# sdp_ram_rd_stream

### config.mk
export PLATFORM = sky130hd
export DESIGN_NAME = sdp_ram_rd_stream
export DESIGN_NICKNAME = d
export VERILOG_FILES = /design/src/rtl/sdp_ram_rd_stream_pkg.sv /design/src/rtl/rd_stream_buf.sv /design/src/rtl/sdp_ram_rd_stream.sv
export SDC_FILE = /design/constraint.sdc
export NUM_CORES = 1
export LEC_CHECK = 0
export CAP_MARGIN = 15
export CORE_ASPECT_RATIO = 0.6
export CORE_UTILIZATION = 48
export DETAILED_ROUTE_END_ITERATION = 16
export MAX_ROUTING_LAYER = met4
export PLACE_DENSITY = 0.82
export SLEW_MARGIN = 10
export SYNTH_ARGS = -nofsm -noshare
export SYNTH_HDL_FRONTEND = slang
export SYNTH_SLANG_ARGS = --single-unit
### constraint.sdc
create_clock -name clka -period 6.89 [get_ports clka]
set_clock_uncertainty 0.2 [all_clocks]
set_input_delay 1.7225 -clock clka [delete_from_list [all_inputs] [get_ports clka]]
set_output_delay 1.7225 -clock clka [all_outputs]
set_load 0.05 [all_outputs]
### src/rtl/sdp_ram_rd_stream_pkg.sv
// Shared definitions for the sdp_ram read streamer: address width, output buffer depth, FSM encodings.
// Latency: none, this file holds definitions only.
// Backpressure: none, this file holds definitions only.
//
// The `FIFO_ADDR_WIDTH, `RD_BUF_DEPTH and state macros are guarded so that an existing
// defines.vh may supply them first.
`ifndef FIFO_ADDR_WIDTH
`define FIFO_ADDR_WIDTH 9
`endif
`ifndef RD_BUF_DEPTH
`define RD_BUF_DEPTH 4
`endif
`ifndef RD_ST_IDLE
`define RD_ST_IDLE  2'd0
`define RD_ST_RUN   2'd1
`define RD_ST_DRAIN 2'd2
`define RD_ST_DONE  2'd3
`endif

package sdp_ram_rd_stream_pkg;

  // Words that may be either in flight in the RAM pipeline or waiting in the output buffer.
  localparam int RD_BUF_DEPTH = `RD_BUF_DEPTH;

  localparam logic [1:0] ST_IDLE  = `RD_ST_IDLE;
  localparam logic [1:0] ST_RUN   = `RD_ST_RUN;
  localparam logic [1:0] ST_DRAIN = `RD_ST_DRAIN;
  localparam logic [1:0] ST_DONE  = `RD_ST_DONE;

endpackage

### src/rtl/rd_stream_buf.sv
// Small synchronous FIFO that holds returned RAM words until the consumer takes them.
// Latency: a push becomes visible at head_data/count on the next cycle.
// Backpressure: none internally; the caller must never push when full.
// Ports: clka/rst clock and sync reset, push/push_data write side, pop read side,
//        head_data oldest entry, count number of stored entries.
module rd_stream_buf #(
  parameter int WIDTH = 64,
  parameter int DEPTH = 4
) (
  input  logic                       clka,
  input  logic                       rst,
  input  logic                       push,
  input  logic [WIDTH-1:0]           push_data,
  input  logic                       pop,
  output logic [WIDTH-1:0]           head_data,
  output logic [$clog2(DEPTH+1)-1:0] count
);
  localparam int PW = $clog2(DEPTH);
  localparam int CW = $clog2(DEPTH+1);

  logic [WIDTH-1:0] mem [DEPTH];
  logic [PW-1:0]    wr_ptr;
  logic [PW-1:0]    rd_ptr;

  // Storage is deliberately not reset; only the occupancy state is.
  always_ff @(posedge clka) begin
    if (push) begin
      mem[wr_ptr] <= push_data;
    end
  end

  always_ff @(posedge clka) begin
    if (rst) begin
      wr_ptr <= '0;
      rd_ptr <= '0;
      count  <= '0;
    end else begin
      if (push) wr_ptr <= wr_ptr + 1'b1;
      if (pop)  rd_ptr <= rd_ptr + 1'b1;
      case ({push, pop})
        2'b10:   count <= count + 1'b1;
        2'b01:   count <= count - 1'b1;
        default: count <= count;
      endcase
    end
  end

  assign head_data = mem[rd_ptr];

  a_no_overflow : assert property (@(posedge clka) disable iff (rst)
    !(push && !pop && (count == CW'(DEPTH))));
  a_no_underflow : assert property (@(posedge clka) disable iff (rst)
    !(pop && (count == '0)));

endmodule

### src/rtl/sdp_ram_rd_stream.sv
// Streams `length` consecutive sdp_ram words from start_addr onto a valid/ready output.
// Latency: first beat L+2 cycles after start (L = RAM read latency), then one word per cycle.
// Backpressure: full; reads are issued only while in-flight plus buffered words stay below 4.
// Ports: clka/rst clock and sync reset; start/start_addr/length command; busy/done status;
//        ram_addrb/ram_enb/ram_regceb/ram_rstb/ram_doutb to sdp_ram port B;
//        m_data/m_valid/m_ready/m_last output stream.
module sdp_ram_rd_stream
  import sdp_ram_rd_stream_pkg::*;
#(
  parameter int    RAM_WIDTH       = 64,
  parameter int    RAM_DEPTH       = 512,
  parameter string RAM_PERFORMANCE = "LOW_LATENCY",
  parameter int    LEN_WIDTH       = 16
) (
  input  logic                        clka,
  input  logic                        rst,
  input  logic                        start,
  input  logic [`FIFO_ADDR_WIDTH-1:0] start_addr,
  input  logic [LEN_WIDTH-1:0]        length,
  output logic                        busy,
  output logic                        done,
  output logic [`FIFO_ADDR_WIDTH-1:0] ram_addrb,
  output logic                        ram_enb,
  output logic                        ram_regceb,
  output logic                        ram_rstb,
  input  logic [RAM_WIDTH-1:0]        ram_doutb,
  output logic [RAM_WIDTH-1:0]        m_data,
  output logic                        m_valid,
  input  logic                        m_ready,
  output logic                        m_last
);
  localparam int AW = `FIFO_ADDR_WIDTH;
  localparam int L  = (RAM_PERFORMANCE == "LOW_LATENCY") ? 1 : 2;
  localparam int CW = $clog2(RD_BUF_DEPTH + 1);

  logic [1:0]           state_q;
  logic [AW-1:0]        addr_q;
  logic [LEN_WIDTH-1:0] len_q;
  logic [LEN_WIDTH-1:0] issued_q;
  logic [LEN_WIDTH-1:0] beats_q;
  logic [L-1:0]         vld_sr;     // one bit per read still inside the RAM pipeline
  logic [CW-1:0]        buf_count;
  logic [CW-1:0]        inflight;
  logic [RAM_WIDTH-1:0] buf_head;
  logic                 credit_ok;
  logic                 issue;
  logic                 last_issue;
  logic                 pop;

  // Every issued-but-unpopped word owns a buffer slot, so the buffer can never overflow.
  assign inflight   = CW'($countones(vld_sr));
  assign credit_ok  = (int'(inflight) + int'(buf_count)) < RD_BUF_DEPTH;
  assign issue      = (state_q == ST_RUN) && (issued_q < len_q) && credit_ok;
  assign last_issue = issue && (issued_q == len_q - LEN_WIDTH'(1));

  assign m_valid = (buf_count != '0);
  assign m_data  = m_valid ? buf_head : '0;   // storage is unreset, so hide it when empty
  assign pop     = m_valid && m_ready;
  assign m_last  = m_valid && (beats_q == len_q - LEN_WIDTH'(1));

  assign busy       = (state_q == ST_RUN) || (state_q == ST_DRAIN);
  assign done       = (state_q == ST_DONE);
  assign ram_enb    = issue;
  assign ram_addrb  = addr_q;
  assign ram_regceb = 1'b1;
  assign ram_rstb   = rst;

  always_ff @(posedge clka) begin
    if (rst) begin
      state_q  <= ST_IDLE;
      addr_q   <= '0;
      len_q    <= '0;
      issued_q <= '0;
      beats_q  <= '0;
      vld_sr   <= '0;
    end else begin
      vld_sr[0] <= issue;
      for (int i = 1; i < L; i++) begin
        vld_sr[i] <= vld_sr[i-1];
      end

      if (issue) begin
        issued_q <= issued_q + 1'b1;
        addr_q   <= (addr_q == AW'(RAM_DEPTH - 1)) ? '0 : addr_q + 1'b1;
      end
      if (pop) begin
        beats_q <= beats_q + 1'b1;
      end

      case (state_q)
        ST_IDLE: begin
          if (start) begin
            len_q    <= length;
            addr_q   <= start_addr;
            issued_q <= '0;
            beats_q  <= '0;
            state_q  <= (length != '0) ? ST_RUN : ST_DONE;
          end
        end
        ST_RUN:   if (last_issue)     state_q <= ST_DRAIN;
        ST_DRAIN: if (pop && m_last)  state_q <= ST_DONE;
        ST_DONE:                      state_q <= ST_IDLE;
        default:                      state_q <= ST_IDLE;
      endcase
    end
  end

  // The buffer takes the RAM output in the cycle the oldest pipeline bit emerges.
  rd_stream_buf #(
    .WIDTH (RAM_WIDTH),
    .DEPTH (RD_BUF_DEPTH)
  ) u_buf (
    .clka      (clka),
    .rst       (rst),
    .push      (vld_sr[L-1]),
    .push_data (ram_doutb),
    .pop       (pop),
    .head_data (buf_head),
    .count     (buf_count)
  );

endmodule

==> sdp_ram_rd_stream/met1.png <==
Cells faint in the background.
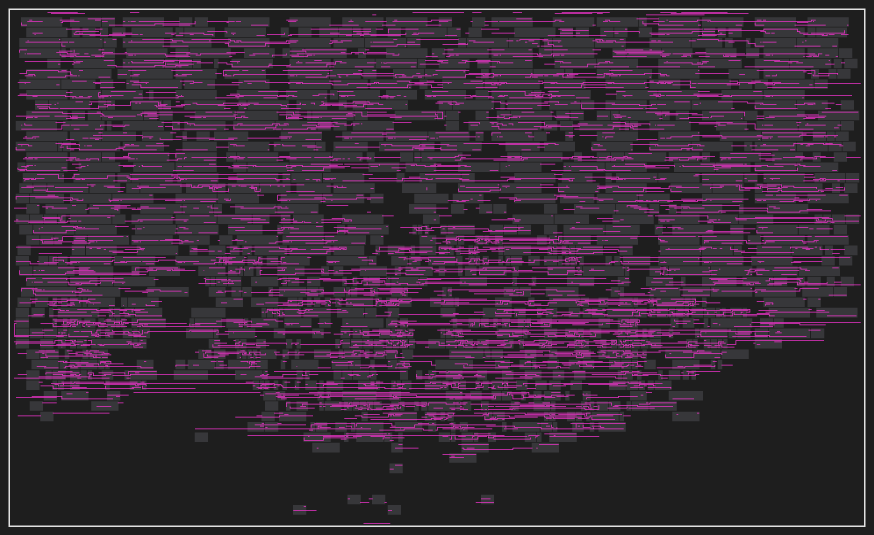
longest straight run: 67.2 um
nets with wire on the layer: 1152
wire length on this layer: 14200 um

==> sdp_ram_rd_stream/met2.png <==
Scale bar: 50 um.
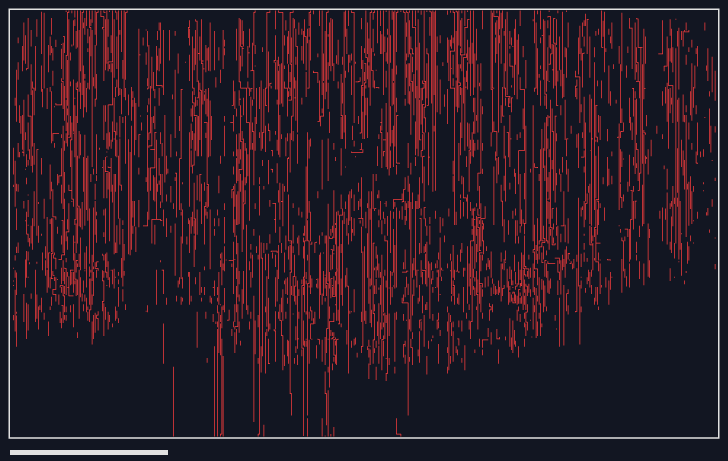
longest straight run: 62.7 um
main direction: vertical

==> sdp_ram_rd_stream/met3.png <==
Scale bar: 50 um.
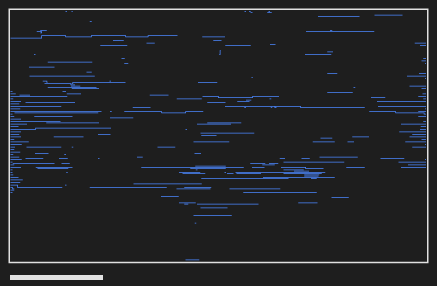
nets with wire on the layer: 167
longest straight run: 54.7 um
main direction: horizontal
share of all routed wire: 7.5%

==> out/results.txt <==
status: finished, final reports clean
top cell category: flip-flops and latches
Final non-clock buffer share: 10.6%
dominant logic cell type in the layout: edfxtp_1
Comb gates: 555
number of global-route vias before repair: 8470
Finished Layout Cells: 1551
Cells after Synth: 966
Fillers: 2174
WHS Path Cells: 2
CP Capture Point: m_last
CP Max Fanout: 8
Layout clock area frac: 5.25%
Pwr top: combinational cells
Logic pwr share: 38.8%
met3 usage: 4.13%
Reg2Reg Depth: 10
Seq. pwr: 2.44 mW
routed wl met3: 2400 um
max cap viols: 0
Clk power: 1.55 mW
total global-route track usage: 21.8%
combinational fraction of the cell area: 27.6%
via count: 8520
cycle use final: 89.0%
synthesized area per cell: 14.7 sq um
CP Buf/Inv Count: 2
top-count cell post-synth: edfxtp_1
xor/xnor share: 4.53%
mux share: 10.5%
async set or reset register ratio after synthesis: 0%
Register Area: 9070 sq um
Synth cell types: 66
Placed Area: 16200 sq um
TNS Setup: 0 ps
start point of the worst min-delay path: beats_q[1]$_SDFF_PP0_
yosys adder share: 2.88%

# imm_seq_ctrl_flat

==> imm_seq_ctrl_flat/met1.png <==
Cells faint in the background.
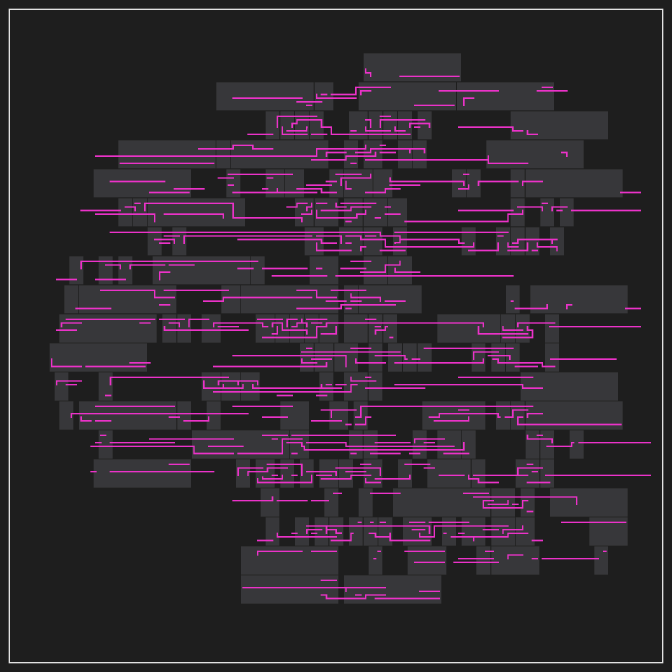
==> imm_seq_ctrl_flat/met2.png <==
Scale bar: 20 um.
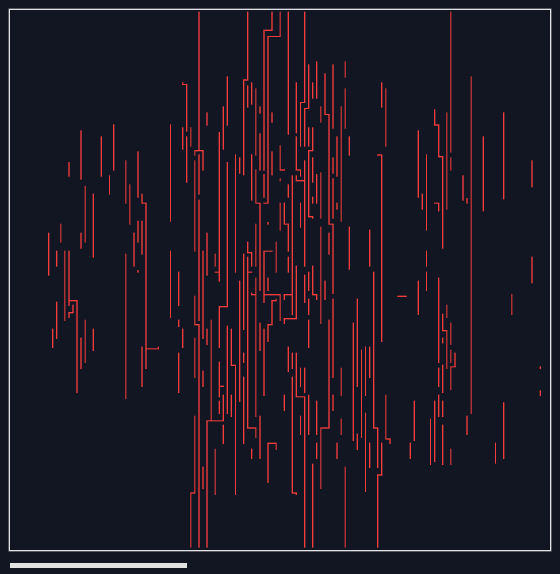
--- src/rtl/imm_seq_ctrl_pkg.sv ---
// Shared encodings for the immediate path: field modes and sequencer states.
// Also imported by the decoder so both sides agree on mode values.
package imm_seq_ctrl_pkg;

    typedef enum logic [1:0] {
        IMM_SEXT  = 2'b00,
        IMM_ZEXT  = 2'b01,
        IMM_UPPER = 2'b10,
        IMM_PAIR  = 2'b11
    } imm_mode_e;

    typedef enum logic [1:0] {
        ST_IDLE    = 2'b00,
        ST_HOLD_HI = 2'b01,
        ST_OUT     = 2'b10
    } imm_state_e;

endpackage

--- src/rtl/imm_seq_ctrl_if.sv ---
// Decode-side and ALU-side handshake bundle of the immediate sequencer.
// master = surrounding pipeline, slave = imm_seq_ctrl.
interface imm_seq_ctrl_if #(
    parameter int unsigned IN_W  = 8,
    parameter int unsigned OUT_W = 16
);
    logic             in_valid;
    logic             in_ready;
    logic [IN_W-1:0]  in_imm;
    logic [1:0]       in_mode;
    logic             flush;
    logic             out_valid;
    logic             out_ready;
    logic [OUT_W-1:0] out_imm;
    logic             pair_pending;

    modport master (
        output in_valid, in_imm, in_mode, flush, out_ready,
        input  in_ready, out_valid, out_imm, pair_pending
    );

    modport slave (
        input  in_valid, in_imm, in_mode, flush, out_ready,
        output in_ready, out_valid, out_imm, pair_pending
    );
endinterface

--- src/rtl/imm_extend_core.sv ---
// Combinational operand builder: widens an immediate field according to its mode.
// OUT_W must be exactly 2*IN_W so every concatenation is full width.
module imm_extend_core
    import imm_seq_ctrl_pkg::*;
#(
    parameter int unsigned IN_W  = 8,
    parameter int unsigned OUT_W = 16
) (
    input  imm_mode_e        mode,
    input  logic [IN_W-1:0]  hi_byte,
    input  logic [IN_W-1:0]  field,
    output logic [OUT_W-1:0] value
);

    always_comb begin
        value = '0;
        unique case (mode)
            IMM_SEXT:  value = {{(OUT_W-IN_W){field[IN_W-1]}}, field};
            IMM_ZEXT:  value = {{(OUT_W-IN_W){1'b0}}, field};
            IMM_UPPER: value = {field, {(OUT_W-IN_W){1'b0}}};
            IMM_PAIR:  value = {hi_byte, field};
            default:   value = '0;
        endcase
    end

endmodule

--- src/rtl/imm_seq_ctrl.sv ---
// Immediate-path sequencer: accepts 8-bit fields, builds 16-bit operands and
// holds each one on a registered valid/ready output until consumed.
module imm_seq_ctrl
    import imm_seq_ctrl_pkg::*;
#(
    parameter int unsigned IN_W  = 8,
    parameter int unsigned OUT_W = 16
) (
    input logic          clk,
    input logic          rst_n,
    imm_seq_ctrl_if.slave bus
);

    imm_state_e       state_q, state_d;
    logic [OUT_W-1:0] out_imm_q, out_imm_d;
    logic [IN_W-1:0]  hi_byte_q, hi_byte_d;

    logic             in_ready;
    logic             in_xfer;
    logic             out_xfer;
    logic             load_new;
    imm_mode_e        ext_mode;
    logic [OUT_W-1:0] ext_value;

    // In HOLD_HI the incoming beat is always the low byte, whatever its mode says.
    assign ext_mode = (state_q == ST_HOLD_HI) ? IMM_PAIR : imm_mode_e'(bus.in_mode);

    imm_extend_core #(
        .IN_W  (IN_W),
        .OUT_W (OUT_W)
    ) u_extend (
        .mode    (ext_mode),
        .hi_byte (hi_byte_q),
        .field   (bus.in_imm),
        .value   (ext_value)
    );

    always_comb begin
        in_ready = 1'b0;
        case (state_q)
            ST_IDLE, ST_HOLD_HI: in_ready = 1'b1;
            ST_OUT:              in_ready = bus.out_ready;
            default:             in_ready = 1'b0;
        endcase
        if (bus.flush) begin
            in_ready = 1'b0;
        end
    end

    assign in_xfer  = bus.in_valid & in_ready;
    assign out_xfer = (state_q == ST_OUT) & bus.out_ready;

    always_comb begin
        state_d   = state_q;
        out_imm_d = out_imm_q;
        hi_byte_d = hi_byte_q;
        load_new  = 1'b0;

        case (state_q)
            ST_IDLE: load_new = in_xfer;
            ST_HOLD_HI: begin
                if (in_xfer) begin
                    out_imm_d = ext_value;
                    state_d   = ST_OUT;
                end
            end
            ST_OUT: begin
                if (out_xfer) begin
                    load_new = in_xfer;
                    if (!in_xfer) begin
                        state_d = ST_IDLE;
                    end
                end
            end
            default: state_d = ST_IDLE;
        endcase

        if (load_new) begin
            if (ext_mode == IMM_PAIR) begin
                hi_byte_d = bus.in_imm;
                state_d   = ST_HOLD_HI;
            end else begin
                out_imm_d = ext_value;
                state_d   = ST_OUT;
            end
        end

        // in_ready is already low under flush, so only the state needs overriding.
        if (bus.flush) begin
            state_d = ST_IDLE;
        end
    end

    always_ff @(posedge clk or negedge rst_n) begin
        if (!rst_n) begin
            state_q   <= ST_IDLE;
            out_imm_q <= '0;
            hi_byte_q <= '0;
        end else begin
            state_q   <= state_d;
            out_imm_q <= out_imm_d;
            hi_byte_q <= hi_byte_d;
        end
    end

    assign bus.in_ready     = in_ready;
    assign bus.out_valid    = (state_q == ST_OUT);
    assign bus.out_imm      = out_imm_q;
    assign bus.pair_pending = (state_q == ST_HOLD_HI);

endmodule

--- src/flat_wrapper.sv ---
// flat-port wrapper written by rule: the top's interface ports become plain ports
module imm_seq_ctrl_flat import imm_seq_ctrl_pkg::*;
#(
    parameter int unsigned IN_W  = 8,
    parameter int unsigned OUT_W = 16
)
  (clk, rst_n, bus_in_valid, bus_in_imm, bus_in_mode, bus_flush, bus_out_ready, bus_in_ready, bus_out_valid, bus_out_imm, bus_pair_pending);
  imm_seq_ctrl_if #(.IN_W(IN_W), .OUT_W(OUT_W)) bus_i ();
  input logic clk;
  input logic rst_n;
  input wire logic [$bits(bus_i.in_valid)-1:0] bus_in_valid;
  input wire logic [$bits(bus_i.in_imm)-1:0] bus_in_imm;
  input wire logic [$bits(bus_i.in_mode)-1:0] bus_in_mode;
  input wire logic [$bits(bus_i.flush)-1:0] bus_flush;
  input wire logic [$bits(bus_i.out_ready)-1:0] bus_out_ready;
  output wire logic [$bits(bus_i.in_ready)-1:0] bus_in_ready;
  output wire logic [$bits(bus_i.out_valid)-1:0] bus_out_valid;
  output wire logic [$bits(bus_i.out_imm)-1:0] bus_out_imm;
  output wire logic [$bits(bus_i.pair_pending)-1:0] bus_pair_pending;
  assign bus_i.in_valid = bus_in_valid;
  assign bus_i.in_imm = bus_in_imm;
  assign bus_i.in_mode = bus_in_mode;
  assign bus_i.flush = bus_flush;
  assign bus_i.out_ready = bus_out_ready;
  assign bus_in_ready = bus_i.in_ready;
  assign bus_out_valid = bus_i.out_valid;
  assign bus_out_imm = bus_i.out_imm;
  assign bus_pair_pending = bus_i.pair_pending;
  imm_seq_ctrl #(.IN_W(IN_W), .OUT_W(OUT_W)) u_core (.clk(clk), .rst_n(rst_n), .bus(bus_i));
endmodule
--- config.mk ---
export PLATFORM = sky130hd
export DESIGN_NAME = imm_seq_ctrl_flat
export DESIGN_NICKNAME = d
export VERILOG_FILES = /design/src/rtl/imm_seq_ctrl_pkg.sv /design/src/rtl/imm_seq_ctrl_if.sv /design/src/rtl/imm_extend_core.sv /design/src/rtl/imm_seq_ctrl.sv /design/src/flat_wrapper.sv
export SDC_FILE = /design/constraint.sdc
export NUM_CORES = 1
export LEC_CHECK = 0
export ABC_AREA = 1
export ABC_CLOCK_PERIOD_IN_PS = 4190
export CORE_MARGIN = 3
export CORE_UTILIZATION = 44
export CTS_CLUSTER_SIZE = 16
export DETAILED_ROUTE_END_ITERATION = 6
export DONT_BUFFER_PORTS = 1
export PLACE_DENSITY_LB_ADDON = 0.3
export SLEW_MARGIN = 25
export SYNTH_ARGS = -nofsm -noshare
export SYNTH_HDL_FRONTEND = slang
export SYNTH_SLANG_ARGS = --single-unit
--- constraint.sdc ---
create_clock -name clk -period 4.19 [get_ports clk]
set_clock_uncertainty 0.2 [all_clocks]
set_input_delay 0.419 -clock clk [delete_from_list [all_inputs] [get_ports clk]]
set_output_delay 0.419 -clock clk [all_outputs]
set_load 0.02 [all_outputs]
==> out/results.txt <==
status: finished, final reports clean
Simple Share, Synth: 38.6%
area figure in the yosys stat output: 1340 sq um
Buffers excl. clock: 3
RSZ-0062 raised after global routing: false
number of enable flip-flop cells: 0
final WL: 2880 um
hold buffers post-CTS: 3
CP Max Fanout: 6
cycle use final: 50.0%
CP top delay family: flip-flops
most frequent cells in the layout: nand2_1 (61), nand3_1 (26), dfrtp_1 (26)
Routed WL per cell: 14.2 um
final instance area: 1400 sq um
CP Capture Point: bus_pair_pending
Cells after Synth: 171
Hold Vio Cnt, Final: 0
## Picture notes: imm_seq_ctrl_flat/met1.png
main direction: horizontal
longest straight run: 25.3 um
nets with wire on the layer: 177
share of all routed wire: 45%
wire length on this layer: 1290 um

## Picture notes: imm_seq_ctrl_flat/met2.png
longest straight run: 38.1 um
nets with wire on the layer: 142
main direction: vertical
share of all routed wire: 48%
wire length on this layer: 1370 um


# stream_out_mux

**src/rtl/stream_out_mux.sv**
```systemverilog
// Per-slave-port output stage: locks onto the arbiter's granted master for one packet and
// forwards its beats through a 2-entry registered skid buffer. Optional lock watchdog:
// define STREAM_OUT_MUX_WATCHDOG_EN to add the idle timeout and the sticky err_o flag.
//
// state | meaning
// IDLE  | no lock held; inputs not ready; waits for grant_valid_i
// LOCK  | forwarding lock_id_q's packet until its tlast beat is accepted
module stream_out_mux #(
  parameter int unsigned S_DATA_COUNT   = 2,
  parameter int unsigned T_DATA_WIDTH   = 32,
  parameter int unsigned TIMEOUT_CYCLES = 16,
  localparam int unsigned T_ID___WIDTH  = $clog2(S_DATA_COUNT)
) (
  input  logic                    clk_i,
  input  logic                    rst_in,
  input  logic [T_ID___WIDTH-1:0] grant_id_i,
  input  logic                    grant_valid_i,
  output logic [S_DATA_COUNT-1:0] last_o,
  input  logic [T_DATA_WIDTH-1:0] s_tdata_i [S_DATA_COUNT],
  input  logic [S_DATA_COUNT-1:0] s_tvalid_i,
  input  logic [S_DATA_COUNT-1:0] s_tlast_i,
  output logic [S_DATA_COUNT-1:0] s_tready_o,
  output logic [T_DATA_WIDTH-1:0] m_tdata_o,
  output logic                    m_tvalid_o,
  output logic                    m_tlast_o,
  output logic [T_ID___WIDTH-1:0] m_tid_o,
`ifdef STREAM_OUT_MUX_WATCHDOG_EN
  output logic                    err_o,
`endif
  input  logic                    m_tready_i
);

  if (S_DATA_COUNT < 2 || TIMEOUT_CYCLES < 1) begin : g_bad_params
    $error("stream_out_mux: S_DATA_COUNT must be >= 2 and TIMEOUT_CYCLES >= 1");
  end

  typedef enum logic {IDLE = 1'b0, LOCK = 1'b1} state_e;

  typedef struct packed {
    logic [T_ID___WIDTH-1:0] id;
    logic                    last;
    logic [T_DATA_WIDTH-1:0] data;
  } beat_t;

  state_e                  state_q;
  logic [T_ID___WIDTH-1:0] lock_id_q;
  beat_t                   main_q, main_d, skid_q, skid_d;
  logic                    main_vld_q, main_vld_d, skid_vld_q, skid_vld_d;
  beat_t                   in_beat;
  logic                    in_vld, accept, consume, pkt_done, wd_fire;

  assign in_vld   = s_tvalid_i[lock_id_q];
  assign accept   = (state_q == LOCK) && in_vld && !skid_vld_q;
  assign consume  = main_vld_q && m_tready_i;
  assign in_beat  = {lock_id_q, s_tlast_i[lock_id_q], s_tdata_i[lock_id_q]};
  assign pkt_done = (accept && s_tlast_i[lock_id_q]) || wd_fire;

  always_comb begin
    s_tready_o = '0;
    last_o     = '0;
    if (state_q == LOCK) s_tready_o[lock_id_q] = !skid_vld_q;
    if (pkt_done) last_o[lock_id_q] = 1'b1;
  end

  // Skid only fills while main is stalled, so skid valid implies main valid.
  always_comb begin
    main_d     = main_q;
    main_vld_d = main_vld_q;
    skid_d     = skid_q;
    skid_vld_d = skid_vld_q;
    if (consume) begin
      if (skid_vld_q) begin
        main_d     = skid_q;
        skid_vld_d = 1'b0;
      end else begin
        main_vld_d = accept;
        if (accept) main_d = in_beat;
      end
    end else if (accept) begin
      if (main_vld_q) begin
        skid_d     = in_beat;
        skid_vld_d = 1'b1;
      end else begin
        main_d     = in_beat;
        main_vld_d = 1'b1;
      end
    end
  end

  always_ff @(posedge clk_i) begin
    if (!rst_in) begin
      main_q     <= '0;
      skid_q     <= '0;
      main_vld_q <= 1'b0;
      skid_vld_q <= 1'b0;
    end else begin
      main_q     <= main_d;
      skid_q     <= skid_d;
      main_vld_q <= main_vld_d;
      skid_vld_q <= skid_vld_d;
    end
  end

  always_ff @(posedge clk_i) begin
    if (!rst_in) begin
      state_q   <= IDLE;
      lock_id_q <= '0;
    end else begin
      case (state_q)
        IDLE: begin
          if (grant_valid_i) begin
            lock_id_q <= grant_id_i;
            state_q   <= LOCK;
          end
        end
        LOCK: begin
          if (pkt_done) state_q <= IDLE;
        end
        default: state_q <= IDLE;
      endcase
    end
  end

  assign m_tdata_o  = main_q.data;
  assign m_tlast_o  = main_q.last;
  assign m_tid_o    = main_q.id;
  assign m_tvalid_o = main_vld_q;

`ifdef STREAM_OUT_MUX_WATCHDOG_EN
  localparam int unsigned WD_W = $clog2(TIMEOUT_CYCLES + 1);

  logic [WD_W-1:0] wd_cnt_q;
  logic            err_q;

  // Down-counter of remaining silent LOCK cycles; fires on the last one.
  assign wd_fire = (state_q == LOCK) && !in_vld && (wd_cnt_q == WD_W'(1));

  always_ff @(posedge clk_i) begin
    if (!rst_in) begin
      wd_cnt_q <= WD_W'(TIMEOUT_CYCLES);
      err_q    <= 1'b0;
    end else begin
      if (state_q != LOCK || accept || wd_fire) wd_cnt_q <= WD_W'(TIMEOUT_CYCLES);
      else if (!in_vld) wd_cnt_q <= wd_cnt_q - WD_W'(1);
      if (wd_fire) err_q <= 1'b1;
    end
  end

  assign err_o = err_q;
`else
  assign wd_fire = 1'b0;
`endif

endmodule

```
**config.mk**
```make
export PLATFORM = sky130hd
export DESIGN_NAME = stream_out_mux
export DESIGN_NICKNAME = d
export VERILOG_FILES = /design/src/rtl/stream_out_mux.sv
export SDC_FILE = /design/constraint.sdc
export NUM_CORES = 1
export LEC_CHECK = 0
export ABC_AREA = 0
export ABC_CLOCK_PERIOD_IN_PS = 1490
export CORE_ASPECT_RATIO = 1.25
export CORE_MARGIN = 10
export CORE_UTILIZATION = 41
export DETAILED_ROUTE_END_ITERATION = 12
export GPL_TIMING_DRIVEN = 0
export PLACE_DENSITY_LB_ADDON = 0.3
export SLEW_MARGIN = 20
export SYNTH_ARGS = -nofsm -noshare
export SYNTH_HDL_FRONTEND = slang
export SYNTH_SLANG_ARGS = --single-unit
export TNS_END_PERCENT = 20
```
**constraint.sdc**
```tcl
create_clock -name clk_i -period 1.49 [get_ports clk_i]
set_input_delay 0.149 -clock clk_i [delete_from_list [all_inputs] [get_ports clk_i]]
set_output_delay 0.149 -clock clk_i [all_outputs]
set_load 0.01 [all_outputs]
```
==> out/results.txt <==
WHS Endpoint: m_tdata_o[30]$_SDFFE_PN0P_
start point of the worst min-delay path: rst_in
RSZ-0062 raised after global routing: true
Most Used Layer, Global Route: met2
Die H: 122 um
total global-route track usage: 16.6%
dominant logic cell type in the layout: clkdlybuf4s50_1
share of power burned in registers: 46.9%
Final setup viols: 65
CP Max Fanout: 10
Comb gates: 261
Non-clk invs: 1
largest buffer count on any clock path: 2
GP Congestion: 0.793
initial antenna violation count: 0
Antenna Nets Post-Route: 0
placed instance count: 573
first-pass GRT wire length: 16500 um
Area Growth Syn to Fin: 50.2%
Setup crit start kind: register
xor/xnor share: 0%
failing checks: setup timing
Final non-clock buffer share: 29.9%
core area: 7930 sq um
R2R setup slack: -120 ps
# DRC: 0
Congestion Overflow GR: 0
I/O Buffers: 110
min setup slack post-route: -130 ps
mux share: 11.1%
top cell category: logic gates
WS Path Type: register to primary output
Reg2Reg Depth: 7
crit end category: primary output
Seq. pwr: 2.02 mW
FP Rows: 36
Dominant cell area share: 42.7%
status: complete, but fails checks
Pwr Density: 848 nW/um^2
via count: 3246
Flops: 72
==> stream_out_mux/met1.png <==
Cells faint in the background.
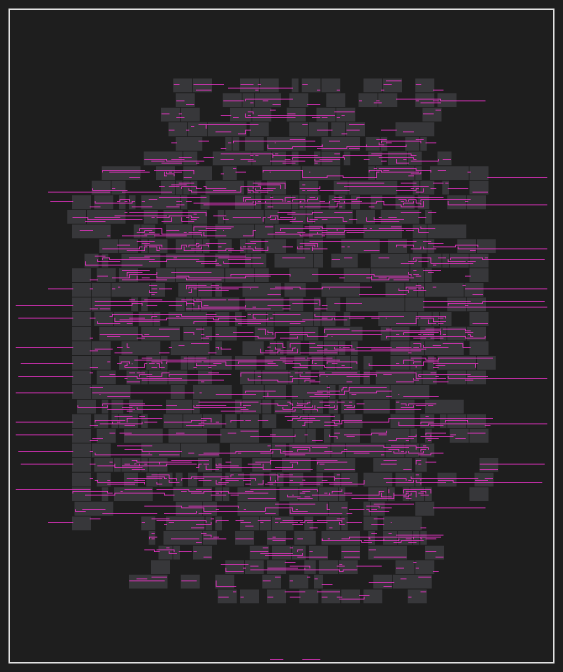
nets with wire on the layer: 528
main direction: horizontal


# sy_ppl_fpr_freelist

==> src/rtl/sy_pkg.sv <==
// Shared rename-stage parameters and the FP free-list pointer type.
package sy_pkg;

  localparam int PHY_FP_REG  = 64;
  localparam int ARCH_FP_REG = 32;
  localparam int PHY_REG_WTH = $clog2(PHY_FP_REG);
  localparam int FP_FREE_NUM = PHY_FP_REG - ARCH_FP_REG;

  // Pointer carries one extra wrap bit above the list index.
  typedef logic [$clog2(FP_FREE_NUM):0] fp_fl_ptr_t;

endpackage

==> src/rtl/sy_ppl_fpr_freelist.sv <==
// FP physical-register free list: circular buffer with speculative head,
// committed head and tail; flush rewinds the speculative head.
module sy_ppl_fpr_freelist #(
  parameter int PHY_FP_REG  = sy_pkg::PHY_FP_REG,
  parameter int ARCH_FP_REG = sy_pkg::ARCH_FP_REG,
  parameter int FREE_NUM    = PHY_FP_REG - ARCH_FP_REG
) (
  input  logic                           clk_i,
  input  logic                           rst_i,
  input  logic                           alloc_req_i,
  output logic                           alloc_ready_o,
  output logic [sy_pkg::PHY_REG_WTH-1:0] alloc_idx_o,
  input  logic                           commit_alloc_i,
  input  logic                           release_en_i,
  input  logic [sy_pkg::PHY_REG_WTH-1:0] release_idx_i,
  input  logic                           flush_i,
  output logic [$clog2(FREE_NUM):0]      free_cnt_o,
  output logic                           err_o
);

  localparam int IDX_W = sy_pkg::PHY_REG_WTH;
  localparam int PTR_W = $clog2(FREE_NUM) + 1;
  localparam int LOW_W = PTR_W - 1;

  if (FREE_NUM < 2 || (FREE_NUM & (FREE_NUM - 1)) != 0) begin : g_bad_depth
    $error("sy_ppl_fpr_freelist: FREE_NUM must be a power of two >= 2");
  end

  logic [IDX_W-1:0] list [FREE_NUM];
  logic [PTR_W-1:0] spec_head;
  logic [PTR_W-1:0] cmt_head;
  logic [PTR_W-1:0] tail;
  logic [PTR_W-1:0] cmt_next;
  logic             full;
  logic             cmt_stall;
  logic             alloc_fire;

  always_comb begin
    free_cnt_o    = tail - spec_head;
    alloc_ready_o = (tail != spec_head);
    alloc_idx_o   = list[spec_head[LOW_W-1:0]];
    full          = ((tail - cmt_head) == PTR_W'(FREE_NUM));
    // Commit can never overtake allocations that actually happened.
    cmt_stall     = (cmt_head == spec_head);
    alloc_fire    = alloc_req_i & alloc_ready_o & ~flush_i;
    cmt_next      = (commit_alloc_i && !cmt_stall) ? cmt_head + PTR_W'(1) : cmt_head;
  end

  always_ff @(posedge clk_i or posedge rst_i) begin
    if (rst_i) begin
      spec_head <= '0;
      cmt_head  <= '0;
      tail      <= PTR_W'(FREE_NUM);
      err_o     <= 1'b0;
      for (int i = 0; i < FREE_NUM; i++) begin
        list[i] <= IDX_W'(ARCH_FP_REG + i);
      end
    end else begin
      cmt_head <= cmt_next;
      if (commit_alloc_i && cmt_stall) begin
        err_o <= 1'b1;
      end

      if (release_en_i) begin
        if (full) begin
          err_o <= 1'b1;
        end else begin
          list[tail[LOW_W-1:0]] <= release_idx_i;
          tail                  <= tail + PTR_W'(1);
        end
      end

      // Flush keeps the same-cycle commit, drops the same-cycle allocate.
      if (flush_i) begin
        spec_head <= cmt_next;
      end else if (alloc_fire) begin
        spec_head <= spec_head + PTR_W'(1);
      end
    end
  end

endmodule

==> config.mk <==
export PLATFORM = sky130hd
export DESIGN_NAME = sy_ppl_fpr_freelist
export DESIGN_NICKNAME = d
export VERILOG_FILES = /design/src/rtl/sy_pkg.sv /design/src/rtl/sy_ppl_fpr_freelist.sv
export SDC_FILE = /design/constraint.sdc
export NUM_CORES = 1
export LEC_CHECK = 0
export CORE_MARGIN = 5
export CORE_UTILIZATION = 24
export DETAILED_ROUTE_END_ITERATION = 10
export GPL_ROUTABILITY_DRIVEN = 0
export PLACE_DENSITY_LB_ADDON = 0.3
export RECOVER_POWER = 100
export SLEW_MARGIN = 10
export SYNTH_ARGS = -nofsm -noshare
export SYNTH_HDL_FRONTEND = slang
export SYNTH_SLANG_ARGS = --single-unit
==> constraint.sdc <==
create_clock -name clk_i -period 12.3 [get_ports clk_i]
set_clock_uncertainty 0.05 [all_clocks]
set_input_delay 3.69 -clock clk_i [delete_from_list [all_inputs] [get_ports clk_i]]
set_output_delay 3.69 -clock clk_i [all_outputs]
set_load 0.005 [all_outputs]
==> sy_ppl_fpr_freelist/met1.png <==
Cells faint in the background.
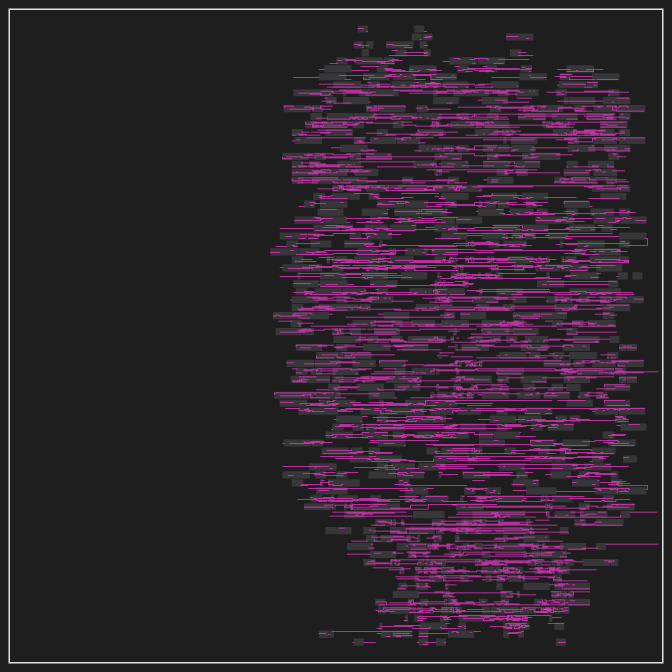
nets with wire on the layer: 725
main direction: horizontal
wire length on this layer: 12200 um
share of all routed wire: 49%

==> sy_ppl_fpr_freelist/met2.png <==
Scale bar: 50 um.
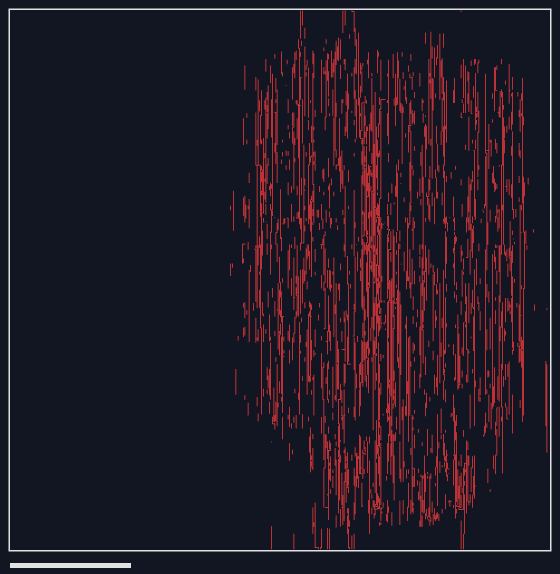
main direction: vertical
nets with wire on the layer: 681

==> out/results.txt <==
WHS Endpoint: list[18]$_DFFE_PP0P_
number of enable flip-flop cells: 0
clk latency of the worst-skew pair: 510 ps
Tap Count: 600
start point of the worst min-delay path: list[18]$_DFFE_PP0P_
Register Area: 5430 sq um
status: complete, but fails checks
Reg clk slew, reported paths: 60 ps
Seq. pwr: 1.34 mW
failing checks: capacitance limit, slew limit
Syn. warnings: 0
crit path DRT: 8560 ps
Layout clock area frac: 6.17%
Slew Viols, Final: 165
initial antenna violation count: 0
Reg2Reg Depth: 7
max cap viols: 2
Dominant flop cell: dfstp_2
htree depth: 1
Die Footprint: 49600 sq um
hold buffers post-CTS: 0
Synth cell types: 47
slowest stage delay, CP: 1650 ps
Util after Layout: 27.2%
routed wl met3: 843 um
total I/O pin count: 26
Setup WS pre-CTS: 5320 ps
Achievable Freq: 0.115 GHz
# DRC: 0

# pipelined_addsub

==> pipelined_addsub/met1.png <==
Cells faint in the background.
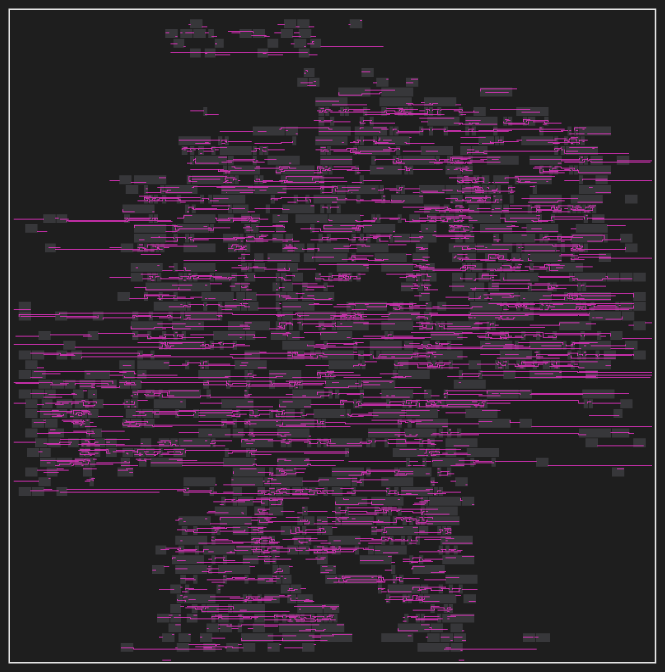
==> pipelined_addsub/met2.png <==
Scale bar: 50 um.
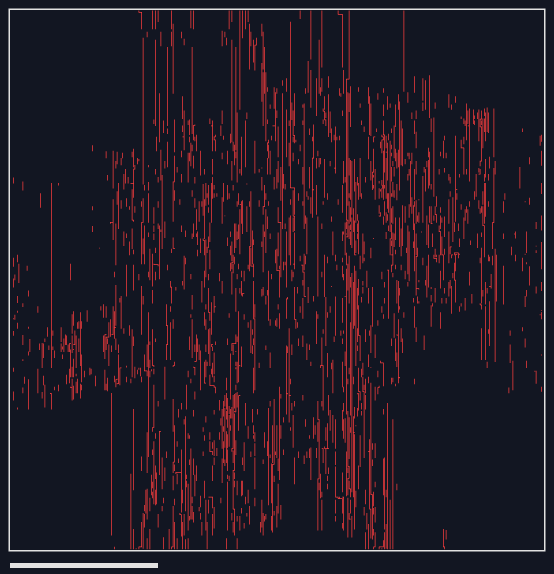
==> src/rtl/addsub_pkg.sv <==
// Shared opcode encodings and opcode decode for the pipelined adder/subtractor.
package addsub_pkg;

    typedef enum logic [1:0] {
        OP_ADD = 2'b00,
        OP_SUB = 2'b01,
        OP_ADC = 2'b10,
        OP_SBC = 2'b11
    } op_t;

    typedef struct packed {
        logic inv;
        logic c0;
    } op_ctl_t;

    // Every op reduces to A + (B ^ {inv}) + c0.
    function automatic op_ctl_t decode_op(op_t op, logic cin);
        op_ctl_t ctl;
        ctl.inv = 1'b0;
        ctl.c0  = 1'b0;
        case (op)
            OP_ADD: begin ctl.inv = 1'b0; ctl.c0 = 1'b0; end
            OP_SUB: begin ctl.inv = 1'b1; ctl.c0 = 1'b1; end
            OP_ADC: begin ctl.inv = 1'b0; ctl.c0 = cin;  end
            OP_SBC: begin ctl.inv = 1'b1; ctl.c0 = cin;  end
            default: begin ctl.inv = 1'b0; ctl.c0 = 1'b0; end
        endcase
        return ctl;
    endfunction

endpackage

==> src/rtl/csla_segment.sv <==
// One carry-select segment: both carry-in candidates computed, then muxed on ci.
module csla_segment #(
    parameter int unsigned SEG = 8
) (
    input  logic [SEG-1:0] a,
    input  logic [SEG-1:0] b,
    input  logic           ci,
    output logic [SEG-1:0] s,
    output logic           co,
    output logic           c_msb_in
);

    logic [SEG:0] sum0;
    logic [SEG:0] sum1;

    assign sum0 = {1'b0, a} + {1'b0, b};
    assign sum1 = {1'b0, a} + {1'b0, b} + (SEG+1)'(1);
    assign {co, s} = ci ? sum1 : sum0;
    // Carry into the top bit recovered from the sum bit and its operands.
    assign c_msb_in = s[SEG-1] ^ a[SEG-1] ^ b[SEG-1];

endmodule

==> src/rtl/pipelined_addsub.sv <==
// Pipelined carry-select add/sub with ADC/SBC, NZCV flags and valid/ready backpressure.
module pipelined_addsub
    import addsub_pkg::*;
#(
    parameter int unsigned WIDTH  = 32,
    parameter int unsigned STAGES = 4
) (
    input  logic             clk,
    input  logic             rst,
    input  logic             in_valid,
    output logic             in_ready,
    input  logic [1:0]       in_op,
    input  logic [WIDTH-1:0] in_a,
    input  logic [WIDTH-1:0] in_b,
    input  logic             in_cin,
    output logic             out_valid,
    input  logic             out_ready,
    output logic [WIDTH-1:0] out_sum,
    output logic             out_n,
    output logic             out_z,
    output logic             out_c,
    output logic             out_v
);

    localparam int unsigned SEG  = WIDTH / STAGES;
    localparam int unsigned LAST = STAGES - 1;

    logic    adv_c;
    op_ctl_t ctl_c;

    logic [STAGES-1:0][WIDTH-1:0] a_d, a_q, b_d, b_q, s_d, s_q;
    logic [STAGES-1:0]            c_d, c_q, vld_d, vld_q, cm_c;
    logic                         z_d, z_q, v_d, v_q;
    logic                         unused_ok;

    assign adv_c    = ~vld_q[LAST] | out_ready;
    assign in_ready = adv_c;
    assign ctl_c    = decode_op(op_t'(in_op), in_cin);

    // Stage k consumes the low SEG bits of its operands and passes the rest down shifted.
    for (genvar k = 0; k < STAGES; k++) begin : g_stage
        logic [WIDTH-1:0] a_in, b_in, s_in, s_ins;
        logic [SEG-1:0]   seg_s;
        logic             ci, seg_co, seg_cm, vin;

        if (k == 0) begin : g_first
            assign a_in = in_a;
            assign b_in = in_b ^ {WIDTH{ctl_c.inv}};
            assign s_in = '0;
            assign ci   = ctl_c.c0;
            assign vin  = in_valid & adv_c;
        end else begin : g_next
            assign a_in = a_q[k-1];
            assign b_in = b_q[k-1];
            assign s_in = s_q[k-1];
            assign ci   = c_q[k-1];
            assign vin  = vld_q[k-1];
        end

        csla_segment #(.SEG(SEG)) u_seg (
            .a        (a_in[SEG-1:0]),
            .b        (b_in[SEG-1:0]),
            .ci       (ci),
            .s        (seg_s),
            .co       (seg_co),
            .c_msb_in (seg_cm)
        );

        always_comb begin
            s_ins = s_in;
            s_ins[k*SEG +: SEG] = seg_s;
        end

        assign a_d[k]   = a_in >> SEG;
        assign b_d[k]   = b_in >> SEG;
        assign s_d[k]   = s_ins;
        assign c_d[k]   = seg_co;
        assign cm_c[k]  = seg_cm;
        assign vld_d[k] = vin;
    end

    always_comb begin
        z_d = ~|s_d[LAST];
        v_d = cm_c[LAST] ^ c_d[LAST];
    end

    always_ff @(posedge clk or posedge rst) begin
        if (rst) begin
            a_q   <= '0;
            b_q   <= '0;
            s_q   <= '0;
            c_q   <= '0;
            vld_q <= '0;
            z_q   <= 1'b0;
            v_q   <= 1'b0;
        end else if (adv_c) begin
            a_q   <= a_d;
            b_q   <= b_d;
            s_q   <= s_d;
            c_q   <= c_d;
            vld_q <= vld_d;
            z_q   <= z_d;
            v_q   <= v_d;
        end
    end

    assign out_valid = vld_q[LAST];
    assign out_sum   = s_q[LAST];
    assign out_n     = s_q[LAST][WIDTH-1];
    assign out_z     = z_q;
    assign out_c     = c_q[LAST];
    assign out_v     = v_q;

    // Last-stage operand copies and inner segment MSB carries have no consumer.
    assign unused_ok = ^{a_q[LAST], b_q[LAST], cm_c};

endmodule

==> config.mk <==
export PLATFORM = sky130hd
export DESIGN_NAME = pipelined_addsub
export DESIGN_NICKNAME = d
export VERILOG_FILES = /design/src/rtl/addsub_pkg.sv /design/src/rtl/csla_segment.sv /design/src/rtl/pipelined_addsub.sv
export SDC_FILE = /design/constraint.sdc
export NUM_CORES = 1
export LEC_CHECK = 0
export CAP_MARGIN = 10
export CORE_AREA = 2 2 178 180
export CTS_CLUSTER_SIZE = 25
export DETAILED_ROUTE_END_ITERATION = 10
export DIE_AREA = 0 0 180 182
export PLACE_DENSITY = 0.59
export SYNTH_ARGS = -nofsm -noshare
export SYNTH_HDL_FRONTEND = slang
export SYNTH_SLANG_ARGS = --single-unit
==> constraint.sdc <==
create_clock -name clk -period 8.8 [get_ports clk]
set_input_delay 1.76 -clock clk [delete_from_list [all_inputs] [get_ports clk]]
set_output_delay 1.76 -clock clk [all_outputs]
set_load 0.01 [all_outputs]
==> out/results.txt <==
status: finished, final reports clean
Antenna Nets Post-Route: 0
max cap viols: 0
Worst slew margin: 34.5%
via count: 6664
Post-CTS Setup Bufs: 0
total global-route track usage: 12.4%
Util after Layout: 35.8%
Routed WL per cell: 12.9 um
CP arrival: 3970 ps
worst slew pin tran: 983 ps
final instance area: 11100 sq um
CP top delay family: buffers and inverters
Critical Path Start: out_ready
Reg clk slew, reported paths: 70 ps
TritonCTS Sinks: 186
Most Used Layer, Global Route: met2
Slew Viols, Final: 0
TNS Setup: 0 ps
initial antenna violation count: 0
routed wl met3: 682 um
Reg2Reg Depth: 8
met1 WL: 10100 um
most frequent cells in the layout: nand2_1 (425), dfrtp_1 (186), clkdlybuf4s50_1 (107)
Hold Vio Cnt, Final: 0
Die Wd: 180 um
Final setup viols: 0
Flops: 186
total I/O pin count: 109
Die H: 182 um
Clk power: 0.718 mW
Worst Hold Class: register to register
number of diodes: 0
Register Area: 4650 sq um
Area Growth Syn to Fin: 21.8%
largest buffer count on any clock path: 2
share of power burned in registers: 36.8%
clock buf count: 18
Achievable Freq: 0.174 GHz
Tap Count: 402
flop share of the area: 42.0%
CP Depth: 5
CP Cell Sequence: clkdlybuf4s50_1, nor2b_4, buf_4, inv_4, clkdlybuf4s50_1
About pipelined_addsub/met1.png:
nets with wire on the layer: 1095
longest straight run: 48.3 um
wire length on this layer: 10100 um
share of all routed wire: 52%
main direction: horizontal

About pipelined_addsub/met2.png:
longest straight run: 73.8 um
nets with wire on the layer: 892
main direction: vertical
wire length on this layer: 8410 um


# alu_mc

==> alu_mc/met1.png <==
Cells faint in the background.
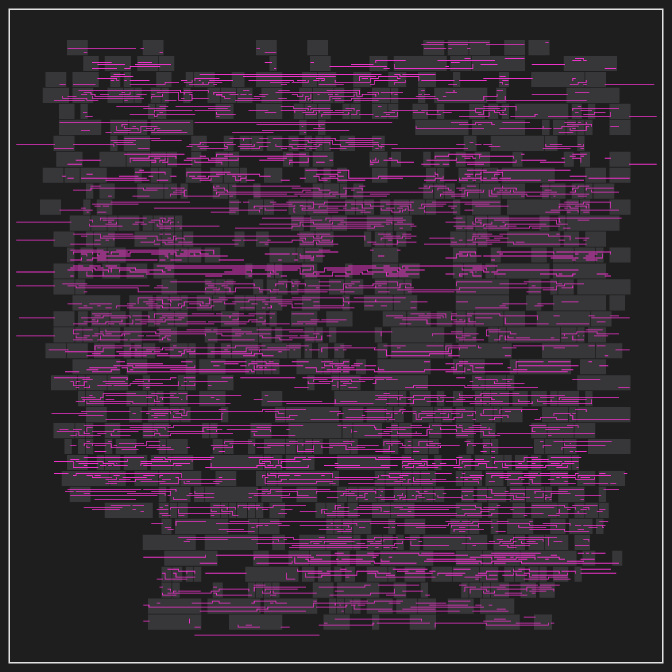
==> alu_mc/met2.png <==
Scale bar: 20 um.
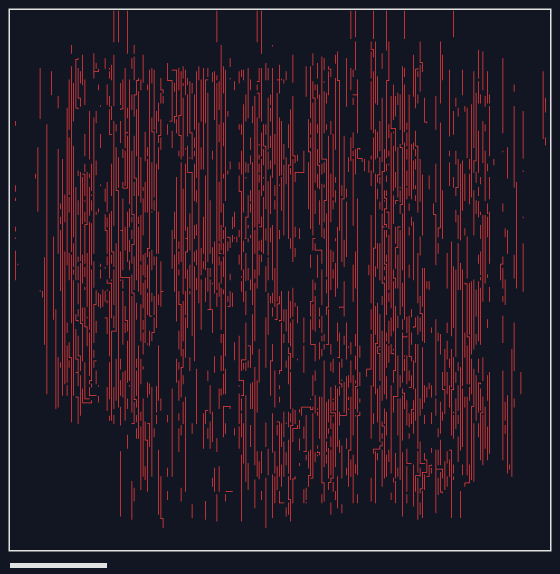
==> alu_mc/met3.png <==
Scale bar: 20 um.
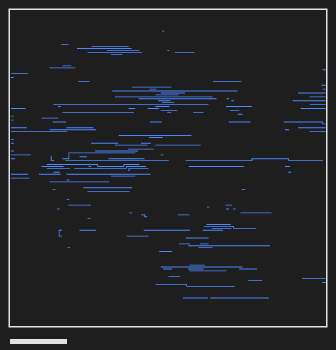
## src/rtl/alu_mc_pkg.sv

```systemverilog
// rtl/alu_mc_pkg.sv - opcode constants, FSM state encoding and dispatch helper for alu_mc
package alu_mc_pkg;

    localparam int OPCODE_W = 4;

    localparam logic [OPCODE_W-1:0] OP_ADD = 4'd0;
    localparam logic [OPCODE_W-1:0] OP_SUB = 4'd1;
    localparam logic [OPCODE_W-1:0] OP_AND = 4'd2;
    localparam logic [OPCODE_W-1:0] OP_OR  = 4'd3;
    localparam logic [OPCODE_W-1:0] OP_XOR = 4'd4;
    localparam logic [OPCODE_W-1:0] OP_SHL = 4'd5;
    localparam logic [OPCODE_W-1:0] OP_SHR = 4'd6;
    localparam logic [OPCODE_W-1:0] OP_SRA = 4'd7;
    localparam logic [OPCODE_W-1:0] OP_CMP = 4'd8;
    localparam logic [OPCODE_W-1:0] OP_MUL = 4'd9;
    localparam logic [OPCODE_W-1:0] OP_DIV = 4'd10;
    localparam logic [OPCODE_W-1:0] OP_REM = 4'd11;

    typedef enum logic [1:0] {
        ST_IDLE = 2'd0,
        ST_BUSY = 2'd1,
        ST_DONE = 2'd2
    } state_t;

    // MUL always iterates; DIV/REM only iterate when the divisor is nonzero,
    // a zero divisor is resolved in a single cycle.
    function automatic logic is_iterative(input logic [OPCODE_W-1:0] op,
                                          input logic b_nonzero);
        return (op == OP_MUL) || (((op == OP_DIV) || (op == OP_REM)) && b_nonzero);
    endfunction

endpackage

```

## src/rtl/alu_muldiv_seq.sv

```systemverilog
// rtl/alu_muldiv_seq.sv - iterative shift-add multiplier / restoring divider, one bit per cycle
module alu_muldiv_seq #(
    parameter int DATA_WIDTH = 8
) (
    input  logic                  clk,
    input  logic                  rst_n,
    input  logic                  i_start,
    input  logic                  i_is_mul,
    input  logic [DATA_WIDTH-1:0] i_a,
    input  logic [DATA_WIDTH-1:0] i_b,
    output logic                  o_done,
    output logic [DATA_WIDTH-1:0] o_hi,
    output logic [DATA_WIDTH-1:0] o_lo
);

    localparam int CW = $clog2(DATA_WIDTH);

    // hi/lo are shared: for MUL they are the upper/lower product halves
    // (lo starts as the multiplier), for DIV they are remainder/quotient
    // (lo starts as the dividend). r_opnd is multiplicand or divisor.
    logic                  r_busy;
    logic                  r_is_mul;
    logic [CW-1:0]         r_count;
    logic [DATA_WIDTH-1:0] r_hi;
    logic [DATA_WIDTH-1:0] r_lo;
    logic [DATA_WIDTH-1:0] r_opnd;

    logic [DATA_WIDTH:0]   w_mul_sum;
    logic [DATA_WIDTH:0]   w_div_shift;
    logic [DATA_WIDTH:0]   w_div_diff;
    logic                  w_div_ge;
    logic [DATA_WIDTH-1:0] w_hi_next;
    logic [DATA_WIDTH-1:0] w_lo_next;

    // One iteration step; the next-state values double as the final result
    // so the parent can capture them on the last iteration edge.
    always_comb begin
        w_mul_sum   = {1'b0, r_hi} + (r_lo[0] ? {1'b0, r_opnd} : {(DATA_WIDTH+1){1'b0}});
        w_div_shift = {r_hi, r_lo[DATA_WIDTH-1]};
        w_div_ge    = (w_div_shift >= {1'b0, r_opnd});
        w_div_diff  = w_div_shift - {1'b0, r_opnd};
        if (r_is_mul) begin
            w_hi_next = w_mul_sum[DATA_WIDTH:1];
            w_lo_next = {w_mul_sum[0], r_lo[DATA_WIDTH-1:1]};
        end else begin
            w_hi_next = w_div_ge ? w_div_diff[DATA_WIDTH-1:0] : w_div_shift[DATA_WIDTH-1:0];
            w_lo_next = {r_lo[DATA_WIDTH-2:0], w_div_ge};
        end
    end

    assign o_done = r_busy && (r_count == CW'(DATA_WIDTH - 1));
    assign o_hi   = w_hi_next;
    assign o_lo   = w_lo_next;

    // Load operands on start, then run exactly DATA_WIDTH iterations.
    always_ff @(posedge clk or negedge rst_n) begin
        if (!rst_n) begin
            r_busy   <= 1'b0;
            r_is_mul <= 1'b0;
            r_count  <= '0;
            r_hi     <= '0;
            r_lo     <= '0;
            r_opnd   <= '0;
        end else if (i_start) begin
            r_busy   <= 1'b1;
            r_is_mul <= i_is_mul;
            r_count  <= '0;
            r_hi     <= '0;
            r_lo     <= i_is_mul ? i_b : i_a;
            r_opnd   <= i_is_mul ? i_a : i_b;
        end else if (r_busy) begin
            r_hi    <= w_hi_next;
            r_lo    <= w_lo_next;
            r_count <= r_count + 1'b1;
            if (o_done) begin
                r_busy <= 1'b0;
            end
        end
    end

endmodule

```

## src/rtl/alu_mc.sv

```systemverilog
// rtl/alu_mc.sv - multi-cycle ALU with valid/ready handshake and status flags
module alu_mc
    import alu_mc_pkg::*;
#(
    parameter int DATA_WIDTH = 8,
    parameter int OP_WIDTH   = 4
) (
    input  logic                  clk,
    input  logic                  rst_n,
    input  logic                  in_valid,
    output logic                  in_ready,
    input  logic [DATA_WIDTH-1:0] a,
    input  logic [DATA_WIDTH-1:0] b,
    input  logic [OP_WIDTH-1:0]   op_code,
    output logic                  out_valid,
    input  logic                  out_ready,
    output logic [DATA_WIDTH-1:0] result,
    output logic                  zero_flag,
    output logic                  carry_flag,
    output logic                  overflow_flag,
    output logic                  negative_flag,
    output logic                  div_zero_flag
);

    localparam int SHW = $clog2(DATA_WIDTH);
    localparam int MSB = DATA_WIDTH - 1;

    state_t                r_state;
    logic [OP_WIDTH-1:0]   r_op;
    logic [DATA_WIDTH-1:0] r_result;
    logic                  r_zero;
    logic                  r_carry;
    logic                  r_ovf;
    logic                  r_neg;
    logic                  r_dz;
    logic                  r_out_valid;
    logic                  r_in_ready;

    logic                  w_accept;
    logic                  w_multi;
    logic                  w_start;
    logic [SHW-1:0]        w_shamt;
    logic [DATA_WIDTH:0]   w_add;
    logic [DATA_WIDTH:0]   w_sub;
    logic [DATA_WIDTH-1:0] w_alu_res;
    logic                  w_alu_carry;
    logic                  w_alu_ovf;
    logic                  w_alu_dz;
    logic                  w_seq_done;
    logic [DATA_WIDTH-1:0] w_seq_hi;
    logic [DATA_WIDTH-1:0] w_seq_lo;
    logic [DATA_WIDTH-1:0] w_md_res;
    logic                  w_md_carry;

    assign w_accept = (r_state == ST_IDLE) && r_in_ready && in_valid;
    assign w_multi  = is_iterative(op_code, |b);
    assign w_start  = w_accept && w_multi;
    assign w_shamt  = b[SHW-1:0];
    assign w_add    = {1'b0, a} + {1'b0, b};
    assign w_sub    = {1'b0, a} - {1'b0, b};

    // Single-cycle datapath, evaluated straight from the live operands so the
    // result can be registered on the accept edge.
    always_comb begin
        w_alu_res   = '0;
        w_alu_carry = 1'b0;
        w_alu_ovf   = 1'b0;
        w_alu_dz    = 1'b0;
        case (op_code)
            OP_ADD: begin
                w_alu_res   = w_add[MSB:0];
                w_alu_carry = w_add[DATA_WIDTH];
                w_alu_ovf   = (a[MSB] == b[MSB]) && (w_add[MSB] != a[MSB]);
            end
            OP_SUB: begin
                w_alu_res   = w_sub[MSB:0];
                w_alu_carry = w_sub[DATA_WIDTH];
                w_alu_ovf   = (a[MSB] != b[MSB]) && (w_sub[MSB] != a[MSB]);
            end
            OP_AND: w_alu_res = a & b;
            OP_OR:  w_alu_res = a | b;
            OP_XOR: w_alu_res = a ^ b;
            OP_SHL: w_alu_res = a << w_shamt;
            OP_SHR: w_alu_res = a >> w_shamt;
            OP_SRA: w_alu_res = $signed(a) >>> w_shamt;
            OP_CMP: w_alu_res = DATA_WIDTH'(a == b);
            // Only reached with b == 0; nonzero divisors take the iterative path.
            OP_DIV: begin
                w_alu_res = '1;
                w_alu_dz  = 1'b1;
            end
            OP_REM: begin
                w_alu_res = a;
                w_alu_dz  = 1'b1;
            end
            default: w_alu_res = '0;
        endcase
    end

    // Pick the iterative result: quotient/product-low live in lo, remainder in hi.
    always_comb begin
        w_md_res   = (r_op == OP_REM) ? w_seq_hi : w_seq_lo;
        w_md_carry = (r_op == OP_MUL) && (|w_seq_hi);
    end

    alu_muldiv_seq #(
        .DATA_WIDTH (DATA_WIDTH)
    ) u_muldiv (
        .clk      (clk),
        .rst_n    (rst_n),
        .i_start  (w_start),
        .i_is_mul (op_code == OP_MUL),
        .i_a      (a),
        .i_b      (b),
        .o_done   (w_seq_done),
        .o_hi     (w_seq_hi),
        .o_lo     (w_seq_lo)
    );

    // Control FSM with registered result, flags and handshake outputs.
    always_ff @(posedge clk or negedge rst_n) begin
        if (!rst_n) begin
            r_state     <= ST_IDLE;
            r_op        <= '0;
            r_result    <= '0;
            r_zero      <= 1'b0;
            r_carry     <= 1'b0;
            r_ovf       <= 1'b0;
            r_neg       <= 1'b0;
            r_dz        <= 1'b0;
            r_out_valid <= 1'b0;
            r_in_ready  <= 1'b0;
        end else begin
            case (r_state)
                ST_IDLE: begin
                    if (!r_in_ready) begin
                        r_in_ready <= 1'b1;
                    end else if (in_valid) begin
                        r_op       <= op_code;
                        r_in_ready <= 1'b0;
                        if (w_multi) begin
                            r_state <= ST_BUSY;
                        end else begin
                            r_state     <= ST_DONE;
                            r_out_valid <= 1'b1;
                            r_result    <= w_alu_res;
                            r_zero      <= (w_alu_res == '0);
                            r_carry     <= w_alu_carry;
                            r_ovf       <= w_alu_ovf;
                            r_neg       <= w_alu_res[MSB];
                            r_dz        <= w_alu_dz;
                        end
                    end
                end
                ST_BUSY: begin
                    if (w_seq_done) begin
                        r_state     <= ST_DONE;
                        r_out_valid <= 1'b1;
                        r_result    <= w_md_res;
                        r_zero      <= (w_md_res == '0);
                        r_carry     <= w_md_carry;
                        r_ovf       <= 1'b0;
                        r_neg       <= w_md_res[MSB];
                        r_dz        <= 1'b0;
                    end
                end
                ST_DONE: begin
                    if (out_ready) begin
                        r_state     <= ST_IDLE;
                        r_out_valid <= 1'b0;
                        r_in_ready  <= 1'b1;
                    end
                end
                default: begin
                    r_state     <= ST_IDLE;
                    r_out_valid <= 1'b0;
                    r_in_ready  <= 1'b0;
                end
            endcase
        end
    end

    assign in_ready      = r_in_ready;
    assign out_valid     = r_out_valid;
    assign result        = r_result;
    assign zero_flag     = r_zero;
    assign carry_flag    = r_carry;
    assign overflow_flag = r_ovf;
    assign negative_flag = r_neg;
    assign div_zero_flag = r_dz;

endmodule

```

## config.mk

```make
export PLATFORM = sky130hd
export DESIGN_NAME = alu_mc
export DESIGN_NICKNAME = d
export VERILOG_FILES = /design/src/rtl/alu_mc_pkg.sv /design/src/rtl/alu_muldiv_seq.sv /design/src/rtl/alu_mc.sv
export SDC_FILE = /design/constraint.sdc
export NUM_CORES = 1
export LEC_CHECK = 0
export CORE_MARGIN = 5
export CORE_UTILIZATION = 55
export CTS_CLUSTER_DIAMETER = 60
export DETAILED_ROUTE_END_ITERATION = 7
export PLACE_DENSITY = 0.75
export SYNTH_ARGS = -nofsm -noshare
export SYNTH_HDL_FRONTEND = slang
export SYNTH_SLANG_ARGS = --single-unit
```

## constraint.sdc

```tcl
create_clock -name clk -period 6 [get_ports clk]
set_input_delay 0.6 -clock clk [delete_from_list [all_inputs] [get_ports clk]]
set_output_delay 0.6 -clock clk [all_outputs]
set_load 0.005 [all_outputs]
```

==> out/results.txt <==
TNS Setup: 0 ps
Tap Count: 136
Worst R2R End: zero_flag$_DFFE_PN0P_
Achievable Freq: 0.244 GHz
TritonCTS clock tree: built
Setup Skew: 10.4 ps
Congestion Overflow GR: 0
DP Wirelength: 12900 um
status: finished, final reports clean
Hold Vio Cnt, Final: 0
Pwr Density: 455 nW/um^2
max cap viols: 0
Setup WS pre-CTS: 1670 ps
Layout clock area frac: 1.42%
hold buffers post-CTS: 0
worst slew pin tran: 1250 ps
crit end category: register
R2R setup slack: 2300 ps
Seq cells post-synth: 49
Yosys Instances: 711
Worst Hold Class: register to register
About alu_mc/met1.png:
nets with wire on the layer: 707
wire length on this layer: 7290 um
share of all routed wire: 43%

About alu_mc/met2.png:
share of all routed wire: 46%
nets with wire on the layer: 646

About alu_mc/met3.png:
wire length on this layer: 1250 um
share of all routed wire: 7.4%


# cordic_engine

==> cordic_engine/met1.png <==
Cells faint in the background.
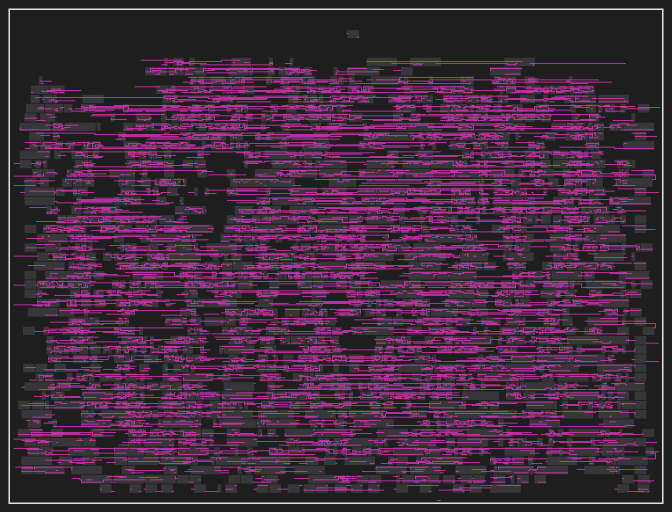
==> cordic_engine/met2.png <==
Scale bar: 50 um.
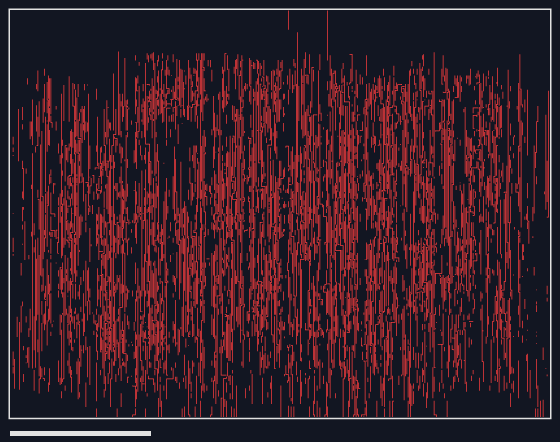
## config.mk

```make
export PLATFORM = sky130hd
export DESIGN_NAME = cordic_engine
export DESIGN_NICKNAME = d
export VERILOG_FILES = /design/src/rtl/cordic_engine.sv
export SDC_FILE = /design/constraint.sdc
export NUM_CORES = 1
export LEC_CHECK = 0
export CAP_MARGIN = 10
export CORE_ASPECT_RATIO = 0.75
export CORE_MARGIN = 2
export CORE_UTILIZATION = 50
export CTS_BUF_LIST = sky130_fd_sc_hd__clkbuf_16
export CTS_CLUSTER_DIAMETER = 50
export DETAILED_ROUTE_END_ITERATION = 8
export PLACE_DENSITY = 0.71
export SLEW_MARGIN = 20
export SYNTH_ARGS = -nofsm -noshare
export SYNTH_HDL_FRONTEND = slang
export SYNTH_SLANG_ARGS = --single-unit
```

## constraint.sdc

```tcl
create_clock -name clk -period 7.5 [get_ports clk]
set_input_delay 1.125 -clock clk [delete_from_list [all_inputs] [get_ports clk]]
set_output_delay 1.125 -clock clk [all_outputs]
set_load 0.02 [all_outputs]
```

## src/rtl/cordic_engine.sv

```systemverilog
// Iterative CORDIC (rotation; vectoring when CORDIC_VECTOR_EN is defined), one op in flight.
// Latency: out_valid N_ITER+2 cycles after accept; result held until out_ready, in_ready only when idle.
module cordic_engine #(
  parameter int WL     = 16,
  parameter int FL     = 13,
  parameter int N_ITER = 15
) (
  input  logic          clk,
  input  logic          rst_n,
  input  logic          in_valid,
  output logic          in_ready,
  input  logic          in_mode,
  input  logic [WL-1:0] in_x,
  input  logic [WL-1:0] in_y,
  input  logic [WL-1:0] in_z,
  output logic          out_valid,
  input  logic          out_ready,
  output logic          out_mode,
  output logic [WL-1:0] out_x,
  output logic [WL-1:0] out_y,
  output logic [WL-1:0] out_z
);

  localparam int AW = WL + 2;
  localparam int SH = 30 - FL;
  localparam logic [63:0] RND = 64'd1 << (SH - 1);
  localparam logic signed [AW-1:0] HALF_PI = AW'((64'd1686629713 + RND) >> SH);
  localparam logic signed [AW-1:0] SMAX = AW'((64'd1 << (WL - 1)) - 64'd1);
  localparam logic signed [AW-1:0] SMIN = ~SMAX;
  localparam logic [4:0] LAST = 5'(N_ITER - 1);

  localparam logic [1:0] S_IDLE = 2'd0;
  localparam logic [1:0] S_PRE  = 2'd1;
  localparam logic [1:0] S_ROT  = 2'd2;
  localparam logic [1:0] S_OUT  = 2'd3;

  // atan(2^-i) in Q2.30
  function automatic logic [31:0] atan_q30(input logic [4:0] idx);
    case (idx)
      5'd0:  atan_q30 = 32'd843314857;
      5'd1:  atan_q30 = 32'd497837829;
      5'd2:  atan_q30 = 32'd263043837;
      5'd3:  atan_q30 = 32'd133525159;
      5'd4:  atan_q30 = 32'd67021687;
      5'd5:  atan_q30 = 32'd33543516;
      5'd6:  atan_q30 = 32'd16775851;
      5'd7:  atan_q30 = 32'd8388437;
      5'd8:  atan_q30 = 32'd4194283;
      5'd9:  atan_q30 = 32'd2097149;
      5'd31: atan_q30 = 32'd0;
      default: atan_q30 = 32'd1 << (30 - idx);
    endcase
  endfunction

  function automatic logic [WL-1:0] sat(input logic signed [AW-1:0] v);
    if (v > SMAX)      sat = SMAX[WL-1:0];
    else if (v < SMIN) sat = SMIN[WL-1:0];
    else               sat = v[WL-1:0];
  endfunction

  logic [1:0]           r_state;
  logic [4:0]           r_i;
  logic signed [AW-1:0] r_x, r_y, r_z;
  logic                 r_out_valid;
  logic [WL-1:0]        r_out_x, r_out_y, r_out_z;
  logic signed [AW-1:0] w_atan, w_xs, w_ys;
  logic                 w_d;

  assign w_atan = AW'(({32'd0, atan_q30(r_i)} + RND) >> SH);
  assign w_xs   = r_x >>> r_i;
  assign w_ys   = r_y >>> r_i;

`ifdef CORDIC_VECTOR_EN
  logic r_mode, r_out_mode;
  assign w_d      = r_mode ? r_y[AW-1] : ~r_z[AW-1];
  assign out_mode = r_out_mode;
`else
  logic w_unused;
  assign w_unused = in_mode;
  assign w_d      = ~r_z[AW-1];
  assign out_mode = 1'b0;
`endif

  assign in_ready  = (r_state == S_IDLE);
  assign out_valid = r_out_valid;
  assign out_x     = r_out_x;
  assign out_y     = r_out_y;
  assign out_z     = r_out_z;

  always_ff @(posedge clk or negedge rst_n) begin
    if (!rst_n) begin
      r_state     <= S_IDLE;
      r_i         <= '0;
      r_x         <= '0;
      r_y         <= '0;
      r_z         <= '0;
      r_out_valid <= 1'b0;
      r_out_x     <= '0;
      r_out_y     <= '0;
      r_out_z     <= '0;
`ifdef CORDIC_VECTOR_EN
      r_mode      <= 1'b0;
      r_out_mode  <= 1'b0;
`endif
    end else begin
      case (r_state)
        S_IDLE: if (in_valid) begin
          r_x     <= {{2{in_x[WL-1]}}, in_x};
          r_y     <= {{2{in_y[WL-1]}}, in_y};
          r_z     <= {{2{in_z[WL-1]}}, in_z};
          r_i     <= '0;
          r_state <= S_PRE;
`ifdef CORDIC_VECTOR_EN
          r_mode  <= in_mode;
`endif
        end
        S_PRE: begin
          // Fold the input into the +-pi/2 convergence range of the iterations
`ifdef CORDIC_VECTOR_EN
          if (r_mode) begin
            if (r_x[AW-1] && !r_y[AW-1]) begin
              r_x <= r_y;  r_y <= -r_x;  r_z <= HALF_PI;
            end else if (r_x[AW-1]) begin
              r_x <= -r_y; r_y <= r_x;   r_z <= -HALF_PI;
            end else begin
              r_z <= '0;
            end
          end else
`endif
          begin
            if (r_z > HALF_PI) begin
              r_x <= -r_y; r_y <= r_x;  r_z <= r_z - HALF_PI;
            end else if (r_z < -HALF_PI) begin
              r_x <= r_y;  r_y <= -r_x; r_z <= r_z + HALF_PI;
            end
          end
          r_state <= S_ROT;
        end
        S_ROT: begin
          r_x <= w_d ? r_x - w_ys : r_x + w_ys;
          r_y <= w_d ? r_y + w_xs : r_y - w_xs;
          r_z <= w_d ? r_z - w_atan : r_z + w_atan;
          r_i <= r_i + 5'd1;
          if (r_i == LAST) r_state <= S_OUT;
        end
        S_OUT: begin
          if (!r_out_valid) begin
            r_out_valid <= 1'b1;
            r_out_x     <= sat(r_x);
            r_out_y     <= sat(r_y);
            r_out_z     <= r_z[WL-1:0];
`ifdef CORDIC_VECTOR_EN
            r_out_mode  <= r_mode;
`endif
          end else if (out_ready) begin
            r_out_valid <= 1'b0;
            r_state     <= S_IDLE;
          end
        end
        default: r_state <= S_IDLE;
      endcase
    end
  end

endmodule

```

==> out/results.txt <==
most used cell, CP: ha_1
RSZ-0062 raised after global routing: false
Most Used Layer, Global Route: met2
total global-route track usage: 31.2%
Post-synth seq share: 20.9%
Die Wd: 191 um
CP Max Fanout: 25
clock buf count: 9
htree depth: 3
Non-clk invs: 49
TNS Setup: 0 ps
mux share: 10.4%
number of global-route vias before repair: 11785
first-pass GRT wire length: 66400 um
Finished Layout Cells: 1982
status: finished, final reports clean
Dominant cell area share: 20.9%
Final non-clock buffer share: 8.26%
Setup crit start kind: register
final WL: 43200 um
xor/xnor share: 8.66%
DP Wirelength: 30600 um
top-count cell post-synth: nand2_1
CP arrival: 6990 ps
Post-CTS Setup Bufs: 0
Antenna Nets Post-Route: 0
CP Capture Point: r_z[17]$_DFFE_PN0P_
Register Area: 2760 sq um
GP Congestion: 0.957
Setup WS pre-CTS: 946 ps
WS Path Type: register to register
Die H: 144 um
## Picture notes: cordic_engine/met1.png
longest straight run: 78.7 um
wire length on this layer: 18700 um
share of all routed wire: 43%

## Picture notes: cordic_engine/met2.png
main direction: vertical
wire length on this layer: 18800 um
nets with wire on the layer: 1431
share of all routed wire: 44%
longest straight run: 76.2 um


# serial_addsub

`config.mk`:
```
export PLATFORM = sky130hd
export DESIGN_NAME = serial_addsub
export DESIGN_NICKNAME = d
export VERILOG_FILES = /design/src/rtl/serial_addsub.sv
export SDC_FILE = /design/constraint.sdc
export NUM_CORES = 1
export LEC_CHECK = 0
export CORE_UTILIZATION = 53
export DETAILED_ROUTE_END_ITERATION = 7
export HOLD_SLACK_MARGIN = 0.12
export PLACE_DENSITY = 0.8
export SYNTH_ARGS = -nofsm -noshare
export SYNTH_HDL_FRONTEND = slang
export SYNTH_SLANG_ARGS = --single-unit
```
`constraint.sdc`:
```
create_clock -name clock -period 2.4 [get_ports clock]
set_input_delay 0.48 -clock clock [delete_from_list [all_inputs] [get_ports clock]]
set_output_delay 0.48 -clock clock [all_outputs]
set_load 0.1 [all_outputs]
```
`src/rtl/serial_addsub.sv`:
```
// -----------------------------------------------------------------------------
// serial_addsub
// Digit-serial two's-complement adder/subtractor. Processes DIGIT bits of the
// WIDTH-bit operands per clock through a ripple chain of full-adder cells. The
// carry is held in a register between digits, so the adder area depends only
// on DIGIT.
//
// Ports
//   clock      in   1      rising-edge clock
//   resetn     in   1      asynchronous active-low reset
//   in_valid   in   1      a, b and sub are valid
//   in_ready   out  1      operands can be accepted (IDLE only)
//   a, b       in   WIDTH  operands
//   sub        in   1      0: a+b, 1: a-b (a + ~b + 1)
//   out_valid  out  1      result/cout/overflow valid (DONE only)
//   out_ready  in   1      sink accepts the result
//   result     out  WIDTH  sum/difference modulo 2^WIDTH
//   cout       out  1      carry out of bit WIDTH-1 (sub: 1 = no borrow)
//   overflow   out  1      signed overflow
//
// WIDTH must be a multiple of DIGIT. One operation takes N = WIDTH/DIGIT cycles.
// -----------------------------------------------------------------------------
module serial_addsub #(
  parameter int WIDTH = 32,
  parameter int DIGIT = 4
) (
  input  logic             clock,
  input  logic             resetn,
  input  logic             in_valid,
  output logic             in_ready,
  input  logic [WIDTH-1:0] a,
  input  logic [WIDTH-1:0] b,
  input  logic             sub,
  output logic             out_valid,
  input  logic             out_ready,
  output logic [WIDTH-1:0] result,
  output logic             cout,
  output logic             overflow
);

  localparam int N     = WIDTH / DIGIT;
  localparam int CNT_W = (N > 1) ? $clog2(N) : 1;
  localparam logic [CNT_W-1:0] LAST_CNT = CNT_W'(N - 1);

  typedef enum logic [1:0] {
    IDLE,
    RUN,
    DONE
  } state_t;

  state_t           state_q,  state_d;
  logic [WIDTH-1:0] a_q,      a_d;
  logic [WIDTH-1:0] b_q,      b_d;
  logic [WIDTH-1:0] acc_q,    acc_d;     // result being assembled, MSB side in
  logic [WIDTH-1:0] result_q, result_d;  // last completed result
  logic             carry_q,  carry_d;
  logic             cout_q,   cout_d;
  logic             ovf_q,    ovf_d;
  logic [CNT_W-1:0] cnt_q,    cnt_d;

  // Ripple chain across the current digit.
  logic [DIGIT-1:0] sum_digit;
  logic [WIDTH-1:0] sum_ext;
  logic             ripple_c;
  logic             c_into_top;  // carry into the top bit of this digit
  logic             c_out;

  always_comb begin
    // NOTE: every variable written here gets a value before any branch, so the
    // block can never hold a previous value and no latch is inferred.
    ripple_c   = carry_q;
    c_into_top = carry_q;
    sum_digit  = '0;
    for (int i = 0; i < DIGIT; i++) begin
      if (i == DIGIT - 1) c_into_top = ripple_c;
      sum_digit[i] = a_q[i] ^ b_q[i] ^ ripple_c;
      ripple_c     = (a_q[i] & b_q[i]) | (ripple_c & (a_q[i] ^ b_q[i]));
    end
    c_out   = ripple_c;
    sum_ext = WIDTH'(sum_digit);
  end

  // Next-state and handshake outputs.
  always_comb begin
    state_d   = state_q;
    a_d       = a_q;
    b_d       = b_q;
    acc_d     = acc_q;
    result_d  = result_q;
    carry_d   = carry_q;
    cout_d    = cout_q;
    ovf_d     = ovf_q;
    cnt_d     = cnt_q;
    in_ready  = 1'b0;
    out_valid = 1'b0;

    unique case (state_q)
      IDLE: begin
        in_ready = 1'b1;
        if (in_valid) begin
          a_d     = a;
          // Subtraction as a + ~b + 1: invert b here, inject the +1 as carry-in.
          b_d     = b ^ {WIDTH{sub}};
          carry_d = sub;
          cnt_d   = '0;
          state_d = RUN;
        end
      end

      RUN: begin
        a_d     = a_q >> DIGIT;
        b_d     = b_q >> DIGIT;
        // Digits come out LSB first, so each enters at the top and the
        // register shifts down; after N digits the result is aligned.
        acc_d   = (acc_q >> DIGIT) | (sum_ext << (WIDTH - DIGIT));
        carry_d = c_out;
        cnt_d   = cnt_q + CNT_W'(1);
        if (cnt_q == LAST_CNT) begin
          result_d = acc_d;
          cout_d   = c_out;
          ovf_d    = c_into_top ^ c_out;
          state_d  = DONE;
        end
      end

      DONE: begin
        out_valid = 1'b1;
        // Handoff only; a new operation is taken no earlier than back in IDLE.
        if (out_ready) state_d = IDLE;
      end

      default: state_d = IDLE;
    endcase
  end

  // NOTE: datapath registers are reset along with the FSM. This makes the
  // reset values of result/cout/overflow defined, and it leaves no X in the
  // shift registers.
  always_ff @(posedge clock or negedge resetn) begin
    if (!resetn) begin
      state_q  <= IDLE;
      a_q      <= '0;
      b_q      <= '0;
      acc_q    <= '0;
      result_q <= '0;
      carry_q  <= 1'b0;
      cout_q   <= 1'b0;
      ovf_q    <= 1'b0;
      cnt_q    <= '0;
    end else begin
      // NOTE: non-blocking assignments, so all registers update from the same
      // pre-edge values regardless of statement order.
      state_q  <= state_d;
      a_q      <= a_d;
      b_q      <= b_d;
      acc_q    <= acc_d;
      result_q <= result_d;
      carry_q  <= carry_d;
      cout_q   <= cout_d;
      ovf_q    <= ovf_d;
      cnt_q    <= cnt_d;
    end
  end

  assign result   = result_q;
  assign cout     = cout_q;
  assign overflow = ovf_q;

endmodule
```
==> serial_addsub/met1.png <==
Cells faint in the background.
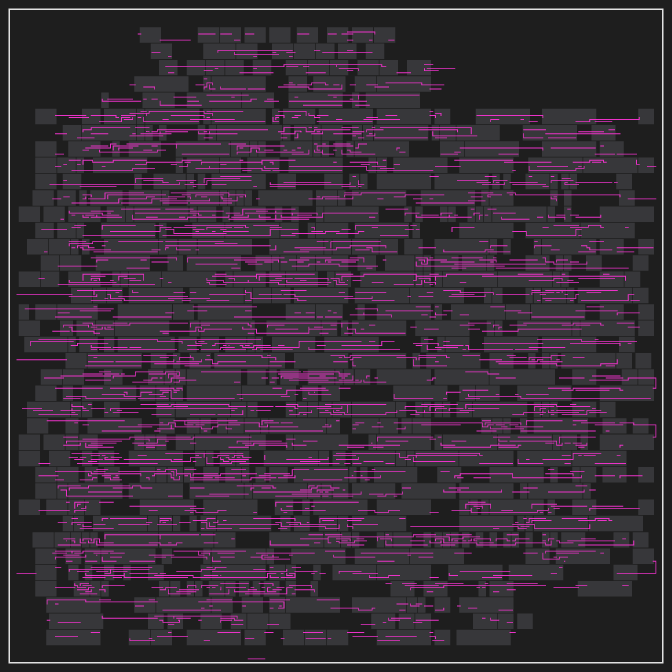
wire length on this layer: 5790 um
nets with wire on the layer: 617
longest straight run: 23.9 um
main direction: horizontal

==> serial_addsub/met4.png <==
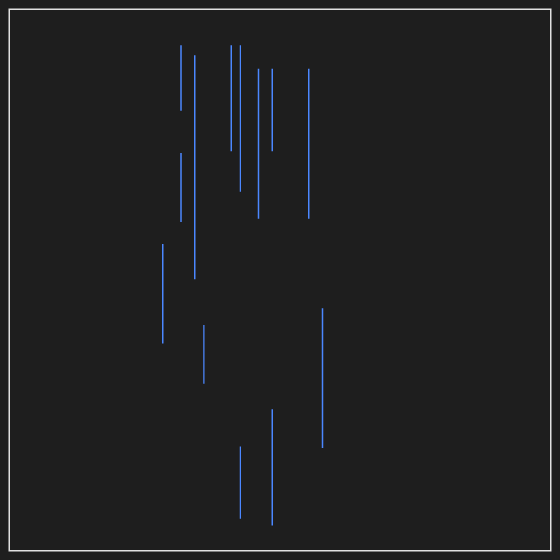
nets with wire on the layer: 10
longest straight run: 44.9 um
main direction: vertical
wire length on this layer: 294 um

==> serial_addsub/met2.png <==
Scale bar: 20 um.
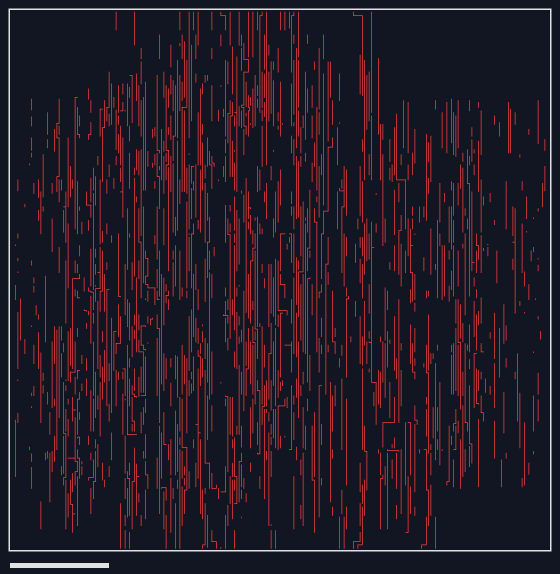
longest straight run: 32.3 um
main direction: vertical
share of all routed wire: 50%
wire length on this layer: 6700 um
nets with wire on the layer: 630

==> out/results.txt <==
Sw Ratio: 44.9%
mux share: 5.58%
Fillers: 798
Routed WL per cell: 16.8 um
Antenna Nets Post-Route: 0
Max VDD drop: 0.00156 V
Slew Viols, Final: 0
placed instance count: 770
WS Path Type: register to register
routed wl met3: 675 um
Simple Share, Synth: 12.0%
FP Rows: 38
top cell category: flip-flops and latches
met1 WL: 5790 um
crit path DRT: 2720 ps
Floorplan Nets: 629
share of cells above drive strength 1: 22.0%
slowest stage delay, CP: 430 ps
CP Depth: 8
CP Cell Sequence: fa_1, inv_1, fa_1, inv_1, fa_1, inv_1, fa_1, o21ai_0
reg-to-reg critical path startpoint: a_q[0]$_DFFE_PN0P_
WHS Endpoint: carry_q$_DFFE_PN0P_
Buffers excl. clock: 121
initial antenna violation count: 0
Worst path slowest cell: fa_1
ao+oa area frac: 16.4%
xor/xnor share: 4.77%
Congestion Overflow GR: 0
Yosys Instances: 554
Netlist Area Pre-Place: 6060 sq um
number of enable flip-flop cells: 0
status: finished, final reports clean
yosys adder share: 1.74%
Die Footprint: 11900 sq um
Final nets: 725
met1 usage: 32.2%
most used cell, CP: fa_1
Clk power: 2.56 mW
CP Max Fanout: 3
hold buffers post-CTS: 1
Seq. pwr: 3.81 mW
count of tool warnings: 26

# convolution_flat

==> convolution_flat/met1.png <==
Cells faint in the background.
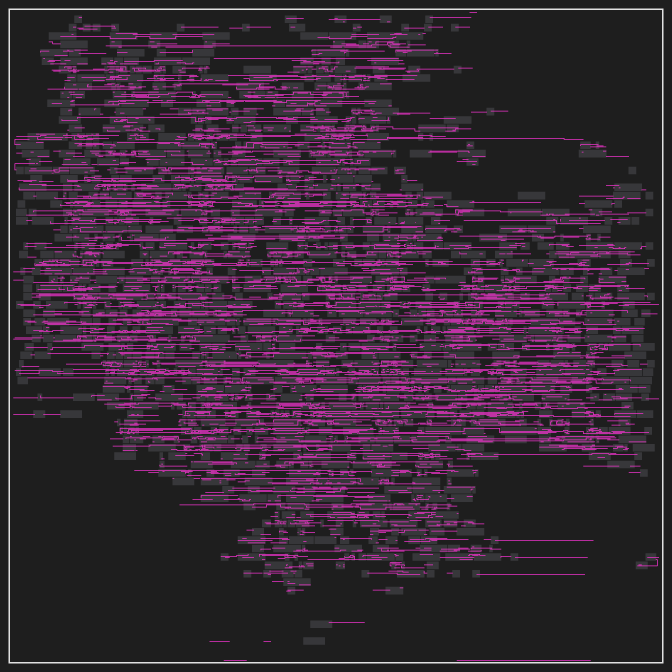
==> convolution_flat/met2.png <==
Scale bar: 50 um.
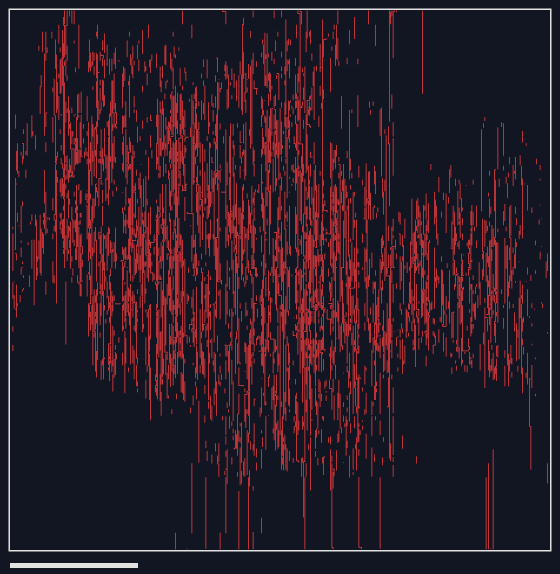
==> convolution_flat/met3.png <==
Scale bar: 50 um.
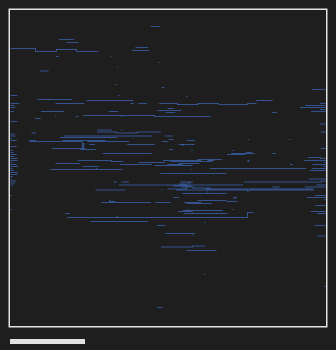
--- config.mk ---
export PLATFORM = sky130hd
export DESIGN_NAME = convolution_flat
export DESIGN_NICKNAME = d
export VERILOG_FILES = /design/src/rtl/conv_pkg.sv /design/src/rtl/convolution_if.sv /design/src/rtl/conv_mul_array.sv /design/src/rtl/convolution.sv /design/src/flat_wrapper.sv
export SDC_FILE = /design/constraint.sdc
export NUM_CORES = 1
export LEC_CHECK = 0
export CORE_MARGIN = 1.5
export CORE_UTILIZATION = 30
export DETAILED_ROUTE_END_ITERATION = 7
export MAX_ROUTING_LAYER = met4
export SETUP_SLACK_MARGIN = 0.15
export SYNTH_ARGS = -nofsm -noshare
export SYNTH_HDL_FRONTEND = slang
export SYNTH_SLANG_ARGS = --single-unit
--- constraint.sdc ---
create_clock -name clk -period 2.5 [get_ports clk]
set_input_delay 0.25 -clock clk [delete_from_list [all_inputs] [get_ports clk]]
set_output_delay 0.25 -clock clk [all_outputs]
set_load 0.1 [all_outputs]
--- src/rtl/conv_pkg.sv ---
// rtl/conv_pkg.sv - shared widths and element types for the convolution engine
package conv_pkg;

  localparam int DATA_W = 6;
  localparam int N_TAPS = 4;
  localparam int N_OUT  = 7;
  localparam int N_PROD = N_TAPS * N_TAPS;
  localparam int PROD_W = 2 * DATA_W;
  localparam int SUM_W  = 2 * DATA_W + 2;

  typedef logic [DATA_W-1:0] elem_t;
  typedef logic [PROD_W-1:0] prod_t;
  typedef logic [SUM_W-1:0]  sum_t;

endpackage

--- src/rtl/convolution_if.sv ---
// rtl/convolution_if.sv - operand/result bundle for the convolution engine
interface convolution_if;
  import conv_pkg::*;

  logic  in_valid;
  elem_t x0, x1, x2, x3;
  elem_t h0, h1, h2, h3;
  logic  out_valid;
  elem_t y0, y1, y2, y3, y4, y5, y6;

  // Operand producer / result consumer side
  modport master (
    output in_valid, x0, x1, x2, x3, h0, h1, h2, h3,
    input  out_valid, y0, y1, y2, y3, y4, y5, y6
  );

  // Convolution engine side
  modport slave (
    input  in_valid, x0, x1, x2, x3, h0, h1, h2, h3,
    output out_valid, y0, y1, y2, y3, y4, y5, y6
  );

endinterface

--- src/rtl/conv_mul_array.sv ---
// rtl/conv_mul_array.sv - 4x4 unsigned multiplier array with stage-1 registers
module conv_mul_array
  import conv_pkg::*;
(
  input  logic                   clk,
  input  logic                   rst_n,
  input  logic                   in_valid,
  input  elem_t [N_TAPS-1:0]     x,
  input  elem_t [N_TAPS-1:0]     h,
  output prod_t [N_PROD-1:0]     prod,
  output logic                   valid
);

  // Register every x[i]*h[j] at index i*N_TAPS+j; products hold while idle
  always_ff @(posedge clk or negedge rst_n) begin
    if (!rst_n) begin
      prod  <= '0;
      valid <= 1'b0;
    end else begin
      valid <= in_valid;
      if (in_valid) begin
        for (int i = 0; i < N_TAPS; i++) begin
          for (int j = 0; j < N_TAPS; j++) begin
            prod[i*N_TAPS+j] <= prod_t'(x[i]) * prod_t'(h[j]);
          end
        end
      end
    end
  end

endmodule

--- src/rtl/convolution.sv ---
// rtl/convolution.sv - two-stage four-tap linear convolution engine
module convolution
  import conv_pkg::*;
(
  input  logic          clk,
  input  logic          rst_n,
  convolution_if.slave  bus
);

  elem_t [N_TAPS-1:0] x_vec;
  elem_t [N_TAPS-1:0] h_vec;
  prod_t [N_PROD-1:0] prod;
  logic               s1_valid;
  sum_t  [N_OUT-1:0]  sum;
  elem_t [N_OUT-1:0]  y_q;
  logic               out_valid_q;

  assign x_vec = {bus.x3, bus.x2, bus.x1, bus.x0};
  assign h_vec = {bus.h3, bus.h2, bus.h1, bus.h0};

  conv_mul_array u_mul (
    .clk      (clk),
    .rst_n    (rst_n),
    .in_valid (bus.in_valid),
    .x        (x_vec),
    .h        (h_vec),
    .prod     (prod),
    .valid    (s1_valid)
  );

  // Anti-diagonal adder trees: y[n] collects every product with i+j == n
  always_comb begin
    for (int n = 0; n < N_OUT; n++) begin
      sum[n] = '0;
      for (int i = 0; i < N_TAPS; i++) begin
        for (int j = 0; j < N_TAPS; j++) begin
          if (i + j == n) begin
            sum[n] = sum[n] + sum_t'(prod[i*N_TAPS+j]);
          end
        end
      end
    end
  end

  // Output stage: keep the low DATA_W bits of each sum; results hold while idle
  always_ff @(posedge clk or negedge rst_n) begin
    if (!rst_n) begin
      y_q         <= '0;
      out_valid_q <= 1'b0;
    end else begin
      out_valid_q <= s1_valid;
      if (s1_valid) begin
        for (int n = 0; n < N_OUT; n++) begin
          y_q[n] <= sum[n][DATA_W-1:0];
        end
      end
    end
  end

  assign bus.out_valid = out_valid_q;
  assign bus.y0 = y_q[0];
  assign bus.y1 = y_q[1];
  assign bus.y2 = y_q[2];
  assign bus.y3 = y_q[3];
  assign bus.y4 = y_q[4];
  assign bus.y5 = y_q[5];
  assign bus.y6 = y_q[6];

endmodule

--- src/flat_wrapper.sv ---
// flat-port wrapper written by rule: the top's interface ports become plain ports
module convolution_flat import conv_pkg::*;
  (clk, rst_n, bus_in_valid, bus_x0, bus_x1, bus_x2, bus_x3, bus_h0, bus_h1, bus_h2, bus_h3, bus_out_valid, bus_y0, bus_y1, bus_y2, bus_y3, bus_y4, bus_y5, bus_y6);
  convolution_if bus_i ();
  input  logic clk;
  input  logic rst_n;
  input wire logic [$bits(bus_i.in_valid)-1:0] bus_in_valid;
  input wire logic [$bits(bus_i.x0)-1:0] bus_x0;
  input wire logic [$bits(bus_i.x1)-1:0] bus_x1;
  input wire logic [$bits(bus_i.x2)-1:0] bus_x2;
  input wire logic [$bits(bus_i.x3)-1:0] bus_x3;
  input wire logic [$bits(bus_i.h0)-1:0] bus_h0;
  input wire logic [$bits(bus_i.h1)-1:0] bus_h1;
  input wire logic [$bits(bus_i.h2)-1:0] bus_h2;
  input wire logic [$bits(bus_i.h3)-1:0] bus_h3;
  output wire logic [$bits(bus_i.out_valid)-1:0] bus_out_valid;
  output wire logic [$bits(bus_i.y0)-1:0] bus_y0;
  output wire logic [$bits(bus_i.y1)-1:0] bus_y1;
  output wire logic [$bits(bus_i.y2)-1:0] bus_y2;
  output wire logic [$bits(bus_i.y3)-1:0] bus_y3;
  output wire logic [$bits(bus_i.y4)-1:0] bus_y4;
  output wire logic [$bits(bus_i.y5)-1:0] bus_y5;
  output wire logic [$bits(bus_i.y6)-1:0] bus_y6;
  assign bus_i.in_valid = bus_in_valid;
  assign bus_i.x0 = bus_x0;
  assign bus_i.x1 = bus_x1;
  assign bus_i.x2 = bus_x2;
  assign bus_i.x3 = bus_x3;
  assign bus_i.h0 = bus_h0;
  assign bus_i.h1 = bus_h1;
  assign bus_i.h2 = bus_h2;
  assign bus_i.h3 = bus_h3;
  assign bus_out_valid = bus_i.out_valid;
  assign bus_y0 = bus_i.y0;
  assign bus_y1 = bus_i.y1;
  assign bus_y2 = bus_i.y2;
  assign bus_y3 = bus_i.y3;
  assign bus_y4 = bus_i.y4;
  assign bus_y5 = bus_i.y5;
  assign bus_y6 = bus_i.y6;
  convolution u_core (.clk(clk), .rst_n(rst_n), .bus(bus_i));
endmodule
==> out/results.txt <==
status: complete, but fails checks
failing checks: setup timing
worst slew pin tran: 592 ps
slowest stage delay, CP: 540 ps
Layout clock area frac: 3.25%
CP Capture Point: u_core.u_mul.prod[113]$_DFFE_PN0P_
Most Used Layer, Global Route: met2
RSZ-0062 raised after global routing: true
Pwr top: combinational cells
number of diodes: 0
Die Footprint: 44500 sq um
Finished Layout Cells: 2137
mux share: 8.04%
most frequent cells in the layout: nand2_1 (170), buf_4 (167), dfrtp_1 (139)
met1 usage: 24.9%
Reg clk slew, reported paths: 60 ps
Pwr Density: 830 nW/um^2
largest net degree at the start of global routing: 77
min setup slack post-route: -467 ps
number of global-route vias before repair: 10869
Critical Path Start: bus_x2[3]
Sw Ratio: 43.7%
share of cells above drive strength 1: 39.7%
WL met2: 17900 um
final instance area: 18400 sq um
CP Buf/Inv Count: 5
max FFs per register: 96
Max VDD drop: 0.000524 V
Worst Hold Class: input port to async pin
Final setup viols: 18
core area: 42900 sq um
Slew Viols, Final: 0
Antenna Nets Post-Route: 0
Register Area: 3500 sq um
Worst path slowest cell: fa_1
FP Util: 30.3%
Buffers excl. clock: 309
top-count cell post-synth: nand2_1
largest reg by FF count: u_core.u_mul.prod
ao+oa area frac: 3.08%
Notes on convolution_flat/met1.png above:
share of all routed wire: 46%
wire length on this layer: 17800 um
nets with wire on the layer: 1639
longest straight run: 86.0 um

Notes on convolution_flat/met2.png above:
share of all routed wire: 46%
nets with wire on the layer: 1614
main direction: vertical

Notes on convolution_flat/met3.png above:
nets with wire on the layer: 139
share of all routed wire: 6.0%
wire length on this layer: 2330 um


# input_debounce

==> config.mk <==
export PLATFORM = sky130hd
export DESIGN_NAME = input_debounce
export DESIGN_NICKNAME = d
export VERILOG_FILES = /design/src/rtl/input_debounce.sv
export SDC_FILE = /design/constraint.sdc
export NUM_CORES = 1
export LEC_CHECK = 0
export CORE_ASPECT_RATIO = 1.4
export CORE_MARGIN = 4
export CORE_UTILIZATION = 56
export CTS_CLUSTER_DIAMETER = 80
export DETAILED_ROUTE_END_ITERATION = 10
export GPL_TIMING_DRIVEN = 0
export PLACE_DENSITY = 0.81
export SYNTH_ARGS = -nofsm -noshare
export SYNTH_HDL_FRONTEND = slang
export SYNTH_SLANG_ARGS = --single-unit
==> constraint.sdc <==
create_clock -name clk -period 2.7 [get_ports clk]
set_input_delay 0.54 -clock clk [delete_from_list [all_inputs] [get_ports clk]]
set_output_delay 0.54 -clock clk [all_outputs]
set_load 0.05 [all_outputs]
==> src/rtl/input_debounce.sv <==
// Two-flop synchronizers and a tick-paced stability filter for the
// board buttons and switches, with a one-cycle press pulse per key.
module input_debounce #(
    parameter int N_KEY        = 4,
    parameter int N_SW         = 10,
    parameter int TICK_DIV     = 50000,
    parameter int STABLE_TICKS = 10
) (
    input  logic             clk,
    input  logic             reset,
    input  logic [N_KEY-1:0] key_pin,
    input  logic [N_SW-1:0]  sw_pin,
    output logic [N_KEY-1:0] key,
    output logic [N_SW-1:0]  sw,
    output logic [N_KEY-1:0] key_press,
    output logic             tick
);

    localparam int N  = N_KEY + N_SW;
    localparam int PW = (TICK_DIV > 2) ? $clog2(TICK_DIV) : 1;
    localparam int CW = $clog2(STABLE_TICKS + 1);

    localparam logic [PW-1:0] P_LAST  = PW'(TICK_DIV - 1);
    localparam logic [PW-1:0] P_PRE   = PW'(TICK_DIV - 2);
    localparam logic [CW-1:0] C_LAST  = CW'(STABLE_TICKS - 1);
    localparam logic [N-1:0]  RST_VAL = {{N_SW{1'b0}}, {N_KEY{1'b1}}};

    // Keys sit in the low bits, switches above them; every bit is
    // filtered by the same rule, only the idle level differs.
    logic [N-1:0]  pin_all;
    logic [N-1:0]  sync1;
    logic [N-1:0]  sync2;
    logic [N-1:0]  deb;
    logic [N-1:0]  mismatch;
    logic [N-1:0]  accept;
    logic [PW-1:0] pcnt;
    logic          tick_q;
    logic [CW-1:0] cnt [N];
    logic [N_KEY-1:0] press_q;

    assign pin_all = {sw_pin, key_pin};

    // Two-flop synchronizer bringing the raw pins into the clk domain.
    always_ff @(posedge clk) begin
        if (reset) begin
            sync1 <= RST_VAL;
            sync2 <= RST_VAL;
        end else begin
            sync1 <= pin_all;
            sync2 <= sync1;
        end
    end

    // Prescaler; the strobe is registered so it lines up with count TICK_DIV-1.
    always_ff @(posedge clk) begin
        if (reset) begin
            pcnt   <= '0;
            tick_q <= 1'b0;
        end else begin
            if (pcnt == P_LAST) begin
                pcnt <= '0;
            end else begin
                pcnt <= pcnt + 1'b1;
            end
            tick_q <= (pcnt == P_PRE);
        end
    end

    // A bit is accepted on the tick that completes its stable run.
    always_comb begin
        mismatch = sync2 ^ deb;
        accept   = '0;
        for (int i = 0; i < N; i++) begin
            accept[i] = mismatch[i] & tick_q & (cnt[i] == C_LAST);
        end
    end

    // Per-bit stability counters; any return to the old level restarts the run.
    always_ff @(posedge clk) begin
        if (reset) begin
            deb <= RST_VAL;
            for (int i = 0; i < N; i++) begin
                cnt[i] <= '0;
            end
        end else begin
            for (int i = 0; i < N; i++) begin
                if (!mismatch[i]) begin
                    cnt[i] <= '0;
                end else if (accept[i]) begin
                    cnt[i] <= '0;
                    deb[i] <= sync2[i];
                end else if (tick_q) begin
                    cnt[i] <= cnt[i] + 1'b1;
                end
            end
        end
    end

    // Press pulse coincides with the accepting update of a 1->0 key change.
    always_ff @(posedge clk) begin
        if (reset) begin
            press_q <= '0;
        end else begin
            press_q <= accept[N_KEY-1:0] & deb[N_KEY-1:0];
        end
    end

    assign key       = deb[N_KEY-1:0];
    assign sw        = deb[N-1:N_KEY];
    assign key_press = press_q;
    assign tick      = tick_q;

endmodule

==> input_debounce/met1.png <==
Cells faint in the background.
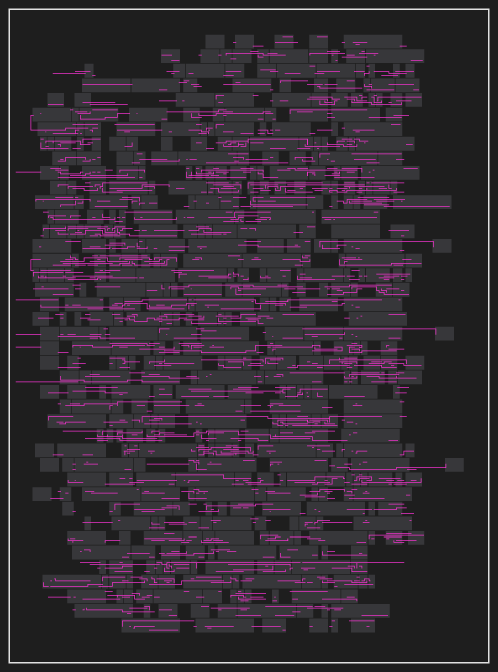
share of all routed wire: 41%
nets with wire on the layer: 521
longest straight run: 24.8 um

==> input_debounce/met2.png <==
Scale bar: 20 um.
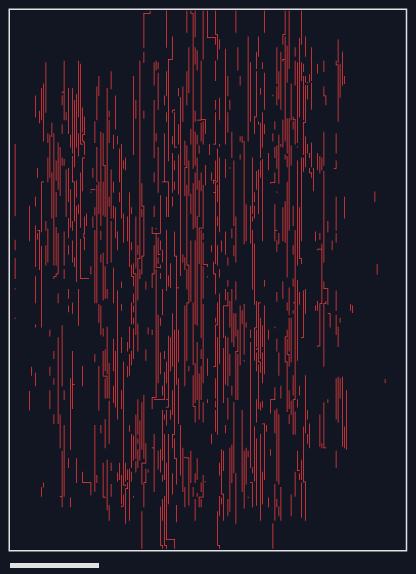
longest straight run: 44.4 um
wire length on this layer: 4700 um
main direction: vertical
share of all routed wire: 53%

==> out/results.txt <==
Worst Hold Class: register to register
Sw Ratio: 19.4%
P_sw: 0.779 mW
Setup crit start kind: register
CP arrival: 1800 ps
number of global-route vias before repair: 3324
Finished Layout Cells: 632
Initial DRT Pass Iterations: 4
CP Capture Point: tick
Setup WS pre-CTS: 191 ps
Netlist Area Pre-Place: 5150 sq um
ao+oa area frac: 1.02%
Layout clock area frac: 8.56%
CTS root buf: clkbuf_16
RSZ-0062 raised after global routing: false
status: finished, final reports clean
Post-synth seq share: 57.1%
Fillers: 636
initial antenna violation count: 0
Seq. pwr: 1.96 mW
Die Wd: 89.1 um
max FFs per register: 56
FP Util: 57.4%
total global-route track usage: 18.4%
Achievable Freq: 0.428 GHz
clock buf count: 28
number of diodes: 0
min Tclk post-route: 2340 ps
Seq cells post-synth: 119
count of tool warnings: 41
number of enable flip-flop cells: 56
Worst path slowest cell: clkdlybuf4s50_1
crit end category: primary output
==> input_debounce/met3.png <==
Scale bar: 20 um.
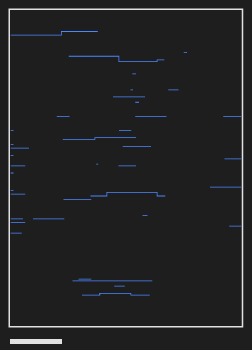
wire length on this layer: 344 um
nets with wire on the layer: 26
main direction: horizontal
share of all routed wire: 3.9%


# qos_ctrl_fsm

==> qos_ctrl_fsm/met2.png <==
Scale bar: 20 um.
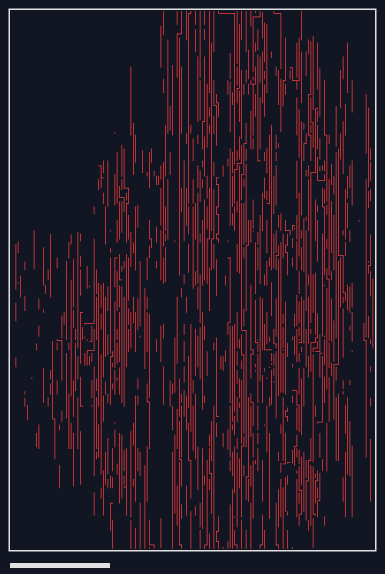
==> qos_ctrl_fsm/met3.png <==
Scale bar: 20 um.
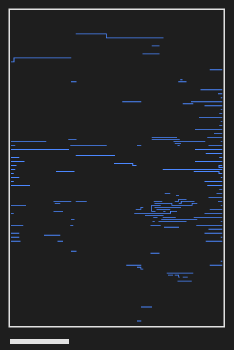
==> qos_ctrl_fsm/final_clocks.png <==
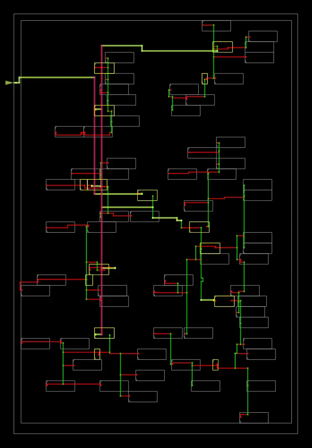
[src/rtl/qos_ctrl_fsm.sv]
`default_nettype none
// ============================================================================
// Module   : qos_ctrl_fsm
// Brief    : Supervisory FSM for the QoS FIFO array: threshold distribution,
//            configuration sanity check, idle debounce, sticky error capture.
// Revision : 1.0
// ============================================================================
module qos_ctrl_fsm #(
    parameter int                   NUM_FIFOS = 5,
    parameter int                   THR_W     = 4,
    parameter int                   IDLE_CNT  = 4,
    parameter logic [NUM_FIFOS-1:0] ERR_MASK  = {NUM_FIFOS{1'b1}}
) (
    input  logic                         clk,
    input  logic                         reset,
    input  logic                         init,
    input  logic [NUM_FIFOS*THR_W-1:0]   cfg_high,
    input  logic [NUM_FIFOS*THR_W-1:0]   cfg_low,
    input  logic [NUM_FIFOS-1:0]         fifo_empty,
    input  logic [NUM_FIFOS-1:0]         fifo_error,
    input  logic                         err_clear,
    output logic [NUM_FIFOS*THR_W-1:0]   thr_high,
    output logic [NUM_FIFOS*THR_W-1:0]   thr_low,
    output logic [2:0]                   state_out,
    output logic                         init_out,
    output logic                         idle_out,
    output logic                         active_out,
    output logic                         error_out,
    output logic [NUM_FIFOS-1:0]         error_full,
    output logic                         cfg_error
);

    localparam logic [2:0] c_st_reset  = 3'd0;
    localparam logic [2:0] c_st_init   = 3'd1;
    localparam logic [2:0] c_st_idle   = 3'd2;
    localparam logic [2:0] c_st_active = 3'd3;
    localparam logic [2:0] c_st_error  = 3'd4;

    // Counter value seen on the last of IDLE_CNT consecutive all-empty cycles
    localparam logic [7:0] c_idle_last = 8'(IDLE_CNT - 1);

    logic [2:0]                 r_state;
    logic [2:0]                 w_next;
    logic [7:0]                 r_idle_cnt;
    logic [NUM_FIFOS*THR_W-1:0] r_thr_high;
    logic [NUM_FIFOS*THR_W-1:0] r_thr_low;
    logic [NUM_FIFOS-1:0]       r_error_full;
    logic                       r_cfg_error;
    logic                       r_init_flag;
    logic                       r_idle_flag;
    logic                       r_active_flag;
    logic                       r_error_flag;

    logic [NUM_FIFOS-1:0]       w_err_masked;
    logic                       w_err_hit;
    logic                       w_all_empty;
    logic [NUM_FIFOS-1:0]       w_slice_ok;
    logic                       w_cfg_ok;

    assign w_err_masked = fifo_error & ERR_MASK;
    assign w_err_hit    = |w_err_masked;
    assign w_all_empty  = &fifo_empty;
    assign w_cfg_ok     = &w_slice_ok;

    generate
        for (genvar gi = 0; gi < NUM_FIFOS; gi++) begin : g_cfg_chk
            assign w_slice_ok[gi] = (cfg_low[gi*THR_W +: THR_W] <= cfg_high[gi*THR_W +: THR_W]);
        end
    endgenerate

    always_comb begin
        w_next = r_state;
        case (r_state)
            c_st_reset: begin
                if (init) w_next = c_st_init;
            end
            c_st_init: begin
                if (w_err_hit)        w_next = c_st_error;
                else if (init)        w_next = c_st_init;
                else if (!w_cfg_ok)   w_next = c_st_init;
                else if (w_all_empty) w_next = c_st_idle;
                else                  w_next = c_st_active;
            end
            c_st_idle: begin
                if (w_err_hit)         w_next = c_st_error;
                else if (init)         w_next = c_st_init;
                else if (!w_all_empty) w_next = c_st_active;
            end
            c_st_active: begin
                if (w_err_hit)                                  w_next = c_st_error;
                else if (init)                                  w_next = c_st_init;
                else if (w_all_empty && r_idle_cnt == c_idle_last) w_next = c_st_idle;
            end
            c_st_error: begin
                // init is deliberately ignored here; only a clean err_clear exits
                if (err_clear && !w_err_hit) w_next = c_st_init;
            end
            default: w_next = c_st_reset;
        endcase
    end

    always_ff @(posedge clk) begin
        if (reset) begin
            r_state       <= c_st_reset;
            r_idle_cnt    <= 8'd0;
            r_thr_high    <= '0;
            r_thr_low     <= '0;
            r_error_full  <= '0;
            r_cfg_error   <= 1'b0;
            r_init_flag   <= 1'b0;
            r_idle_flag   <= 1'b0;
            r_active_flag <= 1'b0;
            r_error_flag  <= 1'b0;
        end else begin
            r_state       <= w_next;
            r_init_flag   <= (w_next == c_st_init);
            r_idle_flag   <= (w_next == c_st_idle);
            r_active_flag <= (w_next == c_st_active);
            r_error_flag  <= (w_next == c_st_error);

            // Entry into ACTIVE and any busy cycle restart the debounce
            if (r_state == c_st_active && w_next == c_st_active && w_all_empty)
                r_idle_cnt <= r_idle_cnt + 8'd1;
            else
                r_idle_cnt <= 8'd0;

            if (r_state == c_st_init) begin
                r_cfg_error <= !w_cfg_ok;
                if (w_cfg_ok) begin
                    r_thr_high <= cfg_high;
                    r_thr_low  <= cfg_low;
                end
            end

            if (w_next == c_st_error)
                r_error_full <= r_error_full | w_err_masked;
            else if (r_state == c_st_error)
                r_error_full <= '0;
        end
    end

    assign thr_high   = r_thr_high;
    assign thr_low    = r_thr_low;
    assign state_out  = r_state;
    assign init_out   = r_init_flag;
    assign idle_out   = r_idle_flag;
    assign active_out = r_active_flag;
    assign error_out  = r_error_flag;
    assign error_full = r_error_full;
    assign cfg_error  = r_cfg_error;

endmodule
`default_nettype wire

[config.mk]
export PLATFORM = sky130hd
export DESIGN_NAME = qos_ctrl_fsm
export DESIGN_NICKNAME = d
export VERILOG_FILES = /design/src/rtl/qos_ctrl_fsm.sv
export SDC_FILE = /design/constraint.sdc
export NUM_CORES = 1
export LEC_CHECK = 0
export ABC_AREA = 1
export CAP_MARGIN = 0
export CORE_ASPECT_RATIO = 1.5
export CORE_MARGIN = 1.5
export CORE_UTILIZATION = 40
export DETAILED_ROUTE_END_ITERATION = 10
export PLACE_DENSITY = 0.8
export SYNTH_ARGS = -nofsm -noshare
export SYNTH_HDL_FRONTEND = slang
export SYNTH_SLANG_ARGS = --single-unit
[constraint.sdc]
create_clock -name clk -period 1.8 [get_ports clk]
set_clock_uncertainty 0.05 [all_clocks]
set_input_delay 0.45 -clock clk [delete_from_list [all_inputs] [get_ports clk]]
set_output_delay 0.45 -clock clk [all_outputs]
set_load 0.02 [all_outputs]
==> out/results.txt <==
status: finished, final reports clean
routed wl met3: 564 um
number of enable flip-flop cells: 0
Hold Worst Slack: 327 ps
Dominant flop cell: dfxtp_1
Worst path slowest cell: buf_4
first-pass GRT wire length: 13500 um
Logic pwr share: 22.7%
WS Path Type: input port to register
CP Cell Sequence: buf_2, inv_2, buf_4, buf_4, buf_4, buf_4, buf_4, buf_4, buf_4, buf_4, buf_4, buf_4, buf_4, a21oi_2
vias per cell: 4.90
xor/xnor share: 1.50%
Worst Hold Class: input port to register
CTS root buf: clkbuf_8
placed instance count: 592
Die Wd: 72.9 um
Notes on qos_ctrl_fsm/met2.png above:
longest straight run: 47.3 um
main direction: vertical
share of all routed wire: 56%
nets with wire on the layer: 532
wire length on this layer: 5070 um

Notes on qos_ctrl_fsm/met3.png above:
main direction: horizontal
wire length on this layer: 565 um
longest straight run: 20.0 um
nets with wire on the layer: 96
share of all routed wire: 6.2%

Notes on qos_ctrl_fsm/final_clocks.png above:
clk latency of the worst-skew pair: 340 ps
Num CTS Buffers: 9


# winograd_output_transform_acc

==> winograd_output_transform_acc/met1.png <==
Cells faint in the background.
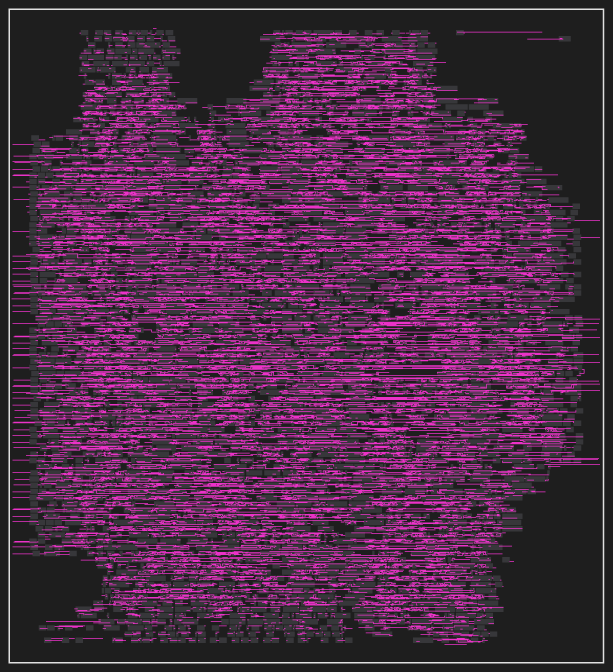
==> winograd_output_transform_acc/met2.png <==
Scale bar: 100 um.
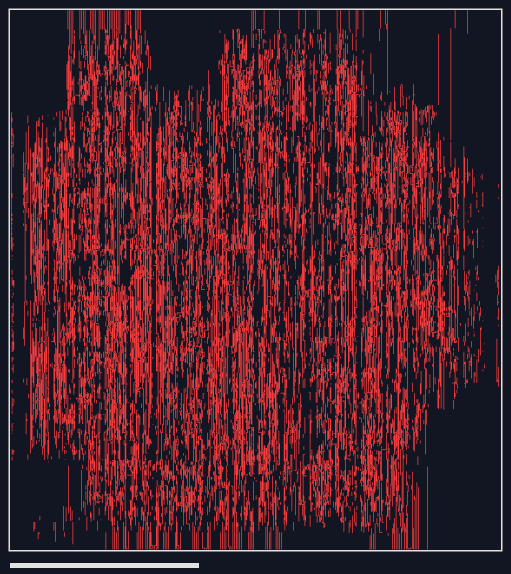
==> winograd_output_transform_acc/met3.png <==
Scale bar: 100 um.
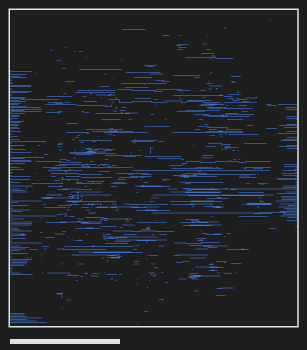
File: config.mk
export PLATFORM = sky130hd
export DESIGN_NAME = winograd_output_transform_acc
export DESIGN_NICKNAME = d
export VERILOG_FILES = /design/src/rtl/wino_pkg.sv /design/src/rtl/wino_at_1d.sv /design/src/rtl/winograd_output_transform_acc.sv
export SDC_FILE = /design/constraint.sdc
export NUM_CORES = 2
export LEC_CHECK = 0
export CORE_AREA = 8 8 252 278
export CTS_BUF_LIST = sky130_fd_sc_hd__clkbuf_16
export DETAILED_ROUTE_END_ITERATION = 6
export DIE_AREA = 0 0 260 286
export GPL_TIMING_DRIVEN = 0
export HOLD_SLACK_MARGIN = 0.12
export PLACE_DENSITY = 0.78
export SLEW_MARGIN = 20
export SYNTH_ARGS = -nofsm -noshare
export SYNTH_HDL_FRONTEND = slang
export SYNTH_SLANG_ARGS = --single-unit
File: constraint.sdc
create_clock -name clk -period 4.1 [get_ports clk]
set_input_delay 1.025 -clock clk [delete_from_list [all_inputs] [get_ports clk]]
set_output_delay 1.025 -clock clk [all_outputs]
set_load 0.03 [all_outputs]
File: src/rtl/wino_pkg.sv
// Shared definitions for the Winograd F(2x2,3x3) output transform.
//   AT         : transform coefficients, AT[i][k] multiplies input element k of output i
//   idx_m      : flat index of element (r,c) in a 4x4 tile (also used for the 2x4 T tile)
//   idx_y      : flat index of element (i,j) in a 2x2 result tile
//   acc_width  : accumulator width that cannot wrap for up to max_ch channels
//   sat_round  : optional round-half-up right shift, then signed saturation to ow bits
package wino_pkg;

    localparam int AT [2][4] = '{'{1, 1, 1, 0}, '{0, 1, -1, -1}};

    function automatic int idx_m(input int r, input int c);
        return 4 * r + c;
    endfunction

    function automatic int idx_y(input int i, input int j);
        return 2 * i + j;
    endfunction

    function automatic int acc_width(input int w, input int max_ch);
        return w + 4 + $clog2(max_ch);
    endfunction

    // Works on a 64-bit container so the rounding add cannot overflow the caller's width.
    function automatic logic signed [63:0] sat_round(input logic signed [63:0] s,
                                                     input int shift, input int ow);
        logic signed [63:0] r;
        logic signed [63:0] hi;
        logic signed [63:0] lo;
        r = s;
        if (shift > 0) begin
            r = (s + (64'sd1 <<< (shift - 1))) >>> shift;
        end
        hi = (64'sd1 <<< (ow - 1)) - 64'sd1;
        lo = -(64'sd1 <<< (ow - 1));
        if (r > hi) begin
            r = hi;
        end else if (r < lo) begin
            r = lo;
        end
        return r;
    endfunction

endpackage

File: src/rtl/wino_at_1d.sv
// One-dimensional A^T transform: four signed inputs to two signed outputs.
//   x : input k at slice [k*IW +: IW], signed
//   y : output i at slice [i*(IW+2) +: IW+2], signed; two bits of growth cover a
//       three-term sum with no wrap
module wino_at_1d
    import wino_pkg::*;
#(
    parameter int unsigned IW = 16
) (
    input  logic [4*IW-1:0]     x,
    output logic [2*(IW+2)-1:0] y
);

    localparam int unsigned OW1 = IW + 2;

    logic signed [OW1-1:0] xe [4];
    logic signed [OW1-1:0] s  [2];

    always_comb begin
        for (int k = 0; k < 4; k++) begin
            xe[k] = OW1'(signed'(x[k*IW +: IW]));
        end
        for (int i = 0; i < 2; i++) begin
            s[i] = '0;
            for (int k = 0; k < 4; k++) begin
                if (AT[i][k] == 1) begin
                    s[i] = s[i] + xe[k];
                end else if (AT[i][k] == -1) begin
                    s[i] = s[i] - xe[k];
                end
            end
        end
        y = {s[1], s[0]};
    end

endmodule

File: src/rtl/winograd_output_transform_acc.sv
// Winograd F(2x2,3x3) output transform Y = A^T * M * A with accumulation over a
// run-time number of input channels, followed by rounding shift and saturation.
// Pipeline: stage 1 registers T = A^T*M (columns), stage 2 registers P = T*A (rows),
// the accumulate stage adds P into the running sum and loads Y on a group's last tile.
// Ports:
//   clk, rstn            : clock, asynchronous active-low reset
//   cfg_ch               : channels per group, sampled with the group's first tile
//   in_valid/in_ready, M : input tile stream, element (r,c) at [(4r+c)*W +: W]
//   out_valid/out_ready,Y: result stream, element (i,j) at [(2i+j)*OW +: OW]
// Build option: define WOT_RELU_EN to force negative output lanes to zero.
module winograd_output_transform_acc
    import wino_pkg::*;
#(
    parameter int unsigned W      = 16,
    parameter int unsigned OW     = 16,
    parameter int unsigned MAX_CH = 64,
    parameter int unsigned SHIFT  = 0
) (
    input  logic                      clk,
    input  logic                      rstn,
    input  logic [$clog2(MAX_CH):0]   cfg_ch,
    input  logic                      in_valid,
    output logic                      in_ready,
    input  logic [16*W-1:0]           M,
    output logic                      out_valid,
    input  logic                      out_ready,
    output logic [4*OW-1:0]           Y
);

    localparam int unsigned CW = $clog2(MAX_CH) + 1;
    localparam int unsigned TW = W + 2;
    localparam int unsigned PW = W + 4;
    localparam int unsigned AW = acc_width(W, MAX_CH);

    logic                 en;
    logic [4*W-1:0]       col  [4];
    logic [2*TW-1:0]      tcol [4];
    logic [8*TW-1:0]      t_d;
    logic [4*TW-1:0]      row  [2];
    logic [2*PW-1:0]      prow [2];
    logic [4*PW-1:0]      p_d;

    logic                 v1_q, v2_q;
    logic [8*TW-1:0]      t_q;
    logic [4*PW-1:0]      p_q;
    // cfg_ch travels with each tile so the first tile of a group carries its own count.
    logic [CW-1:0]        ch1_q, ch2_q;
    logic [CW-1:0]        cnt_q, tgt_q;
    logic signed [AW-1:0] acc_q [4];
    logic                 out_valid_q;
    logic [4*OW-1:0]      y_q;

    logic [CW-1:0]        ch_clamp, tgt_eff;
    logic                 last;
    logic signed [AW-1:0] sum [4];
    logic signed [63:0]   r;
    logic [4*OW-1:0]      y_conv;

    // Stall everything while a result is held and not taken.
    assign en        = !(out_valid_q && !out_ready);
    assign in_ready  = en;
    assign out_valid = out_valid_q;
    assign Y         = y_q;

    // Stage 1: A^T applied down each column of M.
    for (genvar c = 0; c < 4; c++) begin : g_col
        assign col[c] = {M[idx_m(3, c)*W +: W], M[idx_m(2, c)*W +: W],
                         M[idx_m(1, c)*W +: W], M[idx_m(0, c)*W +: W]};
        wino_at_1d #(
            .IW (W)
        ) u_at_col (
            .x (col[c]),
            .y (tcol[c])
        );
        assign t_d[idx_m(0, c)*TW +: TW] = tcol[c][0 +: TW];
        assign t_d[idx_m(1, c)*TW +: TW] = tcol[c][TW +: TW];
    end

    // Stage 2: A applied along each row of T.
    for (genvar i = 0; i < 2; i++) begin : g_row
        assign row[i] = {t_q[idx_m(i, 3)*TW +: TW], t_q[idx_m(i, 2)*TW +: TW],
                         t_q[idx_m(i, 1)*TW +: TW], t_q[idx_m(i, 0)*TW +: TW]};
        wino_at_1d #(
            .IW (TW)
        ) u_at_row (
            .x (row[i]),
            .y (prow[i])
        );
        assign p_d[idx_y(i, 0)*PW +: PW] = prow[i][0 +: PW];
        assign p_d[idx_y(i, 1)*PW +: PW] = prow[i][PW +: PW];
    end

    always_comb begin
        if (ch2_q == '0) begin
            ch_clamp = CW'(1);
        end else if (ch2_q > CW'(MAX_CH)) begin
            ch_clamp = CW'(MAX_CH);
        end else begin
            ch_clamp = ch2_q;
        end
        tgt_eff = (cnt_q == '0) ? ch_clamp : tgt_q;
        last    = (cnt_q == tgt_eff - CW'(1));
        r       = '0;
        y_conv  = '0;
        for (int l = 0; l < 4; l++) begin
            sum[l] = acc_q[l] + AW'(signed'(p_q[l*PW +: PW]));
            r      = sat_round(64'(sum[l]), int'(SHIFT), int'(OW));
`ifdef WOT_RELU_EN
            if (r < 64'sd0) begin
                r = '0;
            end
`endif
            y_conv[l*OW +: OW] = r[OW-1:0];
        end
    end

    always_ff @(posedge clk or negedge rstn) begin
        if (!rstn) begin
            v1_q        <= 1'b0;
            v2_q        <= 1'b0;
            t_q         <= '0;
            p_q         <= '0;
            ch1_q       <= '0;
            ch2_q       <= '0;
            cnt_q       <= '0;
            tgt_q       <= '0;
            out_valid_q <= 1'b0;
            y_q         <= '0;
            for (int l = 0; l < 4; l++) begin
                acc_q[l] <= '0;
            end
        end else begin
            if (out_valid_q && out_ready) begin
                out_valid_q <= 1'b0;
            end
            if (en) begin
                v1_q <= in_valid;
                if (in_valid) begin
                    t_q   <= t_d;
                    ch1_q <= cfg_ch;
                end
                v2_q <= v1_q;
                if (v1_q) begin
                    p_q   <= p_d;
                    ch2_q <= ch1_q;
                end
                if (v2_q) begin
                    if (cnt_q == '0) begin
                        tgt_q <= ch_clamp;
                    end
                    if (last) begin
                        // Overrides the handshake clear above when results are back-to-back.
                        y_q         <= y_conv;
                        out_valid_q <= 1'b1;
                        cnt_q       <= '0;
                        for (int l = 0; l < 4; l++) begin
                            acc_q[l] <= '0;
                        end
                    end else begin
                        cnt_q <= cnt_q + CW'(1);
                        for (int l = 0; l < 4; l++) begin
                            acc_q[l] <= sum[l];
                        end
                    end
                end
            end
        end
    end

endmodule
==> out/results.txt <==
Comb power: 27.9 mW
number of enable flip-flop cells: 0
total I/O pin count: 333
Synth cell types: 82
Setup Skew: 20.3 ps
vias per cell: 5.88
mux share: 0.817%
Logic pwr share: 69.9%
most frequent cells in the layout: nand2_1 (530), dfrtp_1 (421), o21ai_0 (345)
TritonCTS clock tree: built
failing checks: setup timing
final WL: 111000 um
Reg2Reg Depth: 19
Reg clk slew, reported paths: 70 ps
CP arrival: 4670 ps
status: complete, but fails checks
Max VDD drop: 0.000477 V
min Tclk post-route: 4140 ps
largest buffer count on any clock path: 3
total global-route track usage: 29.2%
Congestion Overflow GR: 0
Yosys Instances: 3931
R2R setup slack: -40 ps
min setup slack post-route: -44.9 ps
Hold Worst Slack: 445 ps
Placed Area: 39400 sq um
grt met2 use: 47.1%
Final setup viols: 10
CTS root buf: clkbuf_16
Largest regs: t_q (144), acc_q (104), p_q (80)
Notes on winograd_output_transform_acc/met1.png above:
longest straight run: 86.0 um
wire length on this layer: 45.3 mm

Notes on winograd_output_transform_acc/met2.png above:
nets with wire on the layer: 4448
longest straight run: 90.4 um
share of all routed wire: 46%
wire length on this layer: 50.8 mm
main direction: vertical

Notes on winograd_output_transform_acc/met3.png above:
share of all routed wire: 7.5%
wire length on this layer: 8310 um
nets with wire on the layer: 593
longest straight run: 124 um
main direction: horizontal


# mem_responder

==> mem_responder/met1.png <==
Cells faint in the background.
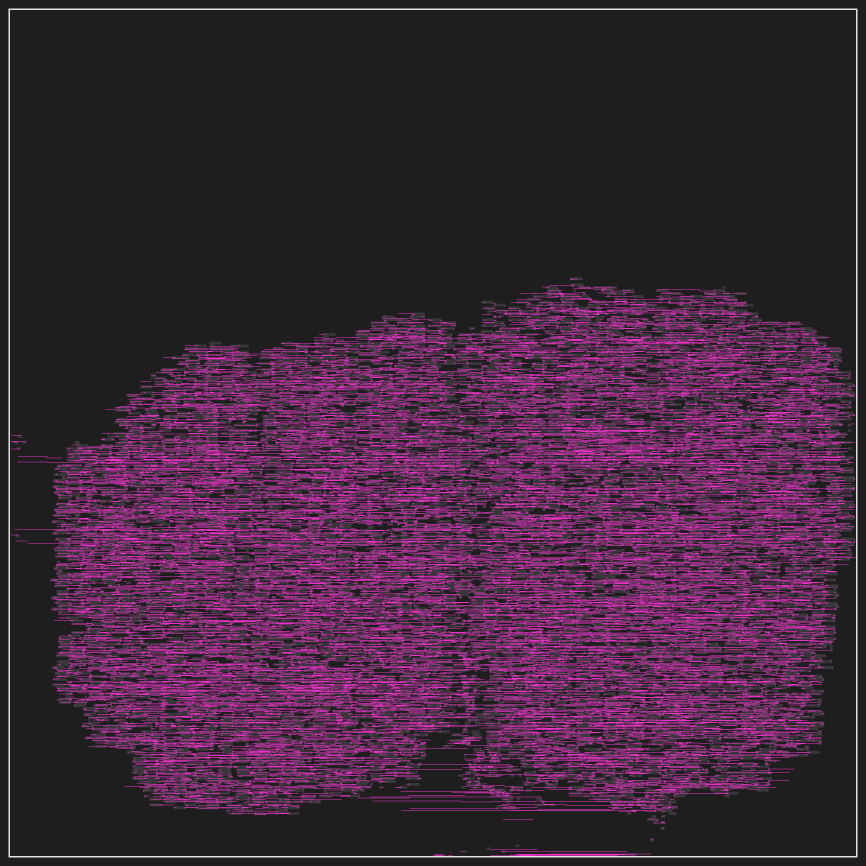
File: src/rtl/mem_responder.sv
`default_nettype none
// ============================================================================
// Module   : mem_responder
// Brief    : Word-array memory behind the LC-3b single-port interface with
//            programmable wait states and a one-cycle resp_b pulse.
//            Optional protocol checker: define MEM_RESPONDER_PROTO_CHECK_EN.
// Revision : 1.0 - initial release
// ============================================================================
module mem_responder #(
    parameter int ADDR_BITS = 8,
    parameter int LATENCY   = 2
) (
    input  logic        clk,
    input  logic        reset_n,
    input  logic        read_b,
    input  logic        write_b,
    input  logic [1:0]  wmask_b,
    input  logic [15:0] address_b,
    input  logic [15:0] wdata_b,
    output logic        resp_b,
    output logic [15:0] rdata_b
`ifdef MEM_RESPONDER_PROTO_CHECK_EN
    ,
    output logic        proto_err
`endif
);

    localparam int         DEPTH      = 1 << ADDR_BITS;
    localparam logic [3:0] C_CNT_INIT = (LATENCY == 0) ? 4'd0 : 4'(LATENCY - 1);

    typedef enum logic [1:0] {
        S_IDLE = 2'd0,
        S_WAIT = 2'd1,
        S_RESP = 2'd2
    } state_t;

    state_t      r_state;
    logic [3:0]  r_cnt;
    logic        r_wr;
    logic [15:0] r_addr;
    logic [1:0]  r_mask;
    logic [15:0] r_wdata;
    logic [15:0] r_mem [0:DEPTH-1];

    logic                 w_req;
    logic                 w_accept;
    logic                 w_enter_resp;
    logic                 w_sel_wr;
    logic [ADDR_BITS-1:0] w_sel_idx;
    logic [1:0]           w_sel_mask;
    logic [15:0]          w_sel_data;
    logic                 w_unused_addr;

    assign w_req    = read_b | write_b;
    assign w_accept = (r_state == S_IDLE) && w_req;

    // With zero latency the commit happens on the accepting edge, so the
    // live request fields are used instead of the (not yet loaded) captures.
    assign w_sel_wr   = (r_state == S_IDLE) ? write_b                  : r_wr;
    assign w_sel_idx  = (r_state == S_IDLE) ? address_b[ADDR_BITS:1]   : r_addr[ADDR_BITS:1];
    assign w_sel_mask = (r_state == S_IDLE) ? wmask_b                  : r_mask;
    assign w_sel_data = (r_state == S_IDLE) ? wdata_b                  : r_wdata;

    assign w_enter_resp = reset_n &&
                          ((w_accept && (LATENCY == 0)) ||
                           ((r_state == S_WAIT) && w_req && (r_cnt == 4'd0)));

    assign w_unused_addr = ^r_addr;

    always_ff @(posedge clk) begin
        if (!reset_n) begin
            r_state <= S_IDLE;
            r_cnt   <= 4'd0;
            resp_b  <= 1'b0;
            rdata_b <= 16'h0000;
        end else begin
            resp_b <= 1'b0;
            case (r_state)
                S_IDLE: begin
                    if (w_req) begin
                        r_wr    <= write_b;
                        r_addr  <= address_b;
                        r_mask  <= wmask_b;
                        r_wdata <= wdata_b;
                        r_cnt   <= C_CNT_INIT;
                        r_state <= (LATENCY == 0) ? S_RESP : S_WAIT;
                    end
                end
                S_WAIT: begin
                    if (!w_req) begin
                        r_state <= S_IDLE;
                    end else if (r_cnt == 4'd0) begin
                        r_state <= S_RESP;
                    end else begin
                        r_cnt <= r_cnt - 4'd1;
                    end
                end
                S_RESP:  r_state <= S_IDLE;
                default: r_state <= S_IDLE;
            endcase
            if (w_enter_resp) begin
                resp_b <= 1'b1;
                if (!w_sel_wr) begin
                    rdata_b <= r_mem[w_sel_idx];
                end
            end
        end
    end

    // Storage has no reset; only lanes enabled by the captured mask change.
    always_ff @(posedge clk) begin
        if (w_enter_resp && w_sel_wr) begin
            if (w_sel_mask[0]) r_mem[w_sel_idx][7:0]  <= w_sel_data[7:0];
            if (w_sel_mask[1]) r_mem[w_sel_idx][15:8] <= w_sel_data[15:8];
        end
    end

`ifdef MEM_RESPONDER_PROTO_CHECK_EN
    logic w_both;
    logic w_abort;
    logic w_changed;

    assign w_both    = read_b && write_b &&
                       ((r_state == S_IDLE) || (r_state == S_WAIT));
    assign w_abort   = (r_state == S_WAIT) && !w_req;
    assign w_changed = (r_state == S_WAIT) &&
                       ((address_b != r_addr) || (wdata_b != r_wdata) ||
                        (wmask_b != r_mask));

    always_ff @(posedge clk) begin
        if (!reset_n) begin
            proto_err <= 1'b0;
        end else if (w_both || w_abort || w_changed) begin
            proto_err <= 1'b1;
        end
    end
`endif

endmodule
`default_nettype wire

File: config.mk
export PLATFORM = sky130hd
export DESIGN_NAME = mem_responder
export DESIGN_NICKNAME = d
export VERILOG_FILES = /design/src/rtl/mem_responder.sv
export SDC_FILE = /design/constraint.sdc
export NUM_CORES = 2
export LEC_CHECK = 0
export CAP_MARGIN = 5
export CORE_UTILIZATION = 25
export CTS_BUF_LIST = sky130_fd_sc_hd__clkbuf_2 sky130_fd_sc_hd__clkbuf_4 sky130_fd_sc_hd__clkbuf_8
export DETAILED_ROUTE_END_ITERATION = 10
export GPL_ROUTABILITY_DRIVEN = 0
export HOLD_SLACK_MARGIN = 0.05
export PLACE_DENSITY = 0.51
export SLEW_MARGIN = 20
export SYNTH_ARGS = -nofsm -noshare
export SYNTH_HDL_FRONTEND = slang
export SYNTH_SLANG_ARGS = --single-unit
File: constraint.sdc
create_clock -name clk -period 5.7 [get_ports clk]
set_input_delay 1.14 -clock clk [delete_from_list [all_inputs] [get_ports clk]]
set_output_delay 1.14 -clock clk [all_outputs]
set_load 0.02 [all_outputs]
==> out/results.txt <==
CP Depth: 13
CTS root buf: clkbuf_8
Logic pwr share: 11.3%
cycle use final: 84.5%
Post-synth seq share: 80.6%
number of diodes: 5
placed instance count: 17193
internal cell power: 48.9 mW
Reg2Reg Depth: 13
status: finished, final reports clean
DP Wirelength: 274000 um
Flops: 4146
clock buf count: 883
main logic family after synthesis: AND-OR/OR-AND gates
Pwr top: sequential cells
max FFs per register: 4096
FP Rows: 288
Post-CTS Setup Bufs: 0
CP Buf/Inv Count: 5
## Picture notes: mem_responder/met1.png
share of all routed wire: 44%
wire length on this layer: 204 mm
main direction: horizontal
longest straight run: 196 um


# uart_tx_ctrl

$ cat config.mk
export PLATFORM = sky130hd
export DESIGN_NAME = uart_tx_ctrl
export DESIGN_NICKNAME = d
export VERILOG_FILES = /design/src/rtl/uart_tx_ctrl.sv
export SDC_FILE = /design/constraint.sdc
export NUM_CORES = 1
export LEC_CHECK = 0
export CAP_MARGIN = 20
export CORE_MARGIN = 2
export CORE_UTILIZATION = 50
export DETAILED_ROUTE_END_ITERATION = 7
export PLACE_DENSITY = 0.72
export SLEW_MARGIN = 5
export SYNTH_ARGS = -nofsm -noshare
export SYNTH_HDL_FRONTEND = slang
export SYNTH_SLANG_ARGS = --single-unit
export TNS_END_PERCENT = 1
$ cat constraint.sdc
create_clock -name clk -period 2.8 [get_ports clk]
set_clock_uncertainty 0.2 [all_clocks]
set_input_delay 0.42 -clock clk [delete_from_list [all_inputs] [get_ports clk]]
set_output_delay 0.42 -clock clk [all_outputs]
set_load 0.005 [all_outputs]
$ cat src/rtl/uart_tx_ctrl.sv
// UART transmit controller: start bit, LSB-first data, optional parity, 1 or 2 stop bits.
// tx_out comes straight from a flop; the baud counter runs only while a frame is in flight.
module uart_tx_ctrl #(
    parameter int CLKS_PER_BIT = 868,
    parameter int FRAME_WIDTH  = 8,
    parameter int PARITY_EN    = 0,
    parameter int PARITY_ODD   = 0,
    parameter int STOP_BITS    = 1
) (
    input  logic                   clk,
    input  logic                   rst,
    input  logic [FRAME_WIDTH-1:0] tx_data,
    input  logic                   tx_valid,
    output logic                   tx_ready,
    output logic                   tx_out,
    output logic                   tx_busy,
    output logic                   baud_tick,
    output logic                   tx_done
);

    // state  | meaning
    // IDLE   | line high, waiting for tx_valid
    // START  | driving the start bit (0)
    // DATA   | shifting data bits out, LSB first
    // PARITY | driving the parity bit
    // STOP   | driving stop bit(s) (1)
    localparam logic [2:0] IDLE   = 3'd0;
    localparam logic [2:0] START  = 3'd1;
    localparam logic [2:0] DATA   = 3'd2;
    localparam logic [2:0] PARITY = 3'd3;
    localparam logic [2:0] STOP   = 3'd4;

    localparam int CNT_W = (CLKS_PER_BIT > 2) ? $clog2(CLKS_PER_BIT) : 1;
    localparam int IDX_W = (FRAME_WIDTH > 1) ? $clog2(FRAME_WIDTH) : 1;
    localparam logic [CNT_W-1:0] CNT_LAST  = CNT_W'(CLKS_PER_BIT - 1);
    localparam logic [IDX_W-1:0] IDX_LAST  = IDX_W'(FRAME_WIDTH - 1);
    localparam logic             STOP_LAST = 1'(STOP_BITS - 1);
    localparam logic             ODD       = 1'(PARITY_ODD);

    logic [2:0]             state;
    logic [CNT_W-1:0]       baud_cnt;
    logic [IDX_W-1:0]       bit_idx;
    logic                   stop_cnt;
    logic [FRAME_WIDTH-1:0] shreg;
    logic                   parity_bit;
    logic                   in_idle;

    // Status outputs are forced low during reset, even before state has returned to IDLE.
    always_comb begin
        in_idle   = (state == IDLE);
        tx_ready  = in_idle && !rst;
        tx_busy   = !in_idle && !rst;
        baud_tick = !in_idle && !rst && (baud_cnt == CNT_LAST);
        tx_done   = baud_tick && (state == STOP) && (stop_cnt == STOP_LAST);
    end

    always_ff @(posedge clk) begin
        if (rst) begin
            state      <= IDLE;
            tx_out     <= 1'b1;
            baud_cnt   <= '0;
            bit_idx    <= '0;
            stop_cnt   <= 1'b0;
            shreg      <= '0;
            parity_bit <= 1'b0;
        end else if (in_idle) begin
            baud_cnt <= '0;
            if (tx_valid) begin
                shreg      <= tx_data;
                parity_bit <= (^tx_data) ^ ODD;
                bit_idx    <= '0;
                stop_cnt   <= 1'b0;
                tx_out     <= 1'b0;
                state      <= START;
            end
        end else begin
            baud_cnt <= baud_tick ? '0 : baud_cnt + 1'b1;
            if (baud_tick) begin
                case (state)
                    START: begin
                        tx_out <= shreg[0];
                        shreg  <= shreg >> 1;
                        state  <= DATA;
                    end
                    DATA: begin
                        if (bit_idx == IDX_LAST) begin
                            if (PARITY_EN != 0) begin
                                tx_out <= parity_bit;
                                state  <= PARITY;
                            end else begin
                                tx_out <= 1'b1;
                                state  <= STOP;
                            end
                        end else begin
                            bit_idx <= bit_idx + 1'b1;
                            tx_out  <= shreg[0];
                            shreg   <= shreg >> 1;
                        end
                    end
                    PARITY: begin
                        tx_out <= 1'b1;
                        state  <= STOP;
                    end
                    STOP: begin
                        if (stop_cnt == STOP_LAST) state <= IDLE;
                        else stop_cnt <= stop_cnt + 1'b1;
                    end
                    default: begin
                        tx_out <= 1'b1;
                        state  <= IDLE;
                    end
                endcase
            end
        end
    end

endmodule

==> out/results.txt <==
status: finished, final reports clean
# DRC: 0
Register Area: 505 sq um
largest reg by FF count: baud_cnt
TNS Setup: 0 ps
number of global-route vias before repair: 908
clk latency of the worst-skew pair: 320 ps
Netlist Area Pre-Place: 1200 sq um
via count: 958
Layout clock area frac: 1.94%
Worst path slowest cell: clkdlybuf4s50_1
Pwr Density: 457 nW/um^2
Simple Share, Synth: 25.3%
TritonCTS Sinks: 25
Clock Power Share: 25.7%
grt met2 use: 31.7%
internal cell power: 0.477 mW
FP Util: 53.7%
dominant logic cell type in the layout: dfxtp_1
Floorplan Nets: 144
number of enable flip-flop cells: 0
Final setup viols: 0
Initial DRT Pass Iterations: 4
final instance area: 1420 sq um
met1 WL: 1200 um
min Tclk post-route: 2700 ps
met1 usage: 25.2%
Final non-clock buffer share: 12.2%
worst slew pin tran: 850 ps
WL met2: 1110 um
Tap Count: 28
mux share: 5.84%
==> uart_tx_ctrl/met1.png <==
Cells faint in the background.
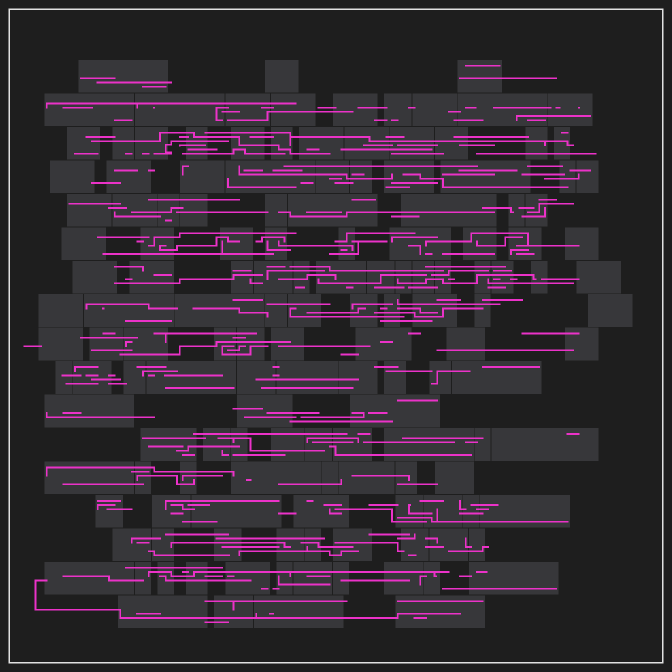
share of all routed wire: 50%
longest straight run: 22.5 um
nets with wire on the layer: 140
main direction: horizontal
wire length on this layer: 1200 um


# tomasulo_cdb_arb

<file path="src/rtl/tomasulo_cdb_arb.sv">
// rtl/tomasulo_cdb_arb.sv - round-robin Common Data Bus arbiter with per-unit holding registers
// Completion records park in one-entry holding registers; one is broadcast per cycle on a registered CDB.
module tomasulo_cdb_arb #(
  parameter int N = 4,
  parameter int W = 32,
  localparam int SW = $clog2(N)
) (
  input  logic            clk,
  input  logic            rst,
  input  logic [N-1:0]    req_vld,
  input  logic [N*W-1:0]  req_data,
  output logic [N-1:0]    req_rdy,
  output logic            cdb_vld_r,
  output logic [W-1:0]    cdb_data_r,
  output logic [SW-1:0]   cdb_src_r,
  output logic [N-1:0]    hold_vld_r
);

  logic [N-1:0]          hold_vld_q, hold_vld_d;
  logic [N-1:0][W-1:0]   hold_data_q, hold_data_d;
  logic [SW-1:0]         ptr_q, ptr_d;
  logic                  cdb_vld_q, cdb_vld_d;
  logic [W-1:0]          cdb_data_q, cdb_data_d;
  logic [SW-1:0]         cdb_src_q, cdb_src_d;

  logic [N-1:0]          gnt;
  logic [SW-1:0]         gnt_idx;
  logic                  gnt_any;
  logic [SW:0]           scan_idx;

  // Rotating priority search starting at ptr_q; first occupied register wins.
  always_comb begin
    gnt      = '0;
    gnt_idx  = '0;
    gnt_any  = 1'b0;
    scan_idx = '0;
    for (int k = 0; k < N; k++) begin
      scan_idx = {1'b0, ptr_q} + (SW+1)'(k);
      if (scan_idx >= (SW+1)'(N)) begin
        scan_idx = scan_idx - (SW+1)'(N);
      end
      if (!gnt_any && hold_vld_q[scan_idx[SW-1:0]]) begin
        gnt_any  = 1'b1;
        gnt_idx  = scan_idx[SW-1:0];
        gnt[scan_idx[SW-1:0]] = 1'b1;
      end
    end
  end

  // A granted register drains this edge, so it may be refilled in the same cycle.
  assign req_rdy = ~hold_vld_q | gnt;

  always_comb begin
    hold_vld_d  = hold_vld_q;
    hold_data_d = hold_data_q;
    for (int i = 0; i < N; i++) begin
      if (gnt[i]) begin
        hold_vld_d[i] = 1'b0;
      end
      if (req_vld[i] && req_rdy[i]) begin
        hold_vld_d[i]  = 1'b1;
        hold_data_d[i] = req_data[i*W +: W];
      end
    end
  end

  always_comb begin
    ptr_d = ptr_q;
    if (gnt_any) begin
      ptr_d = (gnt_idx == SW'(N-1)) ? '0 : gnt_idx + SW'(1);
    end
  end

  always_comb begin
    cdb_vld_d  = gnt_any;
    cdb_data_d = gnt_any ? hold_data_q[gnt_idx] : '0;
    cdb_src_d  = gnt_any ? gnt_idx : '0;
  end

  always_ff @(posedge clk) begin
    if (rst) begin
      hold_vld_q  <= '0;
      hold_data_q <= '0;
      ptr_q       <= '0;
      cdb_vld_q   <= 1'b0;
      cdb_data_q  <= '0;
      cdb_src_q   <= '0;
    end else begin
      hold_vld_q  <= hold_vld_d;
      hold_data_q <= hold_data_d;
      ptr_q       <= ptr_d;
      cdb_vld_q   <= cdb_vld_d;
      cdb_data_q  <= cdb_data_d;
      cdb_src_q   <= cdb_src_d;
    end
  end

  assign cdb_vld_r  = cdb_vld_q;
  assign cdb_data_r = cdb_data_q;
  assign cdb_src_r  = cdb_src_q;
  assign hold_vld_r = hold_vld_q;

endmodule

</file>
<file path="config.mk">
export PLATFORM = sky130hd
export DESIGN_NAME = tomasulo_cdb_arb
export DESIGN_NICKNAME = d
export VERILOG_FILES = /design/src/rtl/tomasulo_cdb_arb.sv
export SDC_FILE = /design/constraint.sdc
export NUM_CORES = 1
export LEC_CHECK = 0
export ABC_AREA = 1
export CORE_MARGIN = 3
export CORE_UTILIZATION = 35
export DETAILED_ROUTE_END_ITERATION = 16
export RECOVER_POWER = 25
export SYNTH_ARGS = -nofsm -noshare
export SYNTH_HDL_FRONTEND = slang
export SYNTH_SLANG_ARGS = --single-unit
</file>
<file path="constraint.sdc">
create_clock -name clk -period 3.4 [get_ports clk]
set_input_delay 0.34 -clock clk [delete_from_list [all_inputs] [get_ports clk]]
set_output_delay 0.34 -clock clk [all_outputs]
set_load 0.05 [all_outputs]
</file>
==> tomasulo_cdb_arb/met1.png <==
Cells faint in the background.
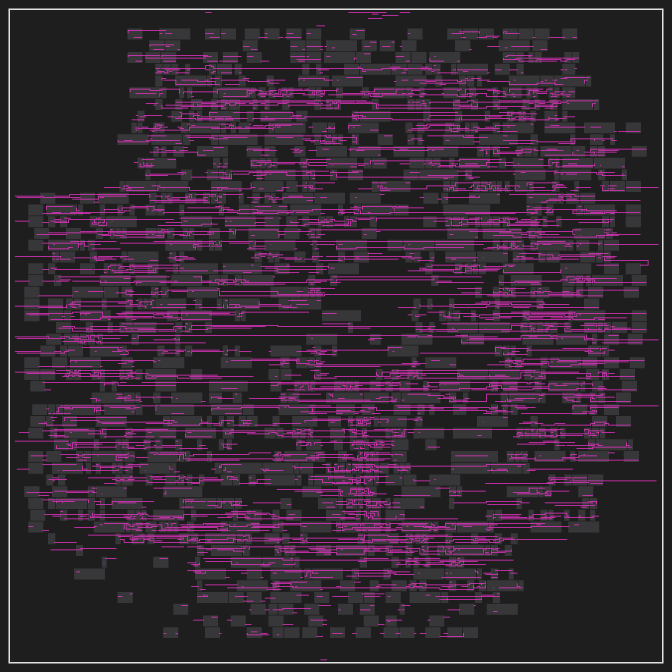
share of all routed wire: 50%
nets with wire on the layer: 1126
main direction: horizontal
longest straight run: 64.9 um

==> out/results.txt <==
DP Wirelength: 15300 um
met3 usage: 3.59%
Setup WS pre-CTS: 214 ps
CP Buf/Inv Count: 5
TritonCTS Sinks: 169
Setup crit start kind: register
Dominant cell area share: 45.9%
Post-CTS Setup Bufs: 0
Flops: 169
WHS Path Cells: 2
Clock Power Share: 17.8%
Simple Share, Synth: 21.1%
met1 usage: 27.6%
cycle use final: 91.2%
FP Util: 36.1%
Post-synth area hogs: dfxtp_1 (46%), a21oi_1 (8.0%), nand3_1 (6.7%), inv_1 (5.3%), nand2_1 (4.7%)
Seq. pwr: 2.61 mW
status: finished, final reports clean
Comb power: 6.37 mW
Final non-clock buffer share: 20.1%
clk latency of the worst-skew pair: 430 ps
combinational fraction of the cell area: 31.6%
worst slew pin tran: 715 ps
min setup slack post-route: 298 ps
Setup Skew: 8.22 ps

# instr_exec_unit

<file path="config.mk">
export PLATFORM = sky130hd
export DESIGN_NAME = instr_exec_unit
export DESIGN_NICKNAME = d
export VERILOG_FILES = /design/src/rtl/instr_exec_pkg.sv /design/src/rtl/instr_alu.sv /design/src/rtl/instr_exec_unit.sv
export SDC_FILE = /design/constraint.sdc
export NUM_CORES = 1
export LEC_CHECK = 0
export CAP_MARGIN = 20
export CELL_PAD_IN_SITES_DETAIL_PLACEMENT = 0
export CELL_PAD_IN_SITES_GLOBAL_PLACEMENT = 2
export CORE_MARGIN = 2
export CORE_UTILIZATION = 30
export CTS_CLUSTER_SIZE = 24
export DETAILED_ROUTE_END_ITERATION = 16
export HOLD_SLACK_MARGIN = 0.15
export PLACE_DENSITY = 0.73
export SYNTH_ARGS = -nofsm -noshare
export SYNTH_HDL_FRONTEND = slang
export SYNTH_SLANG_ARGS = --single-unit
</file>
<file path="constraint.sdc">
create_clock -name clk -period 4.85 [get_ports clk]
set_input_delay 0.97 -clock clk [delete_from_list [all_inputs] [get_ports clk]]
set_output_delay 0.97 -clock clk [all_outputs]
set_load 0.005 [all_outputs]
</file>
<file path="src/rtl/instr_exec_pkg.sv">
// instr_exec_pkg: opcodes, FSM states and instruction field positions for instr_exec_unit.
package instr_exec_pkg;

    localparam logic [3:0] OP_NOP  = 4'h0;
    localparam logic [3:0] OP_MOVI = 4'h1;
    localparam logic [3:0] OP_MOV  = 4'h2;
    localparam logic [3:0] OP_INC  = 4'h3;
    localparam logic [3:0] OP_DEC  = 4'h4;
    localparam logic [3:0] OP_ADD  = 4'h5;
    localparam logic [3:0] OP_SUB  = 4'h6;
    localparam logic [3:0] OP_AND  = 4'h7;
    localparam logic [3:0] OP_OR   = 4'h8;
    localparam logic [3:0] OP_XOR  = 4'h9;
    localparam logic [3:0] OP_ADDI = 4'hA;
    localparam logic [3:0] OP_HALT = 4'hF;

    typedef enum logic [1:0] {ST_IDLE, ST_EXEC, ST_HALTED} state_t;

    function automatic int op_lsb(int aw, int dw);
        return 2 * aw + dw;
    endfunction

    function automatic int rd_lsb(int aw, int dw);
        return aw + dw;
    endfunction

    function automatic int rs_lsb(int dw);
        return dw;
    endfunction

endpackage

</file>
<file path="src/rtl/instr_alu.sv">
// instr_alu: combinational ALU; arithmetic in DATA_W+1 bits so the top bit is carry/borrow.
module instr_alu
    import instr_exec_pkg::*;
#(
    parameter int DATA_W = 8
) (
    input  logic [3:0]        op,
    input  logic [DATA_W-1:0] a,
    input  logic [DATA_W-1:0] b,
    output logic [DATA_W-1:0] result,
    output logic              carry,
    output logic              zero,
    output logic              writes_rd,
    output logic              updates_carry,
    output logic              is_illegal
);
    logic [DATA_W:0] wide;

    always_comb begin
        wide = '0;
        case (op)
            OP_MOVI, OP_MOV:  wide = {1'b0, b};
            OP_INC:           wide = {1'b0, a} + (DATA_W+1)'(1);
            OP_DEC:           wide = {1'b0, a} - (DATA_W+1)'(1);
            OP_ADD, OP_ADDI:  wide = {1'b0, a} + {1'b0, b};
            OP_SUB:           wide = {1'b0, a} - {1'b0, b};
            OP_AND:           wide = {1'b0, a & b};
            OP_OR:            wide = {1'b0, a | b};
            OP_XOR:           wide = {1'b0, a ^ b};
            default:          wide = '0;
        endcase
    end

    assign result        = wide[DATA_W-1:0];
    assign carry         = wide[DATA_W];
    assign zero          = result == '0;
    assign writes_rd     = op inside {[OP_MOVI:OP_ADDI]};
    assign updates_carry = op inside {[OP_INC:OP_XOR], OP_ADDI};
    assign is_illegal    = op inside {[4'hB:4'hE]};

endmodule

</file>
<file path="src/rtl/instr_exec_unit.sv">
// instr_exec_unit: handshaked decode/execute unit with register file, zero/carry flags and halt/resume.
module instr_exec_unit
    import instr_exec_pkg::*;
#(
    parameter int DATA_W  = 8,
    parameter int NREGS   = 8,
    parameter int ADDR_W  = $clog2(NREGS),
    parameter int INSTR_W = 4 + 2*ADDR_W + DATA_W
) (
    input  logic               clk,
    input  logic               rst_n,
    input  logic [INSTR_W-1:0] instr,
    input  logic               instr_valid,
    output logic               instr_ready,
    input  logic               resume,
    output logic               wb_valid,
    output logic [ADDR_W-1:0]  wb_addr,
    output logic [DATA_W-1:0]  wb_data,
    output logic               zero_flag,
    output logic               carry_flag,
    output logic               halted,
    output logic               illegal,
    input  logic [ADDR_W-1:0]  dbg_addr,
    output logic [DATA_W-1:0]  dbg_data
);
    localparam int OPL = op_lsb(ADDR_W, DATA_W);
    localparam int RDL = rd_lsb(ADDR_W, DATA_W);
    localparam int RSL = rs_lsb(DATA_W);

    state_t             state, state_nx;
    logic [INSTR_W-1:0] ir;
    logic [DATA_W-1:0]  regs [NREGS];
    logic [3:0]         op;
    logic [ADDR_W-1:0]  rd, rs;
    logic [DATA_W-1:0]  imm, opb, result;
    logic               carry, zero, writes_rd, updates_carry, is_illegal;

    assign op          = ir[OPL +: 4];
    assign rd          = ir[RDL +: ADDR_W];
    assign rs          = ir[RSL +: ADDR_W];
    assign imm         = ir[DATA_W-1:0];
    assign opb         = (op == OP_MOVI || op == OP_ADDI) ? imm : regs[rs];
    assign instr_ready = state == ST_IDLE;
    assign halted      = state == ST_HALTED;
    assign dbg_data    = regs[dbg_addr];

    instr_alu #(.DATA_W(DATA_W)) u_alu (
        .op            (op),
        .a             (regs[rd]),
        .b             (opb),
        .result        (result),
        .carry         (carry),
        .zero          (zero),
        .writes_rd     (writes_rd),
        .updates_carry (updates_carry),
        .is_illegal    (is_illegal)
    );

    always_comb begin
        state_nx = state;
        case (state)
            ST_IDLE:   if (instr_valid) state_nx = (instr[OPL +: 4] == OP_HALT) ? ST_HALTED : ST_EXEC;
            ST_EXEC:   state_nx = ST_IDLE;
            ST_HALTED: if (resume) state_nx = ST_IDLE;
            default:   state_nx = ST_IDLE;
        endcase
    end

    // Writeback happens on the edge that leaves EXEC, so the next accepted instruction reads fresh values.
    always_ff @(posedge clk or negedge rst_n) begin
        if (!rst_n) begin
            state      <= ST_IDLE;
            ir         <= '0;
            wb_valid   <= 1'b0;
            wb_addr    <= '0;
            wb_data    <= '0;
            zero_flag  <= 1'b0;
            carry_flag <= 1'b0;
            illegal    <= 1'b0;
            for (int i = 0; i < NREGS; i++) regs[i] <= '0;
        end else begin
            state    <= state_nx;
            wb_valid <= 1'b0;
            illegal  <= 1'b0;
            if (instr_ready && instr_valid) ir <= instr;
            if (state == ST_EXEC) begin
                illegal <= is_illegal;
                if (writes_rd) begin
                    regs[rd]  <= result;
                    wb_valid  <= 1'b1;
                    wb_addr   <= rd;
                    wb_data   <= result;
                    zero_flag <= zero;
                end
                if (updates_carry) carry_flag <= carry;
            end
        end
    end

endmodule

</file>
==> instr_exec_unit/met1.png <==
Cells faint in the background.
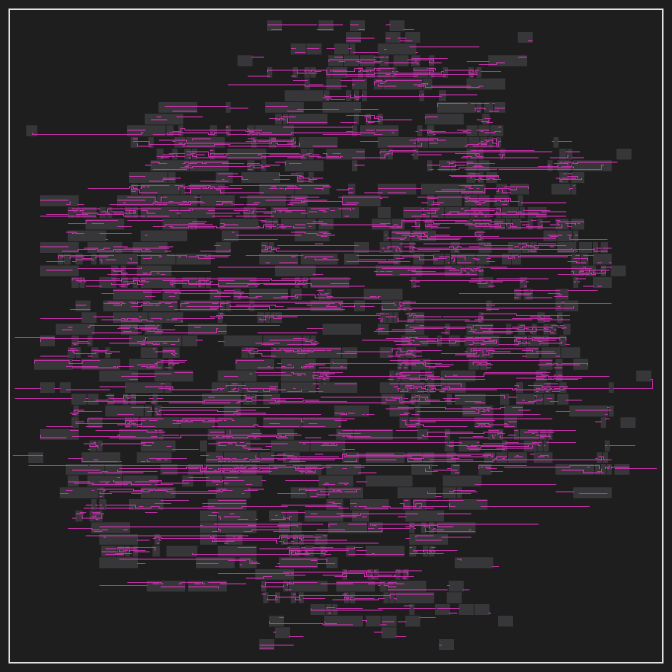
wire length on this layer: 8960 um
longest straight run: 54.3 um

==> instr_exec_unit/met2.png <==
Scale bar: 50 um.
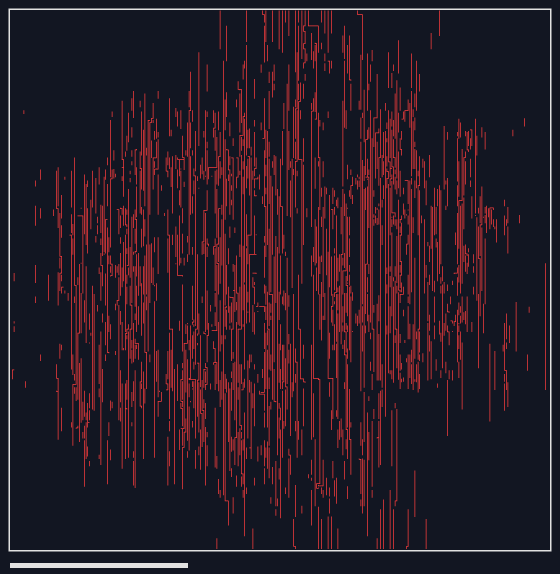
main direction: vertical
nets with wire on the layer: 607
wire length on this layer: 10500 um

==> out/results.txt <==
Area Growth Syn to Fin: 19.1%
Slew Viols, Final: 0
largest net degree at the start of global routing: 61
Util after Layout: 36.1%
Die H: 152 um
Post-synth seq share: 37.8%
Congestion Overflow GR: 0
Post-synth area hogs: dfrtp_1 (38%), mux4_2 (16%), mux2_2 (6.4%), nand2_1 (5.7%), ha_1 (5.1%)
hold buffers post-CTS: 0
# DRC: 0
met3 usage: 4.11%
final instance area: 7820 sq um
total I/O pin count: 50
Num CTS Buffers: 9
yosys adder share: 5.45%
Comb power: 2.56 mW
RSZ-0062 raised after global routing: false
status: finished, final reports clean
Finished Layout Cells: 965
cycle use final: 93.6%
main logic family after synthesis: multiplexers
Placed Area: 7480 sq um
initial antenna violation count: 0
largest buffer count on any clock path: 2
largest reg by FF count: regs
Netlist Area Pre-Place: 6560 sq um
TritonCTS Sinks: 99
share of cells above drive strength 1: 22.0%
crit end category: register

# tx_resp_scheduler

[src/rtl/tx_resp_scheduler.sv]
// tx_resp_scheduler: buffers RF/ALU responses and feeds them byte-wise into the TX FIFO write port.
// Optional RESP_TAG_EN prefixes each response with a tag byte (0xB0 RF, 0xC0 ALU).
module tx_resp_scheduler #(
  parameter int DATA_WIDTH    = 8,
  parameter int ALU_OUT_WIDTH = 16
) (
  input  logic                     CLK,
  input  logic                     RST,
  input  logic [DATA_WIDTH-1:0]    RdData,
  input  logic                     RdData_Valid,
  input  logic [ALU_OUT_WIDTH-1:0] ALU_OUT,
  input  logic                     OUT_Valid,
  input  logic                     FIFO_FULL,
  output logic [DATA_WIDTH-1:0]    WR_DATA,
  output logic                     WR_INC,
  output logic                     BUSY,
  output logic                     OVERRUN
);
`ifdef RESP_TAG_EN
  typedef enum logic [2:0] {IDLE, SEND_RF, SEND_ALU_LO, SEND_ALU_HI, SEND_TAG} state_t;
`else
  typedef enum logic [1:0] {IDLE, SEND_RF, SEND_ALU_LO, SEND_ALU_HI} state_t;
`endif
  state_t state, cur, nxt;
  logic [DATA_WIDTH-1:0]    rf_hold, wr_byte;
  logic [ALU_OUT_WIDTH-1:0] alu_hold;
  logic rf_pend, alu_pend, rf_clr, alu_clr, launch;
  // IDLE arbitrates combinationally on registered pend bits, so a pending response
  // launches in the same cycle the FSM sees it (no idle bubble, one-cycle latency).
  always_comb begin
`ifdef RESP_TAG_EN
    cur = (state == IDLE) ? ((rf_pend | alu_pend) ? SEND_TAG : IDLE) : state;
`else
    cur = (state == IDLE) ? (rf_pend ? SEND_RF : alu_pend ? SEND_ALU_LO : IDLE) : state;
`endif
    launch  = (cur != IDLE) && !FIFO_FULL;
    wr_byte = '0;
    nxt     = IDLE;
    rf_clr  = 1'b0;
    alu_clr = 1'b0;
    case (cur)
      SEND_RF: begin
        wr_byte = rf_hold;
        rf_clr  = launch;
      end
      SEND_ALU_LO: begin
        wr_byte = alu_hold[DATA_WIDTH-1:0];
        nxt     = SEND_ALU_HI;
      end
      SEND_ALU_HI: begin
        wr_byte = alu_hold[ALU_OUT_WIDTH-1:DATA_WIDTH];
        alu_clr = launch;
      end
`ifdef RESP_TAG_EN
      SEND_TAG: begin
        wr_byte = rf_pend ? DATA_WIDTH'(8'hB0) : DATA_WIDTH'(8'hC0);
        nxt     = rf_pend ? SEND_RF : SEND_ALU_LO;
      end
`endif
      default: nxt = IDLE;
    endcase
  end
  always_ff @(posedge CLK or negedge RST) begin
    if (!RST) begin
      state    <= IDLE;
      rf_hold  <= '0;
      alu_hold <= '0;
      rf_pend  <= 1'b0;
      alu_pend <= 1'b0;
      WR_DATA  <= '0;
      WR_INC   <= 1'b0;
      OVERRUN  <= 1'b0;
    end else begin
      state    <= launch ? nxt : cur;
      rf_pend  <= RdData_Valid | (rf_pend & ~rf_clr);
      alu_pend <= OUT_Valid | (alu_pend & ~alu_clr);
      if (RdData_Valid && (!rf_pend || rf_clr)) rf_hold <= RdData;
      if (OUT_Valid && (!alu_pend || alu_clr)) alu_hold <= ALU_OUT;
      OVERRUN  <= OVERRUN | (RdData_Valid & rf_pend & ~rf_clr) | (OUT_Valid & alu_pend & ~alu_clr);
      WR_INC   <= launch;
      if (launch) WR_DATA <= wr_byte;
    end
  end
  assign BUSY = rf_pend | alu_pend | (state != IDLE);
endmodule

[config.mk]
export PLATFORM = sky130hd
export DESIGN_NAME = tx_resp_scheduler
export DESIGN_NICKNAME = d
export VERILOG_FILES = /design/src/rtl/tx_resp_scheduler.sv
export SDC_FILE = /design/constraint.sdc
export NUM_CORES = 1
export LEC_CHECK = 0
export CORE_MARGIN = 2
export CORE_UTILIZATION = 40
export DETAILED_ROUTE_END_ITERATION = 10
export HOLD_SLACK_MARGIN = 0.15
export PLACE_DENSITY_LB_ADDON = 0.2
export SYNTH_ARGS = -nofsm -noshare
export SYNTH_HDL_FRONTEND = slang
export SYNTH_SLANG_ARGS = --single-unit
[constraint.sdc]
create_clock -name CLK -period 3 [get_ports CLK]
set_input_delay 0.6 -clock CLK [delete_from_list [all_inputs] [get_ports CLK]]
set_output_delay 0.6 -clock CLK [all_outputs]
set_load 0.05 [all_outputs]
==> tx_resp_scheduler/met1.png <==
Cells faint in the background.
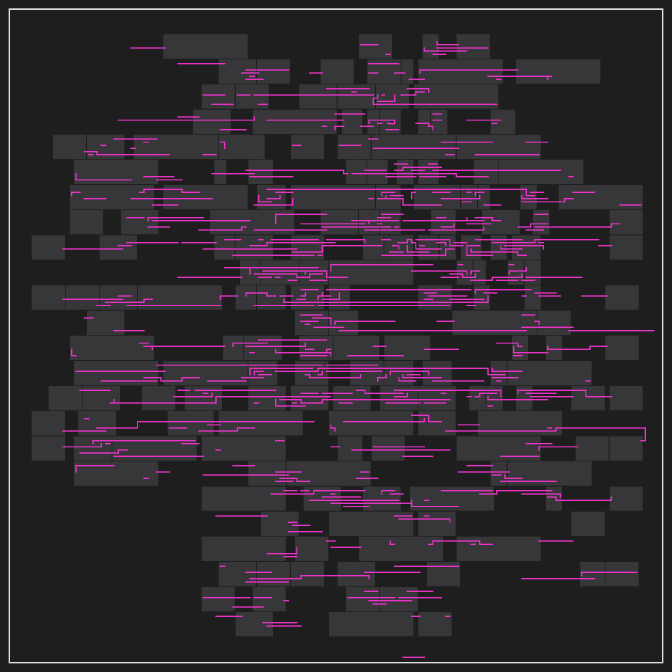
wire length on this layer: 1630 um
share of all routed wire: 44%
main direction: horizontal
nets with wire on the layer: 177

==> tx_resp_scheduler/met2.png <==
Scale bar: 20 um.
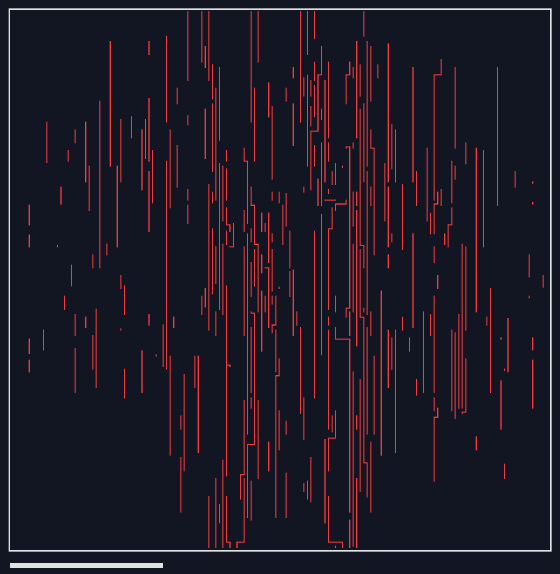
longest straight run: 27.2 um
share of all routed wire: 50%
main direction: vertical
nets with wire on the layer: 179
wire length on this layer: 1850 um

==> tx_resp_scheduler/met3.png <==
Scale bar: 20 um.
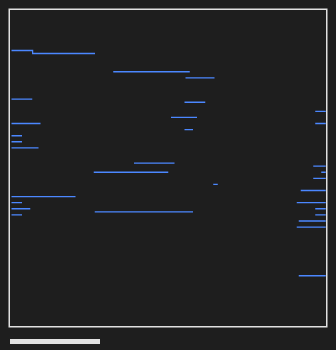
longest straight run: 21.6 um
main direction: horizontal
nets with wire on the layer: 26

==> out/results.txt <==
Dominant flop cell: dfrtp_1
DP Wirelength: 2800 um
largest buffer count on any clock path: 2
Die Footprint: 4980 sq um
Worst slew margin: 66.6%
WHS Path Cells: 1
Logic pwr share: 45.3%
P_sw: 0.818 mW
worst slew pin tran: 500 ps
Congestion Overflow GR: 0
Slew Viols, Final: 0
routed wl met3: 186 um
Worst Hold Class: register to register
Setup Skew: 5.52 ps
# DRC: 0
Post-synth area hogs: dfrtp_1 (54%), mux2_2 (20%), a21oi_1 (4.8%), nor4bb_1 (4.0%), nor2b_1 (3.5%)
Max VDD drop: 0.000388 V
met1 WL: 1630 um
count of tool warnings: 26
Worst path slowest cell: clkdlybuf4s50_1
min Tclk post-route: 2690 ps
cycle use final: 89.6%
largest net degree at the start of global routing: 39
status: finished, final reports clean
share of cells above drive strength 1: 24.9%
WL met2: 1850 um
Util after Layout: 52.7%
TNS Setup: 0 ps
Setup WS pre-CTS: 528 ps
max cap viols: 0
Seq. pwr: 0.889 mW
placed instance count: 226
met1 usage: 21.4%
CP arrival: 2090 ps
most frequent cells in the layout: clkdlybuf4s50_1 (39), dfrtp_1 (38), mux2_2 (31)
total global-route track usage: 16.5%

# serial_bit_feeder_flat

==> serial_bit_feeder_flat/met1.png <==
Cells faint in the background.
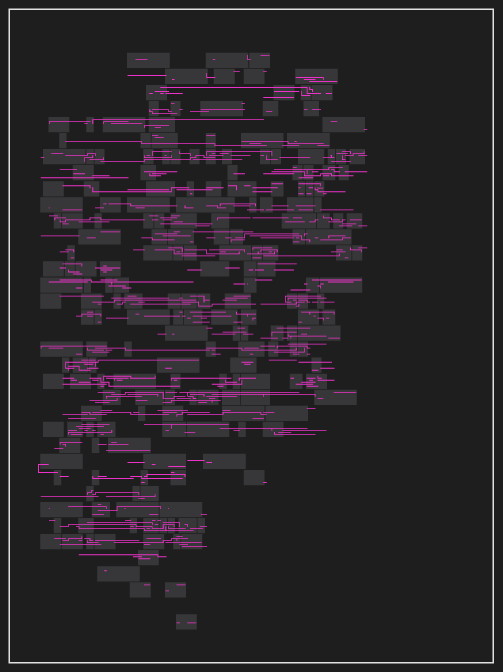
==> serial_bit_feeder_flat/met2.png <==
Scale bar: 20 um.
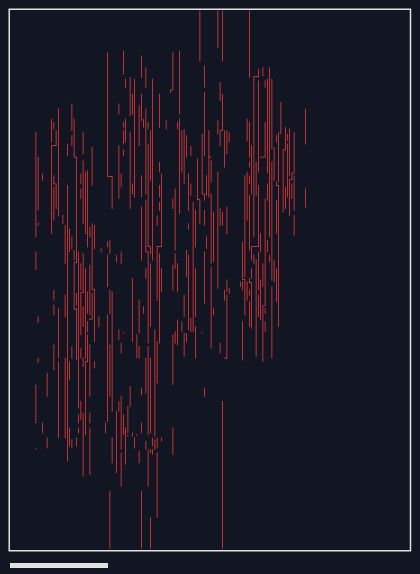
<file path="config.mk">
export PLATFORM = sky130hd
export DESIGN_NAME = serial_bit_feeder_flat
export DESIGN_NICKNAME = d
export VERILOG_FILES = /design/src/rtl/serial_bit_feeder_if.sv /design/src/rtl/serial_bit_feeder.sv /design/src/flat_wrapper.sv
export SDC_FILE = /design/constraint.sdc
export NUM_CORES = 1
export LEC_CHECK = 0
export CAP_MARGIN = 20
export CORE_ASPECT_RATIO = 1.4
export CORE_MARGIN = 5
export CORE_UTILIZATION = 25
export DETAILED_ROUTE_END_ITERATION = 10
export PLACE_DENSITY = 0.5
export SKIP_LAST_GASP = 1
export SYNTH_ARGS = -nofsm -noshare
export SYNTH_HDL_FRONTEND = slang
export SYNTH_SLANG_ARGS = --single-unit
</file>
<file path="constraint.sdc">
create_clock -name clock -period 6.35 [get_ports clock]
set_input_delay 1.905 -clock clock [delete_from_list [all_inputs] [get_ports clock]]
set_output_delay 1.905 -clock clock [all_outputs]
set_load 0.05 [all_outputs]
</file>
<file path="src/rtl/serial_bit_feeder_if.sv">
// Word-in / bit-out bundle between an upstream word source and serial_bit_feeder.
interface serial_bit_feeder_if #(
  parameter int unsigned WIDTH = 8
);

  logic [WIDTH-1:0] data_in;
  logic             data_valid;
  logic             data_ready;
  logic             sequence_out;
  logic             bit_valid;
  logic             frame_done;
  logic             busy;

  // Word source / observer side
  modport master (
    output data_in,
    output data_valid,
    input  data_ready,
    input  sequence_out,
    input  bit_valid,
    input  frame_done,
    input  busy
  );

  // Serializer side
  modport slave (
    input  data_in,
    input  data_valid,
    output data_ready,
    output sequence_out,
    output bit_valid,
    output frame_done,
    output busy
  );

endinterface

</file>
<file path="src/rtl/serial_bit_feeder.sv">
// Parallel-to-serial feeder for the Moore sequence detector: one bit per clock,
// one-word pending buffer behind the shifter, optional idle gap after each word.
module serial_bit_feeder #(
  parameter int unsigned WIDTH      = 8,
  parameter bit          MSB_FIRST  = 1'b1,
  parameter bit          IDLE_LEVEL = 1'b0,
  parameter int unsigned GAP_CYCLES = 0
) (
  input  logic                 clock,
  input  logic                 reset,
  serial_bit_feeder_if.slave   bus
);

  localparam int unsigned CNT_W = (WIDTH > 1) ? $clog2(WIDTH) : 1;
  localparam int unsigned GAP_W = 8;
  localparam logic [CNT_W-1:0] LAST_BIT = CNT_W'(WIDTH - 1);
  localparam logic [GAP_W-1:0] GAP_LAST = GAP_W'((GAP_CYCLES == 0) ? 0 : GAP_CYCLES - 1);
  localparam bit HAS_GAP = (GAP_CYCLES != 0);

  typedef enum logic [1:0] {
    ST_IDLE  = 2'd0,
    ST_SHIFT = 2'd1,
    ST_GAP   = 2'd2
  } state_t;

  state_t           r_state;
  logic [WIDTH-1:0] r_shift;
  logic [CNT_W-1:0] r_bit_cnt;
  logic [GAP_W-1:0] r_gap_cnt;
  logic [WIDTH-1:0] r_pend;
  logic             r_pend_full;
  logic             r_seq;
  logic             r_bit_valid;
  logic             r_frame_done;
  logic             r_busy;

  state_t           w_state_nxt;
  logic [WIDTH-1:0] w_shift_nxt;
  logic [CNT_W-1:0] w_bit_cnt_nxt;
  logic [GAP_W-1:0] w_gap_cnt_nxt;
  logic [WIDTH-1:0] w_pend_nxt;
  logic             w_pend_full_nxt;
  logic             w_seq_nxt;
  logic             w_bit_valid_nxt;
  logic             w_frame_done_nxt;
  logic             w_busy_nxt;
  logic             w_load;
  logic [WIDTH-1:0] w_load_word;

  logic             w_ready;
  logic             w_accept;
  logic             w_shift_last;
  logic             w_free;

  // Shifter always emits from its top bit, so LSB-first words are reversed on load.
  function automatic logic [WIDTH-1:0] orient(input logic [WIDTH-1:0] word);
    logic [WIDTH-1:0] res;
    res = word;
    if (!MSB_FIRST) begin
      for (int unsigned i = 0; i < WIDTH; i++) begin
        res[i] = word[WIDTH-1-i];
      end
    end
    return res;
  endfunction

  assign w_ready      = !reset && !r_pend_full;
  assign w_accept     = bus.data_valid && w_ready;
  assign w_shift_last = (r_state == ST_SHIFT) && (r_bit_cnt == LAST_BIT);
  assign w_free       = (r_state == ST_IDLE)
                     || (w_shift_last && !HAS_GAP)
                     || ((r_state == ST_GAP) && (r_gap_cnt == GAP_LAST));

  assign bus.data_ready   = w_ready;
  assign bus.sequence_out = r_seq;
  assign bus.bit_valid    = r_bit_valid;
  assign bus.frame_done   = r_frame_done;
  assign bus.busy         = r_busy;

  // Next-state and next-output decode: pending word has priority at a free edge.
  always_comb begin
    w_state_nxt      = r_state;
    w_shift_nxt      = r_shift;
    w_bit_cnt_nxt    = r_bit_cnt;
    w_gap_cnt_nxt    = r_gap_cnt;
    w_pend_nxt       = r_pend;
    w_pend_full_nxt  = r_pend_full;
    w_seq_nxt        = IDLE_LEVEL;
    w_bit_valid_nxt  = 1'b0;
    w_frame_done_nxt = 1'b0;
    w_load           = 1'b0;
    w_load_word      = '0;

    if (w_free) begin
      if (r_pend_full) begin
        w_load          = 1'b1;
        w_load_word     = r_pend;
        w_pend_full_nxt = 1'b0;
      end else if (w_accept) begin
        w_load      = 1'b1;
        w_load_word = bus.data_in;
      end else begin
        w_state_nxt = ST_IDLE;
      end
    end else begin
      if (w_accept) begin
        w_pend_nxt      = bus.data_in;
        w_pend_full_nxt = 1'b1;
      end
      case (r_state)
        ST_SHIFT: begin
          if (r_bit_cnt == LAST_BIT) begin
            w_state_nxt   = ST_GAP;
            w_gap_cnt_nxt = '0;
          end else begin
            w_bit_cnt_nxt    = r_bit_cnt + CNT_W'(1);
            w_shift_nxt      = r_shift << 1;
            w_seq_nxt        = r_shift[WIDTH-2];
            w_bit_valid_nxt  = 1'b1;
            w_frame_done_nxt = ((r_bit_cnt + CNT_W'(1)) == LAST_BIT);
          end
        end
        ST_GAP: begin
          w_gap_cnt_nxt = r_gap_cnt + GAP_W'(1);
        end
        default: begin
          w_state_nxt = ST_IDLE;
        end
      endcase
    end

    if (w_load) begin
      w_state_nxt      = ST_SHIFT;
      w_bit_cnt_nxt    = '0;
      w_shift_nxt      = orient(w_load_word);
      w_seq_nxt        = w_shift_nxt[WIDTH-1];
      w_bit_valid_nxt  = 1'b1;
      w_frame_done_nxt = 1'b0;
    end

    w_busy_nxt = (w_state_nxt != ST_IDLE) || w_pend_full_nxt;
  end

  // State and output registers; reset discards both held words.
  always_ff @(posedge clock) begin
    if (reset) begin
      r_state      <= ST_IDLE;
      r_shift      <= '0;
      r_bit_cnt    <= '0;
      r_gap_cnt    <= '0;
      r_pend       <= '0;
      r_pend_full  <= 1'b0;
      r_seq        <= IDLE_LEVEL;
      r_bit_valid  <= 1'b0;
      r_frame_done <= 1'b0;
      r_busy       <= 1'b0;
    end else begin
      r_state      <= w_state_nxt;
      r_shift      <= w_shift_nxt;
      r_bit_cnt    <= w_bit_cnt_nxt;
      r_gap_cnt    <= w_gap_cnt_nxt;
      r_pend       <= w_pend_nxt;
      r_pend_full  <= w_pend_full_nxt;
      r_seq        <= w_seq_nxt;
      r_bit_valid  <= w_bit_valid_nxt;
      r_frame_done <= w_frame_done_nxt;
      r_busy       <= w_busy_nxt;
    end
  end

endmodule

</file>
<file path="src/flat_wrapper.sv">
// flat-port wrapper written by rule: the top's interface ports become plain ports
module serial_bit_feeder_flat 
#(
  parameter int unsigned WIDTH      = 8,
  parameter bit          MSB_FIRST  = 1'b1,
  parameter bit          IDLE_LEVEL = 1'b0,
  parameter int unsigned GAP_CYCLES = 0
)
  (clock, reset, bus_data_in, bus_data_valid, bus_data_ready, bus_sequence_out, bus_bit_valid, bus_frame_done, bus_busy);
  serial_bit_feeder_if #(.WIDTH(WIDTH)) bus_i ();
  input  logic clock;
  input  logic reset;
  input wire logic [$bits(bus_i.data_in)-1:0] bus_data_in;
  input wire logic [$bits(bus_i.data_valid)-1:0] bus_data_valid;
  output wire logic [$bits(bus_i.data_ready)-1:0] bus_data_ready;
  output wire logic [$bits(bus_i.sequence_out)-1:0] bus_sequence_out;
  output wire logic [$bits(bus_i.bit_valid)-1:0] bus_bit_valid;
  output wire logic [$bits(bus_i.frame_done)-1:0] bus_frame_done;
  output wire logic [$bits(bus_i.busy)-1:0] bus_busy;
  assign bus_i.data_in = bus_data_in;
  assign bus_i.data_valid = bus_data_valid;
  assign bus_data_ready = bus_i.data_ready;
  assign bus_sequence_out = bus_i.sequence_out;
  assign bus_bit_valid = bus_i.bit_valid;
  assign bus_frame_done = bus_i.frame_done;
  assign bus_busy = bus_i.busy;
  serial_bit_feeder #(.WIDTH(WIDTH), .MSB_FIRST(MSB_FIRST), .IDLE_LEVEL(IDLE_LEVEL), .GAP_CYCLES(GAP_CYCLES)) u_core (.clock(clock), .reset(reset), .bus(bus_i));
endmodule
</file>
==> out/results.txt <==
status: finished, final reports clean
reg-to-reg critical path startpoint: u_core.r_bit_cnt[0]$_SDFFE_PP0P_
Setup Skew: 3.23 ps
top-count cell post-synth: dfxtp_1
Cells after Synth: 203
cycle use final: 82.4%
most used cell, CP: clkdlybuf4s50_1
largest net degree at the start of global routing: 32
number of enable flip-flop cells: 0
Seq cells post-synth: 33
Total Power: 0.442 mW
Reg clk slew, reported paths: 70 ps
Finished Layout Cells: 312
Area Growth Syn to Fin: 18.4%
Sw Ratio: 25.0%
CP Capture Point: bus_data_ready
CP Depth: 3
logic area: 1060 sq um
Dominant cell area share: 36.6%
Fillers: 815
Setup crit start kind: input port
Largest regs: u_core.r_gap_cnt (8), u_core.r_pend (8), u_core.r_shift (7)
Critical Path Start: reset
Achievable Freq: 0.191 GHz
Logic pwr share: 10.7%
Max VDD drop: 0.000127 V
Antenna Nets Post-Route: 0
WHS Path Cells: 2
initial antenna violation count: 0
count of tool warnings: 32
met1 usage: 11.6%
async set or reset register ratio after synthesis: 0%
Clk power: 0.178 mW
DP Wirelength: 3070 um
## Picture notes: serial_bit_feeder_flat/met1.png
longest straight run: 29.0 um
nets with wire on the layer: 202
main direction: horizontal
share of all routed wire: 41%
wire length on this layer: 1740 um

## Picture notes: serial_bit_feeder_flat/met2.png
main direction: vertical
longest straight run: 56.4 um


# multicycle_seq

==> multicycle_seq/met1.png <==
Cells faint in the background.
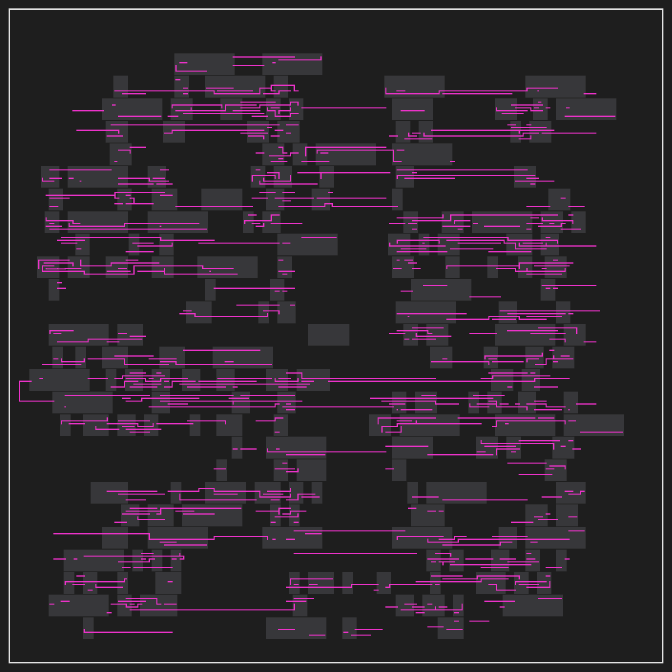
==> multicycle_seq/met2.png <==
Scale bar: 20 um.
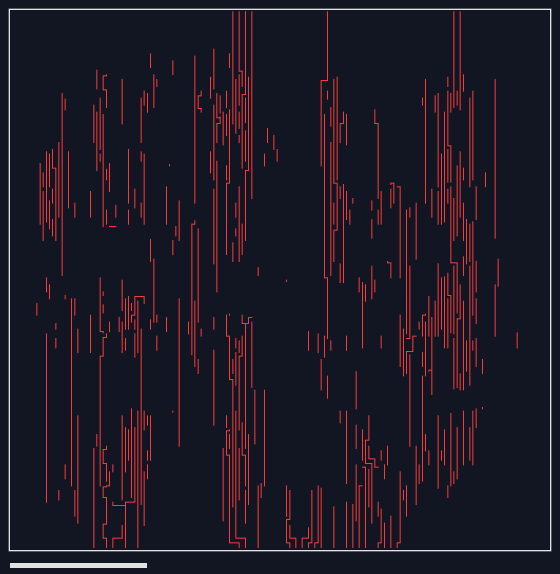
===== config.mk =====
export PLATFORM = sky130hd
export DESIGN_NAME = multicycle_seq
export DESIGN_NICKNAME = d
export VERILOG_FILES = /design/src/rtl/multicycle_seq.sv
export SDC_FILE = /design/constraint.sdc
export NUM_CORES = 1
export LEC_CHECK = 0
export CAP_MARGIN = 20
export CELL_PAD_IN_SITES_DETAIL_PLACEMENT = 1
export CELL_PAD_IN_SITES_GLOBAL_PLACEMENT = 2
export CORE_UTILIZATION = 30
export DETAILED_ROUTE_END_ITERATION = 6
export DONT_BUFFER_PORTS = 1
export PLACE_DENSITY_LB_ADDON = 0.2
export SYNTH_ARGS = -nofsm -noshare
export SYNTH_HDL_FRONTEND = slang
export SYNTH_SLANG_ARGS = --single-unit

===== constraint.sdc =====
create_clock -name clk -period 4 [get_ports clk]
set_input_delay 0.8 -clock clk [delete_from_list [all_inputs] [get_ports clk]]
set_output_delay 0.8 -clock clk [all_outputs]
set_load 0.005 [all_outputs]

===== src/rtl/multicycle_seq.sv =====
// multicycle_seq: FETCH/DECODE/EXEC/MEM/WB sequencer sharing one memory port, with retire counter
module multicycle_seq #(
  parameter int CNT_W = 32
) (
  input  logic             clk,
  input  logic             rst,
  input  logic             run,
  input  logic             mem_read,
  input  logic             mem_write,
  input  logic             branch_sig,
  input  logic             jump,
  input  logic             is_system,
  input  logic             branch_taken,
  input  logic             mem_ready,
  output logic             mem_req,
  output logic             mem_we,
  output logic             mem_addr_sel,
  output logic             ir_we,
  output logic             pc_we,
  output logic             pc_src,
  output logic             rf_we,
  output logic             halted,
  output logic [2:0]       state,
  output logic [CNT_W-1:0] instret
);
  localparam logic [2:0] IDLE   = 3'd0;
  localparam logic [2:0] FETCH  = 3'd1;
  localparam logic [2:0] DECODE = 3'd2;
  localparam logic [2:0] EXEC   = 3'd3;
  localparam logic [2:0] MEM    = 3'd4;
  localparam logic [2:0] WB     = 3'd5;
  localparam logic [2:0] HALT   = 3'd6;
  logic [2:0] nxt;
  logic       in_fetch, in_mem, in_wb;
  always_comb begin
    nxt = state == IDLE   ? (run ? FETCH : IDLE) :
          state == FETCH  ? (mem_ready ? DECODE : FETCH) :
          state == DECODE ? (is_system ? HALT : EXEC) :
          state == EXEC   ? ((mem_read | mem_write) ? MEM : WB) :
          state == MEM    ? (mem_ready ? WB : MEM) :
          state == WB     ? (run ? FETCH : IDLE) :
          state == HALT   ? HALT : IDLE;
  end
  assign in_fetch     = state == FETCH;
  assign in_mem       = state == MEM;
  assign in_wb        = state == WB;
  assign mem_req      = in_fetch | in_mem;
  assign mem_addr_sel = in_mem;
  assign mem_we       = in_mem & mem_write;
  assign ir_we        = in_fetch & mem_ready;
  assign pc_we        = in_wb;
  assign pc_src       = in_wb & (jump | (branch_sig & branch_taken));
  assign rf_we        = in_wb & ~(mem_write | branch_sig);
  assign halted       = state == HALT;
  always_ff @(posedge clk) begin
    if (rst) begin
      state   <= IDLE;
      instret <= '0;
    end else begin
      state <= nxt;
      if (in_wb) instret <= instret + CNT_W'(1);
    end
  end
endmodule

==> out/results.txt <==
largest reg by FF count: instret
top cell category: logic gates
Reg2Reg Depth: 4
Non-clk invs: 5
met1 usage: 19.0%
reg-to-reg critical path startpoint: instret[14]$_SDFFE_PP0N_
slowest stage delay, CP: 760 ps
CTS root buf: clkbuf_8
total I/O pin count: 53
Synth cell types: 33
Routed WL per cell: 17.1 um
TritonCTS clock tree: built
Seq. pwr: 0.362 mW
largest net degree at the start of global routing: 36
final instance area: 1860 sq um
final WL: 4680 um
CP Cell Sequence: and4_1, nand4_1, or4_1, a21oi_1
FP Util: 31.6%
Netlist Area Pre-Place: 1760 sq um
Total Power: 0.629 mW
Seq cells post-synth: 35
Clk power: 0.249 mW
CP Capture Point: instret[25]$_SDFFE_PP0N_
# DRC: 0
status: finished, final reports clean
Die Footprint: 6180 sq um
Flops: 35
Die Wd: 78.6 um
Worst R2R End: instret[25]$_SDFFE_PP0N_
Slew Viols, Final: 0
DP Wirelength: 3160 um
## Picture notes: multicycle_seq/met1.png
longest straight run: 24.8 um
share of all routed wire: 43%
nets with wire on the layer: 194

## Picture notes: multicycle_seq/met2.png
share of all routed wire: 47%
longest straight run: 27.2 um
wire length on this layer: 2200 um


# golden_nonce_uart_reporter

==> golden_nonce_uart_reporter/met1.png <==
Cells faint in the background.
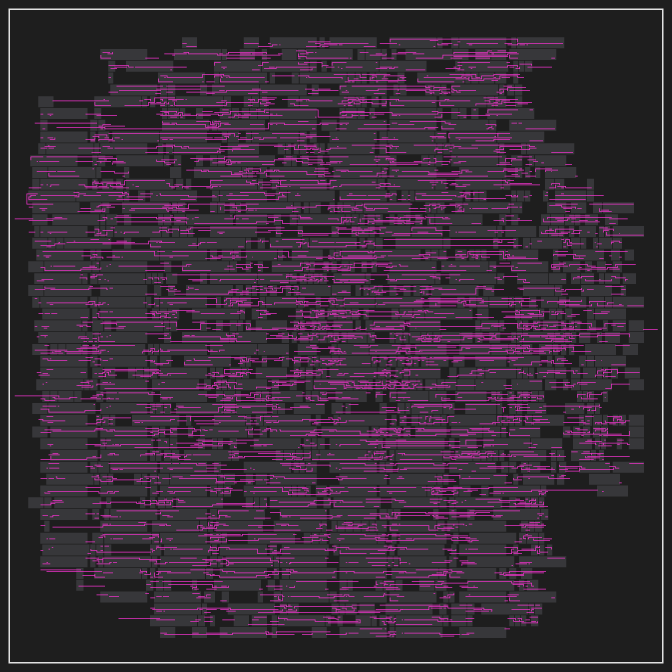
==> golden_nonce_uart_reporter/met2.png <==
Scale bar: 50 um.
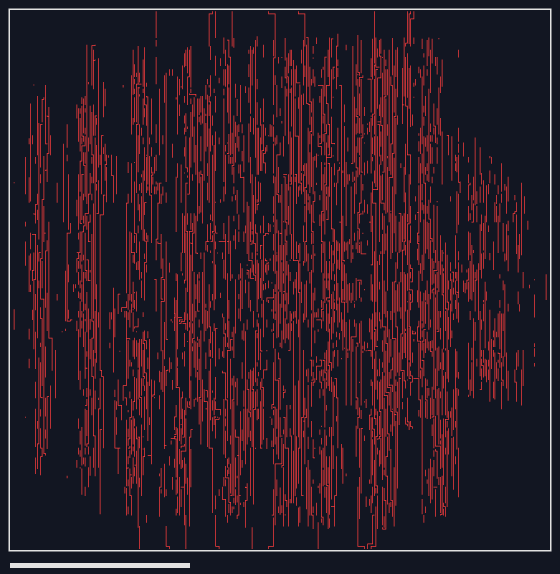
File: config.mk
export PLATFORM = sky130hd
export DESIGN_NAME = golden_nonce_uart_reporter
export DESIGN_NICKNAME = d
export VERILOG_FILES = /design/src/rtl/golden_nonce_uart_reporter.sv
export SDC_FILE = /design/constraint.sdc
export NUM_CORES = 1
export LEC_CHECK = 0
export ABC_AREA = 1
export CAP_MARGIN = 20
export CORE_MARGIN = 4
export CORE_UTILIZATION = 63
export CTS_BUF_LIST = sky130_fd_sc_hd__clkbuf_2
export DETAILED_ROUTE_END_ITERATION = 8
export PLACE_DENSITY = 0.82
export SLEW_MARGIN = 20
export SYNTH_ARGS = -nofsm -noshare
export SYNTH_HDL_FRONTEND = slang
export SYNTH_SLANG_ARGS = --single-unit
export TNS_END_PERCENT = 1
File: constraint.sdc
create_clock -name clk -period 2.9 [get_ports clk]
set_clock_uncertainty 0.1 [all_clocks]
set_input_delay 0.435 -clock clk [delete_from_list [all_inputs] [get_ports clk]]
set_output_delay 0.435 -clock clk [all_outputs]
set_load 0.02 [all_outputs]
File: src/rtl/golden_nonce_uart_reporter.sv
// Golden-nonce FIFO plus 8N1 UART serialiser (MSB byte first, 4 bytes per nonce), hash_clk only.
// Define GOLDEN_NONCE_DEDUP_EN to discard a nonce equal to the most recently pushed one.
module golden_nonce_uart_reporter #(
    parameter int unsigned FIFO_DEPTH_LOG2 = 3,
    parameter int unsigned CLKS_PER_BIT    = 868
) (
    input  logic                       clk,
    input  logic                       reset_n,
    input  logic                       nonce_valid,
    input  logic [31:0]                nonce_in,
    output logic                       uart_tx,
    output logic [FIFO_DEPTH_LOG2:0]   fifo_count,
    output logic                       overflow,
    output logic                       busy
);

    localparam int unsigned Depth = 1 << FIFO_DEPTH_LOG2;
    localparam int unsigned CntW  = $clog2(CLKS_PER_BIT);
    localparam logic [CntW-1:0] CntMax = CntW'(CLKS_PER_BIT - 1);

    typedef enum logic [1:0] {StIdle, StStart, StData, StStop} state_e;

    state_e                     state_q, state_d;
    logic [31:0]                mem [Depth];
    logic [FIFO_DEPTH_LOG2-1:0] wr_ptr_q, rd_ptr_q;
    logic [FIFO_DEPTH_LOG2:0]   count_q, count_d;
    logic                       overflow_q;
    logic [31:0]                frame_q;
    logic [CntW-1:0]            cnt_q;
    logic [2:0]                 bit_idx_q;
    logic [1:0]                 byte_idx_q;
    logic                       tx_q, tx_d;
    logic [7:0]                 cur_byte;
    logic                       full, dup, push, drop, pop, bit_done;

`ifdef GOLDEN_NONCE_DEDUP_EN
    logic [31:0] last_q;
    logic        last_vld_q;

    assign dup = last_vld_q && (nonce_in == last_q);

    always_ff @(posedge clk) begin
        if (!reset_n) begin
            last_q     <= '0;
            last_vld_q <= 1'b0;
        end else if (push) begin
            last_q     <= nonce_in;
            last_vld_q <= 1'b1;
        end
    end
`else
    assign dup = 1'b0;
`endif

    // count never exceeds Depth, so its MSB alone flags full
    assign full     = count_q[FIFO_DEPTH_LOG2];
    assign push     = nonce_valid && !dup && !full;
    assign drop     = nonce_valid && !dup && full;
    assign bit_done = (cnt_q == CntMax);

    always_comb begin
        count_d = count_q;
        unique case ({push, pop})
            2'b10:   count_d = count_q + 1'b1;
            2'b01:   count_d = count_q - 1'b1;
            default: count_d = count_q;
        endcase
    end

    always_ff @(posedge clk) begin
        if (push) begin
            mem[wr_ptr_q] <= nonce_in;
        end
    end

    // State register and datapath
    always_ff @(posedge clk) begin
        if (!reset_n) begin
            state_q    <= StIdle;
            wr_ptr_q   <= '0;
            rd_ptr_q   <= '0;
            count_q    <= '0;
            overflow_q <= 1'b0;
            frame_q    <= '0;
            cnt_q      <= '0;
            bit_idx_q  <= '0;
            byte_idx_q <= '0;
            tx_q       <= 1'b1;
        end else begin
            state_q <= state_d;
            count_q <= count_d;
            tx_q    <= tx_d;
            if (push) begin
                wr_ptr_q <= wr_ptr_q + 1'b1;
            end
            if (drop) begin
                overflow_q <= 1'b1;
            end
            if (pop) begin
                rd_ptr_q <= rd_ptr_q + 1'b1;
                frame_q  <= mem[rd_ptr_q];
            end
            if (state_q == StIdle || state_d != state_q || bit_done) begin
                cnt_q <= '0;
            end else begin
                cnt_q <= cnt_q + 1'b1;
            end
            if (state_q != StData) begin
                bit_idx_q <= '0;
            end else if (bit_done) begin
                bit_idx_q <= bit_idx_q + 1'b1;
            end
            if (pop) begin
                byte_idx_q <= '0;
            end else if (state_q == StStop && bit_done && byte_idx_q != 2'd3) begin
                byte_idx_q <= byte_idx_q + 1'b1;
            end
        end
    end

    always_comb begin
        state_d = state_q;
        unique case (state_q)
            StIdle:  if (count_q != '0) state_d = StStart;
            StStart: if (bit_done) state_d = StData;
            StData:  if (bit_done && bit_idx_q == 3'd7) state_d = StStop;
            StStop:  if (bit_done) state_d = (byte_idx_q != 2'd3) ? StStart : StIdle;
            default: state_d = StIdle;
        endcase
    end

    // tx_d depends only on current state, so the line lags the FSM by one cycle
    always_comb begin
        pop      = 1'b0;
        busy     = 1'b1;
        tx_d     = 1'b1;
        cur_byte = frame_q[31:24];
        unique case (byte_idx_q)
            2'd0:    cur_byte = frame_q[31:24];
            2'd1:    cur_byte = frame_q[23:16];
            2'd2:    cur_byte = frame_q[15:8];
            default: cur_byte = frame_q[7:0];
        endcase
        unique case (state_q)
            StIdle: begin
                busy = 1'b0;
                pop  = (count_q != '0);
            end
            StStart: tx_d = 1'b0;
            StData:  tx_d = cur_byte[bit_idx_q];
            default: tx_d = 1'b1;
        endcase
    end

    assign uart_tx    = tx_q;
    assign fifo_count = count_q;
    assign overflow   = overflow_q;

endmodule

==> out/results.txt <==
Post-CTS Setup Bufs: 0
P_sw: 3.83 mW
TritonCTS Sinks: 317
WHS Endpoint: overflow$_SDFFE_PN0P_
status: finished, final reports clean
Largest regs: mem (256), frame_q (32), cnt_q (10)
Synth top cells by count: edfxtp_1 (256), nor2_1 (213), o21ai_0 (120), nand2_1 (87), nand3_1 (72)
Yosys Instances: 1093
Reg clk slew, reported paths: 90 ps
Layout clock area frac: 5.03%
Comb power: 2.81 mW
ao+oa area frac: 10.4%
Lkg Pwr: 5.02 nW
most frequent cells in the layout: edfxtp_1 (256), nor2_1 (205), o21ai_0 (120)
Floorplan Nets: 1141
top-count cell post-synth: edfxtp_1
final instance area: 14300 sq um
Slew Viols, Final: 0
Final non-clock buffer share: 4.86%
I/O Buffers: 41
min Tclk post-route: 2590 ps
flop share of the area: 62.5%
placed instance count: 1356
Util after Layout: 72.3%
async set or reset register ratio after synthesis: 0%
met1 usage: 31.1%
WS Path Type: register to primary output
initial antenna violation count: 1
Dominant flop cell: edfxtp_1
CP Buf/Inv Count: 2
Sw Ratio: 33.6%
min setup slack post-route: 309 ps
TritonCTS clock tree: built
met3 usage: 5.00%
CTS root buf: clkbuf_2
Pwr top: sequential cells
Notes on golden_nonce_uart_reporter/met1.png above:
share of all routed wire: 39%
longest straight run: 37.7 um
main direction: horizontal

Notes on golden_nonce_uart_reporter/met2.png above:
share of all routed wire: 51%
wire length on this layer: 13500 um
nets with wire on the layer: 979
longest straight run: 60.3 um


# rf_pwr_seq

$ cat config.mk
export PLATFORM = sky130hd
export DESIGN_NAME = rf_pwr_seq
export DESIGN_NICKNAME = d
export VERILOG_FILES = /design/src/rtl/rf_pwr_seq.sv
export SDC_FILE = /design/constraint.sdc
export NUM_CORES = 1
export LEC_CHECK = 0
export ABC_CLOCK_PERIOD_IN_PS = 3500
export CAP_MARGIN = 20
export CORE_MARGIN = 3
export CORE_UTILIZATION = 30
export DETAILED_ROUTE_END_ITERATION = 8
export GPL_ROUTABILITY_DRIVEN = 0
export PLACE_DENSITY = 0.59
export SYNTH_ARGS = -nofsm -noshare
export SYNTH_HDL_FRONTEND = slang
export SYNTH_SLANG_ARGS = --single-unit
$ cat constraint.sdc
create_clock -name CLK -period 3.5 [get_ports CLK]
set_clock_uncertainty 0.1 [all_clocks]
set_input_delay 0.7 -clock CLK [delete_from_list [all_inputs] [get_ports CLK]]
set_output_delay 0.7 -clock CLK [all_outputs]
set_load 0.02 [all_outputs]
$ cat src/rtl/rf_pwr_seq.sv
// Half-duplex RF power sequencer: arbitrates RX/TX for shared bias/PLL and steps supplies.
// Define RF_SEQ_RR_EN for round-robin tie-break; default build gives RX fixed priority.
module rf_pwr_seq #(
    parameter int CW      = 16,
    parameter int T_BIAS  = 10,
    parameter int T_PLL   = 50,
    parameter int T_CHAIN = 20,
    parameter int T_OFF   = 5
) (
    input  logic       CLK,
    input  logic       RST_N,
    input  logic       PU_RX,
    input  logic       PU_TX,
    output logic       EN_BIAS,
    output logic       EN_PLL,
    output logic       EN_LNA,
    output logic       EN_PA,
    output logic       RDY_RX,
    output logic       RDY_TX,
    output logic       GNT_TX,
    output logic       BUSY,
    output logic [2:0] STATE
);

    localparam logic [2:0] S_IDLE   = 3'd0;
    localparam logic [2:0] S_BIAS   = 3'd1;
    localparam logic [2:0] S_PLL    = 3'd2;
    localparam logic [2:0] S_CHAIN  = 3'd3;
    localparam logic [2:0] S_ACTIVE = 3'd4;
    localparam logic [2:0] S_OFF    = 3'd5;

    localparam logic [CW-1:0] L_BIAS  = CW'(T_BIAS - 1);
    localparam logic [CW-1:0] L_PLL   = CW'(T_PLL - 1);
    localparam logic [CW-1:0] L_CHAIN = CW'(T_CHAIN - 1);
    localparam logic [CW-1:0] L_OFF   = CW'(T_OFF - 1);

    logic [2:0]    r_state;
    logic [CW-1:0] r_cnt;
    logic          r_en_bias;
    logic          r_en_pll;
    logic          r_en_lna;
    logic          r_en_pa;
    logic          r_rdy_rx;
    logic          r_rdy_tx;
    logic          r_gnt_tx;

    logic          w_any;
    logic          w_pick_tx;
    logic          w_req_g;
    logic          w_zero;

`ifdef RF_SEQ_RR_EN
    logic          r_last_tx;

    always_comb begin
        w_pick_tx = PU_TX & ~PU_RX;
        if (PU_RX && PU_TX) begin
            w_pick_tx = ~r_last_tx;
        end
    end

    // Last-grant flag starts at TX so RX wins the first tie.
    always_ff @(posedge CLK or negedge RST_N) begin
        if (!RST_N) begin
            r_last_tx <= 1'b1;
        end else if (w_any && ((r_state == S_IDLE) ||
                     ((r_state == S_OFF) && w_zero))) begin
            r_last_tx <= w_pick_tx;
        end
    end
`else
    always_comb begin
        w_pick_tx = PU_TX & ~PU_RX;
    end
`endif

    assign w_any   = PU_RX | PU_TX;
    assign w_req_g = r_gnt_tx ? PU_TX : PU_RX;
    assign w_zero  = (r_cnt == '0);

    always_ff @(posedge CLK or negedge RST_N) begin
        if (!RST_N) begin
            r_state   <= S_IDLE;
            r_cnt     <= '0;
            r_en_bias <= 1'b0;
            r_en_pll  <= 1'b0;
            r_en_lna  <= 1'b0;
            r_en_pa   <= 1'b0;
            r_rdy_rx  <= 1'b0;
            r_rdy_tx  <= 1'b0;
            r_gnt_tx  <= 1'b0;
        end else begin
            case (r_state)
                S_IDLE: begin
                    if (w_any) begin
                        r_state   <= S_BIAS;
                        r_cnt     <= L_BIAS;
                        r_en_bias <= 1'b1;
                        r_gnt_tx  <= w_pick_tx;
                    end
                end
                S_BIAS: begin
                    if (!w_req_g) begin
                        r_state  <= S_OFF;
                        r_cnt    <= L_OFF;
                        r_en_lna <= 1'b0;
                        r_en_pa  <= 1'b0;
                        r_rdy_rx <= 1'b0;
                        r_rdy_tx <= 1'b0;
                    end else if (w_zero) begin
                        r_state  <= S_PLL;
                        r_cnt    <= L_PLL;
                        r_en_pll <= 1'b1;
                    end else begin
                        r_cnt <= r_cnt - 1'b1;
                    end
                end
                S_PLL: begin
                    if (!w_req_g) begin
                        r_state  <= S_OFF;
                        r_cnt    <= L_OFF;
                        r_en_lna <= 1'b0;
                        r_en_pa  <= 1'b0;
                        r_rdy_rx <= 1'b0;
                        r_rdy_tx <= 1'b0;
                    end else if (w_zero) begin
                        r_state  <= S_CHAIN;
                        r_cnt    <= L_CHAIN;
                        r_en_lna <= ~r_gnt_tx;
                        r_en_pa  <= r_gnt_tx;
                    end else begin
                        r_cnt <= r_cnt - 1'b1;
                    end
                end
                S_CHAIN: begin
                    if (!w_req_g) begin
                        r_state  <= S_OFF;
                        r_cnt    <= L_OFF;
                        r_en_lna <= 1'b0;
                        r_en_pa  <= 1'b0;
                        r_rdy_rx <= 1'b0;
                        r_rdy_tx <= 1'b0;
                    end else if (w_zero) begin
                        r_state  <= S_ACTIVE;
                        r_rdy_rx <= ~r_gnt_tx;
                        r_rdy_tx <= r_gnt_tx;
                    end else begin
                        r_cnt <= r_cnt - 1'b1;
                    end
                end
                S_ACTIVE: begin
                    if (!w_req_g) begin
                        r_state  <= S_OFF;
                        r_cnt    <= L_OFF;
                        r_en_lna <= 1'b0;
                        r_en_pa  <= 1'b0;
                        r_rdy_rx <= 1'b0;
                        r_rdy_tx <= 1'b0;
                    end
                end
                S_OFF: begin
                    if (!w_zero) begin
                        r_cnt <= r_cnt - 1'b1;
                    end else if (!w_any) begin
                        r_state   <= S_IDLE;
                        r_en_bias <= 1'b0;
                        r_en_pll  <= 1'b0;
                    end else if (r_en_pll) begin
                        // Shared supplies still up: warm switch straight to the chain.
                        r_state  <= S_CHAIN;
                        r_cnt    <= L_CHAIN;
                        r_gnt_tx <= w_pick_tx;
                        r_en_lna <= ~w_pick_tx;
                        r_en_pa  <= w_pick_tx;
                    end else begin
                        r_state   <= S_BIAS;
                        r_cnt     <= L_BIAS;
                        r_gnt_tx  <= w_pick_tx;
                        r_en_bias <= 1'b1;
                    end
                end
                default: begin
                    r_state   <= S_IDLE;
                    r_cnt     <= '0;
                    r_en_bias <= 1'b0;
                    r_en_pll  <= 1'b0;
                    r_en_lna  <= 1'b0;
                    r_en_pa   <= 1'b0;
                    r_rdy_rx  <= 1'b0;
                    r_rdy_tx  <= 1'b0;
                end
            endcase
        end
    end

    assign EN_BIAS = r_en_bias;
    assign EN_PLL  = r_en_pll;
    assign EN_LNA  = r_en_lna;
    assign EN_PA   = r_en_pa;
    assign RDY_RX  = r_rdy_rx;
    assign RDY_TX  = r_rdy_tx;
    assign GNT_TX  = r_gnt_tx;
    assign BUSY    = (r_state != S_IDLE);
    assign STATE   = r_state;

endmodule

==> out/results.txt <==
Seq. pwr: 0.577 mW
CP Buf/Inv Count: 1
Most Used Layer, Global Route: met2
# DRC: 0
Antenna Nets Post-Route: 0
grt met2 use: 21.9%
Post-synth area hogs: dfrtp_1 (35%), o21ai_0 (5.4%), nor2_1 (5.0%), a21oi_1 (4.8%), nand2_1 (4.4%)
ao+oa area frac: 29.5%
largest buffer count on any clock path: 2
share of cells above drive strength 1: 11.6%
status: finished, final reports clean
Clock Power Share: 12.5%
Setup crit start kind: register
Final nets: 239
Worst Hold Class: register to register
reg-to-reg critical path startpoint: r_cnt[0]$_DFFE_PN0P_
P_sw: 0.756 mW
Area Growth Syn to Fin: 13.5%
R2R setup slack: 610 ps
internal cell power: 0.879 mW
placed instance count: 304
Yosys Instances: 223
TritonCTS clock tree: built
FP Rows: 28
Setup WS pre-CTS: 467 ps
Fillers: 618
Reg2Reg Depth: 8
Critical Path Start: r_cnt[0]$_DFFE_PN0P_
==> rf_pwr_seq/wire_density.png <==
Scale bar: 20 um. 17 x 17 tiles, from dark purple (low) to yellow (high), scaled to the fullest tile. Values are wire area over tile area, all layers added.
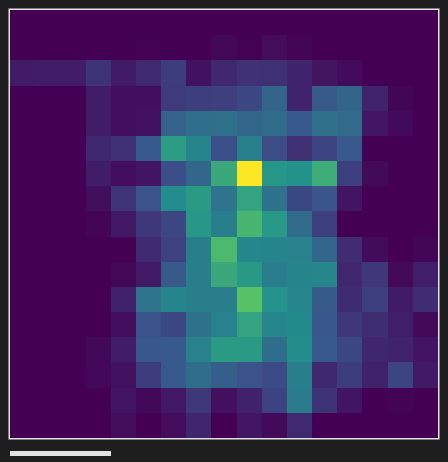
mean over tiles: 0.11
tiles over half the peak: 6.6%
fullest tile: 0.70
emptiest ninth of the die: bottom left
densest ninth of the die: middle
nearly empty tiles: 39%

==> rf_pwr_seq/final_clocks.png <==
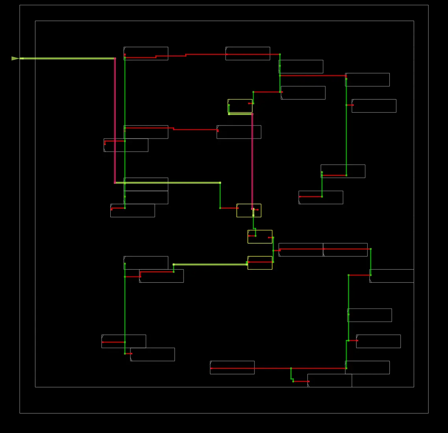
clock buf count: 4
TritonCTS Sinks: 26
Flops: 26
clk latency of the worst-skew pair: 280 ps
Num CTS Buffers: 3


# calc_seq_divider

**src/rtl/calc_seq_divider.sv**
```systemverilog
`default_nettype none
// ============================================================================
// Module   : calc_seq_divider
// Purpose  : Multi-cycle restoring integer divider. It produces one quotient
//            bit per clock. The results feed the calculator result mux:
//            quotient drives the divide input and remainder drives the
//            modulo input.
// Ports    : clk, rst_n (async, active low)
//            start, dividend, divisor   - request and operands, sampled
//                                          on the accepting edge
//            busy, done                 - RUN indicator, 1-cycle done pulse
//            quotient, remainder        - registered results, held
//            div_by_zero                - divisor was zero, held with results
// Config   : CALC_DIV_SIGNED_EN - two's complement operands with truncating
//            division. When it is undefined, the divider is purely unsigned.
// Revision : 1.0 - initial release
// ============================================================================
module calc_seq_divider #(
  parameter int WIDTH = 32
) (
  input  logic             clk,
  input  logic             rst_n,
  input  logic             start,
  input  logic [WIDTH-1:0] dividend,
  input  logic [WIDTH-1:0] divisor,
  output logic             busy,
  output logic             done,
  output logic [WIDTH-1:0] quotient,
  output logic [WIDTH-1:0] remainder,
  output logic             div_by_zero
);

  localparam int CW = $clog2(WIDTH + 1);

  typedef enum logic [1:0] {
    ST_IDLE = 2'd0,
    ST_RUN  = 2'd1,
    ST_DONE = 2'd2
  } state_t;

  state_t           state_q;
  logic [CW-1:0]    count_q;
  logic [WIDTH-1:0] dvd_q;    // dividend shift register; quotient bits enter at LSB
  logic [WIDTH-1:0] dvs_q;    // latched divisor (magnitude)
  logic [WIDTH:0]   prem_q;   // partial remainder
  logic             busy_q, done_q, dbz_q;
  logic [WIDTH-1:0] quo_q, rem_q;

  logic             accept;
  logic [WIDTH-1:0] dvd_mag, dvs_mag;
  logic [WIDTH:0]   shift_d, diff_d, prem_d;
  logic             fit_d;
  logic [WIDTH-1:0] dvd_d, quo_fin, rem_fin;

  assign accept = start && (state_q == ST_IDLE || state_q == ST_DONE);

  // Shift the next dividend bit into the partial remainder and trial-subtract.
  // The partial remainder is always below the divisor, so a negative
  // difference always shows up as the MSB of the WIDTH+1 bit result.
  assign shift_d = {prem_q[WIDTH-1:0], dvd_q[WIDTH-1]};
  assign diff_d  = shift_d - {1'b0, dvs_q};
  assign fit_d   = ~diff_d[WIDTH];
  assign prem_d  = fit_d ? diff_d : shift_d;
  assign dvd_d   = {dvd_q[WIDTH-2:0], fit_d};

`ifdef CALC_DIV_SIGNED_EN
  logic neg_q_q, neg_r_q;
  // The magnitude of MIN_INT is 2^(WIDTH-1), which still fits as unsigned.
  assign dvd_mag = dividend[WIDTH-1] ? -dividend : dividend;
  assign dvs_mag = divisor[WIDTH-1]  ? -divisor  : divisor;
  assign quo_fin = neg_q_q ? -dvd_d : dvd_d;
  assign rem_fin = neg_r_q ? -prem_d[WIDTH-1:0] : prem_d[WIDTH-1:0];
`else
  assign dvd_mag = dividend;
  assign dvs_mag = divisor;
  assign quo_fin = dvd_d;
  assign rem_fin = prem_d[WIDTH-1:0];
`endif

  always_ff @(posedge clk or negedge rst_n) begin
    if (!rst_n) begin
      state_q <= ST_IDLE;
      count_q <= '0;
      dvd_q   <= '0;
      dvs_q   <= '0;
      prem_q  <= '0;
      busy_q  <= 1'b0;
      done_q  <= 1'b0;
      dbz_q   <= 1'b0;
      quo_q   <= '0;
      rem_q   <= '0;
`ifdef CALC_DIV_SIGNED_EN
      neg_q_q <= 1'b0;
      neg_r_q <= 1'b0;
`endif
    end else if (accept) begin
      if (divisor == '0) begin
        // A zero divisor completes immediately. Its result is all ones and the dividend.
        state_q <= ST_DONE;
        busy_q  <= 1'b0;
        done_q  <= 1'b1;
        dbz_q   <= 1'b1;
        quo_q   <= '1;
        rem_q   <= dividend;
      end else begin
        state_q <= ST_RUN;
        busy_q  <= 1'b1;
        done_q  <= 1'b0;
        dbz_q   <= 1'b0;
        count_q <= '0;
        prem_q  <= '0;
        dvd_q   <= dvd_mag;
        dvs_q   <= dvs_mag;
`ifdef CALC_DIV_SIGNED_EN
        neg_q_q <= dividend[WIDTH-1] ^ divisor[WIDTH-1];
        neg_r_q <= dividend[WIDTH-1];
`endif
      end
    end else begin
      case (state_q)
        ST_RUN: begin
          prem_q  <= prem_d;
          dvd_q   <= dvd_d;
          count_q <= count_q + CW'(1);
          if (count_q == CW'(WIDTH - 1)) begin
            state_q <= ST_DONE;
            busy_q  <= 1'b0;
            done_q  <= 1'b1;
            quo_q   <= quo_fin;
            rem_q   <= rem_fin;
          end
        end
        ST_DONE: begin
          state_q <= ST_IDLE;
          done_q  <= 1'b0;
        end
        default: begin
          state_q <= ST_IDLE;
          done_q  <= 1'b0;
          busy_q  <= 1'b0;
        end
      endcase
    end
  end

  assign busy        = busy_q;
  assign done        = done_q;
  assign quotient    = quo_q;
  assign remainder   = rem_q;
  assign div_by_zero = dbz_q;

endmodule
`default_nettype wire

```
**config.mk**
```make
export PLATFORM = sky130hd
export DESIGN_NAME = calc_seq_divider
export DESIGN_NICKNAME = d
export VERILOG_FILES = /design/src/rtl/calc_seq_divider.sv
export SDC_FILE = /design/constraint.sdc
export NUM_CORES = 1
export LEC_CHECK = 0
export CORE_ASPECT_RATIO = 1.1
export CORE_MARGIN = 8
export CORE_UTILIZATION = 45
export CTS_BUF_LIST = sky130_fd_sc_hd__clkbuf_8
export DETAILED_ROUTE_END_ITERATION = 8
export MAX_ROUTING_LAYER = met4
export PLACE_DENSITY = 0.68
export REMOVE_ABC_BUFFERS = 1
export SLEW_MARGIN = 30
export SYNTH_ARGS = -nofsm -noshare
export SYNTH_HDL_FRONTEND = slang
export SYNTH_SLANG_ARGS = --single-unit
export TNS_END_PERCENT = 50
```
**constraint.sdc**
```tcl
create_clock -name clk -period 3.5 [get_ports clk]
set_input_delay 0.7 -clock clk [delete_from_list [all_inputs] [get_ports clk]]
set_output_delay 0.7 -clock clk [all_outputs]
set_load 0.02 [all_outputs]
```
==> calc_seq_divider/met1.png <==
Cells faint in the background.
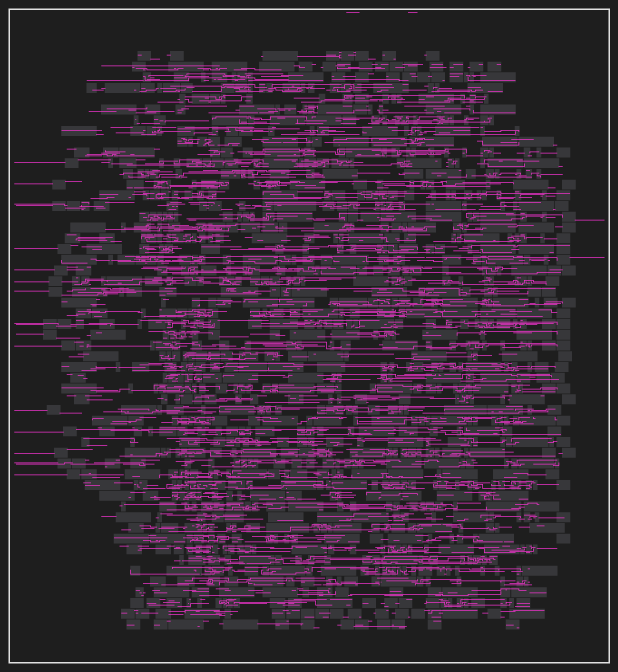
nets with wire on the layer: 1156
main direction: horizontal
longest straight run: 47.4 um

==> out/results.txt <==
status: finished, final reports clean
I/O Buffers: 133
Die H: 165 um
Critical Path Start: prem_q[10]$_DFFE_PN0P_
TNS Setup: 0 ps
Finished Layout Cells: 1404
largest buffer count on any clock path: 2
total I/O pin count: 134
via count: 7731
CP Cell Sequence: ha_1, a21oi_1, o211ai_1, a221oi_2, o21ai_2, a2111o_1, o2111ai_4, buf_12, mux2i_1, a21oi_1, a21o_1
Worst path slowest cell: a2111o_1
internal cell power: 7.20 mW
WS Path Type: register to register
Num CTS Buffers: 17
dominant logic cell type in the layout: dfrtp_1
largest net degree at the start of global routing: 73
FP Util: 45.9%
Setup crit start kind: register
Comb power: 8.15 mW
Max VDD drop: 0.000638 V
Placed Area: 10800 sq um
ao+oa area frac: 19.5%
Worst R2R End: remainder[16]$_DFFE_PN0P_
Pwr Density: 1170 nW/um^2
Routed WL per cell: 17.7 um
cycle use final: 91.4%
flop share of the area: 37.7%
Post-synth area hogs: dfrtp_1 (47%), nor2_1 (5.6%), nand2_1 (5.4%), a21oi_1 (5.4%), ha_1 (4.5%)
Hold Vio Cnt, Final: 0
Register Area: 4250 sq um
Antenna Nets Post-Route: 0
vias per cell: 5.51
Reg2Reg Depth: 11
most used cell, CP: a21oi_1
clk latency of the worst-skew pair: 460 ps
Final nets: 1240

# l1tol2_req_arb

**src/rtl/l1tol2_req_arb.sv**
```systemverilog
// Merges icache and dcache L1 request streams into the single L2 request pipe.
// Each source is buffered in its own FIFO; a round-robin arbiter loads a registered output stage.

module l1tol2_req_arb_fifo #(
    parameter int FIFO_DEPTH = 2,
    parameter int DATA_BITS  = 8
) (
    input  logic                 clk,
    input  logic                 reset,
    input  logic                 push_valid,
    input  logic [DATA_BITS-1:0] push_data,
    input  logic                 pop,
    output logic                 full,
    output logic                 empty,
    output logic [DATA_BITS-1:0] head_data
);
    localparam int PTR_BITS = $clog2(FIFO_DEPTH);
    localparam int CNT_BITS = PTR_BITS + 1;
    localparam logic [CNT_BITS-1:0] FULL_COUNT = CNT_BITS'(FIFO_DEPTH);

    logic [DATA_BITS-1:0] mem [FIFO_DEPTH];
    logic [PTR_BITS-1:0]  wr_ptr;
    logic [PTR_BITS-1:0]  rd_ptr;
    logic [CNT_BITS-1:0]  count;
    logic                 push_en;
    logic                 pop_en;

    // Full is decided from registered state only, so a pop in the same cycle never frees a slot early.
    assign full      = (count == FULL_COUNT);
    assign empty     = (count == '0);
    assign push_en   = push_valid && !full;
    assign pop_en    = pop && !empty;
    assign head_data = mem[rd_ptr];

    always_ff @(posedge clk or negedge reset) begin
        if (!reset) begin
            wr_ptr <= '0;
            rd_ptr <= '0;
            count  <= '0;
        end else begin
            if (push_en) begin
                wr_ptr <= wr_ptr + PTR_BITS'(1);
            end
            if (pop_en) begin
                rd_ptr <= rd_ptr + PTR_BITS'(1);
            end
            count <= count + CNT_BITS'(push_en) - CNT_BITS'(pop_en);
        end
    end

    always_ff @(posedge clk) begin
        if (push_en) begin
            mem[wr_ptr] <= push_data;
        end
    end
endmodule

module l1tol2_req_arb #(
    parameter int FIFO_DEPTH  = 2,
    parameter int DCID_BITS   = 5,
    parameter int CMD_BITS    = 4,
    parameter int PCSIGN_BITS = 13,
    parameter int LADDR_BITS  = 39,
    parameter int SPTBR_BITS  = 38
) (
    input  logic                   clk,
    input  logic                   reset,
    input  logic                   ic_req_valid,
    output logic                   ic_req_retry,
    input  logic [DCID_BITS-1:0]   ic_req_dcid,
    input  logic [CMD_BITS-1:0]    ic_req_cmd,
    input  logic [PCSIGN_BITS-1:0] ic_req_pcsign,
    input  logic [LADDR_BITS-1:0]  ic_req_laddr,
    input  logic [SPTBR_BITS-1:0]  ic_req_sptbr,
    input  logic                   dc_req_valid,
    output logic                   dc_req_retry,
    input  logic [DCID_BITS-1:0]   dc_req_dcid,
    input  logic [CMD_BITS-1:0]    dc_req_cmd,
    input  logic [PCSIGN_BITS-1:0] dc_req_pcsign,
    input  logic [LADDR_BITS-1:0]  dc_req_laddr,
    input  logic [SPTBR_BITS-1:0]  dc_req_sptbr,
    output logic                   l1tol2_req_valid,
    input  logic                   l1tol2_req_retry,
    output logic                   l1tol2_req_src,
    output logic [DCID_BITS-1:0]   l1tol2_req_dcid,
    output logic [CMD_BITS-1:0]    l1tol2_req_cmd,
    output logic [PCSIGN_BITS-1:0] l1tol2_req_pcsign,
    output logic [LADDR_BITS-1:0]  l1tol2_req_laddr,
    output logic [SPTBR_BITS-1:0]  l1tol2_req_sptbr
);
    localparam int REQ_BITS = DCID_BITS + CMD_BITS + PCSIGN_BITS + LADDR_BITS + SPTBR_BITS;

    logic                ic_full, ic_empty, dc_full, dc_empty;
    logic [REQ_BITS-1:0] ic_head, dc_head;
    logic                load_en, any_ready, winner, ic_pop, dc_pop;
    logic                out_valid, out_src, last_grant;
    logic [REQ_BITS-1:0] out_data;

    l1tol2_req_arb_fifo #(.FIFO_DEPTH(FIFO_DEPTH), .DATA_BITS(REQ_BITS)) u_ic_fifo (
        .clk       (clk),
        .reset     (reset),
        .push_valid(ic_req_valid),
        .push_data ({ic_req_dcid, ic_req_cmd, ic_req_pcsign, ic_req_laddr, ic_req_sptbr}),
        .pop       (ic_pop),
        .full      (ic_full),
        .empty     (ic_empty),
        .head_data (ic_head)
    );

    l1tol2_req_arb_fifo #(.FIFO_DEPTH(FIFO_DEPTH), .DATA_BITS(REQ_BITS)) u_dc_fifo (
        .clk       (clk),
        .reset     (reset),
        .push_valid(dc_req_valid),
        .push_data ({dc_req_dcid, dc_req_cmd, dc_req_pcsign, dc_req_laddr, dc_req_sptbr}),
        .pop       (dc_pop),
        .full      (dc_full),
        .empty     (dc_empty),
        .head_data (dc_head)
    );

    assign ic_req_retry = ic_full;
    assign dc_req_retry = dc_full;

    // winner: 0 = icache, 1 = dcache; on a tie the source that did not win last time goes next.
    always_comb begin
        load_en   = !out_valid || !l1tol2_req_retry;
        any_ready = !ic_empty || !dc_empty;
        if (!ic_empty && !dc_empty) begin
            winner = !last_grant;
        end else begin
            winner = !dc_empty;
        end
        ic_pop = load_en && any_ready && !winner;
        dc_pop = load_en && any_ready && winner;
    end

    always_ff @(posedge clk or negedge reset) begin
        if (!reset) begin
            out_valid  <= 1'b0;
            out_src    <= 1'b0;
            out_data   <= '0;
            last_grant <= 1'b0;
        end else if (load_en) begin
            if (any_ready) begin
                out_valid  <= 1'b1;
                out_src    <= winner;
                out_data   <= winner ? dc_head : ic_head;
                last_grant <= winner;
            end else begin
                out_valid <= 1'b0;
            end
        end
    end

    assign l1tol2_req_valid = out_valid;
    assign l1tol2_req_src   = out_src;
    assign {l1tol2_req_dcid, l1tol2_req_cmd, l1tol2_req_pcsign,
            l1tol2_req_laddr, l1tol2_req_sptbr} = out_data;
endmodule

```
**config.mk**
```make
export PLATFORM = sky130hd
export DESIGN_NAME = l1tol2_req_arb
export DESIGN_NICKNAME = d
export VERILOG_FILES = /design/src/rtl/l1tol2_req_arb.sv
export SDC_FILE = /design/constraint.sdc
export NUM_CORES = 1
export LEC_CHECK = 0
export CAP_MARGIN = 20
export CORE_AREA = 2 2 190 192
export CTS_BUF_LIST = sky130_fd_sc_hd__clkbuf_4
export DETAILED_ROUTE_END_ITERATION = 10
export DIE_AREA = 0 0 192 194
export PLACE_DENSITY = 0.86
export SKIP_CTS_REPAIR_TIMING = 1
export SLEW_MARGIN = 25
export SYNTH_ARGS = -nofsm -noshare
export SYNTH_HDL_FRONTEND = slang
export SYNTH_SLANG_ARGS = --single-unit
```
**constraint.sdc**
```tcl
create_clock -name clk -period 6.6 [get_ports clk]
set_clock_uncertainty 0.1 [all_clocks]
set_input_delay 1.32 -clock clk [delete_from_list [all_inputs] [get_ports clk]]
set_output_delay 1.32 -clock clk [all_outputs]
set_load 0.03 [all_outputs]
```
==> out/results.txt <==
status: finished, final reports clean
Antenna Nets Post-Route: 0
Seq cells post-synth: 505
Seq. pwr: 5.01 mW
flop share of the area: 60.7%
met3 usage: 6.12%
Initial DRT Pass Iterations: 5
Cells after Synth: 1007
clk latency of the worst-skew pair: 790 ps
Synth cell types: 22
Setup crit start kind: register
Hold Vio Cnt, Final: 0
number of global-route vias before repair: 12282
grt met2 use: 41.3%
top layer in use: met5
largest buffer count on any clock path: 3
TritonCTS clock tree: built
Die H: 194 um
crit path DRT: 5180 ps
dominant logic cell type in the layout: edfxtp_1
mux share: 10.4%
Fillers: 2304
Clock Power Share: 22.0%
Comb power: 3.84 mW
min Tclk post-route: 3570 ps
CP Buf/Inv Count: 2
Critical Path Start: u_dc_fifo.count[0]$_DFF_PN0_
Tap Count: 461
GP Congestion: 0.760
met1 usage: 30.4%
Largest regs: u_dc_fifo.mem (198), u_ic_fifo.mem (198), out_data (99)
Netlist Area Pre-Place: 19100 sq um
Post-synth seq share: 76.6%
Hold Worst Slack: 372 ps
yosys adder share: 0.262%
Final setup viols: 0
I/O Buffers: 305
CP Cell Sequence: nand2b_1, inv_1, clkdlybuf4s50_1
Pwr Density: 470 nW/um^2
CP top delay family: buffers and inverters
Layout clock area frac: 6.43%
Num CTS Buffers: 120
==> l1tol2_req_arb/met3.png <==
Scale bar: 50 um.
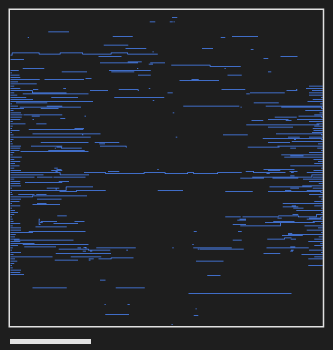
nets with wire on the layer: 257
wire length on this layer: 3860 um
longest straight run: 63.0 um
main direction: horizontal

==> l1tol2_req_arb/final_clocks.png <==
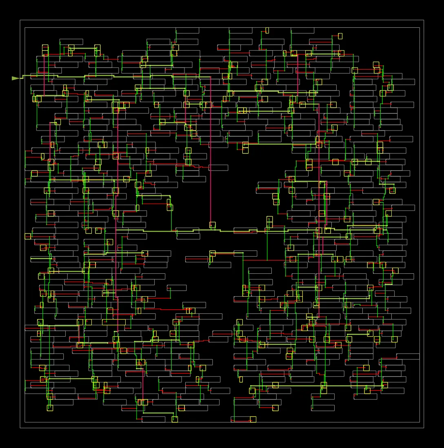
TritonCTS Sinks: 505
Clk power: 2.50 mW


# alu_exec_stage

==> alu_exec_stage/met1.png <==
Cells faint in the background.
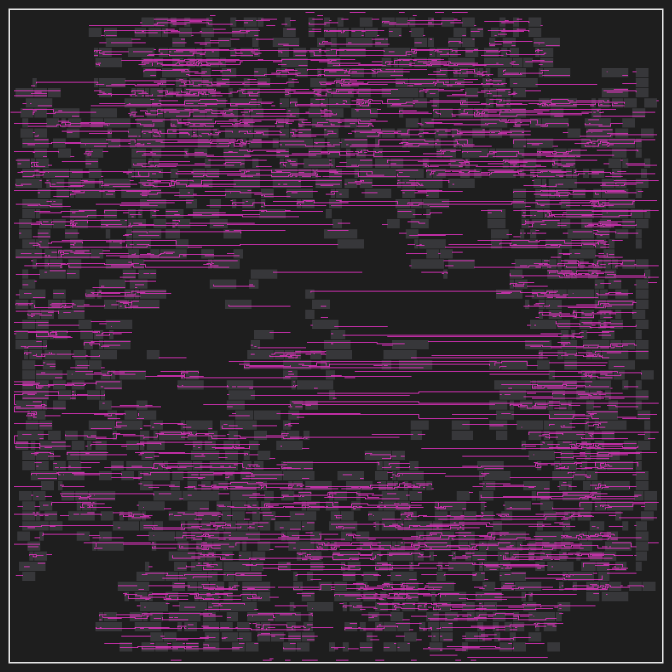
==> alu_exec_stage/met2.png <==
Scale bar: 50 um.
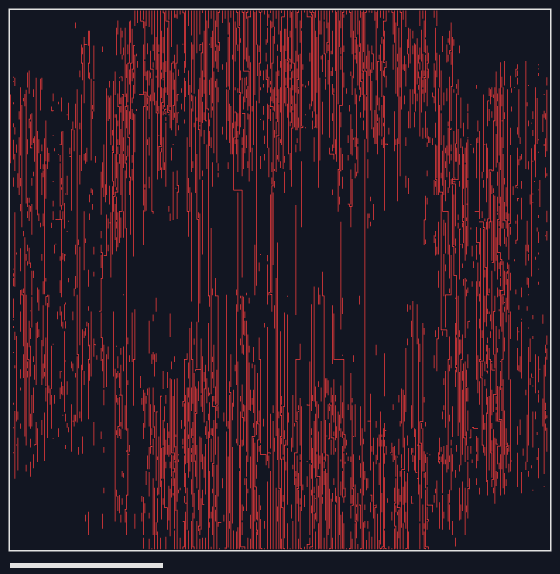
### src/rtl/alu_exec_stage.sv
// Pipelined execute stage: owns the ID/EX and EX/MEM registers and resolves
// operand forwarding for an external combinational ALU.
package cpu_types_pkg;
  typedef logic [31:0] word_t;
  typedef logic [3:0]  aluop_t;
endpackage

module alu_exec_stage
  import cpu_types_pkg::*;
(
  input  logic         CLK,
  input  logic         RST,
  input  logic         stall,
  input  logic         flush,
  input  logic         id_valid,
  input  aluop_t       id_aluop,
  input  logic [1:0]   id_alusrc,
  input  logic [4:0]   id_shamt,
  input  logic         id_extop,
  input  logic [15:0]  id_immed,
  input  logic [4:0]   id_rs,
  input  logic [4:0]   id_rt,
  input  logic [4:0]   id_rd,
  input  logic         id_regwen,
  input  logic         id_memread,
  input  logic         id_memwrite,
  input  word_t        id_rdat1,
  input  word_t        id_rdat2,
  input  logic         wb_regwen,
  input  logic [4:0]   wb_rd,
  input  word_t        wb_wdat,
  output word_t        porta,
  output word_t        portb,
  output word_t        rdat2,
  output aluop_t       aluop,
  output logic [1:0]   ALUsrc,
  output logic [4:0]   shamt,
  output logic         extop,
  output logic [15:0]  immed,
  input  word_t        outport,
  input  logic         neg_f,
  input  logic         over_f,
  input  logic         zero_f,
  output logic         ex_valid,
  output logic         ex_regwen,
  output logic         ex_memread,
  output logic         ex_memwrite,
  output logic [4:0]   ex_rd,
  output word_t        ex_result,
  output word_t        ex_store,
  output logic         ex_neg,
  output logic         ex_over,
  output logic         ex_zero
);

  typedef struct packed {
    logic        valid;
    aluop_t      aluop;
    logic [1:0]  alusrc;
    logic [4:0]  shamt;
    logic        extop;
    logic [15:0] immed;
    logic [4:0]  rs;
    logic [4:0]  rt;
    logic [4:0]  rd;
    logic        regwen;
    logic        memread;
    logic        memwrite;
    word_t       rdat1;
    word_t       rdat2;
  } idex_t;

  typedef struct packed {
    logic        valid;
    logic        regwen;
    logic        memread;
    logic        memwrite;
    logic [4:0]  rd;
    word_t       result;
    word_t       store;
    logic        neg;
    logic        over;
    logic        zero;
  } exmem_t;

  idex_t  idex_q,  idex_d;
  exmem_t exmem_q, exmem_d;
  word_t  fwd_a_s, fwd_b_s;

  // A load sitting in EX/MEM never forwards; the hazard unit stalls for it.
  function automatic word_t forward(input logic [4:0] src, input word_t regval,
                                    input exmem_t ex, input logic wb_en,
                                    input logic [4:0] wb_dst, input word_t wb_val);
    word_t val;
    if (ex.valid && ex.regwen && !ex.memread && (ex.rd != 5'd0) && (ex.rd == src)) begin
      val = ex.result;
    end else if (wb_en && (wb_dst != 5'd0) && (wb_dst == src)) begin
      val = wb_val;
    end else begin
      val = regval;
    end
    return val;
  endfunction

  // Operand forwarding for rs and rt, re-evaluated every cycle including stalls
  always_comb begin
    fwd_a_s = forward(idex_q.rs, idex_q.rdat1, exmem_q, wb_regwen, wb_rd, wb_wdat);
    fwd_b_s = forward(idex_q.rt, idex_q.rdat2, exmem_q, wb_regwen, wb_rd, wb_wdat);
  end

  assign porta  = fwd_a_s;
  assign portb  = fwd_b_s;
  assign rdat2  = fwd_b_s;
  assign aluop  = idex_q.aluop;
  assign ALUsrc = idex_q.alusrc;
  assign shamt  = idex_q.shamt;
  assign extop  = idex_q.extop;
  assign immed  = idex_q.immed;

  // ID/EX next state: flush beats stall
  always_comb begin
    idex_d = idex_q;
    if (flush) begin
      idex_d = '0;
    end else if (!stall) begin
      idex_d.valid    = id_valid;
      idex_d.aluop    = id_aluop;
      idex_d.alusrc   = id_alusrc;
      idex_d.shamt    = id_shamt;
      idex_d.extop    = id_extop;
      idex_d.immed    = id_immed;
      idex_d.rs       = id_rs;
      idex_d.rt       = id_rt;
      idex_d.rd       = id_rd;
      idex_d.regwen   = id_regwen;
      idex_d.memread  = id_memread;
      idex_d.memwrite = id_memwrite;
      idex_d.rdat1    = id_rdat1;
      idex_d.rdat2    = id_rdat2;
    end else begin
      idex_d = idex_q;
    end
  end

  // EX/MEM next state: a bubble in ID/EX becomes an all-zero EX/MEM entry
  always_comb begin
    exmem_d = exmem_q;
    if (stall) begin
      exmem_d = exmem_q;
    end else if (!idex_q.valid) begin
      exmem_d = '0;
    end else begin
      exmem_d.valid    = 1'b1;
      exmem_d.regwen   = idex_q.regwen;
      exmem_d.memread  = idex_q.memread;
      exmem_d.memwrite = idex_q.memwrite;
      exmem_d.rd       = idex_q.rd;
      exmem_d.result   = outport;
      exmem_d.store    = fwd_b_s;
      exmem_d.neg      = neg_f;
      exmem_d.over     = over_f;
      exmem_d.zero     = zero_f;
    end
  end

  // Pipeline registers with synchronous reset dominating stall and flush
  always_ff @(posedge CLK) begin
    if (RST) begin
      idex_q  <= '0;
      exmem_q <= '0;
    end else begin
      idex_q  <= idex_d;
      exmem_q <= exmem_d;
    end
  end

  assign ex_valid    = exmem_q.valid;
  assign ex_regwen   = exmem_q.regwen;
  assign ex_memread  = exmem_q.memread;
  assign ex_memwrite = exmem_q.memwrite;
  assign ex_rd       = exmem_q.rd;
  assign ex_result   = exmem_q.result;
  assign ex_store    = exmem_q.store;
  assign ex_neg      = exmem_q.neg;
  assign ex_over     = exmem_q.over;
  assign ex_zero     = exmem_q.zero;

endmodule

### config.mk
export PLATFORM = sky130hd
export DESIGN_NAME = alu_exec_stage
export DESIGN_NICKNAME = d
export VERILOG_FILES = /design/src/rtl/alu_exec_stage.sv
export SDC_FILE = /design/constraint.sdc
export NUM_CORES = 1
export LEC_CHECK = 0
export CORE_UTILIZATION = 29
export CTS_BUF_LIST = sky130_fd_sc_hd__clkbuf_8
export DETAILED_ROUTE_END_ITERATION = 12
export SLEW_MARGIN = 25
export SYNTH_ARGS = -nofsm -noshare
export SYNTH_HDL_FRONTEND = slang
export SYNTH_SLANG_ARGS = --single-unit
export TNS_END_PERCENT = 30
### constraint.sdc
create_clock -name CLK -period 2.5 [get_ports CLK]
set_clock_uncertainty 0.1 [all_clocks]
set_input_delay 0.25 -clock CLK [delete_from_list [all_inputs] [get_ports CLK]]
set_output_delay 0.25 -clock CLK [all_outputs]
set_load 0.005 [all_outputs]
==> out/results.txt <==
status: complete, but fails checks
failing checks: setup timing
Final non-clock buffer share: 34.4%
WHS Path Cells: 3
Final setup viols: 96
Syn. warnings: 0
Congestion Overflow GR: 0
crit end category: primary output
hold buffers post-CTS: 0
Setup crit start kind: register
min setup slack post-route: -425 ps
Most Used Layer, Global Route: met2
WHS Endpoint: ALUsrc[0]$_SDFFE_PP0N_
placed instance count: 1658
clk latency of the worst-skew pair: 450 ps
Die Footprint: 31000 sq um
max cap viols: 0
min Tclk post-route: 2920 ps
Finished Layout Cells: 1760
WS Path Type: register to primary output
Register Area: 3770 sq um
Notes on alu_exec_stage/met1.png above:
wire length on this layer: 15100 um
longest straight run: 72.2 um

Notes on alu_exec_stage/met2.png above:
longest straight run: 95.2 um
wire length on this layer: 17800 um
nets with wire on the layer: 1327
share of all routed wire: 50%
main direction: vertical


# fetch_queue_flat

<file path="config.mk">
export PLATFORM = sky130hd
export DESIGN_NAME = fetch_queue_flat
export DESIGN_NICKNAME = d
export VERILOG_FILES = /design/src/rtl/fetch_queue_if.sv /design/src/rtl/fetch_queue.sv /design/src/flat_wrapper.sv
export SDC_FILE = /design/constraint.sdc
export NUM_CORES = 1
export LEC_CHECK = 0
export CORE_MARGIN = 1
export CORE_UTILIZATION = 40
export CTS_BUF_LIST = sky130_fd_sc_hd__clkbuf_8
export DETAILED_ROUTE_END_ITERATION = 8
export PLACE_DENSITY_LB_ADDON = 0.05
export SLEW_MARGIN = 20
export SYNTH_ARGS = -nofsm -noshare
export SYNTH_HDL_FRONTEND = slang
export SYNTH_SLANG_ARGS = --single-unit
export TNS_END_PERCENT = 50
</file>
<file path="constraint.sdc">
create_clock -name clk -period 2.88 [get_ports clk]
set_input_delay 0.432 -clock clk [delete_from_list [all_inputs] [get_ports clk]]
set_output_delay 0.432 -clock clk [all_outputs]
set_load 0.01 [all_outputs]
</file>
<file path="src/rtl/fetch_queue_if.sv">
// Instruction-memory handshake between the fetch queue (master) and the
// instruction memory (slave). One request outstanding at a time; ack may
// arrive in the same cycle the request is raised.
interface fetch_queue_if #(
   parameter int RV = 32
);
   logic          ifetch_req;
   logic [RV-1:0] ifetch_addr;
   logic          ifetch_ack;
   logic [15:0]   ifetch_data;

   modport master (
      output ifetch_req,
      output ifetch_addr,
      input  ifetch_ack,
      input  ifetch_data
   );

   modport slave (
      input  ifetch_req,
      input  ifetch_addr,
      output ifetch_ack,
      output ifetch_data
   );
endinterface

</file>
<file path="src/rtl/fetch_queue.sv">
// Halfword instruction fetch queue with redirect handling.
// Optional feature macro: FETCH_PREFETCH_EN (queue depth 2, fetch ahead while
// the queue holds an entry). Without it the queue holds a single entry.
//
// state  | meaning
// -------+------------------------------------------------------------
// S_IDLE | no request outstanding
// S_REQ  | request outstanding, its data will be pushed on ack
// S_DROP | request outstanding after a redirect, its data is discarded
module fetch_queue #(
   parameter int            RV       = 32,
   parameter logic [RV-1:0] RESET_PC = '0
) (
   input  logic          clk,
   input  logic          reset,
   input  logic          pc_load,
   input  logic [RV-1:0] pc_load_addr,
   input  logic          stall,
   fetch_queue_if.master imem,
   output logic [15:0]   ins,
   output logic          idone,
   output logic [RV-1:0] ins_pc
);

`ifdef FETCH_PREFETCH_EN
   localparam int Q = 2;
`else
   localparam int Q = 1;
`endif
   localparam int CW = $clog2(Q + 1);

   typedef enum logic [1:0] {
      S_IDLE,
      S_REQ,
      S_DROP
   } state_t;

   state_t        state_q, state_d;
   logic [RV-1:0] fpc_q, fpc_d;
   logic [RV-1:0] hold_q, hold_d;
   logic [CW-1:0] cnt_q, cnt_d;
   logic [15:0]   q_ins_q [Q];
   logic [15:0]   q_ins_d [Q];
   logic [RV-1:0] q_pc_q  [Q];
   logic [RV-1:0] q_pc_d  [Q];

   logic [RV-1:0] fpc_al;
   logic          push;
   logic          pop;
   logic          space;
   logic [CW-1:0] wr_idx;

   // Aligned fetch PC; while dropping, the stale request address is held so
   // the bus stays stable even though fpc already points at the new target.
   always_comb begin
      fpc_al           = fpc_q & ~RV'(1);
      imem.ifetch_req  = (state_q != S_IDLE);
      imem.ifetch_addr = (state_q == S_DROP) ? hold_q : fpc_al;
      pop              = (cnt_q != '0) && !stall && !pc_load;
      push             = (state_q == S_REQ) && imem.ifetch_ack && !pc_load;
      idone            = pop;
      ins              = q_ins_q[0];
      ins_pc           = q_pc_q[0];
   end

   // Queue occupancy and storage: pop shifts toward the head, push lands
   // behind the surviving entries so FIFO order holds on push+pop.
   always_comb begin
      q_ins_d = q_ins_q;
      q_pc_d  = q_pc_q;
      wr_idx  = cnt_q - CW'(pop);
      if (pc_load) begin
         cnt_d = '0;
      end else begin
         cnt_d = cnt_q + CW'(push) - CW'(pop);
      end
      if (pop) begin
         for (int i = 0; i < Q - 1; i++) begin
            q_ins_d[i] = q_ins_q[i+1];
            q_pc_d[i]  = q_pc_q[i+1];
         end
      end
      for (int i = 0; i < Q; i++) begin
         if (push && (i == int'(wr_idx))) begin
            q_ins_d[i] = imem.ifetch_data;
            q_pc_d[i]  = fpc_al;
         end
      end
      space = (cnt_d < CW'(Q));
   end

   // Next-state, fetch PC and drop-address hold.
   always_comb begin
      state_d = state_q;
      fpc_d   = fpc_q;
      hold_d  = hold_q;
      if (pc_load) begin
         fpc_d = pc_load_addr & ~RV'(1);
      end else if (push) begin
         fpc_d = fpc_q + RV'(2);
      end
      case (state_q)
         S_IDLE: begin
            if (space) state_d = S_REQ;
         end
         S_REQ: begin
            if (pc_load) begin
               if (imem.ifetch_ack) begin
                  state_d = S_REQ;
               end else begin
                  state_d = S_DROP;
                  hold_d  = fpc_al;
               end
            end else if (imem.ifetch_ack) begin
               state_d = space ? S_REQ : S_IDLE;
            end
         end
         S_DROP: begin
            if (imem.ifetch_ack) state_d = S_IDLE;
         end
         default: state_d = S_IDLE;
      endcase
   end

   // Control state with asynchronous reset.
   always_ff @(posedge clk or negedge reset) begin
      if (!reset) begin
         state_q <= S_IDLE;
         fpc_q   <= RESET_PC;
         hold_q  <= '0;
         cnt_q   <= '0;
      end else begin
         state_q <= state_d;
         fpc_q   <= fpc_d;
         hold_q  <= hold_d;
         cnt_q   <= cnt_d;
      end
   end

   // Queue payload; contents are don't-care while the count is zero.
   always_ff @(posedge clk) begin
      q_ins_q <= q_ins_d;
      q_pc_q  <= q_pc_d;
   end

endmodule

</file>
<file path="src/flat_wrapper.sv">
// flat-port wrapper written by rule: the top's interface ports become plain ports
module fetch_queue_flat 
#(
   parameter int            RV       = 32,
   parameter logic [RV-1:0] RESET_PC = '0
)
  (clk, reset, pc_load, pc_load_addr, stall, ins, idone, ins_pc, imem_ifetch_req, imem_ifetch_addr, imem_ifetch_ack, imem_ifetch_data);
  fetch_queue_if #(.RV(RV)) imem_i ();
  input  logic clk;
  input  logic reset;
  input  logic pc_load;
  input  logic [RV-1:0] pc_load_addr;
  input  logic stall;
  output logic [15:0] ins;
  output logic idone;
  output logic [RV-1:0] ins_pc;
  output wire logic [$bits(imem_i.ifetch_req)-1:0] imem_ifetch_req;
  output wire logic [$bits(imem_i.ifetch_addr)-1:0] imem_ifetch_addr;
  input wire logic [$bits(imem_i.ifetch_ack)-1:0] imem_ifetch_ack;
  input wire logic [$bits(imem_i.ifetch_data)-1:0] imem_ifetch_data;
  assign imem_ifetch_req = imem_i.ifetch_req;
  assign imem_ifetch_addr = imem_i.ifetch_addr;
  assign imem_i.ifetch_ack = imem_ifetch_ack;
  assign imem_i.ifetch_data = imem_ifetch_data;
  fetch_queue #(.RV(RV), .RESET_PC(RESET_PC)) u_core (.clk(clk), .reset(reset), .pc_load(pc_load), .pc_load_addr(pc_load_addr), .stall(stall), .imem(imem_i), .ins(ins), .idone(idone), .ins_pc(ins_pc));
endmodule
</file>
==> fetch_queue_flat/met2.png <==
Scale bar: 20 um.
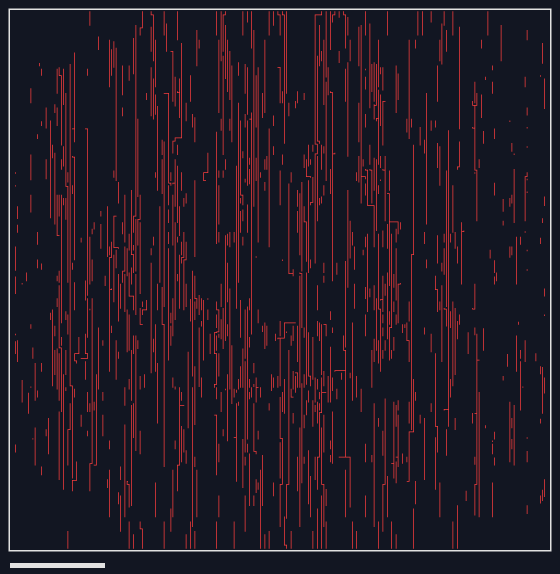
wire length on this layer: 5540 um
main direction: vertical
share of all routed wire: 48%
nets with wire on the layer: 483

==> out/results.txt <==
Lkg Pwr: 2.42 nW
Seq cells post-synth: 112
async set or reset register ratio after synthesis: 58.0%
share of cells above drive strength 1: 16.0%
final WL: 11400 um
slowest stage delay, CP: 520 ps
Num CTS Buffers: 9
Worst R2R End: u_core.fpc_q[19]$_DFFE_PN0P_
# DRC: 0
Total Power: 3.98 mW
area figure in the yosys stat output: 4980 sq um
I/O Buffers: 131
Slew Viols, Final: 0
FP Util: 41.3%
TNS Setup: 0 ps
Netlist Area Pre-Place: 4980 sq um
Dominant flop cell: dfrtp_1
top cell category: flip-flops and latches
Setup crit start kind: register
Seq. pwr: 2.17 mW
top-count cell post-synth: dfrtp_1
Syn. warnings: 0
Fillers: 1076
flop share of the area: 45.5%
min setup slack post-route: 170 ps
CP Buf/Inv Count: 2
Die H: 114 um
met3 usage: 4.36%
Most Used Layer, Global Route: met2
logic area: 1810 sq um
hold buffers post-CTS: 0
core area: 12100 sq um
Post-synth area hogs: dfrtp_1 (33%), edfxtp_1 (28%), mux2_2 (11%), or4_1 (2.4%), nand2_1 (2.3%)
CP top delay family: buffers and inverters
Clock Power Share: 21.6%
crit path DRT: 2450 ps
status: finished, final reports clean
Comb power: 0.949 mW
P_sw: 1.11 mW
total global-route track usage: 18.6%
count of tool warnings: 27
Final setup viols: 0
Die Wd: 114 um
Congestion Overflow GR: 0
Pwr top: sequential cells
==> fetch_queue_flat/met1.png <==
Cells faint in the background.
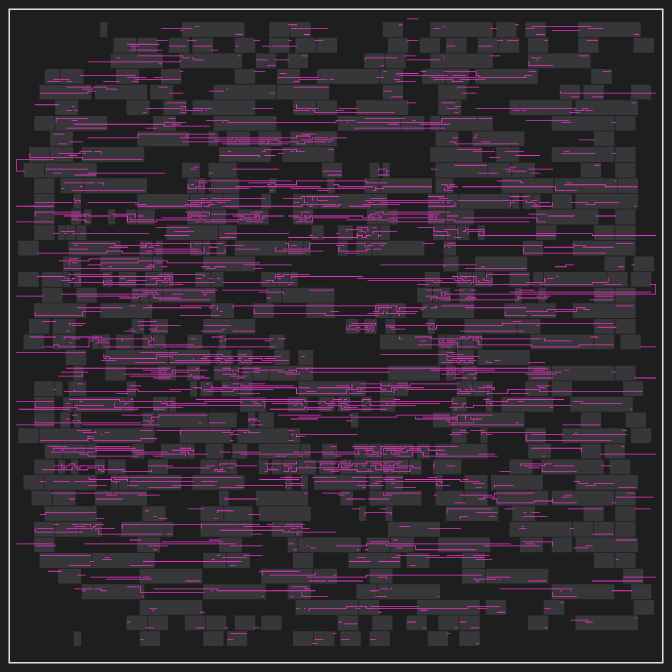
longest straight run: 43.7 um
nets with wire on the layer: 483
share of all routed wire: 45%
wire length on this layer: 5170 um
main direction: horizontal


# cordic_trig_seq

**config.mk**
```make
export PLATFORM = sky130hd
export DESIGN_NAME = cordic_trig_seq
export DESIGN_NICKNAME = d
export VERILOG_FILES = /design/src/rtl/cordic_trig_seq.sv
export SDC_FILE = /design/constraint.sdc
export NUM_CORES = 1
export LEC_CHECK = 0
export ABC_AREA = 1
export ABC_CLOCK_PERIOD_IN_PS = 5450
export CAP_MARGIN = 20
export CORE_ASPECT_RATIO = 0.6
export CORE_UTILIZATION = 25
export CTS_BUF_LIST = sky130_fd_sc_hd__clkbuf_4
export DETAILED_ROUTE_END_ITERATION = 6
export HOLD_SLACK_MARGIN = 0.12
export PLACE_DENSITY = 0.41
export SYNTH_ARGS = -nofsm -noshare
export SYNTH_HDL_FRONTEND = slang
export SYNTH_SLANG_ARGS = --single-unit
export TNS_END_PERCENT = 1
```
**constraint.sdc**
```tcl
create_clock -name clk -period 5.45 [get_ports clk]
set_input_delay 0.8175 -clock clk [delete_from_list [all_inputs] [get_ports clk]]
set_output_delay 0.8175 -clock clk [all_outputs]
set_load 0.02 [all_outputs]
```
**src/rtl/cordic_trig_seq.sv**
```systemverilog
// Sequential CORDIC sine/cosine unit.
// Takes an IEEE-754 single angle in radians (|angle| <= 1.0). Converts it to
// signed fixed point, runs ITER rotation-mode micro-rotations, and packs the
// selected coordinate back to float32 with mantissa truncation.
// Out-of-range, Inf and NaN inputs still take the full latency and return a quiet NaN.
module cordic_trig_seq #(
  parameter int unsigned FRAC = 22,
  parameter int unsigned ITER = 16
) (
  input  logic        clk,
  input  logic        reset_n,
  input  logic        clk_en,
  input  logic        start,
  input  logic        n,
  input  logic [31:0] dataa,
  output logic [31:0] result,
  output logic        done
);

  localparam int unsigned W  = FRAC + 3;
  localparam int unsigned IW = $clog2(ITER);

  // atan(2^-idx) scaled by 2^60, from an integer Taylor series (pi/4 for idx 0)
  function automatic logic [63:0] atan_q60(input int unsigned idx);
    logic [63:0]  acc;
    logic [63:0]  term;
    int unsigned  e;
    acc = '0;
    if (idx == 0) return 64'h0C90_FDAA_2216_8C23;
    for (int unsigned k = 0; k < 61; k++) begin
      e = idx * (2 * k + 1);
      if (e <= 60) begin
        term = (64'd1 << (60 - e)) / 64'(2 * k + 1);
        if ((k % 2) == 1) acc = acc - term;
        else              acc = acc + term;
      end
    end
    return acc;
  endfunction

  // Round the high-precision value to FRAC fractional bits
  function automatic logic [W-1:0] atan_fix(input int unsigned idx);
    logic [63:0] r;
    r = (atan_q60(idx) + (64'd1 << (59 - FRAC))) >> (60 - FRAC);
    return r[W-1:0];
  endfunction

  // Reciprocal of the CORDIC gain, preloaded into x
  localparam logic [W-1:0] X_INIT =
    W'(((64'd6072529350 << FRAC) + 64'd5000000000) / 64'd10000000000);

  typedef enum logic [1:0] {IDLE, CONV, ROT, PACK} state_t;

  state_t                state;
  logic [31:0]           ang;
  logic                  sel_sin;
  logic                  oor;
  logic signed [W-1:0]   x;
  logic signed [W-1:0]   y;
  logic signed [W-1:0]   z;
  logic [IW-1:0]         i;

  logic [W-1:0]          atan_lut [ITER];

  for (genvar g = 0; g < ITER; g++) begin : g_atan
    localparam logic [W-1:0] ATAN_G = atan_fix(g);
    assign atan_lut[g] = ATAN_G;
  end

  // Float-to-fixed conversion of the captured angle
  logic [7:0]            a_exp;
  logic [7:0]            sh;
  logic [FRAC+23:0]      sig_ext;
  logic [W-1:0]          mag;
  logic signed [W-1:0]   conv_z;
  logic                  conv_oor;

  assign a_exp = ang[30:23];

  // Decode the exponent and right-shift the significand into Q(FRAC) fixed point
  always_comb begin
    conv_oor = 1'b0;
    conv_z   = '0;
    sh       = '0;
    sig_ext  = '0;
    mag      = '0;
    if (a_exp == 8'hFF) begin
      conv_oor = 1'b1;
    end else if (a_exp > 8'd127 || (a_exp == 8'd127 && ang[22:0] != 23'd0)) begin
      conv_oor = 1'b1;
    end else if (a_exp != 8'd0 && a_exp >= 8'(127 - FRAC)) begin
      sh      = 8'd150 - a_exp;
      sig_ext = {1'b1, ang[22:0], {FRAC{1'b0}}};
      mag     = W'(sig_ext >> sh);
      conv_z  = ang[31] ? -mag : mag;
    end
  end

  // Fixed-to-float packing of the selected coordinate
  logic signed [W-1:0]   pv;
  logic [W-1:0]          pmag;
  logic [W-1:0]          pshift;
  int unsigned           lead;
  logic [22:0]           mant;
  logic [7:0]            pexp;
  logic [31:0]           pack_val;

  // Leading-one normalisation; the shift pushes the hidden bit out the top
  always_comb begin
    pv     = sel_sin ? y : x;
    pmag   = pv[W-1] ? -pv : pv;
    lead   = 0;
    for (int unsigned b = 0; b < W; b++) begin
      if (pmag[b]) lead = b;
    end
    pshift = pmag << (W - lead);
    mant   = 23'({pshift, 23'd0} >> W);
    pexp   = 8'(127 + lead - FRAC);
    if (oor)              pack_val = 32'h7FC0_0000;
    else if (pmag == '0)  pack_val = 32'h0000_0000;
    else                  pack_val = {pv[W-1], pexp, mant};
  end

  // Control FSM and datapath; nothing moves while clk_en is low
  always_ff @(posedge clk or negedge reset_n) begin
    if (!reset_n) begin
      state   <= IDLE;
      ang     <= '0;
      sel_sin <= 1'b0;
      oor     <= 1'b0;
      x       <= '0;
      y       <= '0;
      z       <= '0;
      i       <= '0;
      result  <= '0;
      done    <= 1'b0;
    end else if (clk_en) begin
      case (state)
        IDLE: begin
          done <= 1'b0;
          if (start) begin
            ang     <= dataa;
            sel_sin <= n;
            state   <= CONV;
          end
        end
        CONV: begin
          x     <= X_INIT;
          y     <= '0;
          z     <= conv_z;
          oor   <= conv_oor;
          i     <= '0;
          state <= ROT;
        end
        ROT: begin
          if (z[W-1]) begin
            x <= x + (y >>> i);
            y <= y - (x >>> i);
            z <= z + atan_lut[i];
          end else begin
            x <= x - (y >>> i);
            y <= y + (x >>> i);
            z <= z - atan_lut[i];
          end
          i <= i + 1'b1;
          if (i == IW'(ITER - 1)) state <= PACK;
        end
        PACK: begin
          // PACK spans two cycles so done is high while still in PACK,
          // which keeps a start coinciding with done from being accepted
          if (!done) begin
            result <= pack_val;
            done   <= 1'b1;
          end else begin
            done  <= 1'b0;
            state <= IDLE;
          end
        end
        default: state <= IDLE;
      endcase
    end
  end

endmodule

```
==> cordic_trig_seq/met1.png <==
Cells faint in the background.
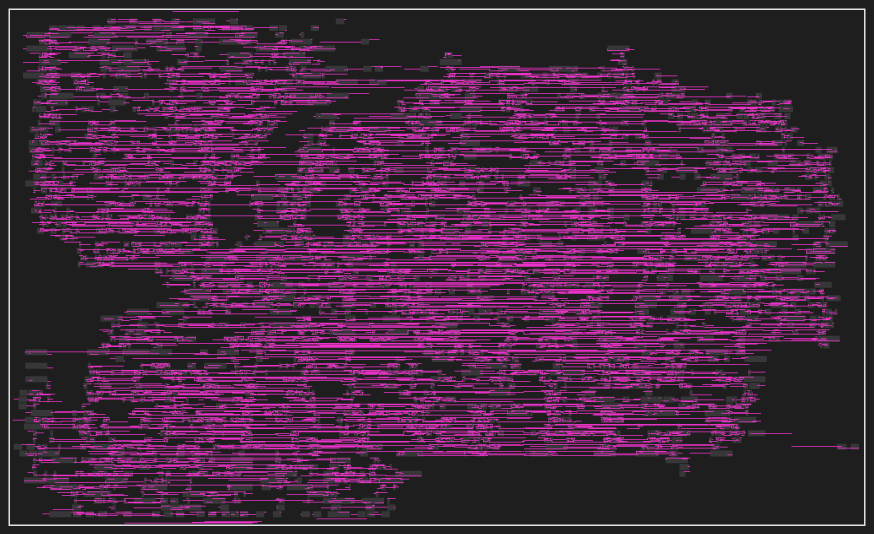
wire length on this layer: 43.7 mm
longest straight run: 104 um

==> out/results.txt <==
Achievable Freq: 0.187 GHz
start point of the worst min-delay path: result[6]$_DFFE_PN0P_
met1 WL: 43700 um
Hold Vio Cnt, Final: 0
Netlist Area Pre-Place: 17500 sq um
Setup WS pre-CTS: -530 ps
min Tclk post-route: 5340 ps
Die H: 207 um
final instance area: 22400 sq um
Placed Area: 21400 sq um
WHS Endpoint: result[6]$_DFFE_PN0P_
post-cts resize count: 63
status: finished, final reports clean
Routed WL per cell: 19.0 um
number of enable flip-flop cells: 0
Finished Layout Cells: 4065
synthesized area per cell: 6.22 sq um
Yosys Instances: 2823
CP arrival: 6030 ps
combinational fraction of the cell area: 55.4%
Setup Skew: 52.3 ps
final WL: 77300 um
top cell category: logic gates

# int_ctrl

==> int_ctrl/met1.png <==
Cells faint in the background.
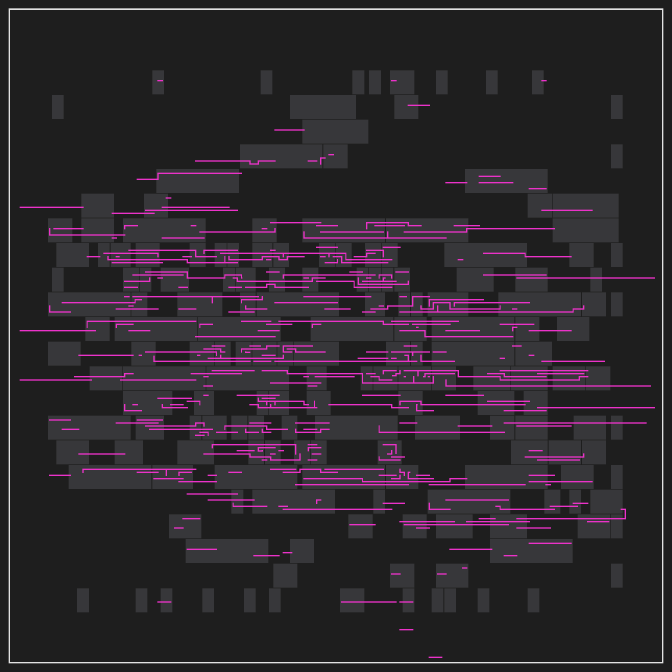
==> src/rtl/int_ctrl_pkg.sv <==
// rtl/int_ctrl_pkg.sv - shared types and constants for the interrupt controller
package int_ctrl_pkg;

  localparam int IRQ_W = 8;
  localparam int NUM_W = 3;

  localparam logic [31:0] DEF_VEC_BASE   = 32'h0000_0100;
  localparam int          DEF_VEC_STRIDE = 4;

  typedef enum logic [1:0] {
    ST_IDLE    = 2'd0,
    ST_REQ     = 2'd1,
    ST_SERVICE = 2'd2
  } state_t;

endpackage

==> src/rtl/int_prio8.sv <==
// rtl/int_prio8.sv - lowest-index-wins priority picker over eight request lines
module int_prio8
  import int_ctrl_pkg::*;
(
  input  logic [IRQ_W-1:0] req,
  output logic [NUM_W-1:0] idx,
  output logic             valid
);

  // Scan from the top down so the lowest set index is the last one written.
  always_comb begin
    idx   = '0;
    valid = 1'b0;
    for (int i = IRQ_W - 1; i >= 0; i--) begin
      if (req[i]) begin
        idx   = NUM_W'(i);
        valid = 1'b1;
      end
    end
  end

endmodule

==> src/rtl/int_ctrl.sv <==
// rtl/int_ctrl.sv - edge-detecting interrupt controller with enable mask and single-level service FSM
module int_ctrl
  import int_ctrl_pkg::*;
#(
  parameter logic [31:0] VEC_BASE   = DEF_VEC_BASE,
  parameter int          VEC_STRIDE = DEF_VEC_STRIDE
) (
  input  logic             clk,
  input  logic             rst,
  input  logic             int_in,
  input  logic [NUM_W-1:0] intnum_in,
  input  logic             ie_we,
  input  logic [IRQ_W-1:0] ie_wdata,
  input  logic             gie,
  input  logic             ack,
  input  logic             iret,
  output logic             irq_req,
  output logic [NUM_W-1:0] irq_num,
  output logic [31:0]      irq_vec,
  output logic [IRQ_W-1:0] pending,
  output logic [IRQ_W-1:0] ie,
  output logic             in_service
);

  state_t             state;
  logic               prev_int;
  logic [NUM_W-1:0]   prev_num;
  logic               evt;
  logic [IRQ_W-1:0]   set_mask;
  logic [IRQ_W-1:0]   clr_mask;
  logic [NUM_W-1:0]   pick_idx;
  logic               pick_valid;

  // A held int_in only counts again when the encoded number changes.
  assign evt      = int_in && (!prev_int || (intnum_in != prev_num));
  assign set_mask = evt ? (IRQ_W'(1) << intnum_in) : '0;
  assign clr_mask = ((state == ST_REQ) && ack) ? (IRQ_W'(1) << irq_num) : '0;

  assign irq_vec = VEC_BASE + (32'(irq_num) * 32'(VEC_STRIDE));

  int_prio8 u_prio (
    .req   (pending & ie),
    .idx   (pick_idx),
    .valid (pick_valid)
  );

  always_ff @(posedge clk or posedge rst) begin
    if (rst) begin
      prev_int <= 1'b0;
      prev_num <= '0;
      pending  <= '0;
      ie       <= '0;
    end else begin
      prev_int <= int_in;
      prev_num <= intnum_in;
      pending  <= (pending & ~clr_mask) | set_mask;
      if (ie_we) begin
        ie <= ie_wdata;
      end
    end
  end

  always_ff @(posedge clk or posedge rst) begin
    if (rst) begin
      state      <= ST_IDLE;
      irq_req    <= 1'b0;
      irq_num    <= '0;
      in_service <= 1'b0;
    end else begin
      case (state)
        ST_IDLE: begin
          if (gie && pick_valid) begin
            state   <= ST_REQ;
            irq_req <= 1'b1;
            irq_num <= pick_idx;
          end
        end
        ST_REQ: begin
          if (ack) begin
            state      <= ST_SERVICE;
            irq_req    <= 1'b0;
            in_service <= 1'b1;
          end else if (!gie) begin
            state   <= ST_IDLE;
            irq_req <= 1'b0;
          end
        end
        ST_SERVICE: begin
          if (iret) begin
            state      <= ST_IDLE;
            in_service <= 1'b0;
          end
        end
        default: begin
          state      <= ST_IDLE;
          irq_req    <= 1'b0;
          in_service <= 1'b0;
        end
      endcase
    end
  end

endmodule

==> config.mk <==
export PLATFORM = sky130hd
export DESIGN_NAME = int_ctrl
export DESIGN_NICKNAME = d
export VERILOG_FILES = /design/src/rtl/int_ctrl_pkg.sv /design/src/rtl/int_prio8.sv /design/src/rtl/int_ctrl.sv
export SDC_FILE = /design/constraint.sdc
export NUM_CORES = 1
export LEC_CHECK = 0
export CORE_MARGIN = 4
export CORE_UTILIZATION = 35
export DETAILED_ROUTE_END_ITERATION = 8
export HOLD_SLACK_MARGIN = 0.15
export PLACE_DENSITY = 0.71
export RECOVER_POWER = 50
export SLEW_MARGIN = 20
export SYNTH_ARGS = -nofsm -noshare
export SYNTH_HDL_FRONTEND = slang
export SYNTH_SLANG_ARGS = --single-unit
==> constraint.sdc <==
create_clock -name clk -period 2.02 [get_ports clk]
set_input_delay 0.404 -clock clk [delete_from_list [all_inputs] [get_ports clk]]
set_output_delay 0.404 -clock clk [all_outputs]
set_load 0.1 [all_outputs]
==> out/results.txt <==
status: finished, final reports clean
yosys adder share: 0%
Post-CTS Setup Bufs: 0
placed instance count: 221
CP Capture Point: pending[3]$_DFF_PP0_
max cap viols: 0
via count: 1051
Fillers: 370
Setup Skew: 1.47 ps
final WL: 3020 um
Achievable Freq: 0.615 GHz
RSZ-0062 raised after global routing: false
Routed WL per cell: 13.4 um
Setup WS pre-CTS: 176 ps
Dominant cell area share: 47.3%
Largest regs: ie (8), pending (8)
Synth cell types: 28
area leader, netlist: dfrtp_1
slowest stage delay, CP: 620 ps
Post-synth area hogs: dfrtp_1 (47%), buf_4 (17%), mux2_2 (6.3%), o21ai_1 (2.8%), nand2_1 (2.6%)
core area: 3800 sq um
Final nets: 196
## Picture notes: int_ctrl/met1.png
main direction: horizontal
wire length on this layer: 1320 um
nets with wire on the layer: 134



## Gallery

M2 wires.
Plate I
Scale bar: 20 um.
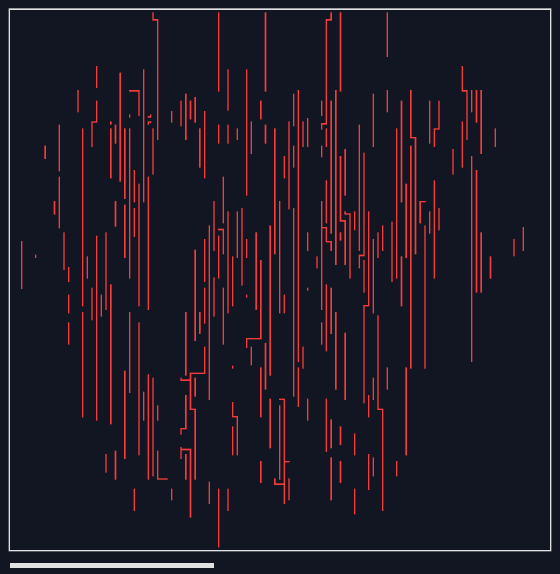
Plate II
Scale bar: 20 um.
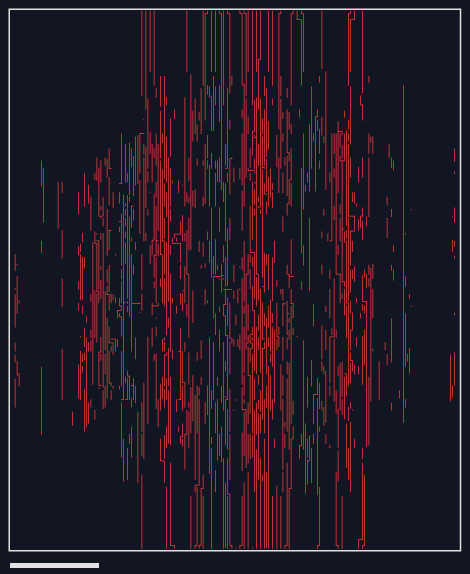
Plate III
Scale bar: 20 um.
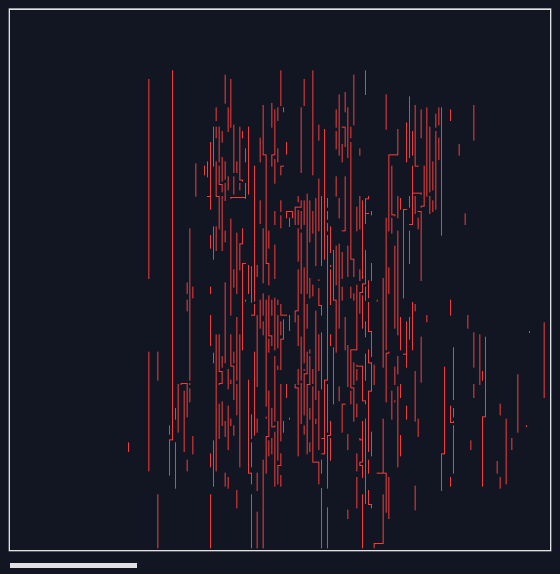
Plate IV
Scale bar: 100 um.
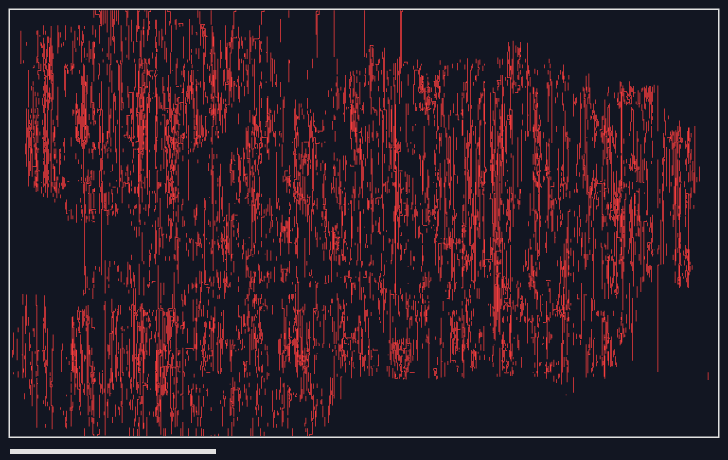
Plate V
Scale bar: 200 um.
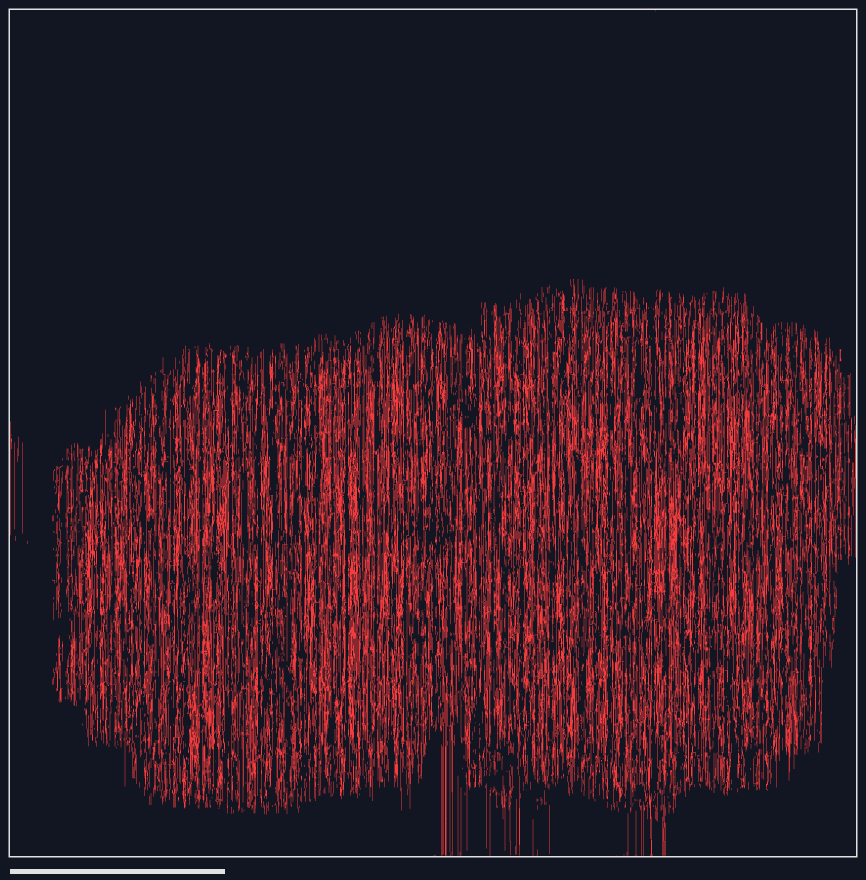
Plate VI
Scale bar: 50 um.
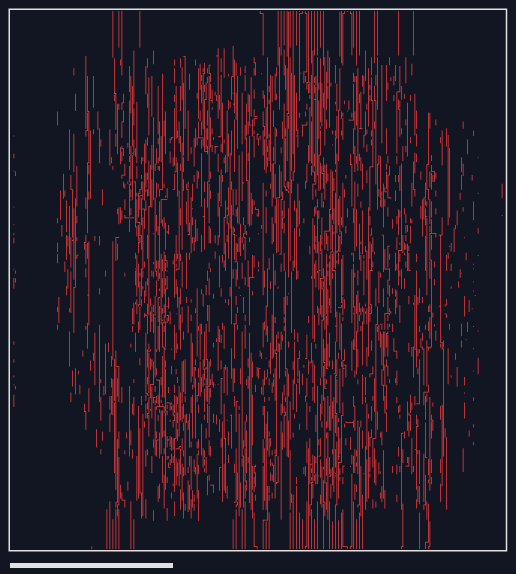
For stream_out_mux, see Plate II.
For rf_pwr_seq, see Plate III.
For cordic_trig_seq, see Plate IV.
For uart_tx_ctrl, see Plate I.
For mem_responder, see Plate V.
For calc_seq_divider, see Plate VI.

Key to Plate III:
wire length on this layer: 2130 um
nets with wire on the layer: 193
longest straight run: 58.0 um
main direction: vertical
share of all routed wire: 44%


==> layout pictures side by side <==
M2 wires.
shot_01.png
Scale bar: 50 um.
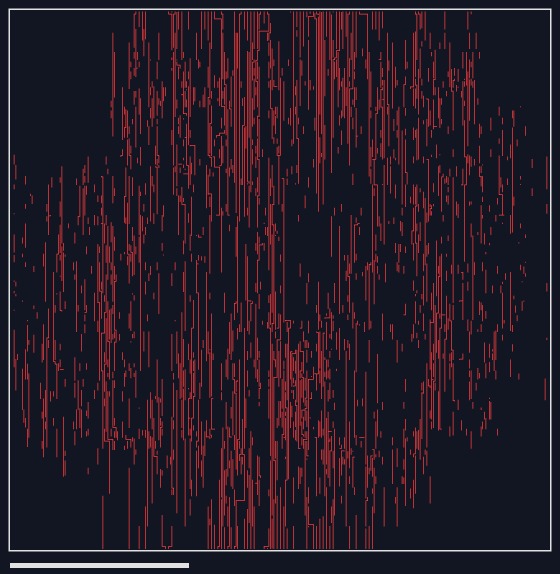
shot_02.png
Scale bar: 20 um.
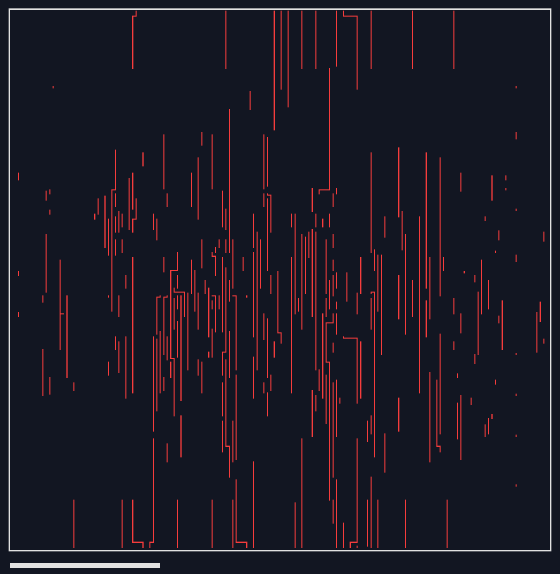
shot_03.png
Scale bar: 50 um.
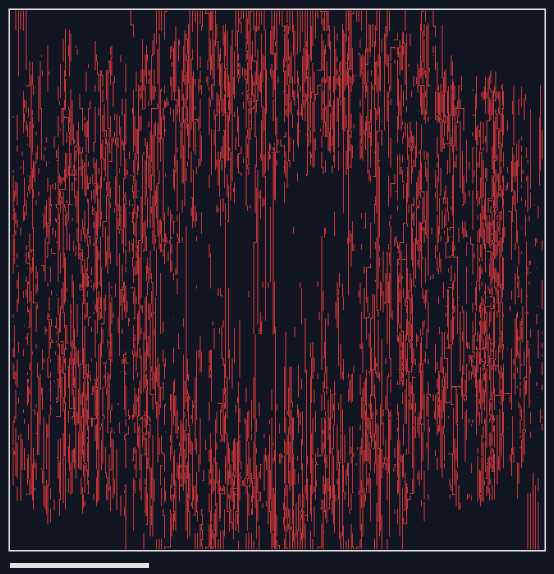
Of these, largest die: shot_03.png
Of these, smallest die: shot_02.png
tomasulo_cdb_arb: shot_01.png
l1tol2_req_arb: shot_03.png
int_ctrl: shot_02.png

Key to shot_03.png:
nets with wire on the layer: 1459
share of all routed wire: 51%
longest straight run: 79.6 um
main direction: vertical

Power and IR drop assume default switching activity.
